==================== fetch_unit
**fetch_unit: sizing map**

Scale bar: 20 µm.
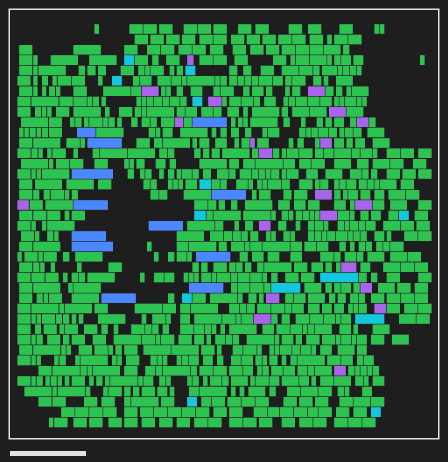

$ cat src/rtl/fetch_unit.sv
// Instruction-fetch stage: owns the PC, fetches over req/ack, and holds the word in IR behind a valid/ready handshake.
// Optional branch delay slot is enabled by defining FETCH_DELAY_SLOT_EN.
module fetch_unit #(
    parameter logic [31:0] RESET_PC = 32'h0000_0000
) (
    input  logic        clk,
    input  logic        reset,
    output logic        imem_req,
    output logic [31:0] imem_addr,
    input  logic        imem_ack,
    input  logic [31:0] imem_rdata,
    output logic [31:0] instr,
    output logic        instr_valid,
    input  logic        instr_ready,
    output logic [31:0] pc,
    output logic [31:0] pc_plus4,
    output logic [15:0] imm16,
    input  logic [31:0] imm_ext,
    input  logic        branch_taken,
    input  logic        jump,
    input  logic        jump_reg,
    input  logic [31:0] reg_target,
    output logic        misalign
);

    typedef enum logic {FETCH, HOLD} state_t;

    state_t      r_state;
    state_t      w_state_nxt;
    logic [31:0] r_pc;
    logic [31:0] r_ir;
    logic        r_misalign;
    logic        w_accept;
    logic        w_redirect;
    logic [31:0] w_pc_plus4;
    logic [31:0] w_redirect_tgt;
    logic [31:0] w_next_pc;

    assign w_pc_plus4 = r_pc + 32'd4;
    assign w_accept   = (r_state == HOLD) && instr_ready;

    // State register
    always_ff @(posedge clk) begin
        if (reset) r_state <= FETCH;
        else       r_state <= w_state_nxt;
    end

    // Next-state logic
    always_comb begin
        w_state_nxt = r_state;
        case (r_state)
            FETCH:   if (imem_ack)    w_state_nxt = HOLD;
            HOLD:    if (instr_ready) w_state_nxt = FETCH;
            default: w_state_nxt = FETCH;
        endcase
    end

    // Output logic
    always_comb begin
        imem_req    = 1'b0;
        instr_valid = 1'b0;
        case (r_state)
            FETCH:   imem_req    = 1'b1;
            HOLD:    instr_valid = 1'b1;
            default: imem_req    = 1'b0;
        endcase
    end

    // Redirect priority: jump_reg > jump > branch_taken
    always_comb begin
        w_redirect     = 1'b1;
        w_redirect_tgt = w_pc_plus4;
        if (jump_reg)          w_redirect_tgt = {reg_target[31:2], 2'b00};
        else if (jump)         w_redirect_tgt = {w_pc_plus4[31:28], r_ir[25:0], 2'b00};
        else if (branch_taken) w_redirect_tgt = w_pc_plus4 + (imm_ext << 2);
        else                   w_redirect     = 1'b0;
    end

`ifdef FETCH_DELAY_SLOT_EN
    logic [31:0] r_pending;
    logic        r_pending_valid;

    // The slot instruction always follows sequentially; its own redirect inputs are ignored.
    assign w_next_pc = r_pending_valid ? r_pending : w_pc_plus4;

    always_ff @(posedge clk) begin
        if (reset) begin
            r_pending       <= '0;
            r_pending_valid <= 1'b0;
        end else if (w_accept) begin
            if (r_pending_valid) begin
                r_pending_valid <= 1'b0;
            end else if (w_redirect) begin
                r_pending       <= w_redirect_tgt;
                r_pending_valid <= 1'b1;
            end
        end
    end
`else
    assign w_next_pc = w_redirect ? w_redirect_tgt : w_pc_plus4;
`endif

    always_ff @(posedge clk) begin
        if (reset) begin
            r_pc       <= RESET_PC;
            r_ir       <= '0;
            r_misalign <= 1'b0;
        end else begin
            r_misalign <= w_accept && jump_reg && (reg_target[1:0] != 2'b00);
            if (r_state == FETCH && imem_ack) r_ir <= imem_rdata;
            if (w_accept)                     r_pc <= w_next_pc;
        end
    end

    assign imem_addr = r_pc;
    assign pc        = r_pc;
    assign pc_plus4  = w_pc_plus4;
    assign instr     = r_ir;
    assign imm16     = r_ir[15:0];
    assign misalign  = r_misalign;

endmodule

$ cat config.mk
export PLATFORM = sky130hd
export DESIGN_NAME = fetch_unit
export DESIGN_NICKNAME = d
export VERILOG_FILES = /design/src/rtl/fetch_unit.sv
export SDC_FILE = /design/constraint.sdc
export NUM_CORES = 1
export LEC_CHECK = 0
export CORE_MARGIN = 1.5
export CORE_UTILIZATION = 47
export DETAILED_ROUTE_END_ITERATION = 6
export PLACE_DENSITY = 0.95
export SYNTH_ARGS = -nofsm -noshare
export SYNTH_HDL_FRONTEND = slang
export SYNTH_SLANG_ARGS = --single-unit
$ cat constraint.sdc
create_clock -name clk -period 8.3 [get_ports clk]
set_clock_uncertainty 0.15 [all_clocks]
set_input_delay 1.66 -clock clk [delete_from_list [all_inputs] [get_ports clk]]
set_output_delay 1.66 -clock clk [all_outputs]
set_load 0.02 [all_outputs]
==================== seg_scan_driver
`config.mk`:
```
export PLATFORM = sky130hd
export DESIGN_NAME = seg_scan_driver
export DESIGN_NICKNAME = d
export VERILOG_FILES = /design/src/rtl/seg_pkg.sv /design/src/rtl/hex7seg.sv /design/src/rtl/seg_scan_driver.sv
export SDC_FILE = /design/constraint.sdc
export NUM_CORES = 1
export LEC_CHECK = 0
export CAP_MARGIN = 0
export CORE_MARGIN = 2
export CORE_UTILIZATION = 50
export CTS_CLUSTER_DIAMETER = 100
export CTS_CLUSTER_SIZE = 14
export DETAILED_ROUTE_END_ITERATION = 8
export HOLD_SLACK_MARGIN = 0.03
export PLACE_DENSITY = 0.83
export SYNTH_ARGS = -nofsm -noshare
export SYNTH_HDL_FRONTEND = slang
export SYNTH_SLANG_ARGS = --single-unit
export TNS_END_PERCENT = 10
```
`constraint.sdc`:
```
create_clock -name CLK -period 2.6 [get_ports CLK]
set_input_delay 0.26 -clock CLK [delete_from_list [all_inputs] [get_ports CLK]]
set_output_delay 0.26 -clock CLK [all_outputs]
set_load 0.02 [all_outputs]
```
`src/rtl/seg_pkg.sv`:
```
// Shared constants and types for the four-digit scanned seven-segment driver.
// Glyphs are active-low, ordered {g,f,e,d,c,b,a}.
package seg_pkg;

    localparam int NUM_DIGITS = 4;

    localparam logic [6:0] SEG_0     = 7'b1000000;
    localparam logic [6:0] SEG_1     = 7'b1111001;
    localparam logic [6:0] SEG_2     = 7'b0100100;
    localparam logic [6:0] SEG_3     = 7'b0110000;
    localparam logic [6:0] SEG_4     = 7'b0011001;
    localparam logic [6:0] SEG_5     = 7'b0010010;
    localparam logic [6:0] SEG_6     = 7'b0000010;
    localparam logic [6:0] SEG_7     = 7'b1111000;
    localparam logic [6:0] SEG_8     = 7'b0000000;
    localparam logic [6:0] SEG_9     = 7'b0010000;
    localparam logic [6:0] SEG_A     = 7'b0001000;
    localparam logic [6:0] SEG_B     = 7'b0000011;
    localparam logic [6:0] SEG_C     = 7'b1000110;
    localparam logic [6:0] SEG_D     = 7'b0100001;
    localparam logic [6:0] SEG_E     = 7'b0000110;
    localparam logic [6:0] SEG_F     = 7'b0001110;
    localparam logic [6:0] SEG_BLANK = 7'h7F;

    // One captured display image: four nibbles plus their decimal points.
    typedef struct packed {
        logic [4*NUM_DIGITS-1:0] value;
        logic [NUM_DIGITS-1:0]   dp;
    } seg_frame_t;

endpackage

```
`src/rtl/hex7seg.sv`:
```
// Combinational hex nibble to active-low seven-segment glyph decoder.
// Purely combinational; no clock or reset.
module hex7seg
    import seg_pkg::*;
(
    input  logic [3:0] iHex,
    output logic [6:0] oSeg
);

    // Map each of the 16 codes to its standard hex glyph.
    always_comb begin
        oSeg = SEG_BLANK;
        unique case (iHex)
            4'h0: oSeg = SEG_0;
            4'h1: oSeg = SEG_1;
            4'h2: oSeg = SEG_2;
            4'h3: oSeg = SEG_3;
            4'h4: oSeg = SEG_4;
            4'h5: oSeg = SEG_5;
            4'h6: oSeg = SEG_6;
            4'h7: oSeg = SEG_7;
            4'h8: oSeg = SEG_8;
            4'h9: oSeg = SEG_9;
            4'hA: oSeg = SEG_A;
            4'hB: oSeg = SEG_B;
            4'hC: oSeg = SEG_C;
            4'hD: oSeg = SEG_D;
            4'hE: oSeg = SEG_E;
            4'hF: oSeg = SEG_F;
        endcase
    end

endmodule

```
`src/rtl/seg_scan_driver.sv`:
```
// Four-digit multiplexed seven-segment driver with tear-free frame updates.
// Optional leading-zero blanking when SEG_SCAN_LZ_BLANK_EN is defined.
module seg_scan_driver
    import seg_pkg::*;
#(
    parameter int SCAN_DIV    = 50000,
    parameter int DEAD_CYCLES = 2
)
(
    input  logic        CLK,
    input  logic        rst,
    input  logic [15:0] iValue,
    input  logic        iLoad,
    input  logic [3:0]  iDpMask,
    output logic [3:0]  oAn,
    output logic [6:0]  oSeg,
    output logic        oDp,
    output logic        oFrame
);

    localparam int CW = (SCAN_DIV > 2) ? $clog2(SCAN_DIV) : 1;
    localparam int IW = $clog2(NUM_DIGITS);
    localparam logic [CW-1:0] PRESC_LAST = CW'(SCAN_DIV - 1);
    localparam logic [IW-1:0] IDX_LAST   = IW'(NUM_DIGITS - 1);
    localparam logic [CW:0]   DEAD_LIM   = (CW + 1)'(DEAD_CYCLES);

    logic [CW-1:0] presc_q, presc_d;
    logic [IW-1:0] idx_q, idx_d;
    seg_frame_t    shadow_q, shadow_d;
    seg_frame_t    disp_q, disp_d;
    logic [3:0]    an_q, an_d;
    logic [6:0]    seg_q, seg_d;
    logic          dp_q, dp_d;
    logic          frame_q, frame_d;

    logic            slot_tick;
    logic            frame_tick;
    logic            dead;
    logic [3:0]      nib;
    logic [6:0]      glyph;
    logic [NUM_DIGITS-1:0] lz_blank;
    seg_frame_t      in_frame;

    assign in_frame   = '{value: iValue, dp: iDpMask};
    assign slot_tick  = (presc_q == PRESC_LAST);
    assign frame_tick = slot_tick && (idx_q == IDX_LAST);
    assign dead       = ({1'b0, presc_q} < DEAD_LIM);
    assign nib        = disp_q.value[{idx_q, 2'b00} +: 4];

    hex7seg u_hex7seg (
        .iHex (nib),
        .oSeg (glyph)
    );

`ifdef SEG_SCAN_LZ_BLANK_EN
    assign lz_blank = {
        disp_q.value[15:12] == 4'h0,
        disp_q.value[15:8]  == 8'h0,
        disp_q.value[15:4]  == 12'h0,
        1'b0
    };
`else
    assign lz_blank = '0;
`endif

    // Scan counters plus shadow/display capture; display only changes at frame wrap.
    always_comb begin
        presc_d  = presc_q + 1'b1;
        idx_d    = idx_q;
        shadow_d = shadow_q;
        disp_d   = disp_q;
        if (slot_tick) begin
            presc_d = '0;
            idx_d   = idx_q + 1'b1;
        end
        if (iLoad) begin
            shadow_d = in_frame;
        end
        if (frame_tick) begin
            disp_d = iLoad ? in_frame : shadow_q;
        end
    end

    // Output image for the current scan position, registered one cycle later.
    always_comb begin
        an_d    = 4'hF;
        seg_d   = SEG_BLANK;
        dp_d    = 1'b1;
        frame_d = (presc_q == '0) && (idx_q == '0);
        if (!dead) begin
            an_d  = ~(4'b0001 << idx_q);
            seg_d = lz_blank[idx_q] ? SEG_BLANK : glyph;
            dp_d  = ~disp_q.dp[idx_q];
        end
    end

    // State and output registers with synchronous reset.
    always_ff @(posedge CLK) begin
        if (rst) begin
            presc_q  <= '0;
            idx_q    <= '0;
            shadow_q <= '0;
            disp_q   <= '0;
            an_q     <= 4'hF;
            seg_q    <= SEG_BLANK;
            dp_q     <= 1'b1;
            frame_q  <= 1'b0;
        end else begin
            presc_q  <= presc_d;
            idx_q    <= idx_d;
            shadow_q <= shadow_d;
            disp_q   <= disp_d;
            an_q     <= an_d;
            seg_q    <= seg_d;
            dp_q     <= dp_d;
            frame_q  <= frame_d;
        end
    end

    assign oAn    = an_q;
    assign oSeg   = seg_q;
    assign oDp    = dp_q;
    assign oFrame = frame_q;

endmodule

```
==================== jtcop_rom_slot32
[src/rtl/jtcop_rom_slot32.sv]
// One-entry 32-bit ROM slot cache in front of a 16-bit SDRAM port.
// A miss fetches two consecutive SDRAM words into a single 32-bit entry.
module jtcop_rom_slot32 #(
  parameter int          AW     = 18,
  parameter logic [21:0] OFFSET = 22'h0
) (
  input  logic          clk,
  input  logic          rst_n,
  input  logic [AW-1:0] slot_addr,
  input  logic          slot_cs,
  input  logic          slot_clr,
  output logic          slot_ok,
  output logic [31:0]   slot_dout,
  output logic [21:0]   sdram_addr,
  output logic          sdram_req,
  input  logic          sdram_ack,
  input  logic          data_dst,
  input  logic          data_rdy,
  input  logic [15:0]   data_read
);

  typedef enum logic [1:0] {
    IDLE,
    REQ,
    WAIT
  } state_t;

  state_t        state;
  state_t        state_nx;
  logic [AW-1:0] cached_addr;
  logic [AW-1:0] req_addr;
  logic [31:0]   cached_data;
  logic          valid;
  logic          cnt;
  logic          full;
  logic          killed;
  logic          hit;
  logic          start;
  logic [AW:0]   word_addr;

  assign hit       = valid && (slot_addr == cached_addr);
  assign start     = (state == IDLE) && slot_cs && !hit;
  assign slot_ok   = slot_cs && hit && (state == IDLE);
  assign slot_dout = cached_data;
  assign sdram_req = (state == REQ);
  // req_addr only moves on REQ entry, so the address is stable per fetch
  assign word_addr  = {req_addr, 1'b0};
  assign sdram_addr = OFFSET + 22'(word_addr);

  always_comb begin
    state_nx = state;
    unique case (state)
      IDLE: if (start) state_nx = REQ;
      REQ:  if (sdram_ack) state_nx = WAIT;
      WAIT: if (data_rdy) state_nx = IDLE;
      default: state_nx = IDLE;
    endcase
  end

  always_ff @(posedge clk or negedge rst_n) begin
    if (!rst_n) begin
      state       <= IDLE;
      cached_addr <= '0;
      req_addr    <= '0;
      cached_data <= '0;
      valid       <= 1'b0;
      cnt         <= 1'b0;
      full        <= 1'b0;
      killed      <= 1'b0;
    end else begin
      state <= state_nx;
      if (start) begin
        req_addr <= slot_addr;
        cnt      <= 1'b0;
        full     <= 1'b0;
        killed   <= 1'b0;
        valid    <= 1'b0;
      end
      if (state == WAIT) begin
        if (data_dst && !full) begin
          if (!cnt) cached_data[15:0]  <= data_read;
          else      cached_data[31:16] <= data_read;
          cnt  <= ~cnt;
          full <= cnt;
        end
        if (data_rdy) begin
          valid       <= !killed;
          cached_addr <= req_addr;
        end
      end
      // a clear during a fetch lets it finish but keeps the entry invalid
      if (slot_clr) begin
        valid <= 1'b0;
        if (state != IDLE) killed <= 1'b1;
      end
    end
  end

endmodule
[config.mk]
export PLATFORM = sky130hd
export DESIGN_NAME = jtcop_rom_slot32
export DESIGN_NICKNAME = d
export VERILOG_FILES = /design/src/rtl/jtcop_rom_slot32.sv
export SDC_FILE = /design/constraint.sdc
export NUM_CORES = 1
export LEC_CHECK = 0
export ABC_CLOCK_PERIOD_IN_PS = 4400
export CORE_ASPECT_RATIO = 2
export CORE_UTILIZATION = 50
export CTS_CLUSTER_DIAMETER = 200
export DETAILED_ROUTE_END_ITERATION = 10
export PLACE_DENSITY = 0.85
export SLEW_MARGIN = 40
export SYNTH_ARGS = -nofsm -noshare
export SYNTH_HDL_FRONTEND = slang
export SYNTH_SLANG_ARGS = --single-unit
[constraint.sdc]
create_clock -name clk -period 4.4 [get_ports clk]
set_input_delay 0.44 -clock clk [delete_from_list [all_inputs] [get_ports clk]]
set_output_delay 0.44 -clock clk [all_outputs]
set_load 0.01 [all_outputs]
==================== ddr_host_arbiter
<file path="config.mk">
export PLATFORM = sky130hd
export DESIGN_NAME = ddr_host_arbiter
export DESIGN_NICKNAME = d
export VERILOG_FILES = /design/src/rtl/ddr_host_arbiter.sv
export SDC_FILE = /design/constraint.sdc
export NUM_CORES = 1
export LEC_CHECK = 0
export CAP_MARGIN = 10
export CORE_MARGIN = 2
export CORE_UTILIZATION = 34
export DETAILED_ROUTE_END_ITERATION = 7
export MAX_ROUTING_LAYER = met4
export PLACE_DENSITY = 0.78
export REMOVE_ABC_BUFFERS = 1
export SLEW_MARGIN = 30
export SYNTH_ARGS = -nofsm -noshare
export SYNTH_HDL_FRONTEND = slang
export SYNTH_SLANG_ARGS = --single-unit
</file>
<file path="constraint.sdc">
create_clock -name clk -period 3.5 [get_ports clk]
set_clock_uncertainty 0.1 [all_clocks]
set_input_delay 0.7 -clock clk [delete_from_list [all_inputs] [get_ports clk]]
set_output_delay 0.7 -clock clk [all_outputs]
set_load 0.01 [all_outputs]
</file>
<file path="src/rtl/ddr_host_arbiter.sv">
// NCH-channel valid/ready front end for the dram_controller host port: one access at a time, round-robin grant.
// Define DDR_ARB_FIXED_PRIO_EN for fixed priority (lowest valid index wins, pointer held at 0).
module ddr_host_arbiter #(
    parameter int NCH = 4,
    parameter int AW  = 23,
    parameter int DW  = 8
) (
    input  logic              clk,
    input  logic              reset,
    input  logic [NCH-1:0]    req_valid,
    output logic [NCH-1:0]    req_ready,
    input  logic [NCH-1:0]    req_we,
    input  logic [NCH*AW-1:0] req_addr,
    input  logic [NCH*DW-1:0] req_wdata,
    output logic [NCH-1:0]    rsp_valid,
    output logic [DW-1:0]     rsp_rdata,
    output logic              mem_ceb,
    output logic              mem_web,
    output logic [AW-1:0]     mem_addr,
    output logic [DW-1:0]     mem_wdata,
    input  logic [DW-1:0]     mem_rdata,
    input  logic              mem_ready,
    output logic              busy,
    output logic [2:0]        grant_id
);

    typedef enum logic [1:0] {S_IDLE, S_ISSUE, S_BUSY, S_RESP} state_t;

    state_t          state_q, state_d;
    logic [2:0]      ptr_q, ptr_d;
    logic [2:0]      grant_q, grant_d;
    logic            we_q, we_d;
    logic [NCH-1:0]  req_ready_q, req_ready_d;
    logic [NCH-1:0]  rsp_valid_q, rsp_valid_d;
    logic [DW-1:0]   rsp_rdata_q, rsp_rdata_d;
    logic            mem_ceb_q, mem_ceb_d;
    logic            mem_web_q, mem_web_d;
    logic [AW-1:0]   mem_addr_q, mem_addr_d;
    logic [DW-1:0]   mem_wdata_q, mem_wdata_d;
    logic            busy_q, busy_d;

    logic            found;
    logic [2:0]      win;
    logic            sel_we;
    logic [AW-1:0]   sel_addr;
    logic [DW-1:0]   sel_wdata;

    // First valid channel at or after ptr, wrapping; in fixed-priority builds ptr stays 0.
    always_comb begin
        logic [3:0] idx;
        found = 1'b0;
        win   = '0;
        idx   = '0;
        for (int k = 0; k < NCH; k++) begin
            idx = {1'b0, ptr_q} + 4'(k);
            if (idx >= 4'(NCH)) idx = idx - 4'(NCH);
            for (int j = 0; j < NCH; j++) begin
                if (!found && req_valid[j] && (4'(j) == idx)) begin
                    found = 1'b1;
                    win   = 3'(j);
                end
            end
        end
    end

    always_comb begin
        sel_we    = 1'b0;
        sel_addr  = '0;
        sel_wdata = '0;
        for (int j = 0; j < NCH; j++) begin
            if (3'(j) == win) begin
                sel_we    = req_we[j];
                sel_addr  = req_addr[j*AW +: AW];
                sel_wdata = req_wdata[j*DW +: DW];
            end
        end
    end

    always_comb begin
        state_d     = state_q;
        ptr_d       = ptr_q;
        grant_d     = grant_q;
        we_d        = we_q;
        req_ready_d = '0;
        rsp_valid_d = '0;
        rsp_rdata_d = rsp_rdata_q;
        mem_ceb_d   = mem_ceb_q;
        mem_web_d   = mem_web_q;
        mem_addr_d  = mem_addr_q;
        mem_wdata_d = mem_wdata_q;
        case (state_q)
            S_IDLE: begin
                if (mem_ready && found) begin
                    grant_d     = win;
                    we_d        = sel_we;
                    mem_ceb_d   = 1'b0;
                    mem_web_d   = ~sel_we;
                    mem_addr_d  = sel_addr;
                    mem_wdata_d = sel_wdata;
                    for (int j = 0; j < NCH; j++) req_ready_d[j] = (3'(j) == win);
                    state_d     = S_ISSUE;
                end
            end
            // Strobe stays low until the controller acknowledges by dropping ready.
            S_ISSUE: begin
                if (!mem_ready) begin
                    mem_ceb_d = 1'b1;
                    mem_web_d = 1'b1;
                    state_d   = S_BUSY;
                end
            end
            S_BUSY: begin
                if (mem_ready) begin
                    if (!we_q) rsp_rdata_d = mem_rdata;
                    for (int j = 0; j < NCH; j++) rsp_valid_d[j] = (3'(j) == grant_q);
                    state_d = S_RESP;
                end
            end
            S_RESP: begin
`ifdef DDR_ARB_FIXED_PRIO_EN
                ptr_d = '0;
`else
                ptr_d = (grant_q == 3'(NCH-1)) ? 3'd0 : grant_q + 3'd1;
`endif
                state_d = S_IDLE;
            end
            default: state_d = S_IDLE;
        endcase
        busy_d = (state_d != S_IDLE);
    end

    always_ff @(posedge clk or posedge reset) begin
        if (reset) begin
            state_q     <= S_IDLE;
            ptr_q       <= '0;
            grant_q     <= '0;
            we_q        <= 1'b0;
            req_ready_q <= '0;
            rsp_valid_q <= '0;
            rsp_rdata_q <= '0;
            mem_ceb_q   <= 1'b1;
            mem_web_q   <= 1'b1;
            mem_addr_q  <= '0;
            mem_wdata_q <= '0;
            busy_q      <= 1'b0;
        end else begin
            state_q     <= state_d;
            ptr_q       <= ptr_d;
            grant_q     <= grant_d;
            we_q        <= we_d;
            req_ready_q <= req_ready_d;
            rsp_valid_q <= rsp_valid_d;
            rsp_rdata_q <= rsp_rdata_d;
            mem_ceb_q   <= mem_ceb_d;
            mem_web_q   <= mem_web_d;
            mem_addr_q  <= mem_addr_d;
            mem_wdata_q <= mem_wdata_d;
            busy_q      <= busy_d;
        end
    end

    assign req_ready = req_ready_q;
    assign rsp_valid = rsp_valid_q;
    assign rsp_rdata = rsp_rdata_q;
    assign mem_ceb   = mem_ceb_q;
    assign mem_web   = mem_web_q;
    assign mem_addr  = mem_addr_q;
    assign mem_wdata = mem_wdata_q;
    assign busy      = busy_q;
    assign grant_id  = grant_q;

endmodule
</file>
**ddr_host_arbiter: wiring heat map**

The die is cut into 21 by 21 equal tiles; dark blue is low, red is high, scaled to the fullest tile. Values are wire area over tile area, all layers added.
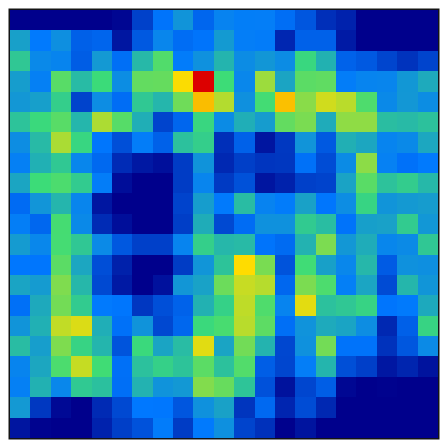
- emptiest ninth of the die: south-east
- mean over tiles: 0.18
- nearly empty tiles: 10%
- fullest tile: 0.62
- tiles over half the peak: 14%
drt total wl: 12500 µm
via count: 3949
WL per Instance: 16.9 µm
Total GRT Usage: 22.8%

==> flow_metrics.tcl, ddr_host_arbiter <==
# metrics dict for downstream scripts
set metrics [dict create \
    min_path_type "reg -> reg" \
    antenna_cells 0 \
    layout_setup_ws_ns 0.529 \
    initCoreUtil_pct 34.8 \
    min_to "mem_wdata[5]" \
    routabilityCongestion 0.852 \
    min_from "mem_wdata[5]" \
    signal_buffers 217 \
    status "finished clean" \
    holdPathStages 2 \
    worstSetupEndpointType "flip-flop" \
    post_dp_cell_area_um2 5700 \
    yosysTopAreaCellShare_pct 38.5 \
    rows 37 \
    ant_nets 0 \
    taps 136 \
    rsz0062_at_grt "no" \
    power_switching_mw 1.80 \
    core_um2 10300 \
    die_h_um 107 \
]
==> ddr_host_arbiter: registers in the layout, indices dropped and copies added (netlist names) <==
| name | flops |
|---|---|
| mem_ceb | 1 |
| rsp_valid | 4 |
| busy | 1 |
| we_q | 1 |
| mem_addr | 23 |
| state_q | 2 |
| mem_web | 1 |
| rsp_rdata | 8 |
| mem_wdata | 8 |
| req_ready | 4 |
| grant_id | 2 |
| ptr_q | 2 |
==> ddr_host_arbiter: power by group through the flow <==
stage | clock [mW] | combinational [mW] | sequential, mW
final | 0.669 | 2.58 | 1.16
after global routing | 0.713 | 2.82 | 1.21
after CTS | 0.688 | 2.58 | 1.17
after detailed placement | 0 | 2.57 | 1.18
after global placement | 0 | 2.50 | 1.16
after floorplan | 0 | 1.20 | 1.26
==> ddr_host_arbiter: layer usage <==
layer	wire length [µm]	GRT usage, %	vias up
li1	-	-	1884
met1	4930	24.4	1838
met2	6280	39.2	196
met3	980	5.33	31
met4	355	12.2	0
met5	0	-	-
==> ddr_host_arbiter: through the flow <==
stage                     cells  utilization (%)
after floorplan             374                -
after global placement      727             55.5
after detailed placement    727             55.5
after CTS                   743             57.5
after global routing        743             57.6
final                       743             57.6
**jtcop_rom_slot32: register map, names as in the netlist**

Scale bar: 20 µm. Other sequential cells in the stronger gray, the rest of the logic in the fainter gray.
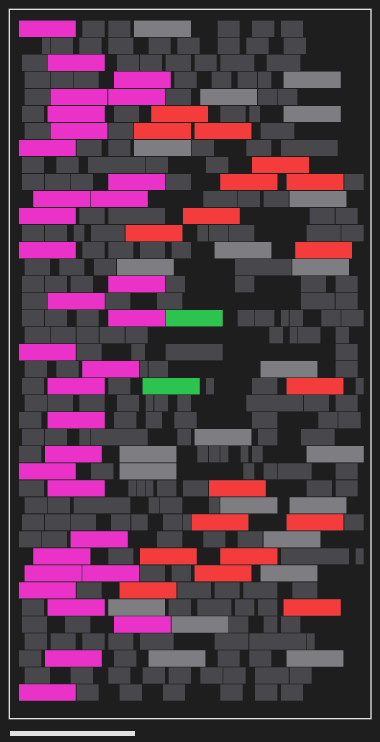
- magenta: slot_dout (flops 32; where a vertical strip on the left)
- green: state (flops 2)
- red: cached_addr (flops 18)
- not colored: 22
Seq. pwr: 1.20 mW
register area: 1850 µm²

==> flow_metrics.tcl, jtcop_rom_slot32 <==
# metrics dict for downstream scripts
set metrics [dict create \
    antenna_cells 0 \
    layout_top_cell "clkdlybuf4s50_1" \
    violations "DRC" \
    cts.hold.buffers_added 0 \
    grt.total_usage_pct 21.2 \
    cp_slowest_stage_delay_ns 0.58 \
    status "finished, violations left" \
    dp_hpwl_um 4210 \
    sh_comb_area_pct 26.8 \
    drc_errors 2 \
    rr_startpoint "cached_addr[12]" \
    taps 63 \
    post_dp_cell_area_um2 4040 \
    ys_async_sr_fraction_pct 100 \
    num-nets-final 342 \
    worstPathArrival_ns 2.51 \
    rr_worst_depth 6 \
    tightestPinTransition_ns 0.706 \
    syn_area_per_cell_um2 15.1 \
    cts_tree "built" \
    ys.flops 74 \
    syn_inst 205 \
    yosysTopAreaCellShare_pct 59.9 \
    grt_pass1_wl_um 10100 \
    pre_cts_ws_ns 1.48 \
    min_path_type "in -> async" \
    top_cell "dfrtp_1" \
    ys.warnings.count 0 \
]
-- jtcop_rom_slot32: worst max-delay path, delay by kind of cell --
kind / cells / cell delay, ns
XOR/XNOR: 1 / 0.15
buffers and inverters: 2 / 1.02
AND/OR/NAND/NOR: 3 / 0.90
-- jtcop_rom_slot32: kinds of logic (layout without fill, tap and decap cells) --
family          Yosys count  count (layout)  share of synthesized area [%]
other cells               1               4                          0.121
buf+inv                  15             112                           3.00
xor+xnor                 19              19                           5.38
flops                    74              74                           59.9
simple gates             21              21                           3.52
mux                      68              68                           26.6
compound gates            7               7                           1.46
-- jtcop_rom_slot32: per-layer routing --
layer  track usage [%]  part of all wire (%)  up-vias
met1              22.9                    38      961
met3              6.86                   5.4        9
met4              10.7                   1.8        0
li1                  -                     -      886
met5                 0                     0        -
met2              36.2                    54       61
-- jtcop_rom_slot32: sequential cells by signal (all words and copies together) (netlist names) --
register / flops
slot_dout: 32
full: 1
valid: 1
state: 2
cached_addr: 18
killed: 1
cnt: 1
req_addr: 18
-- jtcop_rom_slot32: power by group --
part / internal (mW) / switching, mW
clock: 0.432 / 0.261
sequential: 0.992 / 0.204
combinational: 0.764 / 0.417
**fetch_unit: placed standard cells**

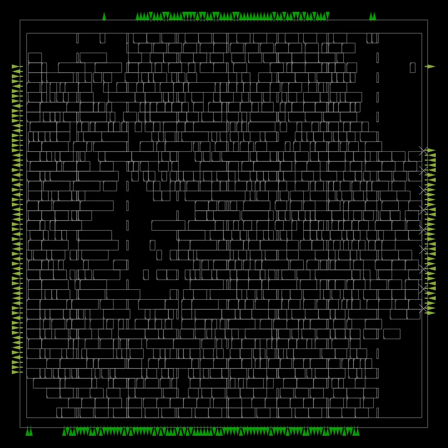
Seq/total area: 15.9%
Std-Cell Rows: 39
flop count: 64
Final Util: 69.8%

**fetch_unit: wiring heat map**

The die is cut into 22 by 22 equal tiles; dark blue is low, red is high, scaled to the fullest tile. Values are wire area over tile area, all layers added.
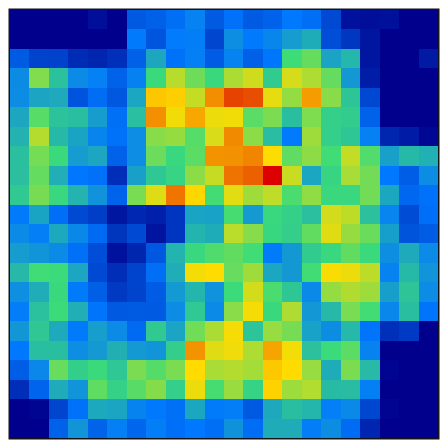
- nearly empty tiles: 9.9%
- mean over tiles: 0.27
- fullest tile: 0.74
- tiles over half the peak: 28%

## Picture notes: 'sizing map' of fetch_unit
- cyan: _3 and _4 cells (cells 13)
- purple: _2 cells (cells 21)
- green: _0 and _1 cells (cells 901)
- blue: _6 and larger (cells 12)

==> flow_metrics.tcl, fetch_unit <==
# metrics dict for downstream scripts
set metrics [dict create \
    min_to "instr[31]" \
    top_area_cell "dfxtp_1" \
    grt.total_usage_pct 31.2 \
    path_cells "ha_1 > nand4_1 > nor3_2 > nand3_1 > nor2_1 > xor2_1 > clkdlybuf4s50_1" \
    drc_errors 9 \
    port_buffers 241 \
    rr_startpoint "imem_addr[4]" \
    design_area_um2 8070 \
    worstPathArrival_ns 3.27 \
    syn_inst 771 \
    status "finished, violations left" \
    cts_tree "built" \
    register_area_um2 1280 \
    ys.warnings.count 0 \
    clk_share_pct 4.11 \
    clkPwrFrac_pct 36.1 \
    cp-start-kind "flip-flop" \
    viasPerCell 5.88 \
    synth-edff-count 0 \
    lay_top_cells "clkdlybuf4s50_1, nand2_1, a21oi_1" \
    violations "DRC" \
    min_from "instr[31]" \
    taps 143 \
    crit_family "simple AND/OR/NAND/NOR gates" \
    layout_top_cell "clkdlybuf4s50_1" \
    chipWidth_um 112 \
    rrSetupSlack_ns 3.98 \
    cts.sinks 64 \
    routabilityCongestion 0.982 \
    clk_pin_slew_ns 0.05 \
]
[fetch_unit: through the flow]
step                cells  utilization, %  total power, mW
floorplan             776               -            0.573
global placement     1074            66.9            0.718
detailed placement   1074            66.9            0.725
CTS                  1090            69.8             1.14
global route         1091            69.8             1.19
finish               1091            69.8             1.14
[fetch_unit: layer usage]
metal | up-vias | share of wire (%)
li1 | 3040 | -
met1 | 2909 | 41
met2 | 416 | 45
met3 | 51 | 11
met4 | 2 | 2.6
met5 | - | 0.075
[fetch_unit: logic make-up after synthesis]
kind of cell	share of synthesized area (%)
adder cells (fa/ha/maj)	8.36
flip-flops	22.8
other	0.0666
XOR/XNOR	7.47
AND-OR/OR-AND	26.7
buffers and inverters	10.8
AND/OR/NAND/NOR	22.9
multiplexers	1.07
[fetch_unit: worst register-to-register path: cells and delay by family (launching register included)]
family / cells / cell delay (ns)
AND/OR/NAND/NOR: 5 / 1.37
AND-OR/OR-AND: 6 / 1.22
XOR/XNOR: 2 / 0.58
flip-flops: 1 / 0.52
adder cells (fa/ha/maj): 1 / 0.37
[fetch_unit: registers in the layout, summed over array words and instances, names as in the netlist]
register	count
instr	32
imem_addr	30
misalign	1
r_state	1
**seg_scan_driver: wiring heat map**

The die is cut into 17 by 17 equal tiles; dark blue is low, red is high, scaled to the fullest tile. Values are wire area over tile area, all layers added.
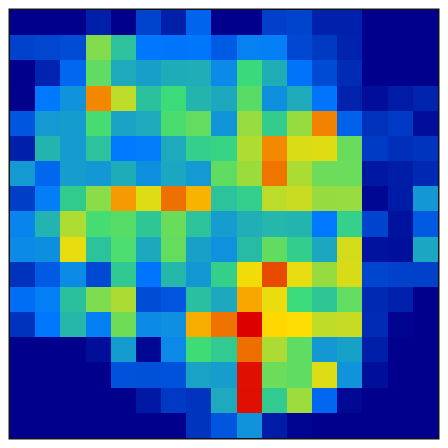
- nearly empty tiles: 19%
- emptiest ninth of the die: south-west
- fullest tile: 0.42
- tiles over half the peak: 24%

==> flow_metrics.tcl, seg_scan_driver <==
# metrics dict for downstream scripts
set metrics [dict create \
    design_area_um2 3790 \
    total_power_mw 2.34 \
    nMultiInputCombCells 208 \
    core_um2 5990 \
    routabilityCongestion 0.898 \
    power_switching_mw 0.503 \
    synthTopCellsByArea "dfxtp_1, mux2i_1, mux2_2" \
    clock_path_buffers 2 \
    rsz0062_at_grt "no" \
    warnings 35 \
    p_comb_share_pct 6.6 \
    register_area_um2 1420 \
    mi_logic_area_um2 1600 \
    fin_crit_ns 2.19 \
    drt_iter0_markers 126 \
    status "finished clean" \
    fillers 483 \
    setup-violations-final 0 \
    critPathKind "reg -> reg" \
    period_used_pct 84.1 \
    drc_errors 0 \
    holdPathStages 1 \
    grt_overflow 0 \
    cts_tree "built" \
]
seg_scan_driver: synth_stat cells, drive strengths merged, types with 3 or more instances:
library cell / instances
nand4: 6
a21oi: 5
inv: 8
nand3: 11
mux4: 4
xnor2: 4
nor3b: 4
nand2: 11
and2: 3
nor2b: 20
nor2: 35
nor3: 4
o21ai: 5
clkbuf: 7
and3: 3
dfxtp: 71
mux2i: 29
buf: 9
or3: 4
ha: 12
mux2: 22
xor2: 9
seg_scan_driver: layer usage:
metal / up-vias / wire length [µm] / track usage (%)
met5: - / 0 / 0
met4: 0 / 85 / 8.35
met3: 7 / 148 / 4.37
met2: 38 / 2750 / 28.2
met1: 1039 / 2790 / 23.1
li1: 1124 / - / -
seg_scan_driver: critical path: stages, from the launching register on:
cell      delay [ns]
dfxtp_1         0.40
mux4_1          0.71
inv_1           0.16
ha_1            0.17
inv_1           0.04
mux4_2          0.43
nand2b_1        0.14
seg_scan_driver: worst max-delay path by stage:
stage,depth (start not counted),end,slack [ns]
2_1_floorplan,7,oSeg[3],0.46
3_3_place_gp,6,oSeg[3],0.48
3_5_place_dp,6,oSeg[3],0.43
4_1_cts,6,oSeg[3],0.41
5_1_grt,6,oSeg[3],0.31
6_report,6,oSeg[3],0.41

==================== common_pseudo_lru_tree_victim_binrd
**common_pseudo_lru_tree_victim_binrd: clock wires, drivers and flops**

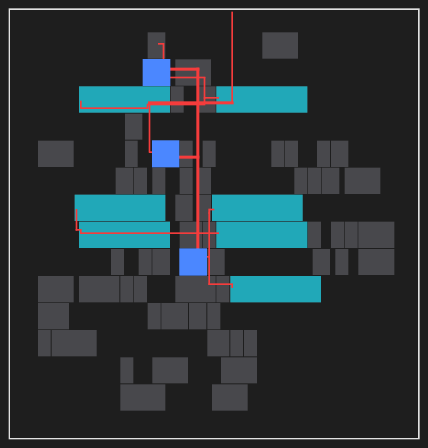

File: src/rtl/common_pseudo_lru_pkg.sv
// common_pseudo_lru_pkg: shared state encodings and sizing helper for the tree-PLRU victim reader.
package common_pseudo_lru_pkg;
  typedef enum logic [1:0] {
    PLRU_V_IDLE = 2'd0,
    PLRU_V_RESP = 2'd1,
    PLRU_V_HOLD = 2'd2
  } plru_v_state_e;
  function automatic int plru_nodes(input int l);
    return (1 << l) - 1;
  endfunction
endpackage

File: src/rtl/common_pseudo_lru_tree_state.sv
// common_pseudo_lru_tree_state: tree-PLRU node bits with ordered touch/commit updates and victim walk.
module common_pseudo_lru_tree_state
  import common_pseudo_lru_pkg::*;
#(
  parameter int L = 2
) (
  input  logic         clk,
  input  logic         resetn,
  input  logic         touch_en,
  input  logic [L-1:0] touch_addr,
  input  logic         commit_en,
  input  logic [L-1:0] commit_addr,
  input  logic         bypass,
  output logic [L-1:0] victim
);
  localparam int N = plru_nodes(L);
  logic [N-1:0] tree_q, mid, tree_d;
  // Nodes on way a's path are pointed away from a; node k's children are 2k+1 and 2k+2.
  function automatic logic [N-1:0] upd(input logic [N-1:0] t, input logic [L-1:0] a);
    int k;
    k = 0;
    for (int i = 0; i < L; i++) begin
      t[k] = ~a[L-1-i];
      k = 2 * k + 1 + int'(a[L-1-i]);
    end
    return t;
  endfunction
  function automatic logic [L-1:0] walk(input logic [N-1:0] t);
    logic [L-1:0] v;
    int k;
    k = 0;
    v = '0;
    for (int i = 0; i < L; i++) begin
      v[L-1-i] = t[k];
      k = 2 * k + 1 + int'(t[k]);
    end
    return v;
  endfunction
  always_comb begin
    mid    = touch_en ? upd(tree_q, touch_addr) : tree_q;
    tree_d = commit_en ? upd(mid, commit_addr) : mid;
    victim = walk(bypass ? mid : tree_q);
  end
  always_ff @(posedge clk or negedge resetn)
    if (!resetn) tree_q <= '0;
    else tree_q <= tree_d;
endmodule

File: src/rtl/common_pseudo_lru_tree_victim_binrd.sv
// common_pseudo_lru_tree_victim_binrd: hands out and holds one binary PLRU victim per request.
// Define COMMON_PSEUDO_LRU_TOUCH_BYPASS_EN to let a same-cycle touch steer the victim walk.
module common_pseudo_lru_tree_victim_binrd
  import common_pseudo_lru_pkg::*;
#(
  parameter int SUBJECT_COUNT_LOG2 = 2
) (
  input  logic                          clk,
  input  logic                          resetn,
  input  logic [SUBJECT_COUNT_LOG2-1:0] touch_addr,
  input  logic                          touch_en,
  input  logic                          vreq_valid,
  output logic                          vreq_ready,
  output logic                          vresp_valid,
  input  logic                          vresp_ready,
  output logic [SUBJECT_COUNT_LOG2-1:0] vresp_addr,
  input  logic                          commit,
  input  logic                          abort,
  output logic                          busy
);
  localparam int L = SUBJECT_COUNT_LOG2;
  plru_v_state_e state_q;
  logic [L-1:0] addr_q, victim;
  logic         bypass, commit_en;
`ifdef COMMON_PSEUDO_LRU_TOUCH_BYPASS_EN
  assign bypass = 1'b1;
`else
  assign bypass = 1'b0;
`endif
  assign commit_en = (state_q == PLRU_V_HOLD) && commit;
  common_pseudo_lru_tree_state #(.L(L)) u_tree (
    .clk        (clk),
    .resetn     (resetn),
    .touch_en   (touch_en),
    .touch_addr (touch_addr),
    .commit_en  (commit_en),
    .commit_addr(addr_q),
    .bypass     (bypass),
    .victim     (victim)
  );
  always_ff @(posedge clk or negedge resetn)
    if (!resetn) begin
      state_q <= PLRU_V_IDLE;
      addr_q  <= '0;
    end else begin
      case (state_q)
        PLRU_V_IDLE: if (vreq_valid) begin
          state_q <= PLRU_V_RESP;
          addr_q  <= victim;
        end
        PLRU_V_RESP: if (vresp_ready) state_q <= PLRU_V_HOLD;
        default:     if (commit || abort) state_q <= PLRU_V_IDLE;
      endcase
    end
  assign vreq_ready  = state_q == PLRU_V_IDLE;
  assign vresp_valid = state_q == PLRU_V_RESP;
  assign busy        = state_q != PLRU_V_IDLE;
  assign vresp_addr  = addr_q;
endmodule

File: config.mk
export PLATFORM = sky130hd
export DESIGN_NAME = common_pseudo_lru_tree_victim_binrd
export DESIGN_NICKNAME = d
export VERILOG_FILES = /design/src/rtl/common_pseudo_lru_pkg.sv /design/src/rtl/common_pseudo_lru_tree_state.sv /design/src/rtl/common_pseudo_lru_tree_victim_binrd.sv
export SDC_FILE = /design/constraint.sdc
export NUM_CORES = 1
export LEC_CHECK = 0
export ABC_AREA = 1
export CAP_MARGIN = 10
export CORE_AREA = 2 2 39 41
export DETAILED_ROUTE_END_ITERATION = 10
export DIE_AREA = 0 0 41 43
export PLACE_DENSITY_LB_ADDON = 0.15
export REMOVE_ABC_BUFFERS = 1
export SLEW_MARGIN = 0
export SYNTH_ARGS = -nofsm -noshare
export SYNTH_HDL_FRONTEND = slang
export SYNTH_SLANG_ARGS = --single-unit
File: constraint.sdc
create_clock -name clk -period 2.17 [get_ports clk]
set_clock_uncertainty 0.15 [all_clocks]
set_input_delay 0.434 -clock clk [delete_from_list [all_inputs] [get_ports clk]]
set_output_delay 0.434 -clock clk [all_outputs]
set_load 0.03 [all_outputs]
==================== axi4lite_reg_slave
<file path="config.mk">
export PLATFORM = sky130hd
export DESIGN_NAME = axi4lite_reg_slave
export DESIGN_NICKNAME = d
export VERILOG_FILES = /design/src/rtl/axi4lite_reg_slave.sv
export SDC_FILE = /design/constraint.sdc
export NUM_CORES = 1
export LEC_CHECK = 0
export ABC_CLOCK_PERIOD_IN_PS = 3350
export CAP_MARGIN = 20
export CELL_PAD_IN_SITES_DETAIL_PLACEMENT = 2
export CELL_PAD_IN_SITES_GLOBAL_PLACEMENT = 2
export CORE_AREA = 2 2 440 442
export CTS_BUF_LIST = sky130_fd_sc_hd__clkbuf_4 sky130_fd_sc_hd__clkbuf_8
export CTS_CLUSTER_DIAMETER = 80
export DETAILED_ROUTE_END_ITERATION = 6
export DIE_AREA = 0 0 442 444
export HOLD_SLACK_MARGIN = 0.12
export PLACE_DENSITY = 0.45
export SETUP_SLACK_MARGIN = 0.4
export SLEW_MARGIN = 0
export SYNTH_ARGS = -nofsm -noshare
export SYNTH_HDL_FRONTEND = slang
export SYNTH_SLANG_ARGS = --single-unit
</file>
<file path="constraint.sdc">
create_clock -name Clk -period 3.35 [get_ports Clk]
set_input_delay 0.67 -clock Clk [delete_from_list [all_inputs] [get_ports Clk]]
set_output_delay 0.67 -clock Clk [all_outputs]
set_load 0.05 [all_outputs]
</file>
<file path="src/rtl/axi4lite_reg_slave.sv">
// AXI4-Lite register bank: R registers of N bytes, byte strobes, read-only status slots, SLVERR decode.
// Define AXI4LITE_REG_WPULSE_EN to add the per-register WrPulse commit strobe output.
module axi4lite_reg_slave #(
  parameter int N = 4,
  parameter int A = 12,
  parameter int R = 16,
  parameter logic [R-1:0] RO_MASK = '0,
  parameter logic [8*N-1:0] RESET_VAL = '0
) (
  input  logic              Clk,
  input  logic              Rst,
  input  logic [A-1:0]      AWADDR,
  input  logic [2:0]        AWPROT,
  input  logic              AWVALID,
  output logic              AWREADY,
  input  logic [8*N-1:0]    WDATA,
  input  logic [N-1:0]      WSTRB,
  input  logic              WVALID,
  output logic              WREADY,
  output logic [1:0]        BRESP,
  output logic              BVALID,
  input  logic              BREADY,
  input  logic [A-1:0]      ARADDR,
  input  logic [2:0]        ARPROT,
  input  logic              ARVALID,
  output logic              ARREADY,
  output logic [8*N-1:0]    RDATA,
  output logic [1:0]        RRESP,
  output logic              RVALID,
  input  logic              RREADY,
  output logic [R*8*N-1:0]  RegOut,
  input  logic [R*8*N-1:0]  StatusIn
`ifdef AXI4LITE_REG_WPULSE_EN
  ,
  output logic [R-1:0]      WrPulse
`endif
);

  localparam int DW = 8 * N;
  localparam int IW = $clog2(R);
  localparam int BW = $clog2(N);
  localparam logic [A:0] LIMIT = (A+1)'(R * N);
  localparam logic [1:0] RESP_OKAY = 2'b00;
  localparam logic [1:0] RESP_SLVERR = 2'b10;

  logic [DW-1:0] regs_q [R];

  logic          aw_full_q, aw_full_d;
  logic          w_full_q, w_full_d;
  logic [A-1:0]  aw_addr_q;
  logic [DW-1:0] w_data_q;
  logic [N-1:0]  w_strb_q;
  logic          aw_ready_q, w_ready_q, ar_ready_q;
  logic          bvalid_q, bvalid_d;
  logic [1:0]    bresp_q;
  logic          rvalid_q, rvalid_d;
  logic [1:0]    rresp_q;
  logic [DW-1:0] rdata_q;

  logic          aw_hs, w_hs, ar_hs, commit, wr_ok;
  logic [IW-1:0] wr_idx, rd_idx;
  logic          rd_in_range;
  logic [DW-1:0] rd_word;

  logic unused_prot;
  assign unused_prot = ^{AWPROT, ARPROT};

  always_comb begin
    aw_hs       = AWVALID && aw_ready_q;
    w_hs        = WVALID && w_ready_q;
    ar_hs       = ARVALID && ar_ready_q;
    commit      = aw_full_q && w_full_q;
    wr_idx      = aw_addr_q[BW +: IW];
    wr_ok       = ({1'b0, aw_addr_q} < LIMIT) && !RO_MASK[wr_idx];
    rd_idx      = ARADDR[BW +: IW];
    rd_in_range = ({1'b0, ARADDR} < LIMIT);
    rd_word     = '0;
    if (rd_in_range) begin
      if (RO_MASK[rd_idx]) rd_word = StatusIn[int'(rd_idx) * DW +: DW];
      else                 rd_word = regs_q[rd_idx];
    end
    aw_full_d = commit ? 1'b0 : (aw_full_q || aw_hs);
    w_full_d  = commit ? 1'b0 : (w_full_q || w_hs);
    bvalid_d  = commit ? 1'b1 : (bvalid_q && !BREADY);
    rvalid_d  = ar_hs ? 1'b1 : (rvalid_q && !RREADY);
  end

  always_ff @(posedge Clk) begin
    if (Rst) begin
      aw_full_q  <= 1'b0;
      w_full_q   <= 1'b0;
      aw_addr_q  <= '0;
      w_data_q   <= '0;
      w_strb_q   <= '0;
      aw_ready_q <= 1'b0;
      w_ready_q  <= 1'b0;
      ar_ready_q <= 1'b0;
      bvalid_q   <= 1'b0;
      bresp_q    <= RESP_OKAY;
      rvalid_q   <= 1'b0;
      rresp_q    <= RESP_OKAY;
      rdata_q    <= '0;
      for (int r = 0; r < R; r++) regs_q[r] <= RESET_VAL;
    end else begin
      aw_full_q  <= aw_full_d;
      w_full_q   <= w_full_d;
      bvalid_q   <= bvalid_d;
      rvalid_q   <= rvalid_d;
      // Ready is registered from next-state so a full slot or pending response blocks the very next beat.
      aw_ready_q <= !aw_full_d && !bvalid_d;
      w_ready_q  <= !w_full_d && !bvalid_d;
      ar_ready_q <= !rvalid_d;
      if (aw_hs) aw_addr_q <= AWADDR;
      if (w_hs) begin
        w_data_q <= WDATA;
        w_strb_q <= WSTRB;
      end
      if (commit) begin
        bresp_q <= wr_ok ? RESP_OKAY : RESP_SLVERR;
        if (wr_ok) begin
          for (int b = 0; b < N; b++) begin
            if (w_strb_q[b]) regs_q[wr_idx][8*b +: 8] <= w_data_q[8*b +: 8];
          end
        end
      end
      if (ar_hs) begin
        rdata_q <= rd_word;
        rresp_q <= rd_in_range ? RESP_OKAY : RESP_SLVERR;
      end
    end
  end

  assign AWREADY = aw_ready_q;
  assign WREADY  = w_ready_q;
  assign ARREADY = ar_ready_q;
  assign BVALID  = bvalid_q;
  assign BRESP   = bresp_q;
  assign RVALID  = rvalid_q;
  assign RRESP   = rresp_q;
  assign RDATA   = rdata_q;

  for (genvar r = 0; r < R; r++) begin : g_regout
    assign RegOut[r*DW +: DW] = RO_MASK[r] ? '0 : regs_q[r];
  end

`ifdef AXI4LITE_REG_WPULSE_EN
  logic [R-1:0] wpulse_q;

  always_ff @(posedge Clk) begin
    if (Rst) begin
      wpulse_q <= '0;
    end else begin
      wpulse_q <= '0;
      if (commit && wr_ok && (|w_strb_q)) wpulse_q[wr_idx] <= 1'b1;
    end
  end

  assign WrPulse = wpulse_q;
`endif

endmodule
</file>

==> gallery <==
Placed standard cells.
Plate I
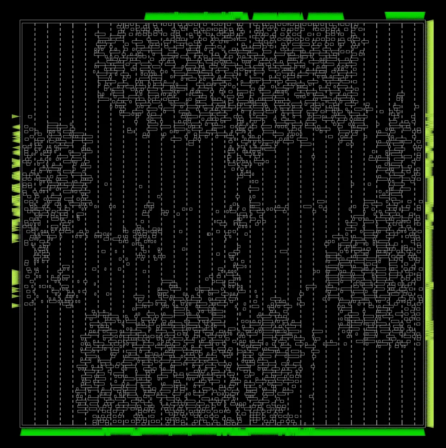
Plate II
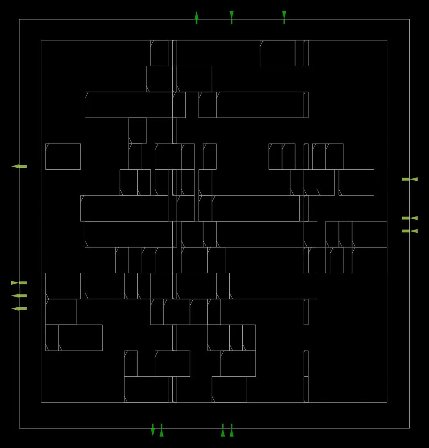
Plate II: common_pseudo_lru_tree_victim_binrd
Plate I: axi4lite_reg_slave

**axi4lite_reg_slave: register map, names as in the netlist**

Scale bar: 100 µm. Other sequential cells in the stronger gray, the rest of the logic in the fainter gray.
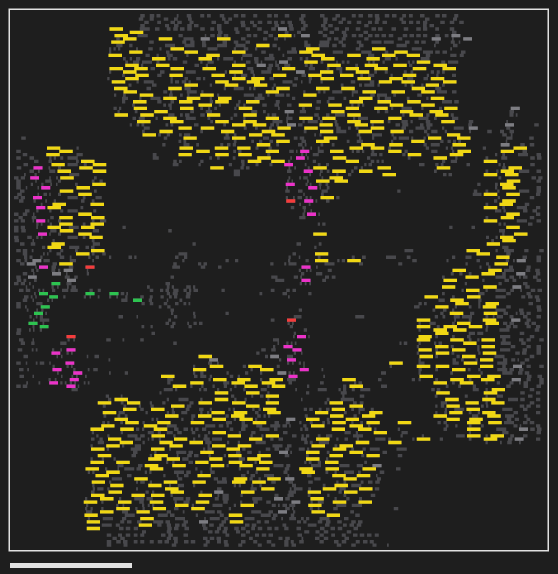
- red: w_strb_q (flops 4)
- magenta: w_data_q (flops 32)
- green: aw_addr_q (flops 10; where west)
- yellow: regs_q (flops 512; where widely spread)
- not colored: 41
Final Util: 20.1%
register area: 17100 µm²
Seq/total area: 44.4%
Seq. pwr: 8.57 mW

**axi4lite_reg_slave: wiring heat map**

The die is cut into 22 by 22 equal tiles; dark blue is low, red is high, scaled to the fullest tile. Values are wire area over tile area, all layers added.
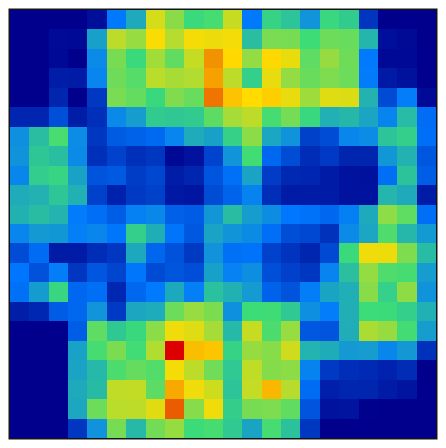
- nearly empty tiles: 12%
- fullest tile: 0.36
- tiles over half the peak: 27%
- mean over tiles: 0.12

==> flow_metrics.tcl, axi4lite_reg_slave <==
# metrics dict for downstream scripts
set metrics [dict create \
    status "finished clean" \
    routed_wire_length_per_instance_um 29.2 \
    common_cells "edfxtp_1, nor3_1, nor4_1, clkbuf_1, nand2_1" \
    syn_area_um2 26300 \
    fin_skew_ns 0.0547 \
    regMostFlops "regs_q" \
    vias 20400 \
    cp.required_ns 2.68 \
    setup_tns_ns 0 \
    grt_use_met1_pct 17.8 \
    cp-start-kind "flip-flop" \
    ys_seq_share_pct 65.1 \
    sh_comb_area_pct 21.3 \
    holdPathStages 3 \
    ys.flops 599 \
    layout_setup_ws_ns 0.517 \
    critPathBufInv 1 \
    port_buffers 613 \
    ant_nets 0 \
    fp.dieArea_um2 196000 \
    syn_area_per_cell_um2 13.8 \
    mi_logic_area_um2 8240 \
    top_logic_kind "simple AND/OR/NAND/NOR gates" \
    num-nets-final 3170 \
]
axi4lite_reg_slave: layout by cell type (no fill, tap or decap), types with 2 or more instances in the layout:
master / Yosys / layout
edfxtp_1: 512 / 512
clkdlybuf4s50_1: 0 / 500
nor3_1: 288 / 288
nor4_1: 227 / 227
buf_4: 2 / 166
nand2_1: 134 / 129
mux4_2: 128 / 128
clkbuf_8: 0 / 128
dlygate4sd2_1: 0 / 107
dfxtp_1: 87 / 87
mux2i_1: 64 / 64
a21oi_1: 51 / 50
clkbuf_4: 0 / 47
o21ai_0: 48 / 39
inv_1: 32 / 32
o221ai_1: 32 / 32
clkinv_1: 5 / 30
buf_12: 0 / 16
o31ai_1: 16 / 13
clkinv_2: 0 / 11
diode_2: 0 / 9
o21ai_1: 0 / 7
nor2_1: 6 / 6
nand3_2: 3 / 6
nand3_1: 12 / 6
nor2b_1: 5 / 5
nand4_1: 5 / 5
clkinvlp_4: 0 / 5
nand2_2: 0 / 3
nand3_4: 0 / 3
o31ai_2: 0 / 3
o21ai_2: 0 / 2
nand2_4: 0 / 2
nand2b_2: 0 / 2
and2_1: 3 / 2
mux2_2: 2 / 2
conb_1: 1 / 2
**common_pseudo_lru_tree_victim_binrd: register map, names as in the netlist**

Scale bar: 10 µm. Other sequential cells in the stronger gray, the rest of the logic in the fainter gray.
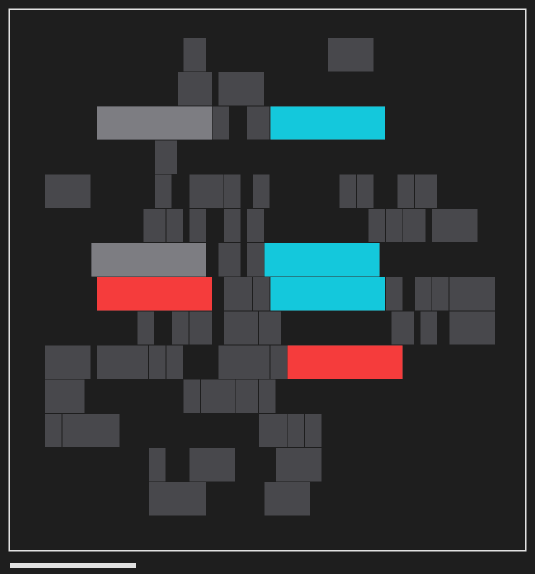
- red: state_q (flops 2)
- cyan: u_tree.tree_q (flops 3)
- not colored: 2
Seq. pwr: 0.234 mW
register area: 175 µm²

**common_pseudo_lru_tree_victim_binrd: wiring heat map**

The die is cut into 8 by 9 equal tiles; dark blue is low, red is high, scaled to the fullest tile. Values are wire area over tile area, all layers added.
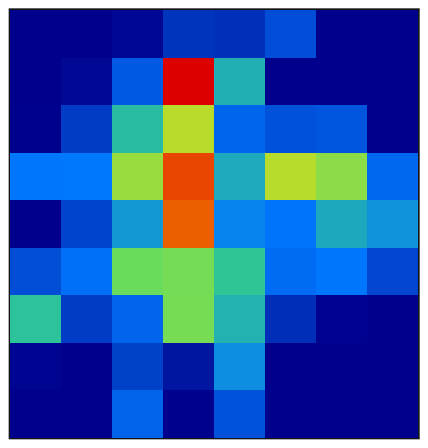
- nearly empty tiles: 36%
- emptiest ninth of the die: south-east
- fullest tile: 0.31
- tiles over half the peak: 14%
WL per Instance: 8.39 µm
Total GRT Usage: 10.4%

About 'clock wires, drivers and flops' of common_pseudo_lru_tree_victim_binrd:
- red: clock wires (length 104 µm)
- cyan: flip-flops (count 7)
- blue: clock drivers (count 3)
- routed clock nets: 4
clock group share of total power: 16.9%
P_clk: 0.120 mW
worst skew pair latency: 0.25 ns

==> flow_metrics.tcl, common_pseudo_lru_tree_victim_binrd <==
# metrics dict for downstream scripts
set metrics [dict create \
    ys_cells 52 \
    fp.dieArea_um2 1760 \
    mi_logic_area_um2 175 \
    ys.flops 7 \
    cts-root-buf "clkbuf_4" \
    layout_top_cell "nand2_1" \
    syn_area_um2 380 \
    seq_power_share_pct 33.0 \
    ant_nets 0 \
    ys_seq_share_pct 46.1 \
    layout_setup_ws_ns 0.261 \
    cp.required_ns 1.59 \
    use_met2_pct 11.9 \
    max-cap-violations 0 \
    clk_pin_slew_ns 0.06 \
    cp-start-kind "flip-flop" \
    grt_pass1_vias 287 \
    p_comb_share_pct 50.2 \
    vias 346 \
    p_per_area_nw_per_um2 1270 \
    setup-violations-final 0 \
    lay_top_cells "nand2_1, clkdlybuf4s50_1, inv_1" \
    endpoint "vreq_ready" \
    compound_area_share_pct 9.21 \
    dominant_cells "flip-flops and latches" \
    status "finished clean" \
    hold_violations 0 \
    routed.top_layer "met4" \
    synth_adder_area_share_pct 0 \
]
-- common_pseudo_lru_tree_victim_binrd: flip-flops by register name, indices dropped and copies added (netlist names) --
| name | count |
|---|---|
| vresp_addr | 2 |
| u_tree.tree_q | 3 |
| state_q | 2 |
-- common_pseudo_lru_tree_victim_binrd: worst min path at each step --
stage / slack [ns] / to / cells past startpoint / from
finish: 0.28 / u_tree.tree_q[0] / 1 / resetn
global route: 0.31 / u_tree.tree_q[1] / 1 / resetn
CTS: 0.29 / u_tree.tree_q[1] / 1 / resetn
detailed placement: 0.31 / u_tree.tree_q[2] / 1 / vresp_addr[0]
global placement: 0.31 / u_tree.tree_q[2] / 1 / vresp_addr[0]
floorplan: -0.01 / state_q[0] / 0 / resetn
-- common_pseudo_lru_tree_victim_binrd: cells in the mapped netlist --
library cell and instances:
nand2_1 20, inv_1 8, dfrtp_1 7, o21ai_0 5, nand3_1 3, nor2_1 2, a21oi_1 1, nand2_2 1
nand2_4 1, nand3b_1 1, nor2_2 1, nor2_4 1, o21ai_1 1
-- common_pseudo_lru_tree_victim_binrd: what timing repair did --
action,4_1_cts,5_1_grt
endpoints found under the setup margin,1,2
gates resized,1,2
gates cloned,0,0

==================== cdb_arbiter_flat
**cdb_arbiter_flat: sizing map**

Scale bar: 50 µm.
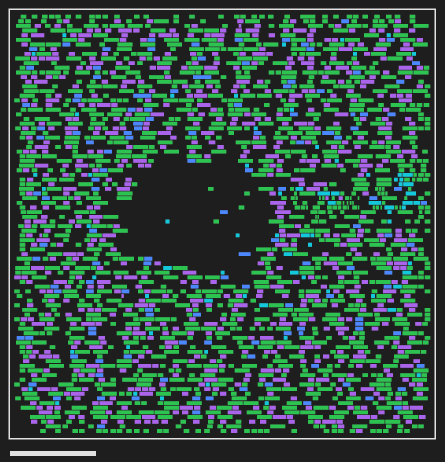

[config.mk]
export PLATFORM = sky130hd
export DESIGN_NAME = cdb_arbiter_flat
export DESIGN_NICKNAME = d
export VERILOG_FILES = /design/src/rtl/cdb_arbiter_pkg.sv /design/src/rtl/cdb_arbiter_if.sv /design/src/rtl/rr_arbiter.sv /design/src/rtl/cdb_arbiter.sv /design/src/flat_wrapper.sv
export SDC_FILE = /design/constraint.sdc
export NUM_CORES = 1
export LEC_CHECK = 0
export CAP_MARGIN = 0
export CORE_AREA = 2 2 246 248
export CTS_BUF_LIST = sky130_fd_sc_hd__clkbuf_4 sky130_fd_sc_hd__clkbuf_8
export CTS_CLUSTER_SIZE = 40
export DETAILED_ROUTE_END_ITERATION = 16
export DIE_AREA = 0 0 248 250
export PLACE_DENSITY_LB_ADDON = 0.08
export SYNTH_ARGS = -nofsm -noshare
export SYNTH_HDL_FRONTEND = slang
export SYNTH_HIERARCHICAL = 1
export SYNTH_SLANG_ARGS = --single-unit
[constraint.sdc]
create_clock -name clk -period 37.6 [get_ports clk]
set_input_delay 7.52 -clock clk [delete_from_list [all_inputs] [get_ports clk]]
set_output_delay 7.52 -clock clk [all_outputs]
set_load 0.005 [all_outputs]
[src/rtl/cdb_arbiter_pkg.sv]
// Shared types for the CDB arbitration stage: the entry carried from a source slot onto the bus.
package cdb_arbiter_pkg;

  localparam int unsigned CDB_XLEN = 32;
  localparam int unsigned REG_W    = 6;

  typedef struct packed {
    logic [CDB_XLEN-1:0] result;
    logic [CDB_XLEN-1:0] address;
    logic [CDB_XLEN-1:0] jmp_address;
    logic [REG_W-1:0]    arn;
    logic [REG_W-1:0]    rrn;
  } cdb_entry_t;

endpackage

[src/rtl/cdb_arbiter_if.sv]
// Source-side and bus-side signals of the CDB arbiter; the arbiter uses the slave modport.
interface cdb_arbiter_if
  import cdb_arbiter_pkg::*;
#(
  parameter int unsigned N_SRC = 4,
  parameter int unsigned XLEN  = 32
);

  logic                            flush;
  logic [N_SRC-1:0]                src_valid;
  logic [N_SRC-1:0]                src_ready;
  logic [N_SRC-1:0][XLEN-1:0]      src_result;
  logic [N_SRC-1:0][XLEN-1:0]      src_address;
  logic [N_SRC-1:0][XLEN-1:0]      src_jmp_address;
  logic [N_SRC-1:0][REG_W-1:0]     src_arn;
  logic [N_SRC-1:0][REG_W-1:0]     src_rrn;

  logic                            cdb_valid;
  logic                            cdb_ready;
  logic [XLEN-1:0]                 cdb_result;
  logic [XLEN-1:0]                 cdb_address;
  logic [XLEN-1:0]                 cdb_jmp_address;
  logic [REG_W-1:0]                cdb_arn;
  logic [REG_W-1:0]                cdb_rrn;
  logic [N_SRC-1:0]                cdb_select;

  modport master (
    output flush, src_valid, src_result, src_address, src_jmp_address, src_arn, src_rrn,
    output cdb_ready,
    input  src_ready,
    input  cdb_valid, cdb_result, cdb_address, cdb_jmp_address, cdb_arn, cdb_rrn, cdb_select
  );

  modport slave (
    input  flush, src_valid, src_result, src_address, src_jmp_address, src_arn, src_rrn,
    input  cdb_ready,
    output src_ready,
    output cdb_valid, cdb_result, cdb_address, cdb_jmp_address, cdb_arn, cdb_rrn, cdb_select
  );

endinterface

[src/rtl/rr_arbiter.sv]
// Combinational round-robin picker: first requester strictly after i_ptr, wrapping modulo N.
module rr_arbiter #(
  parameter int unsigned N     = 4,
  parameter int unsigned PTR_W = 2
) (
  input  logic [N-1:0]     i_req,
  input  logic [PTR_W-1:0] i_ptr,
  input  logic             i_en,
  output logic [N-1:0]     o_gnt,
  output logic [PTR_W-1:0] o_gnt_idx
);

  logic [PTR_W-1:0] w_idx;
  logic             w_found;

  always_comb begin
    o_gnt     = '0;
    o_gnt_idx = '0;
    w_idx     = '0;
    w_found   = 1'b0;
    // Offset N lands back on i_ptr itself, so the last winner is considered last.
    for (int unsigned k = 1; k <= N; k++) begin
      w_idx = PTR_W'((32'(i_ptr) + k) % N);
      if (i_en && !w_found && i_req[w_idx]) begin
        w_found      = 1'b1;
        o_gnt[w_idx] = 1'b1;
        o_gnt_idx    = w_idx;
      end
    end
  end

endmodule

[src/rtl/cdb_arbiter.sv]
// Per-source one-entry slots, round-robin grant and a registered, back-pressurable bus stage.
module cdb_arbiter
  import cdb_arbiter_pkg::*;
#(
  parameter int unsigned N_SRC = 4,
  parameter int unsigned XLEN  = 32
) (
  input logic         clk,
  input logic         reset,
  cdb_arbiter_if.slave bus
);

  localparam int unsigned PTR_W = (N_SRC > 1) ? $clog2(N_SRC) : 1;

  if (XLEN != CDB_XLEN) begin : g_xlen_chk
    $error("cdb_arbiter: XLEN must equal the width fixed in cdb_entry_t");
  end

  logic [N_SRC-1:0] r_full;
  cdb_entry_t       r_slot [N_SRC];
  cdb_entry_t       r_out;
  logic             r_cdb_valid;
  logic [N_SRC-1:0] r_select;
  logic [PTR_W-1:0] r_rr_ptr;

  logic             w_out_free;
  logic             w_arb_en;
  logic [N_SRC-1:0] w_gnt;
  logic [PTR_W-1:0] w_gnt_idx;
  logic [N_SRC-1:0] w_src_ready;
  cdb_entry_t       w_src_entry [N_SRC];

  assign w_out_free = !r_cdb_valid || bus.cdb_ready;
  assign w_arb_en   = w_out_free && !bus.flush;

  rr_arbiter #(
    .N    (N_SRC),
    .PTR_W(PTR_W)
  ) u_rr_arbiter (
    .i_req    (r_full),
    .i_ptr    (r_rr_ptr),
    .i_en     (w_arb_en),
    .o_gnt    (w_gnt),
    .o_gnt_idx(w_gnt_idx)
  );

  for (genvar i = 0; i < N_SRC; i++) begin : g_src
    // A slot being granted this cycle may take a new result in the same cycle.
    assign w_src_ready[i] = !reset && !bus.flush && (!r_full[i] || w_gnt[i]);
    assign w_src_entry[i] = '{result:      bus.src_result[i],
                              address:     bus.src_address[i],
                              jmp_address: bus.src_jmp_address[i],
                              arn:         bus.src_arn[i],
                              rrn:         bus.src_rrn[i]};
  end

  always_ff @(posedge clk or posedge reset) begin
    if (reset) begin
      r_full <= '0;
      for (int i = 0; i < N_SRC; i++) r_slot[i] <= '0;
    end else if (bus.flush) begin
      r_full <= '0;
    end else begin
      for (int i = 0; i < N_SRC; i++) begin
        if (bus.src_valid[i] && w_src_ready[i]) begin
          r_full[i] <= 1'b1;
          r_slot[i] <= w_src_entry[i];
        end else if (w_gnt[i]) begin
          r_full[i] <= 1'b0;
        end
      end
    end
  end

  always_ff @(posedge clk or posedge reset) begin
    if (reset) begin
      r_cdb_valid <= 1'b0;
      r_out       <= '0;
      r_select    <= '0;
      r_rr_ptr    <= PTR_W'(N_SRC - 1);
    end else if (bus.flush) begin
      r_cdb_valid <= 1'b0;
    end else if (w_out_free) begin
      r_cdb_valid <= |w_gnt;
      if (|w_gnt) begin
        r_out    <= r_slot[w_gnt_idx];
        r_select <= w_gnt;
        r_rr_ptr <= w_gnt_idx;
      end
    end
  end

  assign bus.src_ready       = w_src_ready;
  assign bus.cdb_valid       = r_cdb_valid;
  assign bus.cdb_result      = r_out.result;
  assign bus.cdb_address     = r_out.address;
  assign bus.cdb_jmp_address = r_out.jmp_address;
  assign bus.cdb_arn         = r_out.arn;
  assign bus.cdb_rrn         = r_out.rrn;
  assign bus.cdb_select      = r_select;

endmodule
[src/flat_wrapper.sv]
// flat-port wrapper written by rule: the top's interface ports become plain ports
module cdb_arbiter_flat import cdb_arbiter_pkg::*;
#(
  parameter int unsigned N_SRC = 4,
  parameter int unsigned XLEN  = 32
)
  (clk, reset, bus_flush, bus_src_valid, bus_src_result, bus_src_address, bus_src_jmp_address, bus_src_arn, bus_src_rrn, bus_cdb_ready, bus_src_ready, bus_cdb_valid, bus_cdb_result, bus_cdb_address, bus_cdb_jmp_address, bus_cdb_arn, bus_cdb_rrn, bus_cdb_select);
  cdb_arbiter_if #(.N_SRC(N_SRC), .XLEN(XLEN)) bus_i ();
  input logic clk;
  input logic reset;
  input wire logic [$bits(bus_i.flush)-1:0] bus_flush;
  input wire logic [$bits(bus_i.src_valid)-1:0] bus_src_valid;
  input wire logic [$bits(bus_i.src_result)-1:0] bus_src_result;
  input wire logic [$bits(bus_i.src_address)-1:0] bus_src_address;
  input wire logic [$bits(bus_i.src_jmp_address)-1:0] bus_src_jmp_address;
  input wire logic [$bits(bus_i.src_arn)-1:0] bus_src_arn;
  input wire logic [$bits(bus_i.src_rrn)-1:0] bus_src_rrn;
  input wire logic [$bits(bus_i.cdb_ready)-1:0] bus_cdb_ready;
  output wire logic [$bits(bus_i.src_ready)-1:0] bus_src_ready;
  output wire logic [$bits(bus_i.cdb_valid)-1:0] bus_cdb_valid;
  output wire logic [$bits(bus_i.cdb_result)-1:0] bus_cdb_result;
  output wire logic [$bits(bus_i.cdb_address)-1:0] bus_cdb_address;
  output wire logic [$bits(bus_i.cdb_jmp_address)-1:0] bus_cdb_jmp_address;
  output wire logic [$bits(bus_i.cdb_arn)-1:0] bus_cdb_arn;
  output wire logic [$bits(bus_i.cdb_rrn)-1:0] bus_cdb_rrn;
  output wire logic [$bits(bus_i.cdb_select)-1:0] bus_cdb_select;
  assign bus_i.flush = bus_flush;
  assign bus_i.src_valid = bus_src_valid;
  assign bus_i.src_result = bus_src_result;
  assign bus_i.src_address = bus_src_address;
  assign bus_i.src_jmp_address = bus_src_jmp_address;
  assign bus_i.src_arn = bus_src_arn;
  assign bus_i.src_rrn = bus_src_rrn;
  assign bus_i.cdb_ready = bus_cdb_ready;
  assign bus_src_ready = bus_i.src_ready;
  assign bus_cdb_valid = bus_i.cdb_valid;
  assign bus_cdb_result = bus_i.cdb_result;
  assign bus_cdb_address = bus_i.cdb_address;
  assign bus_cdb_jmp_address = bus_i.cdb_jmp_address;
  assign bus_cdb_arn = bus_i.cdb_arn;
  assign bus_cdb_rrn = bus_i.cdb_rrn;
  assign bus_cdb_select = bus_i.cdb_select;
  cdb_arbiter #(.N_SRC(N_SRC), .XLEN(XLEN)) u_core (.clk(clk), .reset(reset), .bus(bus_i));
endmodule
==================== audio_sample_bridge
<file path="config.mk">
export PLATFORM = sky130hd
export DESIGN_NAME = audio_sample_bridge
export DESIGN_NICKNAME = d
export VERILOG_FILES = /design/src/rtl/audio_bridge_pkg.sv /design/src/rtl/sync_fifo.sv /design/src/rtl/audio_sample_bridge.sv
export SDC_FILE = /design/constraint.sdc
export NUM_CORES = 2
export LEC_CHECK = 0
export CORE_MARGIN = 2
export CORE_UTILIZATION = 40
export DETAILED_ROUTE_END_ITERATION = 10
export GPL_ROUTABILITY_DRIVEN = 0
export SLEW_MARGIN = 5
export SYNTH_ARGS = -nofsm -noshare
export SYNTH_HDL_FRONTEND = slang
export SYNTH_SLANG_ARGS = --single-unit
</file>
<file path="constraint.sdc">
create_clock -name SYS_CLK -period 7.35 [get_ports SYS_CLK]
set_input_delay 1.1025 -clock SYS_CLK [delete_from_list [all_inputs] [get_ports SYS_CLK]]
set_output_delay 1.1025 -clock SYS_CLK [all_outputs]
set_load 0.02 [all_outputs]
</file>
<file path="src/rtl/audio_bridge_pkg.sv">
// Shared types and defaults for the ARM-to-AC97 playback sample bridge.
package audio_bridge_pkg;

    localparam int SAMPLE_W        = 16;
    localparam int SLOT_W          = 20;
    localparam int PAIR_W          = 2 * SAMPLE_W;
    localparam int DEF_DEPTH       = 64;
    localparam int DEF_PRIME_LEVEL = 8;
    localparam int DEF_LOW_WATER   = 16;

    typedef enum logic [1:0] {
        ST_DISABLED = 2'd0,
        ST_PRIME    = 2'd1,
        ST_RUN      = 2'd2
    } bridge_state_t;

    // Stereo pair as written by the ARM: left in the upper half.
    typedef struct packed {
        logic signed [SAMPLE_W-1:0] left;
        logic signed [SAMPLE_W-1:0] right;
    } sample_pair_t;

    // AC97 slots are 20 bits, MSB-aligned; 16-bit PCM gets four zero LSBs.
    function automatic logic [SLOT_W-1:0] to_slot(input logic [SAMPLE_W-1:0] s);
        return {s, {(SLOT_W - SAMPLE_W){1'b0}}};
    endfunction

endpackage

</file>
<file path="src/rtl/sync_fifo.sv">
// Single-clock FIFO with synchronous-read RAM: read data appears one cycle after rd_en.
// Pushes while full and pops while empty are ignored; flush empties it and wins over both.
module sync_fifo #(
    parameter int DEPTH = 64,
    parameter int WIDTH = 32
) (
    input  logic                   clk,
    input  logic                   rst_n,
    input  logic                   flush,
    input  logic                   wr_en,
    input  logic [WIDTH-1:0]       wr_data,
    input  logic                   rd_en,
    output logic [WIDTH-1:0]       rd_data,
    output logic [$clog2(DEPTH):0] level,
    output logic                   full,
    output logic                   empty
);

    localparam int AW = $clog2(DEPTH);

    logic [AW:0]      wr_ptr;
    logic [AW:0]      rd_ptr;
    logic [WIDTH-1:0] mem [DEPTH];
    logic             push;
    logic             pop;

    // Pointers carry one extra MSB so full and empty differ only by that bit.
    assign empty = (wr_ptr == rd_ptr);
    assign full  = (wr_ptr[AW] != rd_ptr[AW]) && (wr_ptr[AW-1:0] == rd_ptr[AW-1:0]);
    assign level = wr_ptr - rd_ptr;

    assign push = wr_en && !full && !flush;
    assign pop  = rd_en && !empty && !flush;

    always_ff @(posedge clk) begin
        if (!rst_n) begin
            wr_ptr <= '0;
            rd_ptr <= '0;
        end else if (flush) begin
            wr_ptr <= '0;
            rd_ptr <= '0;
        end else begin
            if (push) begin
                wr_ptr <= wr_ptr + 1'b1;
            end
            if (pop) begin
                rd_ptr <= rd_ptr + 1'b1;
            end
        end
    end

    // Storage is left unreset; only popped words are ever observed.
    always_ff @(posedge clk) begin
        if (push) begin
            mem[wr_ptr[AW-1:0]] <= wr_data;
        end
        if (pop) begin
            rd_data <= mem[rd_ptr[AW-1:0]];
        end
    end

endmodule

</file>
<file path="src/rtl/audio_sample_bridge.sv">
// ARM push FIFO feeding AC97 slots 3/4; each accepted frame_req yields sample_valid 2 cycles later.
// No backpressure: pushes into a full FIFO drop and flag overflow, requests on empty return zeros.
module audio_sample_bridge
    import audio_bridge_pkg::*;
#(
    parameter int DEPTH       = DEF_DEPTH,
    parameter int PRIME_LEVEL = DEF_PRIME_LEVEL,
    parameter int LOW_WATER   = DEF_LOW_WATER
) (
    input  logic                   SYS_CLK,
    input  logic                   SYS_RST_N,
    input  logic                   enable,
    input  logic                   wr_en,
    input  logic [PAIR_W-1:0]      wr_data,
    input  logic                   frame_req,
    input  logic                   clr_status,
    output logic [SLOT_W-1:0]      left_sample,
    output logic [SLOT_W-1:0]      right_sample,
    output logic                   sample_valid,
    output logic [$clog2(DEPTH):0] fifo_level,
    output logic                   fifo_full,
    output logic                   underrun,
    output logic                   overflow,
    output logic                   irq_low_water
);

    localparam int                LVL_W     = $clog2(DEPTH) + 1;
    localparam logic [LVL_W-1:0]  PRIME_LVL = LVL_W'(PRIME_LEVEL);
    localparam logic [LVL_W-1:0]  LOW_LVL   = LVL_W'(LOW_WATER);

    bridge_state_t     state;
    logic              flush;
    logic              req_ok;
    logic              pop;
    logic              starve;
    logic              ovf_evt;
    logic              req_p1;
    logic              pop_p1;
    logic              fifo_empty;
    logic [PAIR_W-1:0] fifo_rd_data;
    sample_pair_t      rd_pair;

    // Leaving any active state empties the FIFO; staying disabled does not,
    // so the ARM may pre-load samples before enabling playback.
    assign flush   = !enable && (state != ST_DISABLED);

    // One request in flight at a time: blocked until its sample_valid has gone out.
    assign req_ok  = frame_req && !flush && !req_p1 && !sample_valid;
    assign pop     = req_ok && (state == ST_RUN) && !fifo_empty;
    assign starve  = req_ok && (state == ST_RUN) && fifo_empty;
    assign ovf_evt = wr_en && !flush && fifo_full;
    assign rd_pair = sample_pair_t'(fifo_rd_data);

    sync_fifo #(
        .DEPTH (DEPTH),
        .WIDTH (PAIR_W)
    ) u_fifo (
        .clk     (SYS_CLK),
        .rst_n   (SYS_RST_N),
        .flush   (flush),
        .wr_en   (wr_en),
        .wr_data (wr_data),
        .rd_en   (pop),
        .rd_data (fifo_rd_data),
        .level   (fifo_level),
        .full    (fifo_full),
        .empty   (fifo_empty)
    );

    always_ff @(posedge SYS_CLK) begin
        if (!SYS_RST_N) begin
            state         <= ST_DISABLED;
            req_p1        <= 1'b0;
            pop_p1        <= 1'b0;
            sample_valid  <= 1'b0;
            left_sample   <= '0;
            right_sample  <= '0;
            underrun      <= 1'b0;
            overflow      <= 1'b0;
            irq_low_water <= 1'b0;
        end else begin
            // Stage 1: RAM read in progress; stage 2: slot registers load.
            req_p1       <= req_ok;
            pop_p1       <= pop;
            sample_valid <= req_p1 && !flush;
            if (req_p1 && !flush) begin
                left_sample  <= pop_p1 ? to_slot(rd_pair.left)  : '0;
                right_sample <= pop_p1 ? to_slot(rd_pair.right) : '0;
            end

            if (starve) begin
                underrun <= 1'b1;
            end else if (clr_status) begin
                underrun <= 1'b0;
            end

            if (ovf_evt) begin
                overflow <= 1'b1;
            end else if (clr_status) begin
                overflow <= 1'b0;
            end

            irq_low_water <= (state != ST_DISABLED) && (fifo_level < LOW_LVL);

            if (!enable) begin
                state <= ST_DISABLED;
            end else begin
                case (state)
                    ST_DISABLED: state <= ST_PRIME;
                    ST_PRIME:    if (fifo_level >= PRIME_LVL) state <= ST_RUN;
                    ST_RUN:      if (starve) state <= ST_PRIME;
                    default:     state <= ST_DISABLED;
                endcase
            end
        end
    end

endmodule

</file>

## Gallery

Register map, names as in the netlist.
image #1
Scale bar: 100 µm. Other sequential cells in the stronger gray, the rest of the logic in the fainter gray.
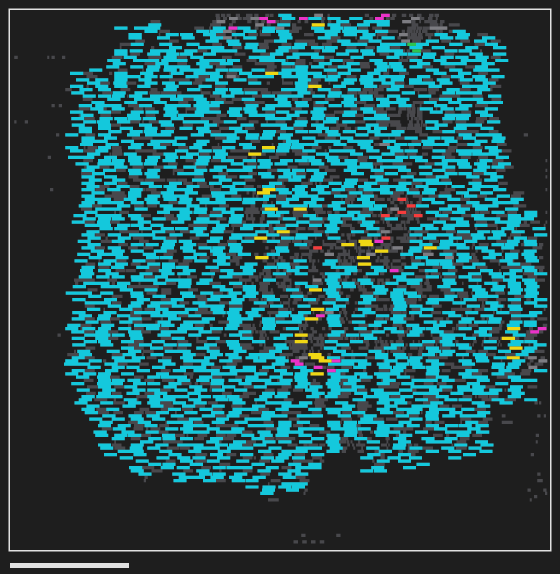
image #2
Scale bar: 50 µm. Other sequential cells in the stronger gray, the rest of the logic in the fainter gray.
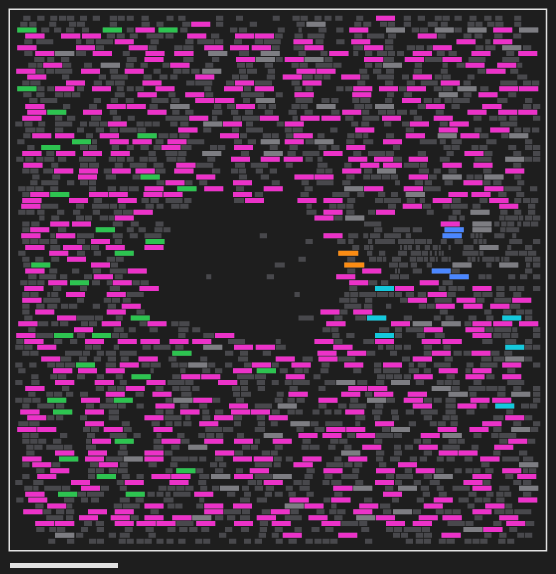
image #1 -> audio_sample_bridge
image #2 -> cdb_arbiter_flat

Key to image #1:
- magenta: right_sample (flops 16)
- yellow: u_fifo.rd_data (flops 32)
- green: state (flops 2)
- cyan: u_fifo.mem (flops 2048; where widely spread)
- red: u_fifo.wr_ptr (flops 7)

**audio_sample_bridge: placed standard cells**

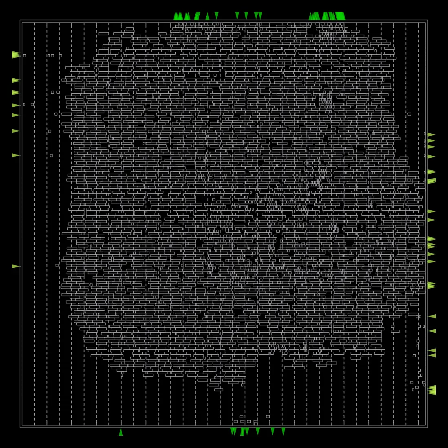
flop count: 2134
Finished Layout Cells: 6599
# fillers: 16500

==> flow_metrics.tcl, audio_sample_bridge <==
# metrics dict for downstream scripts
set metrics [dict create \
    fp.dieArea_um2 207000 \
    cts_max_level 4 \
    cts_tree "built" \
    power_switching_mw 4.92 \
    routed_wire_length_per_instance_um 33.4 \
    fin_crit_ns 5.21 \
    place_inst 6200 \
    grt.total_usage_pct 21.3 \
    critPathKind "reg -> out" \
    min_from "u_fifo.rd_data[3]" \
    ys_seq_share_pct 78.2 \
    timing.fmax_mhz 192 \
    pg_clk_mw 10.7 \
    rows 165 \
    synth-edff-count 2080 \
    chipWidth_um 455 \
    cp_slowest_cell "dfxtp_4" \
    ys_sh_simple_pct 1.57 \
    ys_types 59 \
    setup_tns_ns 0 \
    layout-drive-gt1-share_pct 28.0 \
    grt_use_met1_pct 30.4 \
    num_io_pins 90 \
    status "finished clean" \
    die_h_um 455 \
    met1_length_um 89300 \
    drc_errors 0 \
]
[audio_sample_bridge: layout make-up]
type                       instances  area (µm²)  share of cell area (%)
sequential                      2134       63600                    68.6
multi-input combinational       1177       17100                    18.5
clock buffer                     270        5730                    6.18
tap                             2672        3340                    3.61
timing repair buffer             194        1670                    1.80
clock inverter                   126        1110                    1.20
inverter                          23        91.3                  0.0986
antenna                            3        7.51                 0.00811
[audio_sample_bridge: metrics by stage]
| stage | hold slack [ns] | worst slack (ns) | total power [mW] | utilization, % |
|---|---|---|---|---|
| 2_1_floorplan | 0.436 | 2.92 | 13.7 | - |
| 4_1_cts | 0.461 | 2.07 | 24.6 | 45.9 |
| 6_report | 0.453 | 2.14 | 24.5 | 45.9 |
| 3_3_place_gp | 0.441 | 1.93 | 14.1 | 42.5 |
| 5_1_grt | 0.481 | 1.95 | 25.1 | 45.9 |
| 3_5_place_dp | 0.448 | 2.04 | 14.1 | 42.5 |
[audio_sample_bridge: critical path: cells and delay by family (launching register included)]
family | cells | cell delay, ns
AND-OR/OR-AND | 4 | 0.69
buffers and inverters | 3 | 1.19
flip-flops | 1 | 0.69
adder cells (fa/ha/maj) | 1 | 0.48
XOR/XNOR | 1 | 0.21
**cdb_arbiter_flat: clock wires, drivers and flops**

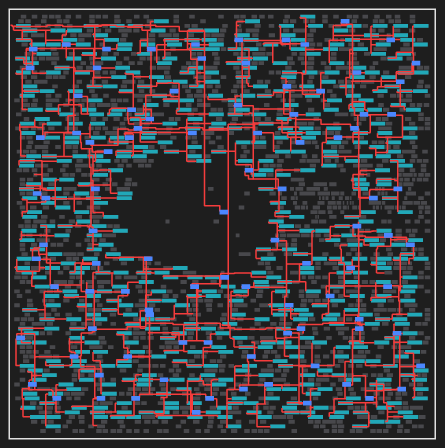
- cyan: flip-flops (count 551)
- red: clock wires (length 7900 µm)
- blue: clock drivers (count 96)
- routed clock nets: 97

About 'sizing map' of cdb_arbiter_flat:
- cyan: _3 and _4 cells (cells 73)
- purple: _2 cells (cells 654)
- green: _0 and _1 cells (cells 1165)
- blue: _6 and larger (cells 129)

==> flow_metrics.tcl, cdb_arbiter_flat <==
# metrics dict for downstream scripts
set metrics [dict create \
    status "finished clean" \
    min_from "u_core/r_slot[152]" \
    hold_slack_ns 0.498 \
    warnings 42 \
    layout-drive-gt1-share_pct 42.4 \
    p_leak_nw 13.1 \
    yosysTopAreaCellShare_pct 58.3 \
    sh_comb_area_pct 29.1 \
    ir_drop_v 0.0000365 \
    cts.sinks 551 \
    pg_seq_mw 0.894 \
    power_leader "sequential cells" \
    routed.top_layer "met5" \
    fin_crit_ns 17.88 \
    grt_pass1_wl_um 101000 \
    syn_inst 1369 \
    fp.dieArea_um2 62000 \
    grt.total_usage_pct 22.1 \
    syn-num-nets 1817 \
    syn_area_per_cell_um2 17.2 \
    dominant_cells "flip-flops and latches" \
    worstPathArrival_ns 10.36 \
    cts_tree "built" \
    top_usage_layer "met2" \
    rows 90 \
    num-nets-final 2400 \
    viasPerCell 5.07 \
    ys_async_sr_fraction_pct 100 \
]
==> cdb_arbiter_flat: worst max-delay path, stage by stage <==
cell and delay, ns:
clkdlybuf4s50_1 0.60, nor2_1 0.65, and3_2 0.36, a22oi_1 0.10
nand2_1 0.20, nand2b_1 0.23, and2_1 0.18, clkdlybuf4s50_1 0.51
==> cdb_arbiter_flat: registers in the layout, summed over array words and instances (netlist names) <==
name and cells:
u_core/bus.cdb_address 32, u_core/bus.cdb_arn 6, u_core/bus.cdb_jmp_address 32, u_core/bus.cdb_result 32, u_core/bus.cdb_rrn 6, u_core/bus.cdb_select 4
u_core/bus.cdb_valid 1, u_core/r_full 4, u_core/r_rr_ptr 2, u_core/r_slot 432
==> cdb_arbiter_flat: cells by family (layout without fill, tap and decap cells) <==
| kind of cell | count (synthesis) | count (layout) | synth area share, % |
|---|---|---|---|
| muxes | 657 | 657 | 36.9 |
| AOI/OAI and AO/OA | 24 | 24 | 0.744 |
| and+or+nand+nor | 38 | 38 | 1.08 |
| other | 0 | 12 | 0 |
| buffers and inverters | 91 | 743 | 2.28 |
| DFF | 551 | 551 | 58.5 |
| adders and majority gates | 8 | 8 | 0.425 |

==================== parity_check_pipe
**parity_check_pipe: wiring heat map**

The die is cut into 12 by 12 equal tiles; dark blue is low, red is high, scaled to the fullest tile. Values are wire area over tile area, all layers added.
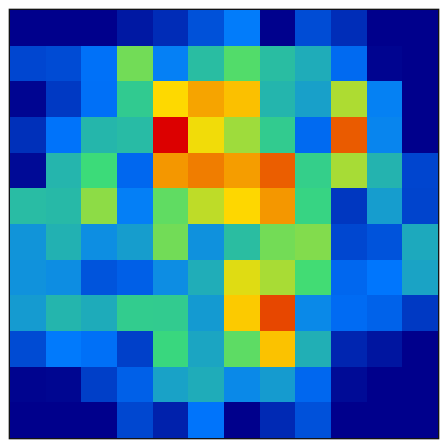

File: config.mk
export PLATFORM = sky130hd
export DESIGN_NAME = parity_check_pipe
export DESIGN_NICKNAME = d
export VERILOG_FILES = /design/src/rtl/parity_check_pipe_pkg.sv /design/src/rtl/parity_check_pipe_ctrl_decoder.sv /design/src/rtl/parity_check_pipe.sv
export SDC_FILE = /design/constraint.sdc
export NUM_CORES = 1
export LEC_CHECK = 0
export CAP_MARGIN = 20
export CORE_MARGIN = 3
export CORE_UTILIZATION = 50
export DETAILED_ROUTE_END_ITERATION = 12
export GPL_TIMING_DRIVEN = 0
export MAX_ROUTING_LAYER = met4
export PLACE_DENSITY = 0.85
export SETUP_SLACK_MARGIN = 0.02
export SYNTH_ARGS = -nofsm -noshare
export SYNTH_HDL_FRONTEND = slang
export SYNTH_SLANG_ARGS = --single-unit
File: constraint.sdc
create_clock -name clk -period 5 [get_ports clk]
set_clock_uncertainty 0.05 [all_clocks]
set_input_delay 1 -clock clk [delete_from_list [all_inputs] [get_ports clk]]
set_output_delay 1 -clock clk [all_outputs]
set_load 0.005 [all_outputs]
File: src/rtl/parity_check_pipe_pkg.sv
// Shared definitions for the ALU result link: alarm FSM states, control-code
// widths and the opcode numbering shared with the encoder and ALU.
package parity_check_pipe_pkg;

    localparam int CTRL_W   = 3;
    localparam int FNCODE_W = 8;

    typedef enum logic [1:0] {
        S_OK    = 2'd0,
        S_ERR   = 2'd1,
        S_ALARM = 2'd2
    } state_e;

    localparam logic [CTRL_W-1:0] ADD  = 3'd0;
    localparam logic [CTRL_W-1:0] SUB  = 3'd1;
    localparam logic [CTRL_W-1:0] AND  = 3'd2;
    localparam logic [CTRL_W-1:0] OR   = 3'd3;
    localparam logic [CTRL_W-1:0] XOR  = 3'd4;
    localparam logic [CTRL_W-1:0] NAND = 3'd5;
    localparam logic [CTRL_W-1:0] NOR  = 3'd6;
    localparam logic [CTRL_W-1:0] XNOR = 3'd7;

endpackage

File: src/rtl/parity_check_pipe_ctrl_decoder.sv
// 3-to-8 one-hot decoder turning an encoded control code back into the
// function code; inverse of the link-side encoder.
module ctrl_decoder
    import parity_check_pipe_pkg::*;
(
    input  logic [CTRL_W-1:0]   i_ctrl,
    output logic [FNCODE_W-1:0] o_fncode
);

    // One-hot decode, one entry per opcode.
    always_comb begin
        o_fncode = 8'b0000_0000;
        case (i_ctrl)
            ADD:     o_fncode = 8'b0000_0001;
            SUB:     o_fncode = 8'b0000_0010;
            AND:     o_fncode = 8'b0000_0100;
            OR:      o_fncode = 8'b0000_1000;
            XOR:     o_fncode = 8'b0001_0000;
            NAND:    o_fncode = 8'b0010_0000;
            NOR:     o_fncode = 8'b0100_0000;
            XNOR:    o_fncode = 8'b1000_0000;
            default: o_fncode = 8'b0000_0000;
        endcase
    end

endmodule

File: src/rtl/parity_check_pipe.sv
// Two-stage receive pipeline: checks even parity on each result beat, decodes
// the control code, and keeps error statistics plus a consecutive-error alarm.
module parity_check_pipe
    import parity_check_pipe_pkg::*;
#(
    parameter int DATA_W    = 4,
    parameter int CNT_W     = 8,
    parameter int ERR_LIMIT = 3
) (
    input  logic                clk,
    input  logic                rst_n,
    input  logic                in_valid,
    input  logic [DATA_W-1:0]   in_data,
    input  logic                in_parity,
    input  logic [CTRL_W-1:0]   in_ctrl,
    input  logic                err_clr,
    output logic                out_valid,
    output logic [DATA_W-1:0]   out_data,
    output logic [FNCODE_W-1:0] out_fncode,
    output logic                out_err,
    output logic [CNT_W-1:0]    err_count,
    output logic                sticky_err,
    output logic                alarm
);

    localparam logic [3:0]       LIMIT_C = 4'(ERR_LIMIT);
    localparam logic [CNT_W-1:0] CNT_MAX = {CNT_W{1'b1}};

    function automatic logic f_parity(input logic [DATA_W-1:0] d);
        return ^d;
    endfunction

    logic                r_s1_valid;
    logic [DATA_W-1:0]   r_s1_data;
    logic                r_s1_parity;
    logic [CTRL_W-1:0]   r_s1_ctrl;

    logic                r_out_valid;
    logic [DATA_W-1:0]   r_out_data;
    logic [FNCODE_W-1:0] r_out_fncode;
    logic                r_out_err;
    logic [CNT_W-1:0]    r_err_count;
    logic                r_sticky_err;
    logic [3:0]          r_consec;
    state_e              r_state;

    logic                w_perr;
    logic                w_err_beat;
    logic [FNCODE_W-1:0] w_fncode;
    logic [3:0]          w_consec_inc;
    state_e              w_state_nxt;

    ctrl_decoder u_ctrl_decoder (
        .i_ctrl   (r_s1_ctrl),
        .o_fncode (w_fncode)
    );

    assign w_perr       = f_parity(r_s1_data) ^ r_s1_parity;
    assign w_err_beat   = r_s1_valid & w_perr;
    assign w_consec_inc = (r_consec >= LIMIT_C) ? LIMIT_C : (r_consec + 4'd1);

    // Stage 1: unconditional capture of the incoming beat.
    always_ff @(posedge clk) begin
        if (!rst_n) begin
            r_s1_valid  <= 1'b0;
            r_s1_data   <= '0;
            r_s1_parity <= 1'b0;
            r_s1_ctrl   <= '0;
        end else begin
            r_s1_valid  <= in_valid;
            r_s1_data   <= in_data;
            r_s1_parity <= in_parity;
            r_s1_ctrl   <= in_ctrl;
        end
    end

    // Stage 2: data and decode hold their last value across invalid cycles.
    always_ff @(posedge clk) begin
        if (!rst_n) begin
            r_out_valid  <= 1'b0;
            r_out_data   <= '0;
            r_out_fncode <= '0;
            r_out_err    <= 1'b0;
        end else begin
            r_out_valid <= r_s1_valid;
            r_out_err   <= w_err_beat;
            if (r_s1_valid) begin
                r_out_data   <= r_s1_data;
                r_out_fncode <= w_fncode;
            end else begin
                r_out_data   <= r_out_data;
                r_out_fncode <= r_out_fncode;
            end
        end
    end

    // Alarm FSM next state, judged on valid beats; S_ALARM only leaves via err_clr.
    always_comb begin
        w_state_nxt = r_state;
        case (r_state)
            S_OK: begin
                if (w_err_beat) begin
                    w_state_nxt = (w_consec_inc >= LIMIT_C) ? S_ALARM : S_ERR;
                end else begin
                    w_state_nxt = S_OK;
                end
            end
            S_ERR: begin
                if (w_err_beat) begin
                    w_state_nxt = (w_consec_inc >= LIMIT_C) ? S_ALARM : S_ERR;
                end else if (r_s1_valid) begin
                    w_state_nxt = S_OK;
                end else begin
                    w_state_nxt = S_ERR;
                end
            end
            S_ALARM: w_state_nxt = S_ALARM;
            default: w_state_nxt = S_OK;
        endcase
    end

    // Statistics and FSM state; err_clr wins over a beat evaluated in the same cycle.
    always_ff @(posedge clk) begin
        if (!rst_n) begin
            r_err_count  <= '0;
            r_sticky_err <= 1'b0;
            r_consec     <= 4'd0;
            r_state      <= S_OK;
        end else if (err_clr) begin
            r_err_count  <= '0;
            r_sticky_err <= 1'b0;
            r_consec     <= 4'd0;
            r_state      <= S_OK;
        end else if (r_s1_valid) begin
            r_state <= w_state_nxt;
            if (w_perr) begin
                r_err_count  <= (r_err_count == CNT_MAX) ? r_err_count : (r_err_count + 1'b1);
                r_sticky_err <= 1'b1;
                r_consec     <= w_consec_inc;
            end else begin
                r_err_count  <= r_err_count;
                r_sticky_err <= r_sticky_err;
                r_consec     <= 4'd0;
            end
        end else begin
            r_err_count  <= r_err_count;
            r_sticky_err <= r_sticky_err;
            r_consec     <= r_consec;
            r_state      <= r_state;
        end
    end

    assign out_valid  = r_out_valid;
    assign out_data   = r_out_data;
    assign out_fncode = r_out_fncode;
    assign out_err    = r_out_err;
    assign err_count  = r_err_count;
    assign sticky_err = r_sticky_err;
    assign alarm      = (r_state == S_ALARM);

endmodule

==================== intcon_ctrl
[config.mk]
export PLATFORM = sky130hd
export DESIGN_NAME = intcon_ctrl
export DESIGN_NICKNAME = d
export VERILOG_FILES = /design/src/rtl/intcon_ctrl.sv
export SDC_FILE = /design/constraint.sdc
export NUM_CORES = 1
export LEC_CHECK = 0
export CORE_ASPECT_RATIO = 0.8
export CORE_MARGIN = 1
export CORE_UTILIZATION = 30
export DETAILED_ROUTE_END_ITERATION = 6
export GPL_TIMING_DRIVEN = 0
export SLEW_MARGIN = 30
export SYNTH_ARGS = -nofsm -noshare
export SYNTH_HDL_FRONTEND = slang
export SYNTH_SLANG_ARGS = --single-unit
[constraint.sdc]
create_clock -name oscIn -period 2.31 [get_ports oscIn]
set_input_delay 0.462 -clock oscIn [delete_from_list [all_inputs] [get_ports oscIn]]
set_output_delay 0.462 -clock oscIn [all_outputs]
set_load 0.005 [all_outputs]
[src/rtl/intcon_ctrl.sv]
// intcon_ctrl: INTCON-style interrupt flag/enable register, request/service
// handshake with the CPU core, and SLEEP wake-up generation. Asynchronous
// event pins are synchronised into the oscIn domain, and then edge or level
// detected. Each set-event is registered once before it reaches its flag.
module intcon_ctrl #(
  parameter int          SYNC_STAGES = 2,
  parameter logic [12:0] VECTOR_ADDR = 13'h0004
) (
  input  logic        oscIn,
  input  logic        rst,
  input  logic        t0ifIn,
  input  logic        rb0Int,
  input  logic        intedg,
  input  logic [3:0]  rbIn,
  input  logic [3:0]  rbInMask,
  input  logic        portbRead,
  input  logic        eeifIn,
  input  logic        eeifClr,
  input  logic        intconWe,
  input  logic [7:0]  intconWdata,
  input  logic        retfie,
  input  logic        irqAck,
  output logic [7:0]  intconOut,
  output logic        eeifOut,
  output logic        irqReq,
  output logic [12:0] vectorAddr,
  output logic        wakeOut
);

  typedef enum logic [1:0] {
    IDLE = 2'd0,
    REQ  = 2'd1,
    SVC  = 2'd2
  } state_t;

  // Bit positions inside INTCON
  localparam int GIE_B  = 7;
  localparam int EEIE_B = 6;
  localparam int T0IE_B = 5;
  localparam int INTE_B = 4;
  localparam int RBIE_B = 3;
  localparam int T0IF_B = 2;
  localparam int INTF_B = 1;
  localparam int RBIF_B = 0;

  logic [SYNC_STAGES-1:0]      t0_sync_q, t0_sync_d;
  logic [SYNC_STAGES-1:0]      rb0_sync_q, rb0_sync_d;
  logic [SYNC_STAGES-1:0][3:0] rb_sync_q, rb_sync_d;
  logic                        t0_prev_q, t0_prev_d;
  logic                        rb0_prev_q, rb0_prev_d;
  logic [3:0]                  rb_latch_q, rb_latch_d;
  logic                        ev_t0_q, ev_t0_d;
  logic                        ev_int_q, ev_int_d;
  logic                        ev_rb_q, ev_rb_d;
  logic [7:0]                  intcon_q, intcon_d;
  logic                        eeif_q, eeif_d;
  logic                        wake_q, wake_d;
  state_t                      state_q, state_d;

  logic                        t0_synced;
  logic                        rb0_synced;
  logic [3:0]                  rb_synced;
  logic                        pending;
  logic                        vec_entry;

  // Synchroniser shift chains, edge/mismatch detection and the PORTB change latch
  always_comb begin
    t0_sync_d  = {t0_sync_q[SYNC_STAGES-2:0], t0ifIn};
    rb0_sync_d = {rb0_sync_q[SYNC_STAGES-2:0], rb0Int};
    rb_sync_d  = {rb_sync_q[SYNC_STAGES-2:0], rbIn};
    t0_synced  = t0_sync_q[SYNC_STAGES-1];
    rb0_synced = rb0_sync_q[SYNC_STAGES-1];
    rb_synced  = rb_sync_q[SYNC_STAGES-1];
    t0_prev_d  = t0_synced;
    rb0_prev_d = rb0_synced;
    ev_t0_d    = t0_synced & ~t0_prev_q;
    ev_int_d   = intedg ? (rb0_synced & ~rb0_prev_q) : (~rb0_synced & rb0_prev_q);
    ev_rb_d    = |((rb_synced ^ rb_latch_q) & rbInMask);
    rb_latch_d = portbRead ? rb_synced : rb_latch_q;
  end

  // Pending interrupt, vector entry decision and the INTCON/EEIF next values
  always_comb begin
    pending = (intcon_q[T0IF_B] & intcon_q[T0IE_B]) |
              (intcon_q[INTF_B] & intcon_q[INTE_B]) |
              (intcon_q[RBIF_B] & intcon_q[RBIE_B]) |
              (eeif_q & intcon_q[EEIE_B]);
    vec_entry = (state_q == IDLE) && intcon_q[GIE_B] && pending;
    intcon_d  = intcon_q;
    if (intconWe) intcon_d = intconWdata;
    if (ev_t0_q)  intcon_d[T0IF_B] = 1'b1;
    if (ev_int_q) intcon_d[INTF_B] = 1'b1;
    if (ev_rb_q)  intcon_d[RBIF_B] = 1'b1;
    if (retfie && (state_q == SVC)) intcon_d[GIE_B] = 1'b1;
    if (vec_entry) intcon_d[GIE_B] = 1'b0;
    eeif_d = (eeif_q & ~eeifClr) | eeifIn;
    wake_d = pending;
  end

  // Request/service handshake: a request, once raised, is held until acknowledged
  always_comb begin
    state_d = state_q;
    unique case (state_q)
      IDLE:    if (vec_entry) state_d = REQ;
      REQ:     if (irqAck)    state_d = SVC;
      SVC:     if (retfie)    state_d = IDLE;
      default: state_d = IDLE;
    endcase
  end

  // State registers with synchronous reset
  always_ff @(posedge oscIn) begin
    if (rst) begin
      t0_sync_q  <= '0;
      rb0_sync_q <= '0;
      rb_sync_q  <= '0;
      t0_prev_q  <= 1'b0;
      rb0_prev_q <= 1'b0;
      rb_latch_q <= 4'h0;
      ev_t0_q    <= 1'b0;
      ev_int_q   <= 1'b0;
      ev_rb_q    <= 1'b0;
      intcon_q   <= 8'h00;
      eeif_q     <= 1'b0;
      wake_q     <= 1'b0;
      state_q    <= IDLE;
    end else begin
      t0_sync_q  <= t0_sync_d;
      rb0_sync_q <= rb0_sync_d;
      rb_sync_q  <= rb_sync_d;
      t0_prev_q  <= t0_prev_d;
      rb0_prev_q <= rb0_prev_d;
      rb_latch_q <= rb_latch_d;
      ev_t0_q    <= ev_t0_d;
      ev_int_q   <= ev_int_d;
      ev_rb_q    <= ev_rb_d;
      intcon_q   <= intcon_d;
      eeif_q     <= eeif_d;
      wake_q     <= wake_d;
      state_q    <= state_d;
    end
  end

  assign intconOut  = intcon_q;
  assign eeifOut    = eeif_q;
  assign irqReq     = (state_q == REQ);
  assign vectorAddr = VECTOR_ADDR;
  assign wakeOut    = wake_q;

endmodule

==================== pwm_ramp_ctrl
[src/rtl/pwm_ramp_ctrl_pkg.sv]
// Shared PWM timebase constants and the duty-slew helpers used by the ramp controller.
package pwm_ramp_ctrl_pkg;

  localparam int SYS_CLK_HZ  = 50_000_000;
  localparam int PWM_TICK_HZ = 200_000;
  localparam int PWM_PERIOD  = 10000;
  localparam int DEF_CLK_DIV = SYS_CLK_HZ / PWM_TICK_HZ;

  typedef enum logic [1:0] {
    DIR_HOLD,
    DIR_JUMP,
    DIR_UP,
    DIR_DOWN
  } ramp_dir_e;

  function automatic ramp_dir_e ramp_dir(input logic [15:0] duty,
                                         input logic [15:0] tgt,
                                         input logic        jump);
    if (duty == tgt) return DIR_HOLD;
    if (jump)        return DIR_JUMP;
    return (duty < tgt) ? DIR_UP : DIR_DOWN;
  endfunction

  // Saturating narrow: 17-bit working values never wrap before clamping.
  function automatic logic [15:0] sat16(input logic [16:0] v, input logic [16:0] lim);
    return (v > lim) ? lim[15:0] : v[15:0];
  endfunction

endpackage

[src/rtl/pwm_frame_timer.sv]
// PWM frame timebase: prescaler to the PWM tick, then a tick counter that flags frame ends.
module pwm_frame_timer #(
  parameter int CLK_DIV = 250,
  parameter int PERIOD  = 10000
) (
  input  logic clock,
  input  logic reset,
  output logic frame_o
);

  localparam int PW = (CLK_DIV > 1) ? $clog2(CLK_DIV) : 1;
  localparam int TW = (PERIOD > 1) ? $clog2(PERIOD) : 1;
  localparam logic [PW-1:0] PRESC_LAST = PW'(CLK_DIV - 1);
  localparam logic [TW-1:0] TICK_LAST  = TW'(PERIOD - 1);

  logic [PW-1:0] presc_q, presc_d;
  logic [TW-1:0] tcnt_q, tcnt_d;
  logic          frame_q, frame_d;
  logic          tick;

  always_comb begin
    tick    = (presc_q == PRESC_LAST);
    presc_d = tick ? '0 : presc_q + 1'b1;
    tcnt_d  = tcnt_q;
    if (tick) tcnt_d = (tcnt_q == TICK_LAST) ? '0 : tcnt_q + 1'b1;
    frame_d = tick && (tcnt_q == TICK_LAST);
  end

  // NOTE: state registers use non-blocking assignments so every flop samples pre-edge values.
  always_ff @(posedge clock or posedge reset) begin
    if (reset) begin
      presc_q <= '0;
      tcnt_q  <= '0;
      frame_q <= 1'b0;
    end else begin
      presc_q <= presc_d;
      tcnt_q  <= tcnt_d;
      frame_q <= frame_d;
    end
  end

  assign frame_o = frame_q;

endmodule

[src/rtl/pwm_ramp_ctrl.sv]
// Slew-limited duty ramp feeding the PWM compare pair; compare values move only at frame ends.
module pwm_ramp_ctrl
  import pwm_ramp_ctrl_pkg::*;
#(
  parameter int CLK_DIV = DEF_CLK_DIV,
  parameter int PERIOD  = PWM_PERIOD,
  parameter int PHASE   = 0,
  parameter int STEP_W  = 8
) (
  input  logic              clock,
  input  logic              reset,
  input  logic              load,
  input  logic [15:0]       target,
  input  logic [STEP_W-1:0] step,
  output logic [15:0]       cr1,
  output logic [15:0]       cr2,
  output logic [15:0]       duty,
  output logic              busy,
  output logic              done,
  output logic              frame
);

  localparam logic [16:0] PERIOD_W = 17'(PERIOD);
  localparam logic [16:0] PHASE_W  = 17'(PHASE);

  logic        frame_q;
  logic [15:0] target_q, target_d;
  logic [15:0] duty_q, duty_d;
  logic [15:0] cr2_q, cr2_d;
  logic        busy_q, busy_d;
  logic        done_q, done_d;
  logic [16:0] step_w, sum_w, gap_w;

  pwm_frame_timer #(
    .CLK_DIV(CLK_DIV),
    .PERIOD (PERIOD)
  ) u_timer (
    .clock  (clock),
    .reset  (reset),
    .frame_o(frame_q)
  );

  // NOTE: every always_comb output gets a default first so no path can infer a latch.
  always_comb begin
    target_d = target_q;
    duty_d   = duty_q;
    cr2_d    = cr2_q;
    done_d   = 1'b0;
    busy_d   = (duty_q != target_q);
    step_w   = 17'(step);
    sum_w    = {1'b0, duty_q} + step_w;
    gap_w    = {1'b0, duty_q - target_q};

    if (load) target_d = sat16({1'b0, target}, PERIOD_W);

    // Update reads the pre-edge target_q, so a load in the frame cycle waits a frame.
    if (frame_q) begin
      case (ramp_dir(duty_q, target_q, step == '0))
        DIR_JUMP: duty_d = target_q;
        DIR_UP:   duty_d = sat16(sum_w, {1'b0, target_q});
        DIR_DOWN: duty_d = (gap_w <= step_w) ? target_q : duty_q - step_w[15:0];
        default:  duty_d = duty_q;
      endcase
      cr2_d  = sat16(PHASE_W + {1'b0, duty_d}, PERIOD_W);
      done_d = (duty_q != target_q) && (duty_d == target_q);
    end
  end

  always_ff @(posedge clock or posedge reset) begin
    if (reset) begin
      target_q <= '0;
      duty_q   <= '0;
      cr2_q    <= PHASE_W[15:0];
      busy_q   <= 1'b0;
      done_q   <= 1'b0;
    end else begin
      target_q <= target_d;
      duty_q   <= duty_d;
      cr2_q    <= cr2_d;
      busy_q   <= busy_d;
      done_q   <= done_d;
    end
  end

  assign cr1   = PHASE_W[15:0];
  assign cr2   = cr2_q;
  assign duty  = duty_q;
  assign busy  = busy_q;
  assign done  = done_q;
  assign frame = frame_q;

endmodule

[config.mk]
export PLATFORM = sky130hd
export DESIGN_NAME = pwm_ramp_ctrl
export DESIGN_NICKNAME = d
export VERILOG_FILES = /design/src/rtl/pwm_ramp_ctrl_pkg.sv /design/src/rtl/pwm_frame_timer.sv /design/src/rtl/pwm_ramp_ctrl.sv
export SDC_FILE = /design/constraint.sdc
export NUM_CORES = 1
export LEC_CHECK = 0
export CORE_MARGIN = 5
export CORE_UTILIZATION = 50
export CTS_BUF_LIST = sky130_fd_sc_hd__clkbuf_8
export CTS_CLUSTER_SIZE = 30
export DETAILED_ROUTE_END_ITERATION = 16
export PLACE_DENSITY = 0.74
export SLEW_MARGIN = 40
export SYNTH_ARGS = -nofsm -noshare
export SYNTH_HDL_FRONTEND = slang
export SYNTH_SLANG_ARGS = --single-unit
[constraint.sdc]
create_clock -name clock -period 7.1 [get_ports clock]
set_clock_uncertainty 0.05 [all_clocks]
set_input_delay 1.42 -clock clock [delete_from_list [all_inputs] [get_ports clock]]
set_output_delay 1.42 -clock clock [all_outputs]
set_load 0.01 [all_outputs]
**pwm_ramp_ctrl: placed standard cells**

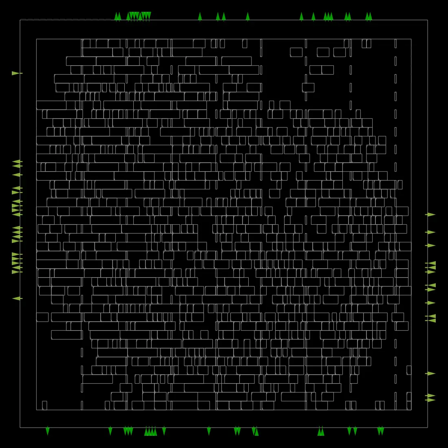
Final Util: 57.9%
flop count: 73
Core ar.: 13200 µm²

**pwm_ramp_ctrl: wiring heat map**

The die is cut into 25 by 25 equal tiles; dark blue is low, red is high, scaled to the fullest tile. Values are wire area over tile area, all layers added.
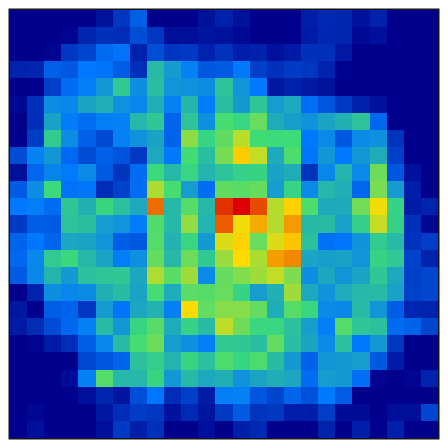
- emptiest ninth of the die: north-east
- tiles over half the peak: 13%
- densest ninth of the die: center
- nearly empty tiles: 18%
- fullest tile: 0.78
WL per Instance: 18.7 µm
drt total wl: 19300 µm
Total GRT Usage: 24.3%

==> flow_metrics.tcl, pwm_ramp_ctrl <==
# metrics dict for downstream scripts
set metrics [dict create \
    die_h_um 126 \
    tightestPinTransition_ns 0.774 \
    cts_buffers 9 \
    r2r-end "done" \
    grt_pass1_vias 6062 \
    cp_slowest_stage_delay_ns 0.48 \
    grt_pass1_wl_um 31200 \
    post_dp_cell_area_um2 7420 \
    clk_pin_slew_ns 0.08 \
    hold_slack_ns 0.448 \
    port_buffers 61 \
    rsz0062_at_grt "no" \
    fp.dieArea_um2 15800 \
    power_switching_mw 0.276 \
    grt_max_degree 74 \
    status "finished clean" \
    layout_top_cell "dfrtp_1" \
    cp_max_fo 6 \
    rows 42 \
    ys.warnings.count 0 \
    num-nonclk-inverters 57 \
    max_slew_margin_pct 48.4 \
    seq_power_share_pct 44.5 \
    power_leader "sequential cells" \
    signal_buffers 78 \
]
==> pwm_ramp_ctrl: logic make-up (layout without fill, tap and decap cells) <==
| logic type | Yosys count | after routing | synth area share [%] |
|---|---|---|---|
| AOI/OAI and AO/OA | 228 | 228 | 23.6 |
| xor gates and xnor gates | 62 | 62 | 8.13 |
| adders and majority gates | 62 | 62 | 12.0 |
| other | 1 | 16 | 0.0562 |
| buffers and inverters | 109 | 149 | 7.37 |
| DFF | 73 | 73 | 27.4 |
| muxes | 10 | 10 | 1.59 |
| and+or+nand+nor | 259 | 259 | 19.9 |
==> pwm_ramp_ctrl: Yosys cell counts (all sizes together) (19+ instances only) <==
library cell  instances  area share (%)
clkbuf               25             1.4
buf                  27             2.8
a21oi                60             4.6
nand4                19             1.8
nand3                25             2.1
nand2                57             3.2
inv                  57             3.2
dfrtp                73              27
nor2                 66             3.7
o21ai                59             4.4
xnor2                46             6.0
ha                   59              11
==> pwm_ramp_ctrl: worst max-delay path, delay by kind of cell <==
family / cells / cell delay (ns)
simple gates: 6 / 1.13
mux: 1 / 0.28
buf+inv: 5 / 0.98
fa+ha+maj: 3 / 0.86
compound gates: 8 / 2.08
xor+xnor: 1 / 0.23
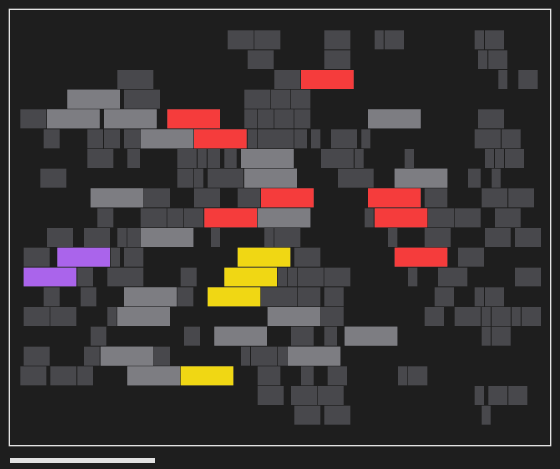
**Above:** intcon_ctrl (register map, names as in the netlist).
Scale bar: 20 µm. Other sequential cells in the stronger gray, the rest of the logic in the fainter gray.
- purple: rb0_sync_q (flops 2)
- yellow: rb_synced (flops 4)
- red: intconOut (flops 8; where center)
- not colored: 19
Seq. pwr: 0.609 mW
Seq/total area: 36.4%
Final Util: 46.4%
register area: 661 µm²

==> flow_metrics.tcl, intcon_ctrl <==
# metrics dict for downstream scripts
set metrics [dict create \
    status "finished clean" \
    routed_wire_length_per_instance_um 9.59 \
    top_area_cell "dfxtp_1" \
    crit_family "buffers and inverters" \
    pg_clk_mw 0.420 \
    layout_top_cell "clkdlybuf4s50_1" \
    period_used_pct 76.9 \
    lay_top_cells "clkdlybuf4s50_1, dfxtp_1, nor2_1, nor2b_1" \
    routed.top_layer "met4" \
    cts-root-buf "clkbuf_8" \
    grt_max_degree 11 \
    hold_violations 0 \
    holdPathStages 1 \
    worstPathArrival_ns 1.32 \
    ys_types 23 \
    syn2layout_area_growth_pct 44.3 \
    met1_length_um 1010 \
    fin_crit_ns 1.78 \
    cts.sinks 33 \
    post_cts_buffers 0 \
    critPathKind "reg -> out" \
    wl_um 2220 \
    cp.required_ns 1.85 \
    drc_errors 0 \
    ys_cells 123 \
    yosysTopAreaCellShare_pct 52.6 \
    ir_drop_v 0.000441 \
]
[intcon_ctrl: cell families after synthesis]
logic type             Yosys count  synth area share (%)
AND/OR/NAND/NOR                 42                  18.3
flip-flops                      33                  52.6
buffers and inverters           19                  10.6
AND-OR/OR-AND                   14                  7.97
multiplexers                     9                  7.17
XOR/XNOR                         4                  2.79
other                            2                 0.598
[intcon_ctrl: final cells by class]
class	instances	share of cell area (%)
sequential	33	36.4
multi-input combinational	82	27.8
timing repair buffer	36	19.9
buffer	18	7.11
clock buffer	7	4.76
tap	55	3.80
inverter	1	0.207
[intcon_ctrl: through the flow]
step,hold slack (ns),power [mW]
2_1_floorplan,0.367,0.691
5_1_grt,0.395,1.23
6_report,0.386,1.18
3_5_place_dp,0.380,0.770
3_3_place_gp,0.373,0.767
4_1_cts,0.388,1.19
[intcon_ctrl: synth_stat cells (all sizes together)]
cell type and n:
clkbuf 1, a22o 2, and2 1, nand2 1
conb 2, o211ai 1, a211oi 4, buf 17
nand2b 1, nor2 17, a21oi 5, dfxtp 33
nor2b 18, nand3b 2, xor2 4, mux2i 9
and2b 1, a22oi 2, inv 1, nor3b 1
**parity_check_pipe: register map, names as in the netlist**

Scale bar: 20 µm. Other sequential cells in the stronger gray, the rest of the logic in the fainter gray.
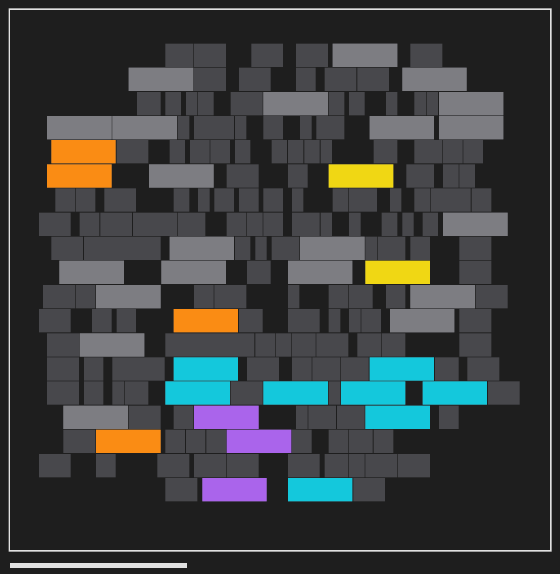
- yellow: r_state (flops 2)
- purple: r_s1_ctrl (flops 3)
- cyan: out_fncode (flops 8)
- orange: out_data (flops 4)
- not colored: 21
Final Util: 69.7%
Seq. pwr: 0.317 mW
register area: 761 µm²
Seq/total area: 38.9%

## Picture notes: 'wiring heat map' of parity_check_pipe
- fullest tile: 0.38
- densest ninth of the die: center
- nearly empty tiles: 16%
via count: 1172
Total GRT Usage: 18.6%
WL per Instance: 12.7 µm
drt total wl: 2810 µm

==> flow_metrics.tcl, parity_check_pipe <==
# metrics dict for downstream scripts
set metrics [dict create \
    min_from "r_consec[3]" \
    drv_slew 0 \
    p_comb_share_pct 10.6 \
    lay_top_cells "dfxtp_1, clkdlybuf4s50_1, and2_1" \
    sh_comb_area_pct 36.0 \
    p_int_mw 0.411 \
    worstSetupEndpointType "output port" \
    grt_pass1_vias 1126 \
    die_h_um 60.9 \
    common_cells "dfxtp_1, and2_1, nor2_1, nor2b_1, a21oi_1" \
    cts.sinks 38 \
    layout_setup_ws_ns 2.58 \
    cp_slowest_stage_delay_ns 0.50 \
    crit_family "buffers and inverters" \
    status "finished clean" \
    min_path_type "reg -> reg" \
    routabilityCongestion 0.818 \
    max-cap-violations 0 \
]
## parity_check_pipe: kinds of logic (layout without fill, tap and decap cells)
logic type      count (synthesis)  count (layout)  synth area share, %
compound gates                 20              20                 8.64
xor+xnor                        7               7                 6.82
fa+ha+maj                       2               2                 1.66
buf+inv                        10              53                 2.66
flops                          38              38                 50.5
mux                             5               5                 3.33
simple gates                   66              66                 26.4
## parity_check_pipe: metal layers
metal	global-route usage [%]	share of wire, %	up-vias
li1	-	-	597
met1	21.0	45	544
met2	29.2	48	23
met3	5.53	4.4	8
met4	10.8	2.5	0
met5	-	0	-
## parity_check_pipe: sequential cells by signal, indices dropped and copies added (netlist names)
| name | count |
|---|---|
| r_s1_valid | 1 |
| out_err | 1 |
| r_consec | 4 |
| out_valid | 1 |
| sticky_err | 1 |
| out_data | 4 |
| r_s1_ctrl | 3 |
| r_s1_data | 4 |
| r_state | 2 |
| out_fncode | 8 |
| r_s1_parity | 1 |
| err_count | 8 |
## parity_check_pipe: through the flow
step	util [%]	cells
floorplan	-	148
global placement	67.5	214
detailed placement	67.5	214
CTS	69.7	222
global route	69.7	222
finish	69.7	222

==> screenshots <==
Sizing map.
picture 1
Scale bar: 20 µm.
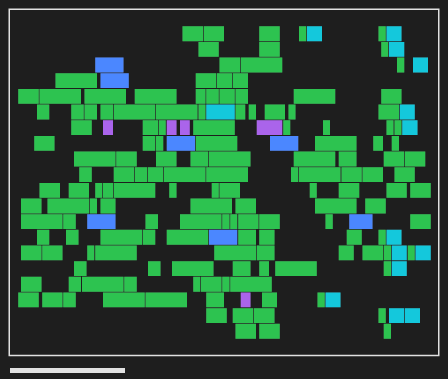
picture 2
Scale bar: 20 µm.
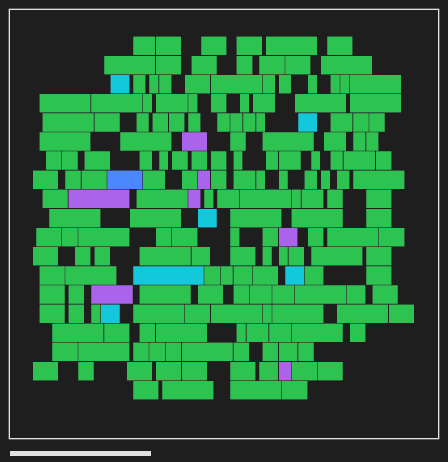
picture 3
Scale bar: 50 µm.
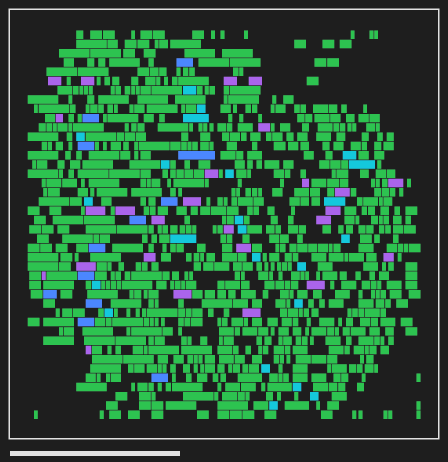
picture 2 -> parity_check_pipe
picture 1 -> intcon_ctrl
picture 3 -> pwm_ramp_ctrl


==================== gate_vector_sequencer
===== src/rtl/gate_vector_sequencer.sv =====
// Purpose: steps a small table of {exp,a,b,c} vectors into a gate-delay DUT and counts output mismatches.
// Latency: each vector takes settle+3 cycles; a run of n vectors raises done n*(settle+3)+1 cycles after leaving IDLE.
// Backpressure: none; start is ignored while busy, and abort returns the sequencer to IDLE from any active state.
module gate_vector_sequencer #(
    parameter int DEPTH = 8,
    parameter int AW    = 3,
    parameter int SW    = 4,
    parameter int CW    = 8
) (
    input  logic          clk,
    input  logic          rst_n,
    input  logic          cfg_we,
    input  logic [AW-1:0] cfg_addr,
    input  logic [3:0]    cfg_vec,
    input  logic [AW:0]   num_vec,
    input  logic [SW-1:0] settle,
    input  logic          start,
    input  logic          abort,
    output logic          a,
    output logic          b,
    output logic          c,
    input  logic          dut_out,
    output logic          busy,
    output logic          done,
    output logic          pass,
    output logic [CW-1:0] err_cnt,
    output logic [AW-1:0] cur_idx
);

    typedef enum logic [2:0] {
        S_IDLE   = 3'd0,
        S_APPLY  = 3'd1,
        S_WAIT   = 3'd2,
        S_SAMPLE = 3'd3,
        S_DONE   = 3'd4
    } state_t;

    localparam logic [AW:0]   DEPTH_N = (AW+1)'(DEPTH);
    localparam logic [CW-1:0] ERR_MAX = '1;

    state_t        state;
    state_t        state_nxt;
    logic [3:0]    tbl [DEPTH];
    logic [AW-1:0] last_idx;
    logic [SW-1:0] settle_lat;
    logic [SW-1:0] settle_cnt;

    logic [AW:0]   n_clamp;
    logic [AW:0]   n_minus1;
    logic          accept;
    logic          aborting;
    logic          last_vec;
    logic          mismatch;
    logic [CW-1:0] err_nxt;

    // Run length is clamped to the table size; the last index is n-1.
    assign n_clamp  = (num_vec > DEPTH_N) ? DEPTH_N : num_vec;
    assign n_minus1 = n_clamp - (AW+1)'(1);
    assign accept   = (state == S_IDLE) && start && (num_vec != '0);
    assign aborting = abort && (state != S_IDLE);
    assign last_vec = (cur_idx == last_idx);

    // Case inequality so an X or Z on the DUT output is treated as a miss, never a match.
    assign mismatch = (dut_out !== tbl[cur_idx][3]);
    assign err_nxt  = (mismatch && (err_cnt != ERR_MAX)) ? err_cnt + CW'(1) : err_cnt;

    // State register.
    always_ff @(posedge clk or negedge rst_n) begin
        if (!rst_n) begin
            state <= S_IDLE;
        end else begin
            state <= state_nxt;
        end
    end

    // Next-state decode; abort overrides every transition out of an active state.
    always_comb begin
        state_nxt = state;
        case (state)
            S_IDLE:   if (accept) state_nxt = S_APPLY;
            S_APPLY:  state_nxt = S_WAIT;
            S_WAIT:   if (settle_cnt == '0) state_nxt = S_SAMPLE;
            S_SAMPLE: state_nxt = last_vec ? S_DONE : S_APPLY;
            S_DONE:   state_nxt = S_IDLE;
            default:  state_nxt = S_IDLE;
        endcase
        if (aborting) state_nxt = S_IDLE;
    end

    // State-decoded outputs; an abort landing in DONE suppresses the done pulse.
    always_comb begin
        busy = (state != S_IDLE);
        done = (state == S_DONE) && !abort;
    end

    // Vector table: written only while idle so a running sequence sees a stable table.
    always_ff @(posedge clk or negedge rst_n) begin
        if (!rst_n) begin
            for (int i = 0; i < DEPTH; i++) begin
                tbl[i] <= '0;
            end
        end else if (cfg_we && (state == S_IDLE)) begin
            tbl[cfg_addr] <= cfg_vec;
        end
    end

    // Run datapath: stimulus registers, settle counter, index, error count and pass flag.
    always_ff @(posedge clk or negedge rst_n) begin
        if (!rst_n) begin
            a          <= 1'b0;
            b          <= 1'b0;
            c          <= 1'b0;
            pass       <= 1'b0;
            err_cnt    <= '0;
            cur_idx    <= '0;
            last_idx   <= '0;
            settle_lat <= '0;
            settle_cnt <= '0;
        end else if (aborting) begin
            // Partial err_cnt and cur_idx are kept for inspection.
            a    <= 1'b0;
            b    <= 1'b0;
            c    <= 1'b0;
            pass <= 1'b0;
        end else begin
            case (state)
                S_IDLE: begin
                    if (accept) begin
                        last_idx   <= n_minus1[AW-1:0];
                        settle_lat <= settle;
                        cur_idx    <= '0;
                        err_cnt    <= '0;
                        pass       <= 1'b0;
                    end
                end
                S_APPLY: begin
                    {a, b, c}  <= tbl[cur_idx][2:0];
                    settle_cnt <= settle_lat;
                end
                S_WAIT: begin
                    if (settle_cnt != '0) settle_cnt <= settle_cnt - SW'(1);
                end
                S_SAMPLE: begin
                    err_cnt <= err_nxt;
                    // pass is settled on entry to DONE so it is valid alongside the done pulse.
                    if (last_vec) begin
                        pass <= (err_nxt == '0);
                    end else begin
                        cur_idx <= cur_idx + AW'(1);
                    end
                end
                default: ;
            endcase
        end
    end

endmodule


===== config.mk =====
export PLATFORM = sky130hd
export DESIGN_NAME = gate_vector_sequencer
export DESIGN_NICKNAME = d
export VERILOG_FILES = /design/src/rtl/gate_vector_sequencer.sv
export SDC_FILE = /design/constraint.sdc
export NUM_CORES = 1
export LEC_CHECK = 0
export CORE_AREA = 3 3 85 87
export DETAILED_ROUTE_END_ITERATION = 8
export DIE_AREA = 0 0 88 90
export PLACE_DENSITY = 0.7
export REMOVE_ABC_BUFFERS = 1
export SETUP_SLACK_MARGIN = 0.5
export SYNTH_ARGS = -nofsm -noshare
export SYNTH_HDL_FRONTEND = slang
export SYNTH_SLANG_ARGS = --single-unit
export TNS_END_PERCENT = 100

===== constraint.sdc =====
create_clock -name clk -period 3.1 [get_ports clk]
set_clock_uncertainty 0.2 [all_clocks]
set_input_delay 0.62 -clock clk [delete_from_list [all_inputs] [get_ports clk]]
set_output_delay 0.62 -clock clk [all_outputs]
set_load 0.1 [all_outputs]

==================== sb_at_cmd_initiator
[config.mk]
export PLATFORM = sky130hd
export DESIGN_NAME = sb_at_cmd_initiator
export DESIGN_NICKNAME = d
export VERILOG_FILES = /design/src/rtl/sb_at_cmd_initiator.sv
export SDC_FILE = /design/constraint.sdc
export NUM_CORES = 1
export LEC_CHECK = 0
export CAP_MARGIN = 20
export CORE_ASPECT_RATIO = 0.9
export CORE_MARGIN = 3
export CORE_UTILIZATION = 48
export DETAILED_ROUTE_END_ITERATION = 10
export PLACE_DENSITY_LB_ADDON = 0.12
export RECOVER_POWER = 25
export SYNTH_ARGS = -nofsm -noshare
export SYNTH_HDL_FRONTEND = slang
export SYNTH_SLANG_ARGS = --single-unit
export TNS_END_PERCENT = 100
[constraint.sdc]
create_clock -name sb_clk -period 1.8 [get_ports sb_clk]
set_input_delay 0.18 -clock sb_clk [delete_from_list [all_inputs] [get_ports sb_clk]]
set_output_delay 0.18 -clock sb_clk [all_outputs]
set_load 0.05 [all_outputs]
[src/rtl/sb_at_cmd_initiator.sv]
// -----------------------------------------------------------------------------
// sb_at_cmd_initiator
//
// Sideband AT-command initiator (sb_clk domain). It accepts one register-access
// request at a time and sends it as a 5-byte frame:
//   SOF_BYTE, addr, ctrl = {rw, len}, chk = addr ^ ctrl, EOF_BYTE
// It then arms the command-response timer and waits for a response that
// carries the same address. A response timeout re-sends the whole frame up to
// MAX_RETRY times before the command is reported as failed.
//
// Ports
//   sb_clk, rst        clock and synchronous active-high reset
//   req_valid/ready    request handshake (ready only while idle)
//   req_addr/rw/len    register address, 1 = write, byte count
//   tx_valid/ready     outgoing frame byte handshake, tx_data = frame byte
//   rsp_valid/addr     response pulse from the RX parser and its address
//   tcmd_timeout       tCmdResponse_timeout from the timer block
//   cmd_cnt_start/end  1-cycle pulses that start / stop the response timer
//   busy               high whenever a command is in progress
//   done / fail        1-cycle completion pulses
//   retry_cnt          re-sends performed for the current or last command
// -----------------------------------------------------------------------------
module sb_at_cmd_initiator #(
  parameter logic [7:0] SOF_BYTE  = 8'hFE,
  parameter logic [7:0] EOF_BYTE  = 8'h40,
  parameter int         MAX_RETRY = 2
) (
  input  logic       sb_clk,
  input  logic       rst,
  input  logic       req_valid,
  output logic       req_ready,
  input  logic [7:0] req_addr,
  input  logic       req_rw,
  input  logic [6:0] req_len,
  output logic       tx_valid,
  input  logic       tx_ready,
  output logic [7:0] tx_data,
  input  logic       rsp_valid,
  input  logic [7:0] rsp_addr,
  input  logic       tcmd_timeout,
  output logic       cmd_cnt_start,
  output logic       cmd_cnt_end,
  output logic       busy,
  output logic       done,
  output logic       fail,
  output logic [1:0] retry_cnt
);

  typedef enum logic [2:0] {
    S_IDLE   = 3'd0,
    S_SEND   = 3'd1,
    S_ARM    = 3'd2,
    S_WAIT   = 3'd3,
    S_FINISH = 3'd4
  } state_t;

  localparam logic [1:0] LP_MAX_RETRY = 2'(MAX_RETRY);

  state_t     r_state;
  state_t     w_state_nxt;
  logic [7:0] r_addr;
  logic [7:0] r_ctrl;
  logic [7:0] r_chk;
  logic [2:0] r_idx;
  logic [1:0] r_retry;
  logic       r_fail;

  logic       w_match;
  logic       w_can_retry;
  logic [7:0] w_req_ctrl;

  assign w_req_ctrl  = {req_rw, req_len};
  assign w_match     = rsp_valid && (rsp_addr == r_addr);
  assign w_can_retry = (r_retry < LP_MAX_RETRY);

  // Next-state logic. A matching response outranks a timeout in the same cycle.
  always_comb begin
    w_state_nxt = r_state;
    case (r_state)
      S_IDLE:   if (req_valid) w_state_nxt = S_SEND;
      S_SEND:   if (tx_ready && (r_idx == 3'd4)) w_state_nxt = S_ARM;
      S_ARM:    w_state_nxt = S_WAIT;
      S_WAIT: begin
        if (w_match)           w_state_nxt = S_FINISH;
        else if (tcmd_timeout) w_state_nxt = w_can_retry ? S_SEND : S_IDLE;
      end
      S_FINISH: w_state_nxt = S_IDLE;
      default:  w_state_nxt = S_IDLE;
    endcase
  end

  // State, frame fields and retry bookkeeping.
  always_ff @(posedge sb_clk) begin
    if (rst) begin
      r_state <= S_IDLE;
      r_addr  <= 8'd0;
      r_ctrl  <= 8'd0;
      r_chk   <= 8'd0;
      r_idx   <= 3'd0;
      r_retry <= 2'd0;
      r_fail  <= 1'b0;
    end else begin
      r_state <= w_state_nxt;
      r_fail  <= 1'b0;
      case (r_state)
        S_IDLE: begin
          if (req_valid) begin
            r_addr  <= req_addr;
            r_ctrl  <= w_req_ctrl;
            r_chk   <= req_addr ^ w_req_ctrl;
            r_idx   <= 3'd0;
            r_retry <= 2'd0;
          end
        end
        S_SEND: begin
          if (tx_ready) r_idx <= r_idx + 3'd1;
        end
        S_WAIT: begin
          if (!w_match && tcmd_timeout) begin
            if (w_can_retry) begin
              r_retry <= r_retry + 2'd1;
              r_idx   <= 3'd0;
            end else begin
              // fail is registered so it appears on the first idle cycle,
              // one cycle after the deciding timeout (same spacing as done).
              r_fail  <= 1'b1;
            end
          end
        end
        default: ;
      endcase
    end
  end

  // Frame byte selection; the bus is driven to zero outside of SEND.
  always_comb begin
    tx_data = 8'd0;
    if (r_state == S_SEND) begin
      case (r_idx)
        3'd0:    tx_data = SOF_BYTE;
        3'd1:    tx_data = r_addr;
        3'd2:    tx_data = r_ctrl;
        3'd3:    tx_data = r_chk;
        default: tx_data = EOF_BYTE;
      endcase
    end
  end

  assign req_ready     = (r_state == S_IDLE);
  assign busy          = (r_state != S_IDLE);
  assign tx_valid      = (r_state == S_SEND);
  assign cmd_cnt_start = (r_state == S_ARM);
  assign cmd_cnt_end   = (r_state == S_FINISH);
  assign done          = (r_state == S_FINISH);
  assign fail          = r_fail;
  assign retry_cnt     = r_retry;

endmodule
==================== lsu_mem_ctrl
`config.mk`:
```
export PLATFORM = sky130hd
export DESIGN_NAME = lsu_mem_ctrl
export DESIGN_NICKNAME = d
export VERILOG_FILES = /design/src/rtl/lsu_mem_ctrl.sv
export SDC_FILE = /design/constraint.sdc
export NUM_CORES = 1
export LEC_CHECK = 0
export ABC_AREA = 0
export ABC_CLOCK_PERIOD_IN_PS = 1920
export CAP_MARGIN = 30
export CORE_MARGIN = 2
export CORE_UTILIZATION = 30
export DETAILED_ROUTE_END_ITERATION = 7
export PLACE_DENSITY_LB_ADDON = 0.12
export SLEW_MARGIN = 20
export SYNTH_ARGS = -nofsm -noshare
export SYNTH_HDL_FRONTEND = slang
export SYNTH_SLANG_ARGS = --single-unit
```
`constraint.sdc`:
```
create_clock -name clk_i -period 1.92 [get_ports clk_i]
set_input_delay 0.384 -clock clk_i [delete_from_list [all_inputs] [get_ports clk_i]]
set_output_delay 0.384 -clock clk_i [all_outputs]
set_load 0.02 [all_outputs]
```
`src/rtl/lsu_mem_ctrl.sv`:
```
// Load/store unit between the core data path and a word-organised RAM.
// Optional alignment trap: define LSU_MISALIGN_TRAP_EN.
module lsu_mem_ctrl #(
    parameter int unsigned XLen      = 32,
    parameter int unsigned MemPos    = 1024,
    localparam int unsigned AddrWidth = $clog2(MemPos)
) (
    input  logic                 clk_i,
    input  logic                 rst_i,
    input  logic                 req_i,
    input  logic                 we_i,
    input  logic [2:0]           funct3_i,
    input  logic [XLen-1:0]      addr_i,
    input  logic [XLen-1:0]      wdata_i,
    output logic [XLen-1:0]      rdata_o,
    output logic                 ready_o,
    output logic                 misaligned_o,
    output logic [AddrWidth-1:0] mem_addr_o,
    output logic                 mem_we_o,
    output logic [XLen-1:0]      mem_wd_o,
    input  logic [XLen-1:0]      mem_rd_i
);

    typedef enum logic [2:0] {
        StIdle,
        StRd,
        StWr,
        StDone,
        StErr
    } state_e;

    state_e      state;
    logic        op_we;
    logic [2:0]  op_funct3;
    logic [1:0]  op_lane;
    logic [15:0] op_wdata;
    logic        mem_we_r;
    logic        req_err;

    // Address bits above the word index are ignored, so the index wraps.
    logic unused_addr;
    assign unused_addr = ^addr_i[XLen-1:AddrWidth+2];

    function automatic logic bad_funct3(input logic we, input logic [2:0] f3);
        if (we) begin
            return !(f3 == 3'b000 || f3 == 3'b001 || f3 == 3'b010);
        end
        return (f3 == 3'b011 || f3 == 3'b110 || f3 == 3'b111);
    endfunction

    function automatic logic [XLen-1:0] load_extract(input logic [XLen-1:0] word,
                                                     input logic [2:0]      f3,
                                                     input logic [1:0]      lane);
        logic [XLen-1:0] shifted;
        logic [15:0]     half;
        logic            sgn;
        sgn     = !f3[2];
        shifted = word >> {lane, 3'b000};
        half    = lane[1] ? word[31:16] : word[15:0];
        unique case (f3[1:0])
            2'b00:   return {{(XLen-8){sgn & shifted[7]}}, shifted[7:0]};
            2'b01:   return {{(XLen-16){sgn & half[15]}}, half};
            default: return word;
        endcase
    endfunction

    function automatic logic [XLen-1:0] store_merge(input logic [XLen-1:0] word,
                                                    input logic [2:0]      f3,
                                                    input logic [1:0]      lane,
                                                    input logic [15:0]     wd);
        logic [XLen-1:0] merged;
        merged = word;
        if (f3[1:0] == 2'b00) begin
            for (int i = 0; i < 4; i++) begin
                if (lane == 2'(i)) begin
                    merged[8*i +: 8] = wd[7:0];
                end
            end
        end else if (lane[1]) begin
            merged[31:16] = wd;
        end else begin
            merged[15:0] = wd;
        end
        return merged;
    endfunction

`ifdef LSU_MISALIGN_TRAP_EN
    logic align_err;
    assign align_err = (funct3_i[1:0] == 2'b01 && addr_i[0]) ||
                       (funct3_i == 3'b010 && addr_i[1:0] != 2'b00);
    assign req_err   = bad_funct3(we_i, funct3_i) || align_err;
`else
    assign req_err      = bad_funct3(we_i, funct3_i);
    assign misaligned_o = 1'b0;
`endif

    always_ff @(posedge clk_i) begin
        if (rst_i) begin
            state        <= StIdle;
            op_we        <= 1'b0;
            op_funct3    <= 3'b000;
            op_lane      <= 2'b00;
            op_wdata     <= '0;
            rdata_o      <= '0;
            ready_o      <= 1'b0;
            mem_addr_o   <= '0;
            mem_we_r     <= 1'b0;
            mem_wd_o     <= '0;
`ifdef LSU_MISALIGN_TRAP_EN
            misaligned_o <= 1'b0;
`endif
        end else begin
            ready_o  <= 1'b0;
            mem_we_r <= 1'b0;
            mem_wd_o <= '0;
`ifdef LSU_MISALIGN_TRAP_EN
            misaligned_o <= 1'b0;
`endif
            unique case (state)
                StIdle: begin
                    if (req_i) begin
                        op_we      <= we_i;
                        op_funct3  <= funct3_i;
                        op_lane    <= addr_i[1:0];
                        op_wdata   <= wdata_i[15:0];
                        mem_addr_o <= addr_i[AddrWidth+1:2];
                        if (req_err) begin
                            state   <= StErr;
                            ready_o <= 1'b1;
`ifdef LSU_MISALIGN_TRAP_EN
                            misaligned_o <= 1'b1;
`endif
                        end else if (we_i && funct3_i == 3'b010) begin
                            // Word stores skip the read: nothing to merge.
                            state    <= StWr;
                            mem_we_r <= 1'b1;
                            mem_wd_o <= wdata_i;
                        end else begin
                            state <= StRd;
                        end
                    end
                end
                StRd: begin
                    if (op_we) begin
                        state    <= StWr;
                        mem_we_r <= 1'b1;
                        mem_wd_o <= store_merge(mem_rd_i, op_funct3, op_lane, op_wdata);
                    end else begin
                        state   <= StDone;
                        ready_o <= 1'b1;
                        rdata_o <= load_extract(mem_rd_i, op_funct3, op_lane);
                    end
                end
                StWr: begin
                    state   <= StDone;
                    ready_o <= 1'b1;
                end
                StDone:  state <= StIdle;
                StErr:   state <= StIdle;
                default: state <= StIdle;
            endcase
        end
    end

    // Gated so a reset arriving during WR can never corrupt RAM.
    assign mem_we_o = mem_we_r & ~rst_i;

endmodule

```
**sb_at_cmd_initiator: register map, names as in the netlist**

Scale bar: 20 µm. Other sequential cells in the stronger gray, the rest of the logic in the fainter gray.
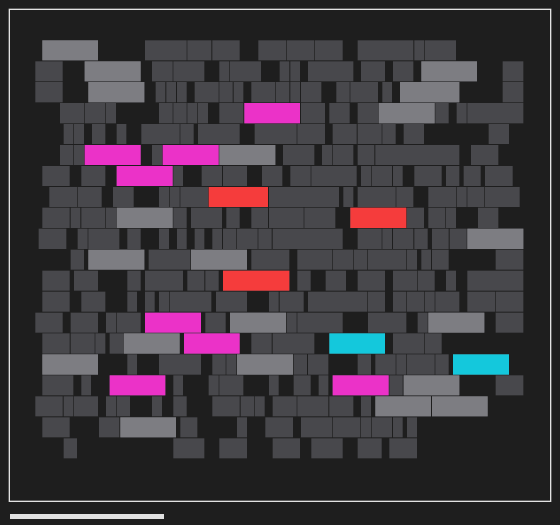
- red: r_idx (flops 3)
- cyan: retry_cnt (flops 2)
- magenta: r_ctrl (flops 8)
Seq. pwr: 0.807 mW
register area: 667 µm²
Seq/total area: 25.3%
Final Util: 76.2%

==> flow_metrics.tcl, sb_at_cmd_initiator <==
# metrics dict for downstream scripts
set metrics [dict create \
    ys_types 38 \
    clkPwrFrac_pct 36.1 \
    cts_max_level 2 \
    worstPathArrival_ns 1.76 \
    drv_slew 0 \
    swShare_pct 28.3 \
    synth-edff-count 0 \
    rows 20 \
    layout_setup_ws_ns -0.136 \
    port_buffers 46 \
    syn-num-nets 258 \
    status "finished, violations left" \
    use_met2_pct 39.4 \
    yosysTopAreaCellShare_pct 37.2 \
    setup-violations-final 8 \
    post_dp_cell_area_um2 2360 \
    ys_sh_simple_pct 23.0 \
    violations "setup timing" \
    pg_clk_mw 0.723 \
]
sb_at_cmd_initiator: state kept, by name (all words and copies together) (netlist names):
register,cells
r_state,3
fail,1
r_ctrl,8
r_addr,8
retry_cnt,2
r_chk,8
r_idx,3
sb_at_cmd_initiator: stage by stage:
stage	total power [mW]	util, %
floorplan	1.07	-
global placement	1.25	68.4
detailed placement	1.25	68.4
CTS	2.01	76.3
global route	2.08	76.2
finish	2.00	76.2
sb_at_cmd_initiator: worst max-delay path: stages, from the launching register on:
cell and delay, ns:
dfxtp_2 0.37, inv_2 0.07, ha_4 0.18, a221o_1 0.36
o41ai_2 0.25, a21oi_2 0.08, buf_6 0.16
sb_at_cmd_initiator: worst paths after layout:
path | cells past startpoint | from | slack, ns | end
min reg2reg | 2 | r_ctrl[6] | 0.47 | r_ctrl[6]
max reg2reg | 5 | r_state[0] | 0.18 | r_idx[1]
max | 6 | r_idx[1] | -0.14 | tx_data[6]
min | 2 | r_ctrl[6] | 0.47 | r_ctrl[6]
sb_at_cmd_initiator: cell families after synthesis:
family                     after synthesis
xor gates and xnor gates                16
AOI/OAI and AO/OA                       60
and+or+nand+nor                         87
buffers and inverters                   22
adders and majority gates                5
DFF                                     33
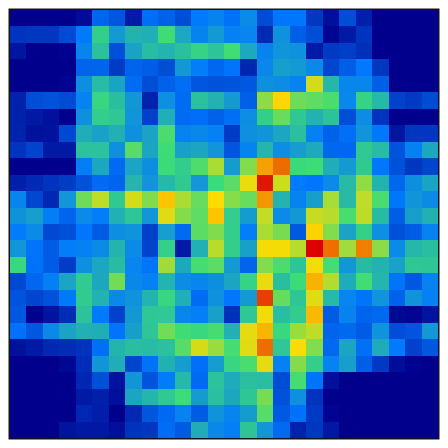
**Above:** lsu_mem_ctrl (wiring heat map).
The die is cut into 26 by 26 equal tiles; dark blue is low, red is high, scaled to the fullest tile. Values are wire area over tile area, all layers added.
- nearly empty tiles: 14%
- tiles over half the peak: 15%
- emptiest ninth of the die: south-west
- densest ninth of the die: center

==> flow_metrics.tcl, lsu_mem_ctrl <==
# metrics dict for downstream scripts
set metrics [dict create \
    holdPathStages 3 \
    yosysTopAreaCellShare_pct 44.1 \
    layout_top_cell "clkdlybuf4s50_1" \
    rr_startpoint "state[1]" \
    ant_nets 0 \
    grt_pass1_vias 4478 \
    chipWidth_um 128 \
    total_power_mw 5.78 \
    cts.hold.buffers_added 0 \
    lay_top_cells "clkdlybuf4s50_1, dfxtp_1, nand2_1" \
    status "finished clean" \
    antenna_found_initial 0 \
    critPathKind "reg -> reg" \
    cts.sinks 101 \
    rows 45 \
    cts_max_level 3 \
    grt_max_degree 37 \
    crit_family "simple AND/OR/NAND/NOR gates" \
    hold_slack_ns 0.418 \
    viasPerCell 5.08 \
    dp_hpwl_um 12300 \
    die_h_um 128 \
    fillers 1498 \
    vias 4507 \
]
## lsu_mem_ctrl: per-layer routing
layer / global-route usage (%) / up-vias / share of wire [%]
li1: - / 2247 / -
met1: 27.5 / 2117 / 48
met2: 30.4 / 127 / 46
met3: 3.01 / 16 / 4.6
met4: 7.05 / 0 / 1.6
met5: 0 / - / 0
## lsu_mem_ctrl: cells in the mapped netlist (2+ instances only)
master / instances
a211oi_1: 35
a21o_1: 7
a21oi_1: 58
a22o_1: 2
a22oi_1: 8
a31o_2: 7
a32o_1: 8
buf_2: 19
buf_4: 4
clkbuf_1: 27
dfxtp_1: 101
inv_1: 4
mux2i_1: 16
nand2_1: 75
nand2b_1: 11
nand3_1: 14
nor2_1: 35
nor2b_1: 20
nor3_1: 4
o21a_1: 3
o21ai_0: 18
o21ai_1: 3
o22ai_1: 6
o2bb2ai_1: 23
or2_2: 6
## lsu_mem_ctrl: area by class of cell
| cell class | count | area share, % |
|---|---|---|
| inverter | 4 | 0.221 |
| clock buffer | 10 | 3.37 |
| multi-input combinational | 381 | 34.3 |
| sequential | 101 | 29.7 |
| tap | 188 | 3.46 |
| timing repair buffer | 198 | 28.4 |
| clock inverter | 5 | 0.533 |
**gate_vector_sequencer: clock wires, drivers and flops**

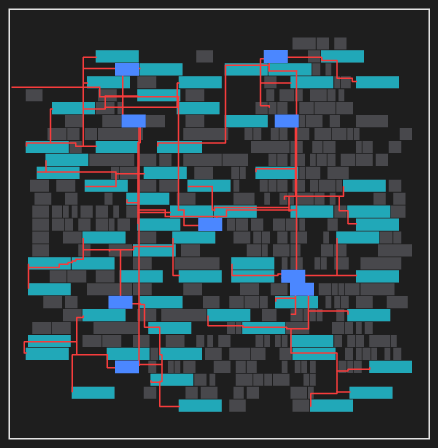
- blue: clock drivers (count 9)
- red: clock wires (length 854 µm)
- cyan: flip-flops (count 61)
- routed clock nets: 10
- flops lie: widely spread
worst skew pair latency: 0.34 ns
P_clk: 0.641 mW
clock group share of total power: 19.4%

**gate_vector_sequencer: placed standard cells**

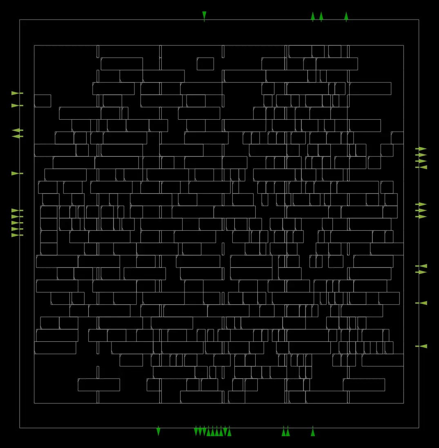
Std-Cell Rows: 29
Tap Count: 77
Finished Layout Cells: 410
Core ar.: 6420 µm²

==> flow_metrics.tcl, gate_vector_sequencer <==
# metrics dict for downstream scripts
set metrics [dict create \
    synthTopCellsByArea "dfrtp_1, mux2_2, mux4_1" \
    period_used_pct 82.6 \
    worstSetupEndpointType "flip-flop" \
    cp_slowest_cell "mux4_1" \
    top_area_cell "dfrtp_1" \
    muxShareOfSynthArea_pct 21.6 \
    wl_met2_um 3260 \
    ant_nets 0 \
    cts_buffers 9 \
    ys_sh_simple_pct 13.9 \
    grtUsageMet3_pct 3.38 \
    initCoreUtil_pct 49.3 \
    fp.dieArea_um2 7920 \
    cts_max_level 3 \
    syn2layout_area_growth_pct 22.4 \
    swShare_pct 37.8 \
    num_io_pins 38 \
    ys_cells 278 \
    hold_violations 0 \
    p_comb_share_pct 40.6 \
    routed_wire_length_per_instance_um 17.0 \
    cp-start-kind "flip-flop" \
    grt_overflow 0 \
    status "finished clean" \
]
## gate_vector_sequencer: metrics by stage
step / total power [mW] / worst slack, ns / TNS, ns
detailed placement: 2.64 / 0.348 / 0
global route: 3.53 / 0.470 / 0
finish: 3.31 / 0.539 / 0
CTS: 3.30 / 0.504 / 0
floorplan: 2.27 / -1.49 / -2.09
global placement: 2.60 / 0.382 / 0
## gate_vector_sequencer: cell type report
class | count | area (µm²)
fillers | 538 | 2550
multi-input cells | 202 | 1610
flip-flops and latches | 61 | 1530
repair buffers | 50 | 448
clock buffers | 12 | 155
well taps | 77 | 96.3
clock inverters | 4 | 22.5
inverters | 4 | 15.0
## gate_vector_sequencer: state kept, by name, summed over array words and instances, names as in the netlist
register / cells
tbl: 32
err_cnt: 8
settle_cnt: 4
settle_lat: 4
cur_idx: 3
last_idx: 3
state: 3
a: 1
b: 1
c: 1
pass: 1
## gate_vector_sequencer: power by group through the flow
stage          logic (mW)  registers (mW)  clock network (mW)
3_5_place_dp         1.31            1.33                   0
6_report             1.34            1.32               0.641
2_1_floorplan       0.839            1.43                   0
3_3_place_gp         1.29            1.31                   0
4_1_cts              1.32            1.32               0.660
5_1_grt              1.47            1.36               0.697

==================== spi_slave_sync
**spi_slave_sync: clock wires, drivers and flops**

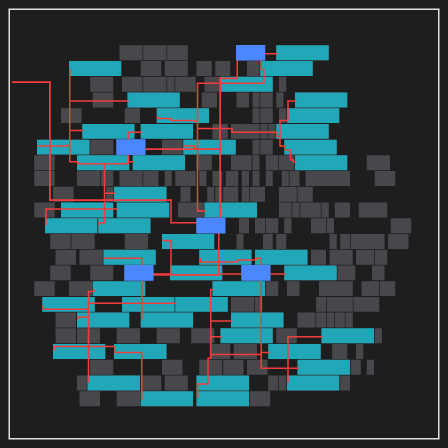

--- src/rtl/spi_pkg.sv ---
// Shared definitions for the clk-domain SPI slave: FSM encoding, default frame width
// and the CPOL/CPHA sample-edge select.
package spi_pkg;

    localparam int SPI_DATA_W = 8;

    typedef enum logic {
        SPI_IDLE   = 1'b0,
        SPI_ACTIVE = 1'b1
    } spi_state_t;

    // 1 when the sample edge is a rising sclk edge (modes 0 and 3)
    function automatic logic sample_on_rise(input logic cpol, input logic cpha);
        return ~(cpol ^ cpha);
    endfunction

endpackage

--- src/rtl/spi_edge_sync.sv ---
// Multi-flop synchronizer for one asynchronous pin, plus rise/fall detection of the
// synchronized level against its previous value.
module spi_edge_sync #(
    parameter int STAGES = 2
) (
    input  logic clk,
    input  logic reset_n,
    input  logic din,
    output logic level,
    output logic rise,
    output logic fall
);

    logic [STAGES-1:0] sync_q;
    logic              prev_q;

    always_ff @(posedge clk or negedge reset_n) begin
        if (!reset_n) begin
            sync_q <= '0;
            prev_q <= 1'b0;
        end else begin
            sync_q <= {sync_q[STAGES-2:0], din};
            prev_q <= sync_q[STAGES-1];
        end
    end

    assign level = sync_q[STAGES-1];
    assign rise  = level & ~prev_q;
    assign fall  = ~level & prev_q;

endmodule

--- src/rtl/spi_slave_sync.sv ---
// Oversampling SPI slave (LSB first, all CPOL/CPHA modes) with valid/ready byte ports.
// Optional SPI_SLV_ERR_FLAGS_EN adds rx_overrun/tx_underrun pulses and drop-on-overrun.
//   state      | meaning
//   SPI_IDLE   | ss deasserted, sclk edges ignored
//   SPI_ACTIVE | frame in progress, sampling/shifting on sclk edges
module spi_slave_sync
    import spi_pkg::*;
#(
    parameter int                DATA_W      = SPI_DATA_W,
    parameter int                SYNC_STAGES = 2,
    parameter logic [DATA_W-1:0] DEFAULT_TX  = '0
) (
    input  logic              clk,
    input  logic              reset_n,
    input  logic              CPOL,
    input  logic              CPHA,
    input  logic              sclk,
    input  logic              ss,
    input  logic              mosi,
    output logic              miso,
    input  logic [DATA_W-1:0] tx_data,
    input  logic              tx_valid,
    output logic              tx_ready,
    output logic [DATA_W-1:0] rx_data,
    output logic              rx_valid,
`ifdef SPI_SLV_ERR_FLAGS_EN
    output logic              rx_overrun,
    output logic              tx_underrun,
`endif
    input  logic              rx_ready
);

    localparam int                CNT_W    = (DATA_W > 1) ? $clog2(DATA_W) : 1;
    localparam logic [CNT_W-1:0]  LAST_BIT = CNT_W'(DATA_W - 1);

    logic       sclk_lvl_unused, sclk_rise, sclk_fall;
    logic       ss_s, ss_rise, ss_fall;
    logic       mosi_s;
    logic [1:0] mosi_edges_unused;

    spi_edge_sync #(.STAGES(SYNC_STAGES)) u_sync_sclk (
        .clk(clk), .reset_n(reset_n), .din(sclk),
        .level(sclk_lvl_unused), .rise(sclk_rise), .fall(sclk_fall)
    );
    spi_edge_sync #(.STAGES(SYNC_STAGES)) u_sync_ss (
        .clk(clk), .reset_n(reset_n), .din(ss),
        .level(ss_s), .rise(ss_rise), .fall(ss_fall)
    );
    spi_edge_sync #(.STAGES(SYNC_STAGES)) u_sync_mosi (
        .clk(clk), .reset_n(reset_n), .din(mosi),
        .level(mosi_s), .rise(mosi_edges_unused[1]), .fall(mosi_edges_unused[0])
    );

    spi_state_t        state_q, state_d;
    logic [CNT_W-1:0]  bit_cnt_q, bit_cnt_d;
    logic [DATA_W-1:0] shreg_q, shreg_d;
    logic [DATA_W-1:0] rx_shift_q, rx_shift_d;
    logic [DATA_W-1:0] tx_buf_q, tx_buf_d;
    logic              tx_full_q, tx_full_d;
    logic              first_q, first_d;
    logic              pend_q, pend_d;
    logic [DATA_W-1:0] rx_data_d;
    logic              rx_valid_d;
    logic              miso_d;
    logic              load, done;
    logic              sample_rise, sample_edge, shift_edge;
    logic [DATA_W-1:0] done_byte;
`ifdef SPI_SLV_ERR_FLAGS_EN
    logic              ovr_d, und_d;
`endif

    always_comb begin
        state_d     = state_q;
        bit_cnt_d   = bit_cnt_q;
        shreg_d     = shreg_q;
        rx_shift_d  = rx_shift_q;
        tx_buf_d    = tx_buf_q;
        tx_full_d   = tx_full_q;
        first_d     = first_q;
        pend_d      = pend_q;
        rx_data_d   = rx_data;
        rx_valid_d  = rx_valid;
`ifdef SPI_SLV_ERR_FLAGS_EN
        ovr_d       = 1'b0;
        und_d       = 1'b0;
`endif
        load        = 1'b0;
        done        = 1'b0;
        sample_rise = sample_on_rise(CPOL, CPHA);
        sample_edge = sample_rise ? sclk_rise : sclk_fall;
        shift_edge  = sample_rise ? sclk_fall : sclk_rise;
        done_byte   = {mosi_s, rx_shift_q[DATA_W-1:1]};

        case (state_q)
            SPI_IDLE: begin
                if (ss_rise) begin
                    load      = 1'b1;
                    bit_cnt_d = '0;
                    first_d   = CPHA;
                    pend_d    = 1'b0;
                    state_d   = SPI_ACTIVE;
                end
            end
            SPI_ACTIVE: begin
                if (ss_fall) begin
                    bit_cnt_d = '0;
                    pend_d    = 1'b0;
                    state_d   = SPI_IDLE;
                end else if (sample_edge) begin
                    rx_shift_d = done_byte;
                    if (bit_cnt_q == LAST_BIT) begin
                        done      = 1'b1;
                        bit_cnt_d = '0;
                        pend_d    = 1'b1;
                    end else begin
                        bit_cnt_d = bit_cnt_q + CNT_W'(1);
                    end
                end else if (shift_edge) begin
                    // back-to-back byte: the next frame is loaded in place of a shift
                    if (pend_q) begin
                        load    = 1'b1;
                        pend_d  = 1'b0;
                        first_d = 1'b0;
                    end else if (first_q) begin
                        first_d = 1'b0;
                    end else begin
                        shreg_d = shreg_q >> 1;
                    end
                end
            end
            default: state_d = SPI_IDLE;
        endcase

        if (load) begin
            shreg_d   = tx_full_q ? tx_buf_q : DEFAULT_TX;
            tx_full_d = 1'b0;
`ifdef SPI_SLV_ERR_FLAGS_EN
            und_d     = ~tx_full_q;
`endif
        end

        if (tx_valid && !tx_full_q) begin
            tx_buf_d  = tx_data;
            tx_full_d = 1'b1;
        end

        if (rx_valid && rx_ready) rx_valid_d = 1'b0;

        if (done) begin
`ifdef SPI_SLV_ERR_FLAGS_EN
            if (rx_valid && !rx_ready) begin
                ovr_d = 1'b1;
            end else begin
                rx_data_d  = done_byte;
                rx_valid_d = 1'b1;
            end
`else
            rx_data_d  = done_byte;
            rx_valid_d = 1'b1;
`endif
        end

        // registered from the next shreg value so miso moves one clk after the sync edge
        miso_d = ss_s & shreg_d[0];
    end

    always_ff @(posedge clk or negedge reset_n) begin
        if (!reset_n) begin
            state_q     <= SPI_IDLE;
            bit_cnt_q   <= '0;
            shreg_q     <= '0;
            rx_shift_q  <= '0;
            tx_buf_q    <= '0;
            tx_full_q   <= 1'b0;
            first_q     <= 1'b0;
            pend_q      <= 1'b0;
            rx_data     <= '0;
            rx_valid    <= 1'b0;
            miso        <= 1'b0;
`ifdef SPI_SLV_ERR_FLAGS_EN
            rx_overrun  <= 1'b0;
            tx_underrun <= 1'b0;
`endif
        end else begin
            state_q     <= state_d;
            bit_cnt_q   <= bit_cnt_d;
            shreg_q     <= shreg_d;
            rx_shift_q  <= rx_shift_d;
            tx_buf_q    <= tx_buf_d;
            tx_full_q   <= tx_full_d;
            first_q     <= first_d;
            pend_q      <= pend_d;
            rx_data     <= rx_data_d;
            rx_valid    <= rx_valid_d;
            miso        <= miso_d;
`ifdef SPI_SLV_ERR_FLAGS_EN
            rx_overrun  <= ovr_d;
            tx_underrun <= und_d;
`endif
        end
    end

    assign tx_ready = ~tx_full_q;

endmodule

--- config.mk ---
export PLATFORM = sky130hd
export DESIGN_NAME = spi_slave_sync
export DESIGN_NICKNAME = d
export VERILOG_FILES = /design/src/rtl/spi_pkg.sv /design/src/rtl/spi_edge_sync.sv /design/src/rtl/spi_slave_sync.sv
export SDC_FILE = /design/constraint.sdc
export NUM_CORES = 1
export LEC_CHECK = 0
export CORE_MARGIN = 4
export CORE_UTILIZATION = 47
export DETAILED_ROUTE_END_ITERATION = 8
export PLACE_DENSITY = 0.7
export SLEW_MARGIN = 20
export SYNTH_ARGS = -nofsm -noshare
export SYNTH_HDL_FRONTEND = slang
export SYNTH_SLANG_ARGS = --single-unit
--- constraint.sdc ---
create_clock -name clk -period 2.35 [get_ports clk]
set_input_delay 0.235 -clock clk [delete_from_list [all_inputs] [get_ports clk]]
set_output_delay 0.235 -clock clk [all_outputs]
set_load 0.005 [all_outputs]
==================== spmmio_router
[src/rtl/spmmio_router.sv]
// ---------------------------------------------------------------------------
// spmmio_router
//
// Routes single Wishbone-style MMIO accesses to one of NUM_CH channels.
// adr_i[0:7] selects the channel and adr_i[8:23] is forwarded as the
// channel-local address. All vectors use ascending (big-endian) numbering,
// so bit 0 is the MSB.
//
// Channels whose WAIT_MASK bit is clear are "immediate": they are read after
// exactly one ACCESS cycle. Channels whose bit is set ("wait" channels)
// provide their own ch_ack. A wait access that gets no ack within TIMEOUT
// ACCESS cycles ends in an error response.
//
// Ports
//   clk, reset          single clock, synchronous active-high reset
//   adr_i, stb_i, cyc_i,
//   sel_i, we_i, dat_i  slave-side request
//   ack_o, err_o, dat_o slave-side response (registered)
//   ch_cs               one-hot channel select, held for the whole access
//   ch_adr, ch_sel,
//   ch_we, ch_d         latched request fields, held for the whole access
//   ch_ack              per-channel ack (only the selected bit is observed)
//   ch_q                per-channel read data, channel i at [32*i +: 32]
// ---------------------------------------------------------------------------
module spmmio_router #(
    parameter int unsigned NUM_CH    = 8,
    parameter logic [15:0] WAIT_MASK = 16'h0008,
    parameter int unsigned TIMEOUT   = 255
) (
    input  logic                  clk,
    input  logic                  reset,
    input  logic [0:23]           adr_i,
    input  logic                  stb_i,
    input  logic                  cyc_i,
    input  logic [0:3]            sel_i,
    input  logic                  we_i,
    input  logic [0:31]           dat_i,
    output logic                  ack_o,
    output logic                  err_o,
    output logic [0:31]           dat_o,
    output logic [0:NUM_CH-1]     ch_cs,
    output logic [0:15]           ch_adr,
    output logic [0:3]            ch_sel,
    output logic                  ch_we,
    output logic [0:31]           ch_d,
    input  logic [0:NUM_CH-1]     ch_ack,
    input  logic [0:32*NUM_CH-1]  ch_q
);

    typedef enum logic [1:0] {
        S_IDLE,
        S_ACCESS,
        S_RESP,
        S_ERR
    } state_e;

    state_e            state_q, state_d;
    logic [3:0]        idx_q, idx_d;
    logic [15:0]       cnt_q, cnt_d;
    logic              ack_o_q, ack_o_d;
    logic              err_o_q, err_o_d;
    logic [0:31]       dat_o_q, dat_o_d;
    logic [0:NUM_CH-1] ch_cs_q, ch_cs_d;
    logic [0:15]       ch_adr_q, ch_adr_d;
    logic [0:3]        ch_sel_q, ch_sel_d;
    logic              ch_we_q, ch_we_d;
    logic [0:31]       ch_d_q, ch_d_d;

    // Channel data and acks spread onto a fixed 16-entry view so that the
    // 4-bit channel index can select from them regardless of NUM_CH.
    logic [0:31] q_arr [16];
    logic [15:0] ack_vec;

    for (genvar g = 0; g < 16; g++) begin : g_ch
        if (g < NUM_CH) begin : g_used
            assign q_arr[g]   = ch_q[32*g +: 32];
            assign ack_vec[g] = ch_ack[g];
        end else begin : g_unused
            assign q_arr[g]   = '0;
            assign ack_vec[g] = 1'b0;
        end
    end

    logic        is_wait;
    logic        ack_sel;
    logic [0:31] q_sel;
    logic        cs_on;

    assign is_wait = WAIT_MASK[idx_q];
    assign ack_sel = ack_vec[idx_q];
    assign q_sel   = q_arr[idx_q];

    // NOTE: every signal written here gets a default before the case
    // statement; a path that leaves one unassigned would infer a latch.
    always_comb begin
        state_d  = state_q;
        idx_d    = idx_q;
        cnt_d    = cnt_q;
        ack_o_d  = 1'b0;
        err_o_d  = 1'b0;
        dat_o_d  = dat_o_q;
        ch_adr_d = ch_adr_q;
        ch_sel_d = ch_sel_q;
        ch_we_d  = ch_we_q;
        ch_d_d   = ch_d_q;
        cs_on    = 1'b0;

        unique case (state_q)
            S_IDLE: begin
                // stb_i alone (cyc_i low) is not a request.
                if (cyc_i && stb_i) begin
                    ch_adr_d = adr_i[8:23];
                    ch_sel_d = sel_i;
                    ch_we_d  = we_i;
                    ch_d_d   = dat_i;
                    idx_d    = adr_i[4:7];
                    if (adr_i[0:7] < 8'(NUM_CH)) begin
                        state_d = S_ACCESS;
                        cnt_d   = '0;
                        cs_on   = 1'b1;
                    end else begin
                        state_d = S_ERR;
                        err_o_d = 1'b1;
                        dat_o_d = '0;
                    end
                end
            end

            S_ACCESS: begin
                if (!cyc_i) begin
                    // Master abandoned the cycle: silent return to IDLE.
                    state_d = S_IDLE;
                end else if (!is_wait || ack_sel) begin
                    // Ack is tested before the timeout so that an ack in
                    // the final allowed cycle still completes normally.
                    state_d = S_RESP;
                    ack_o_d = 1'b1;
                    dat_o_d = ch_we_q ? '0 : q_sel;
                end else if (cnt_q == 16'(TIMEOUT - 1)) begin
                    state_d = S_ERR;
                    err_o_d = 1'b1;
                    dat_o_d = '0;
                end else begin
                    cnt_d = cnt_q + 16'd1;
                    cs_on = 1'b1;
                end
            end

            S_RESP:  state_d = S_IDLE;
            S_ERR:   state_d = S_IDLE;
            default: state_d = S_IDLE;
        endcase

        for (int i = 0; i < NUM_CH; i++) begin
            ch_cs_d[i] = cs_on && (idx_d == 4'(i));
        end
    end

    // NOTE: state is updated with non-blocking assignments so every flop
    // samples the pre-edge values, independent of statement order.
    always_ff @(posedge clk) begin
        if (reset) begin
            // Every register, including the latched request fields, returns
            // to zero so the channel side sees a clean bus after reset.
            state_q  <= S_IDLE;
            idx_q    <= '0;
            cnt_q    <= '0;
            ack_o_q  <= 1'b0;
            err_o_q  <= 1'b0;
            dat_o_q  <= '0;
            ch_cs_q  <= '0;
            ch_adr_q <= '0;
            ch_sel_q <= '0;
            ch_we_q  <= 1'b0;
            ch_d_q   <= '0;
        end else begin
            state_q  <= state_d;
            idx_q    <= idx_d;
            cnt_q    <= cnt_d;
            ack_o_q  <= ack_o_d;
            err_o_q  <= err_o_d;
            dat_o_q  <= dat_o_d;
            ch_cs_q  <= ch_cs_d;
            ch_adr_q <= ch_adr_d;
            ch_sel_q <= ch_sel_d;
            ch_we_q  <= ch_we_d;
            ch_d_q   <= ch_d_d;
        end
    end

    assign ack_o  = ack_o_q;
    assign err_o  = err_o_q;
    assign dat_o  = dat_o_q;
    assign ch_cs  = ch_cs_q;
    assign ch_adr = ch_adr_q;
    assign ch_sel = ch_sel_q;
    assign ch_we  = ch_we_q;
    assign ch_d   = ch_d_q;

endmodule

[config.mk]
export PLATFORM = sky130hd
export DESIGN_NAME = spmmio_router
export DESIGN_NICKNAME = d
export VERILOG_FILES = /design/src/rtl/spmmio_router.sv
export SDC_FILE = /design/constraint.sdc
export NUM_CORES = 1
export LEC_CHECK = 0
export CAP_MARGIN = 20
export CORE_AREA = 5 5 160 162
export CTS_CLUSTER_SIZE = 14
export DETAILED_ROUTE_END_ITERATION = 7
export DIE_AREA = 0 0 165 167
export GPL_TIMING_DRIVEN = 0
export PLACE_DENSITY = 0.65
export SYNTH_ARGS = -nofsm -noshare
export SYNTH_HDL_FRONTEND = slang
export SYNTH_SLANG_ARGS = --single-unit
[constraint.sdc]
create_clock -name clk -period 3 [get_ports clk]
set_clock_uncertainty 0.1 [all_clocks]
set_input_delay 0.3 -clock clk [delete_from_list [all_inputs] [get_ports clk]]
set_output_delay 0.3 -clock clk [all_outputs]
set_load 0.02 [all_outputs]
==================== pc_gen_unit
<file path="config.mk">
export PLATFORM = sky130hd
export DESIGN_NAME = pc_gen_unit
export DESIGN_NICKNAME = d
export VERILOG_FILES = /design/src/rtl/pc_pkg.sv /design/src/rtl/ras_stack.sv /design/src/rtl/pc_gen_unit.sv
export SDC_FILE = /design/constraint.sdc
export NUM_CORES = 1
export LEC_CHECK = 0
export CAP_MARGIN = 20
export CORE_AREA = 2 2 161 163
export DETAILED_ROUTE_END_ITERATION = 10
export DIE_AREA = 0 0 163 165
export GPL_ROUTABILITY_DRIVEN = 1
export MAX_ROUTING_LAYER = met4
export PLACE_DENSITY = 0.66
export SETUP_SLACK_MARGIN = 0.1
export SLEW_MARGIN = 20
export SYNTH_ARGS = -nofsm -noshare
export SYNTH_HDL_FRONTEND = slang
export SYNTH_SLANG_ARGS = --single-unit
</file>
<file path="constraint.sdc">
create_clock -name clk -period 5.8 [get_ports clk]
set_clock_uncertainty 0.15 [all_clocks]
set_input_delay 0.87 -clock clk [delete_from_list [all_inputs] [get_ports clk]]
set_output_delay 0.87 -clock clk [all_outputs]
set_load 0.02 [all_outputs]
</file>
<file path="src/rtl/pc_pkg.sv">
// rtl/pc_pkg.sv - shared next-PC types, defaults and target helpers
package pc_pkg;

  localparam int          AW_DEFAULT        = 32;
  localparam logic [31:0] RESET_PC_DEFAULT  = 32'h0000_3000;
  localparam logic [31:0] EXC_VEC_DEFAULT   = 32'h0000_4180;
  localparam int          RAS_DEPTH_DEFAULT = 4;

  typedef enum logic [2:0] {
    SEL_SEQ,
    SEL_JMP,
    SEL_BR,
    SEL_JR,
    SEL_EXC,
    SEL_ERET
  } next_sel_e;

  function automatic logic [31:0] jump_target(input logic [3:0] region, input logic [25:0] index);
    return {region, index, 2'b00};
  endfunction

  function automatic logic [31:0] branch_offset(input logic [15:0] imm);
    return {{14{imm[15]}}, imm, 2'b00};
  endfunction

endpackage

</file>
<file path="src/rtl/ras_stack.sv">
// rtl/ras_stack.sv - circular return-address stack; a full push overwrites the oldest entry
module ras_stack #(
  parameter int AW    = 32,
  parameter int DEPTH = 4
) (
  input  logic          clk,
  input  logic          reset,
  input  logic          push,
  input  logic          pop,
  input  logic [AW-1:0] push_data,
  output logic [AW-1:0] top,
  output logic          valid
);

  localparam int PW = $clog2(DEPTH);
  localparam int CW = PW + 1;

  logic [AW-1:0] mem [DEPTH];
  logic [PW-1:0] wptr;
  logic [CW-1:0] count;
  logic [PW-1:0] top_idx;

  assign valid   = (count != '0);
  assign top_idx = wptr - PW'(1);
  assign top     = valid ? mem[top_idx] : '0;

  always_ff @(posedge clk) begin
    if (push) begin
      mem[wptr] <= push_data;
    end
  end

  // Pointer wraps freely, so once full the next push lands on the oldest slot.
  always_ff @(posedge clk) begin
    if (reset) begin
      wptr  <= '0;
      count <= '0;
    end else if (push) begin
      wptr <= wptr + PW'(1);
      if (count != CW'(DEPTH)) begin
        count <= count + CW'(1);
      end
    end else if (pop && valid) begin
      wptr  <= wptr - PW'(1);
      count <= count - CW'(1);
    end
  end

endmodule

</file>
<file path="src/rtl/pc_gen_unit.sv">
// rtl/pc_gen_unit.sv - fetch PC register, next-PC priority select and jr $31 predictor
module pc_gen_unit
  import pc_pkg::*;
#(
  parameter int          AW        = AW_DEFAULT,
  parameter logic [31:0] RESET_PC  = RESET_PC_DEFAULT,
  parameter logic [31:0] EXC_VEC   = EXC_VEC_DEFAULT,
  parameter int          RAS_DEPTH = RAS_DEPTH_DEFAULT
) (
  input  logic          clk,
  input  logic          reset,
  input  logic          stall,
  input  logic          ifj,
  input  logic          ifjal,
  input  logic          ifjr,
  input  logic          jr_is_ra,
  input  logic          if_branch,
  input  logic [AW-1:0] pc_id,
  input  logic [31:0]   instr_id,
  input  logic [AW-1:0] jr_target,
  input  logic          exc_req,
  input  logic          eret,
  input  logic [AW-1:0] epc,
  output logic [AW-1:0] pc,
  output logic [AW-1:0] pc_plus4,
  output logic          pc_misalign,
  output logic [AW-1:0] ras_top,
  output logic          ras_valid
);

  next_sel_e     sel;
  logic [AW-1:0] next_pc;
  logic [31:0]   pc_id32;
  logic [AW-1:0] jmp_pc;
  logic [AW-1:0] br_pc;
  logic          pc_en;
  logic          ras_en;
  logic          unused_instr;

  assign unused_instr = ^instr_id[31:26];
  assign pc_plus4     = pc + AW'(4);
  assign pc_id32      = 32'(pc_id);
  assign jmp_pc       = AW'(jump_target(pc_id32[31:28], instr_id[25:0]));
  assign br_pc        = pc_id + AW'(branch_offset(instr_id[15:0]));

  always_comb begin
    sel = SEL_SEQ;
    if (exc_req)            sel = SEL_EXC;
    else if (eret)          sel = SEL_ERET;
    else if (ifj || ifjal)  sel = SEL_JMP;
    else if (if_branch)     sel = SEL_BR;
    else if (ifjr)          sel = SEL_JR;
  end

  always_comb begin
    next_pc = pc_plus4;
    case (sel)
      SEL_EXC:  next_pc = AW'(EXC_VEC);
      SEL_ERET: next_pc = epc;
      SEL_JMP:  next_pc = jmp_pc;
      SEL_BR:   next_pc = br_pc;
      SEL_JR:   next_pc = jr_target;
      default:  next_pc = pc_plus4;
    endcase
  end

  // An exception must always be taken, even over a stall; eret waits like any redirect.
  assign pc_en  = exc_req || !stall;
  assign ras_en = !stall && !exc_req;

  always_ff @(posedge clk) begin
    if (reset) begin
      pc          <= AW'(RESET_PC);
      pc_misalign <= 1'b0;
    end else if (pc_en) begin
      pc          <= next_pc;
      pc_misalign <= (next_pc[1:0] != 2'b00);
    end
  end

  ras_stack #(
    .AW    (AW),
    .DEPTH (RAS_DEPTH)
  ) u_ras (
    .clk       (clk),
    .reset     (reset),
    .push      (ras_en && ifjal),
    .pop       (ras_en && !ifjal && ifjr && jr_is_ra),
    .push_data (pc_id + AW'(8)),
    .top       (ras_top),
    .valid     (ras_valid)
  );

endmodule

</file>
==================== seq_shift_unit
`src/rtl/seq_shift_unit_pkg.sv`:
```
// Shared types and constants for the sequential shift unit.
package seq_shift_unit_pkg;

  // Controller states: waiting for work, stepping, one-cycle completion
  typedef enum logic [1:0] {
    IDLE  = 2'd0,
    SHIFT = 2'd1,
    DONE  = 2'd2
  } shift_state_t;

  localparam logic DIR_LEFT  = 1'b0;
  localparam logic DIR_RIGHT = 1'b1;

  localparam logic BIT_ZERO = 1'b0;
  localparam logic BIT_ONE  = 1'b1;

endpackage

```
`src/rtl/seq_shift_unit_step.sv`:
```
// One shift step: left, logical right or arithmetic right by k positions.
// The caller guarantees k != 0 (zero is remapped to one when latched).
module shift_step_comb
  import seq_shift_unit_pkg::*;
#(
  parameter int DW     = 16,
  parameter int STEP_W = 2
) (
  input  logic [DW-1:0]     i_value,
  input  logic [STEP_W-1:0] i_k,
  input  logic              i_dir,
  input  logic              i_arith,
  output logic [DW-1:0]     o_value,
  output logic              o_bit
);

  localparam logic [STEP_W-1:0] K_ONE = STEP_W'(1);

  logic [STEP_W-1:0] w_km1;
  logic [DW-1:0]     w_left;
  logic [DW-1:0]     w_right_log;
  logic [DW-1:0]     w_right_ari;
  logic [DW-1:0]     w_left_pre;
  logic [DW-1:0]     w_right_pre;

  // Shifting by k-1 first moves the last bit to leave into the edge position
  assign w_km1       = i_k - K_ONE;
  assign w_left      = i_value << i_k;
  assign w_right_log = i_value >> i_k;
  assign w_right_ari = DW'($signed(i_value) >>> i_k);
  assign w_left_pre  = i_value << w_km1;
  assign w_right_pre = i_value >> w_km1;

  // Select result and boundary bit by direction and fill mode
  always_comb begin
    o_value = w_left;
    o_bit   = w_left_pre[DW-1];
    if (i_dir == DIR_RIGHT) begin
      o_value = i_arith ? w_right_ari : w_right_log;
      o_bit   = w_right_pre[0];
    end
  end

endmodule

```
`src/rtl/seq_shift_unit.sv`:
```
// Multi-mode sequential shift register: load an operand, then apply a
// programmed number of shift steps under a start/busy/done handshake.
// Handshake: start is accepted only in IDLE on a rising edge; busy is high
// while a job is in flight (SHIFT, DONE); done pulses for exactly one cycle
// after the last shift; hold freezes register and counter in SHIFT only.
module seq_shift_unit
  import seq_shift_unit_pkg::*;
#(
  parameter int DW     = 16,
  parameter int STEP_W = 2,
  parameter int CNT_W  = $clog2(DW + 1)
) (
  input  logic              clk,
  input  logic              rst,
  input  logic              start,
  input  logic [DW-1:0]     data_in,
  input  logic              dir,
  input  logic              arith,
  input  logic [STEP_W-1:0] step,
  input  logic [CNT_W-1:0]  n_steps,
  input  logic              hold,
  output logic [DW-1:0]     shift_out,
  output logic              carry_out,
  output logic              busy,
  output logic              done,
  output shift_state_t      dbg_state
);

  shift_state_t      r_state;
  logic [DW-1:0]     r_data;
  logic              r_carry;
  logic              r_busy;
  logic              r_done;
  logic [CNT_W-1:0]  r_cnt;
  logic              r_dir;
  logic              r_arith;
  logic [STEP_W-1:0] r_step;

  logic [DW-1:0]     w_next;
  logic              w_bit;

  shift_step_comb #(
    .DW     (DW),
    .STEP_W (STEP_W)
  ) u_step (
    .i_value (r_data),
    .i_k     (r_step),
    .i_dir   (r_dir),
    .i_arith (r_arith),
    .o_value (w_next),
    .o_bit   (w_bit)
  );

  // Controller, counter, latched mode and data register with registered flags
  always_ff @(posedge clk or posedge rst) begin
    if (rst) begin
      r_state <= IDLE;
      r_data  <= '0;
      r_carry <= BIT_ZERO;
      r_busy  <= BIT_ZERO;
      r_done  <= BIT_ZERO;
      r_cnt   <= '0;
      r_dir   <= BIT_ZERO;
      r_arith <= BIT_ZERO;
      r_step  <= '0;
    end else begin
      case (r_state)
        IDLE: begin
          if (start) begin
            r_data  <= data_in;
            r_carry <= BIT_ZERO;
            r_dir   <= dir;
            r_arith <= arith;
            r_step  <= (step == '0) ? STEP_W'(1) : step;
            r_cnt   <= n_steps;
            r_busy  <= BIT_ONE;
            if (n_steps != '0) begin
              r_state <= SHIFT;
              r_done  <= BIT_ZERO;
            end else begin
              r_state <= DONE;
              r_done  <= BIT_ONE;
            end
          end
        end
        SHIFT: begin
          if (!hold) begin
            r_data  <= w_next;
            r_carry <= w_bit;
            r_cnt   <= r_cnt - CNT_W'(1);
            if (r_cnt == CNT_W'(1)) begin
              r_state <= DONE;
              r_done  <= BIT_ONE;
            end
          end
        end
        DONE: begin
          r_state <= IDLE;
          r_busy  <= BIT_ZERO;
          r_done  <= BIT_ZERO;
        end
        default: begin
          r_state <= IDLE;
          r_busy  <= BIT_ZERO;
          r_done  <= BIT_ZERO;
        end
      endcase
    end
  end

  assign shift_out = r_data;
  assign carry_out = r_carry;
  assign busy      = r_busy;
  assign done      = r_done;
  assign dbg_state = r_state;

endmodule

```
`config.mk`:
```
export PLATFORM = sky130hd
export DESIGN_NAME = seq_shift_unit
export DESIGN_NICKNAME = d
export VERILOG_FILES = /design/src/rtl/seq_shift_unit_pkg.sv /design/src/rtl/seq_shift_unit_step.sv /design/src/rtl/seq_shift_unit.sv
export SDC_FILE = /design/constraint.sdc
export NUM_CORES = 1
export LEC_CHECK = 0
export ABC_AREA = 1
export CAP_MARGIN = 20
export CORE_MARGIN = 2
export CORE_UTILIZATION = 55
export CTS_CLUSTER_SIZE = 28
export DETAILED_ROUTE_END_ITERATION = 8
export HOLD_SLACK_MARGIN = 0.15
export PLACE_DENSITY = 0.86
export SETUP_SLACK_MARGIN = 0.2
export SLEW_MARGIN = 20
export SYNTH_ARGS = -nofsm -noshare
export SYNTH_HDL_FRONTEND = slang
export SYNTH_SLANG_ARGS = --single-unit
```
`constraint.sdc`:
```
create_clock -name clk -period 4 [get_ports clk]
set_input_delay 1 -clock clk [delete_from_list [all_inputs] [get_ports clk]]
set_output_delay 1 -clock clk [all_outputs]
set_load 0.005 [all_outputs]
```
**seq_shift_unit: placed standard cells**

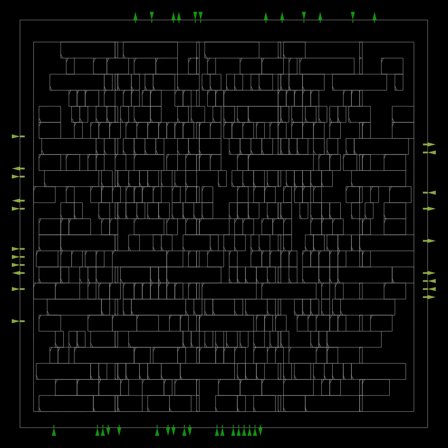
Finished Layout Cells: 461
Std-Cell Rows: 23

**seq_shift_unit: wiring heat map**

The die is cut into 14 by 14 equal tiles; dark blue is low, red is high, scaled to the fullest tile. Values are wire area over tile area, all layers added.
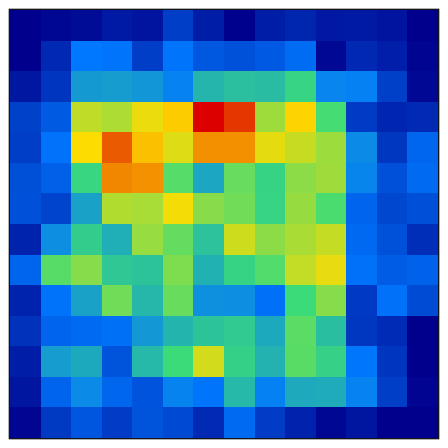
- mean over tiles: 0.22
- tiles over half the peak: 25%
- densest ninth of the die: center
drt total wl: 6310 µm
Total GRT Usage: 27.6%

==> flow_metrics.tcl, seq_shift_unit <==
# metrics dict for downstream scripts
set metrics [dict create \
    status "finished clean" \
    syn_area_um2 2320 \
    cts_max_level 2 \
    syn_inst 369 \
    initCoreUtil_pct 57.7 \
    cp-start-kind "flip-flop" \
    clock_path_buffers 2 \
    max_slew_margin_pct 49.2 \
    routed.top_layer "met4" \
    fp.dieArea_um2 4760 \
    grt_max_degree 32 \
    cp_slowest_cell "dfrtp_1" \
    yosysTopAreaCellShare_pct 31.2 \
    met1_length_um 2650 \
    rr_worst_depth 7 \
    die_h_um 69.0 \
    layout-drive-gt1-share_pct 6.08 \
    max-cap-violations 0 \
    register_area_um2 726 \
    clkbuf_count 6 \
    cts_buffers 5 \
]
[seq_shift_unit: worst max path at each step]
stage                       startpoint       endpoint  slack [ns]  cells after the start
after floorplan                  start  shift_out[11]        2.22                      8
after global placement            hold   shift_out[8]        1.54                      7
after detailed placement          hold  shift_out[10]        1.52                      7
after CTS                 dbg_state[0]   dbg_state[0]        1.23                      1
after global routing      dbg_state[0]   dbg_state[0]        1.18                      1
final                     dbg_state[0]   dbg_state[0]        1.21                      1
[seq_shift_unit: logic make-up (layout without fill, tap and decap cells)]
| kind of cell | Yosys count | after routing | synth area share, % |
|---|---|---|---|
| and+or+nand+nor | 256 | 256 | 50.2 |
| muxes | 1 | 1 | 0.484 |
| DFF | 29 | 29 | 31.2 |
| adders and majority gates | 3 | 3 | 1.61 |
| buffers and inverters | 59 | 101 | 11.4 |
| AOI/OAI and AO/OA | 21 | 21 | 5.11 |
[seq_shift_unit: flip-flops by register name (all words and copies together) (netlist names)]
register   cells
r_dir          1
r_step         2
shift_out     16
dbg_state      2
r_arith        1
busy           1
carry_out      1
r_cnt          5
[seq_shift_unit: report_power, final]
part	switching (mW)	total, mW	internal (mW)
clock	0.128	0.330	0.202
sequential	0.197	0.646	0.449
combinational	1.05	1.76	0.709
**spmmio_router: placed standard cells**

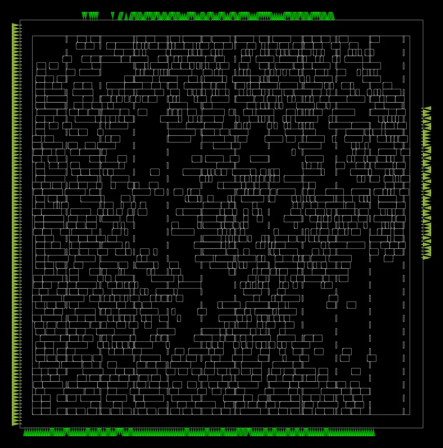
Final Util: 49.5%
Seq/total area: 19.9%
# fillers: 2332
Finished Layout Cells: 1468

==> flow_metrics.tcl, spmmio_router <==
# metrics dict for downstream scripts
set metrics [dict create \
    clkbuf_count 22 \
    power_switching_mw 1.14 \
    rr_worst_depth 8 \
    wl_met2_um 16500 \
    cp.required_ns 3.24 \
    nMultiInputCombCells 501 \
    place_inst 1434 \
    ys_async_sr_fraction_pct 0 \
    clkPwrFrac_pct 42.3 \
    powerComb_mw 1.06 \
    swShare_pct 24.4 \
    worstPathArrival_ns 2.96 \
    synth-edff-count 0 \
    antenna_found_initial 4 \
    timing.fmax_mhz 367 \
    cp-start-kind "flip-flop" \
    ys.warnings.count 0 \
    critPathBufInv 3 \
    cts_tree "built" \
    period_used_pct 90.7 \
    routed_wire_length_per_instance_um 21.3 \
    port_buffers 422 \
    synth-main-ff-cell "dfxtp_1" \
    drt_pass1_iterations 5 \
    vias 7315 \
    layout_setup_ws_ns 0.278 \
    status "finished clean" \
    chipWidth_um 165 \
]
spmmio_router: cell usage in the layout, fill, tap and decap left out, types with 3 or more instances in the layout:
cell type        netlist  layout
diode_2                0       4
buf_1                  7       7
nand2_1              124     124
inv_1                  7       7
nor2b_1                4       4
a21oi_1               66      66
dfxtp_1              118     118
a41oi_1                5       5
nor4_1                 5       5
nor3_1                13      13
buf_2                 15      15
nor2_1                12      12
clkdlybuf4s50_1        0     422
clkbuf_16              0      17
buf_4                  7       7
nand2b_1              36      36
mux2_2                32      32
a31oi_1                9       9
nand3_1                4       4
o21ai_1                4       4
clkinvlp_4             0       3
o21ai_0               38      38
mux4_2                64      64
clkbuf_1              31      34
mux2i_1                7       7
nand4_1               40      40
spmmio_router: how the worst max path moves through the flow:
stage | start | to | cells after the start
after floorplan | idx_q[0] | dat_o[9] | 7
after global placement | ch_ack[7] | ch_cs[4] | 6
after detailed placement | ch_ack[7] | ch_cs[4] | 6
after CTS | idx_q[0] | ch_cs[4] | 6
after global routing | state_q[1] | dat_o[17] | 8
final | state_q[1] | dat_o[7] | 8
spmmio_router: repair_timing:
action                                  4_1_cts  5_1_grt
setup buffers                                 0        0
endpoints found under the setup margin        0        1
gates resized                                 0        1
**spi_slave_sync: register map, names as in the netlist**

Scale bar: 20 µm. Other sequential cells in the stronger gray, the rest of the logic in the fainter gray.
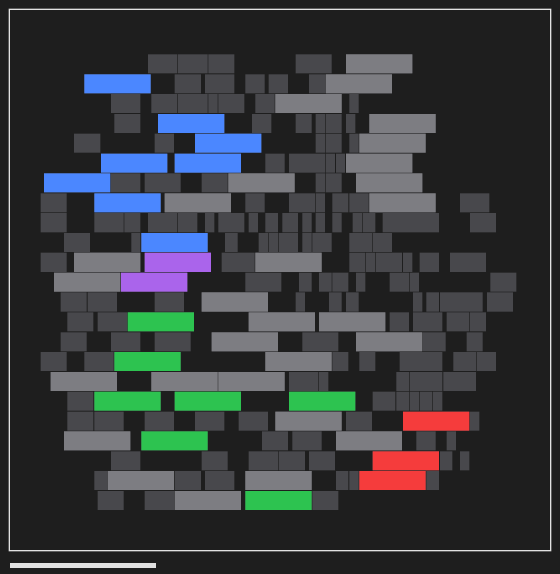
- green: rx_shift_q (flops 7)
- blue: tx_buf_q (flops 8)
- purple: u_sync_mosi.sync_q (flops 2)
- red: bit_cnt_q (flops 3)
- not colored: 28
Seq/total area: 48.0%
Seq. pwr: 1.27 mW
register area: 1200 µm²
Final Util: 60.8%

Notes on 'clock wires, drivers and flops' of spi_slave_sync above:
- red: clock wires (length 494 µm)
- cyan: flip-flops (count 48)
- blue: clock drivers (count 5)
- routed clock nets: 6

==> flow_metrics.tcl, spi_slave_sync <==
# metrics dict for downstream scripts
set metrics [dict create \
    status "finished clean" \
    ys_async_sr_fraction_pct 100 \
    post_dp_cell_area_um2 2400 \
    rrSetupSlack_ns 0.32 \
    num_io_pins 28 \
    viasPerCell 5.45 \
    cp_max_fo 19 \
    min_to "u_sync_sclk.sync_q[1]" \
    top_logic_kind "multiplexers" \
    cp_slowest_cell "dfrtp_1" \
    max-cap-violations 0 \
    ctsResizeCount 0 \
    ys.warnings.count 0 \
    die_h_um 74.0 \
    use_met2_pct 24.4 \
    ys.flops 48 \
    powerComb_mw 0.584 \
    crit_cells 5 \
    routed_wire_length_per_instance_um 15.2 \
    met1_length_um 1820 \
]
-- spi_slave_sync: cell type report --
class | count | area (µm²) | area share (%)
clock buffers | 8 | 90.1 | 3.60
inverters | 8 | 30.0 | 1.20
multi-input cells | 103 | 797 | 31.9
flip-flops and latches | 48 | 1200 | 48.0
well taps | 50 | 62.6 | 2.50
repair buffers | 34 | 320 | 12.8
-- spi_slave_sync: cells in the final DEF (no fill, tap or decap), drive strengths merged --
| cell | n |
|---|---|
| a211oi | 2 |
| a21boi | 1 |
| a21o | 1 |
| a21oi | 6 |
| a221oi | 2 |
| a22o | 1 |
| a31oi | 6 |
| buf | 7 |
| clkbuf | 8 |
| clkdlybuf4s50 | 26 |
| dfrtp | 48 |
| dlygate4sd3 | 1 |
| ha | 2 |
| inv | 8 |
| mux2 | 24 |
| mux2i | 4 |
| nand2 | 11 |
| nand2b | 4 |
| nand3 | 1 |
| nand3b | 1 |
| nand4b | 2 |
| nor2 | 13 |
| nor2b | 3 |
| nor4 | 1 |
| o2111ai | 1 |
| o211ai | 6 |
| o21a | 1 |
| o21ai | 8 |
| o22ai | 1 |
| xnor2 | 1 |
**pc_gen_unit: wiring heat map**

The die is cut into 33 by 33 equal tiles; dark blue is low, red is high, scaled to the fullest tile. Values are wire area over tile area, all layers added.
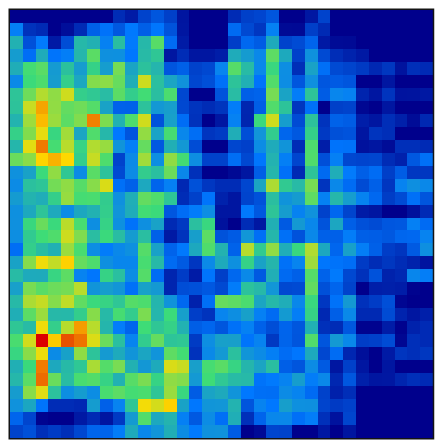
- emptiest ninth of the die: north-east
- nearly empty tiles: 11%
- tiles over half the peak: 16%
- mean over tiles: 0.17
- fullest tile: 0.61
via count: 7997
drt total wl: 28600 µm
Total GRT Usage: 22.4%
WL per Instance: 19.8 µm

==> flow_metrics.tcl, pc_gen_unit <==
# metrics dict for downstream scripts
set metrics [dict create \
    status "finished clean" \
    cp_slowest_cell "nor4_2" \
    cts_buffers 17 \
    dp_hpwl_um 21300 \
    top_usage_layer "met2" \
    ir_drop_v 0.000194 \
    path_cells "ha_1 > and4_1 > nand3_1 > nor4_2 > and3_1 > xor2_1 > clkdlybuf4s50_1" \
    syn-num-nets 1065 \
    warnings 35 \
    p_int_mw 2.24 \
    fin_crit_ns 4.50 \
    rr_worst_depth 10 \
    clk_latency_ns 0.42 \
    crit_cells 7 \
    ctsResizeCount 0 \
    top_area_cell "edfxtp_1" \
    max_slew_margin_pct 33.1 \
    cp-start-kind "flip-flop" \
    wl_met2_um 13000 \
    rr_startpoint "pc[2]" \
]
pc_gen_unit: flip-flops by register name (all words and copies together), names as in the netlist:
register,cells
pc_misalign,1
pc,32
u_ras.wptr,2
u_ras.mem,128
u_ras.count,3
pc_gen_unit: synth_stat cells, types with 19 or more instances:
cell type and n:
nand3_1 33, dfxtp_1 38, nand2_1 54, xnor2_1 52
a21o_1 20, and2_1 37, edfxtp_1 128, a21oi_1 57
ha_1 35, nor2_1 65, o21ai_0 33, mux4_2 32
and3_1 20, xor2_1 25, clkbuf_1 35, nor3_1 19
pc_gen_unit: cells by family after synthesis:
| logic type | share of synthesized area, % |
|---|---|
| muxes | 8.32 |
| buffers and inverters | 2.73 |
| and+or+nand+nor | 15.7 |
| xor gates and xnor gates | 6.83 |
| DFF | 46.7 |
| adders and majority gates | 4.84 |
| AOI/OAI and AO/OA | 14.9 |
pc_gen_unit: area by class of cell:
type | count | area [µm²]
fillers | 2241 | 12000
multi-input cells | 660 | 5000
flip-flops and latches | 166 | 4610
repair buffers | 244 | 2400
clock buffers | 17 | 425
well taps | 330 | 413
clock inverters | 15 | 156
inverters | 16 | 60.1
diodes | 1 | 2.50


==> notes/layouts.md <==
Pictures saved along the way, in no particular order.

Placed standard cells.
(a)
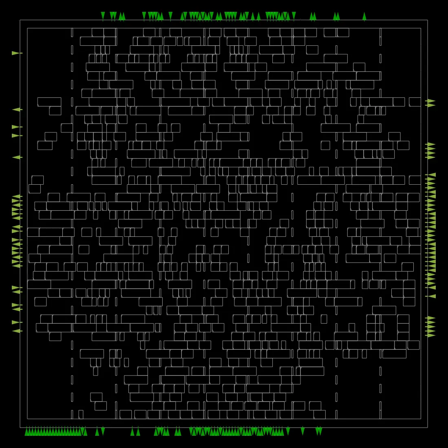
(b)
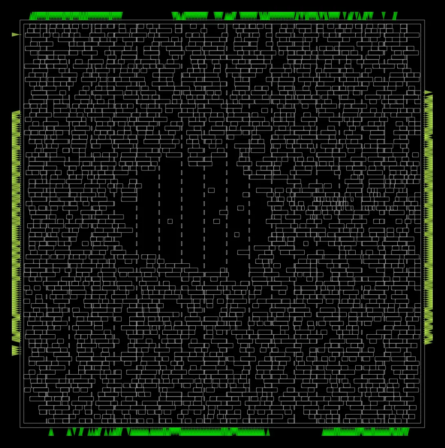
(c)
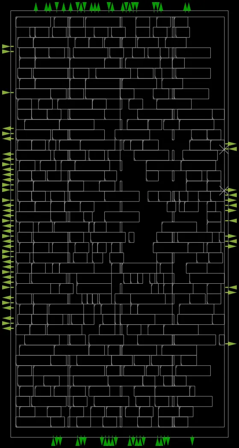
(d)
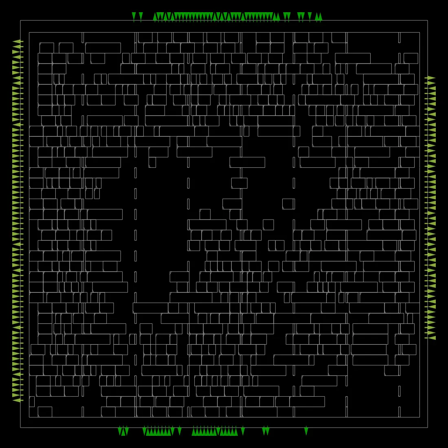
(e)
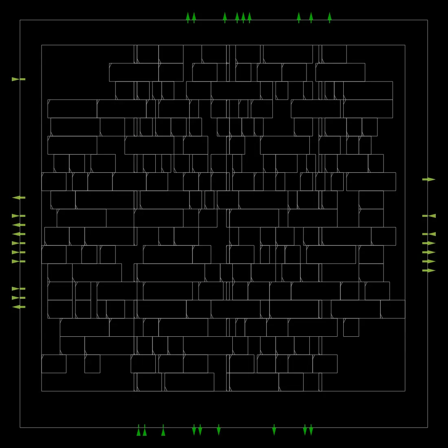
(f)
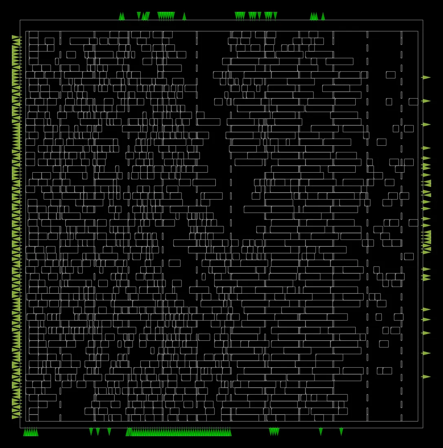
parity_check_pipe -> (e)
ddr_host_arbiter -> (d)
cdb_arbiter_flat -> (b)
pc_gen_unit -> (f)
lsu_mem_ctrl -> (a)
jtcop_rom_slot32 -> (c)


## Gallery

Wiring heat map.
panel A
The die is cut into 15 by 15 equal tiles; dark blue is low, red is high, scaled to the fullest tile. Values are wire area over tile area, all layers added.
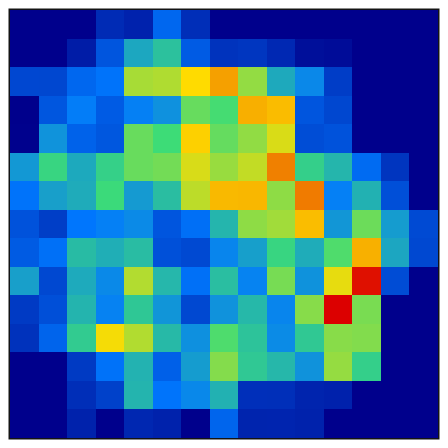
panel B
The die is cut into 18 by 18 equal tiles; dark blue is low, red is high, scaled to the fullest tile. Values are wire area over tile area, all layers added.
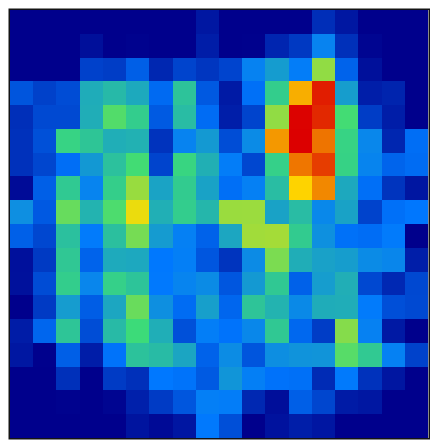
panel C
The die is cut into 23 by 23 equal tiles; dark blue is low, red is high, scaled to the fullest tile. Values are wire area over tile area, all layers added.
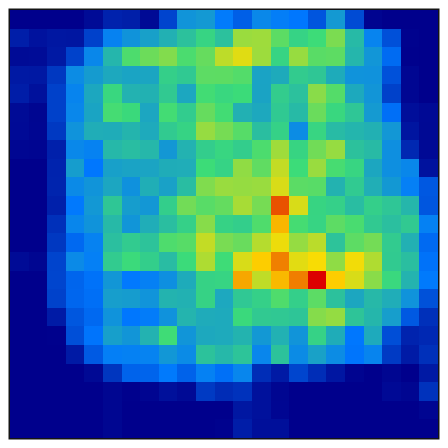
panel D
The die is cut into 15 by 12 equal tiles; dark blue is low, red is high, scaled to the fullest tile. Values are wire area over tile area, all layers added.
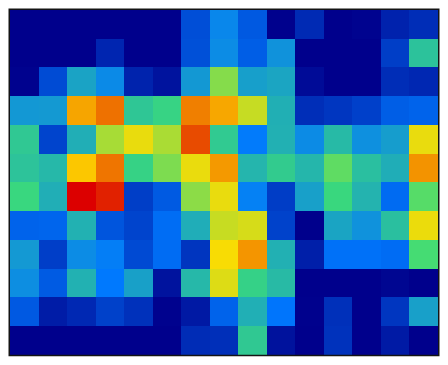
panel E
The die is cut into 25 by 25 equal tiles; dark blue is low, red is high, scaled to the fullest tile. Values are wire area over tile area, all layers added.
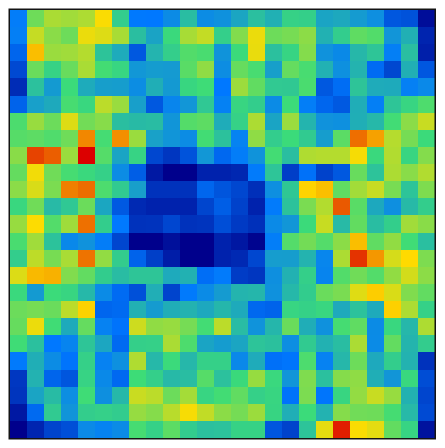
panel F
The die is cut into 12 by 23 equal tiles; dark blue is low, red is high, scaled to the fullest tile. Values are wire area over tile area, all layers added.
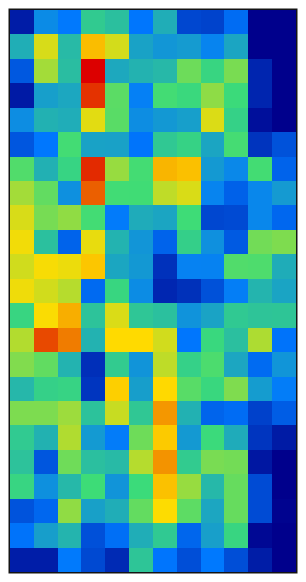
panel B -> gate_vector_sequencer
panel F -> jtcop_rom_slot32
panel A -> spi_slave_sync
panel D -> intcon_ctrl
panel C -> audio_sample_bridge
panel E -> cdb_arbiter_flat

Key to panel B:
- emptiest ninth of the die: south-west
- nearly empty tiles: 18%
- fullest tile: 0.58
- tiles over half the peak: 9.0%
- mean over tiles: 0.14

Power is estimated from default activity; no workload was simulated.
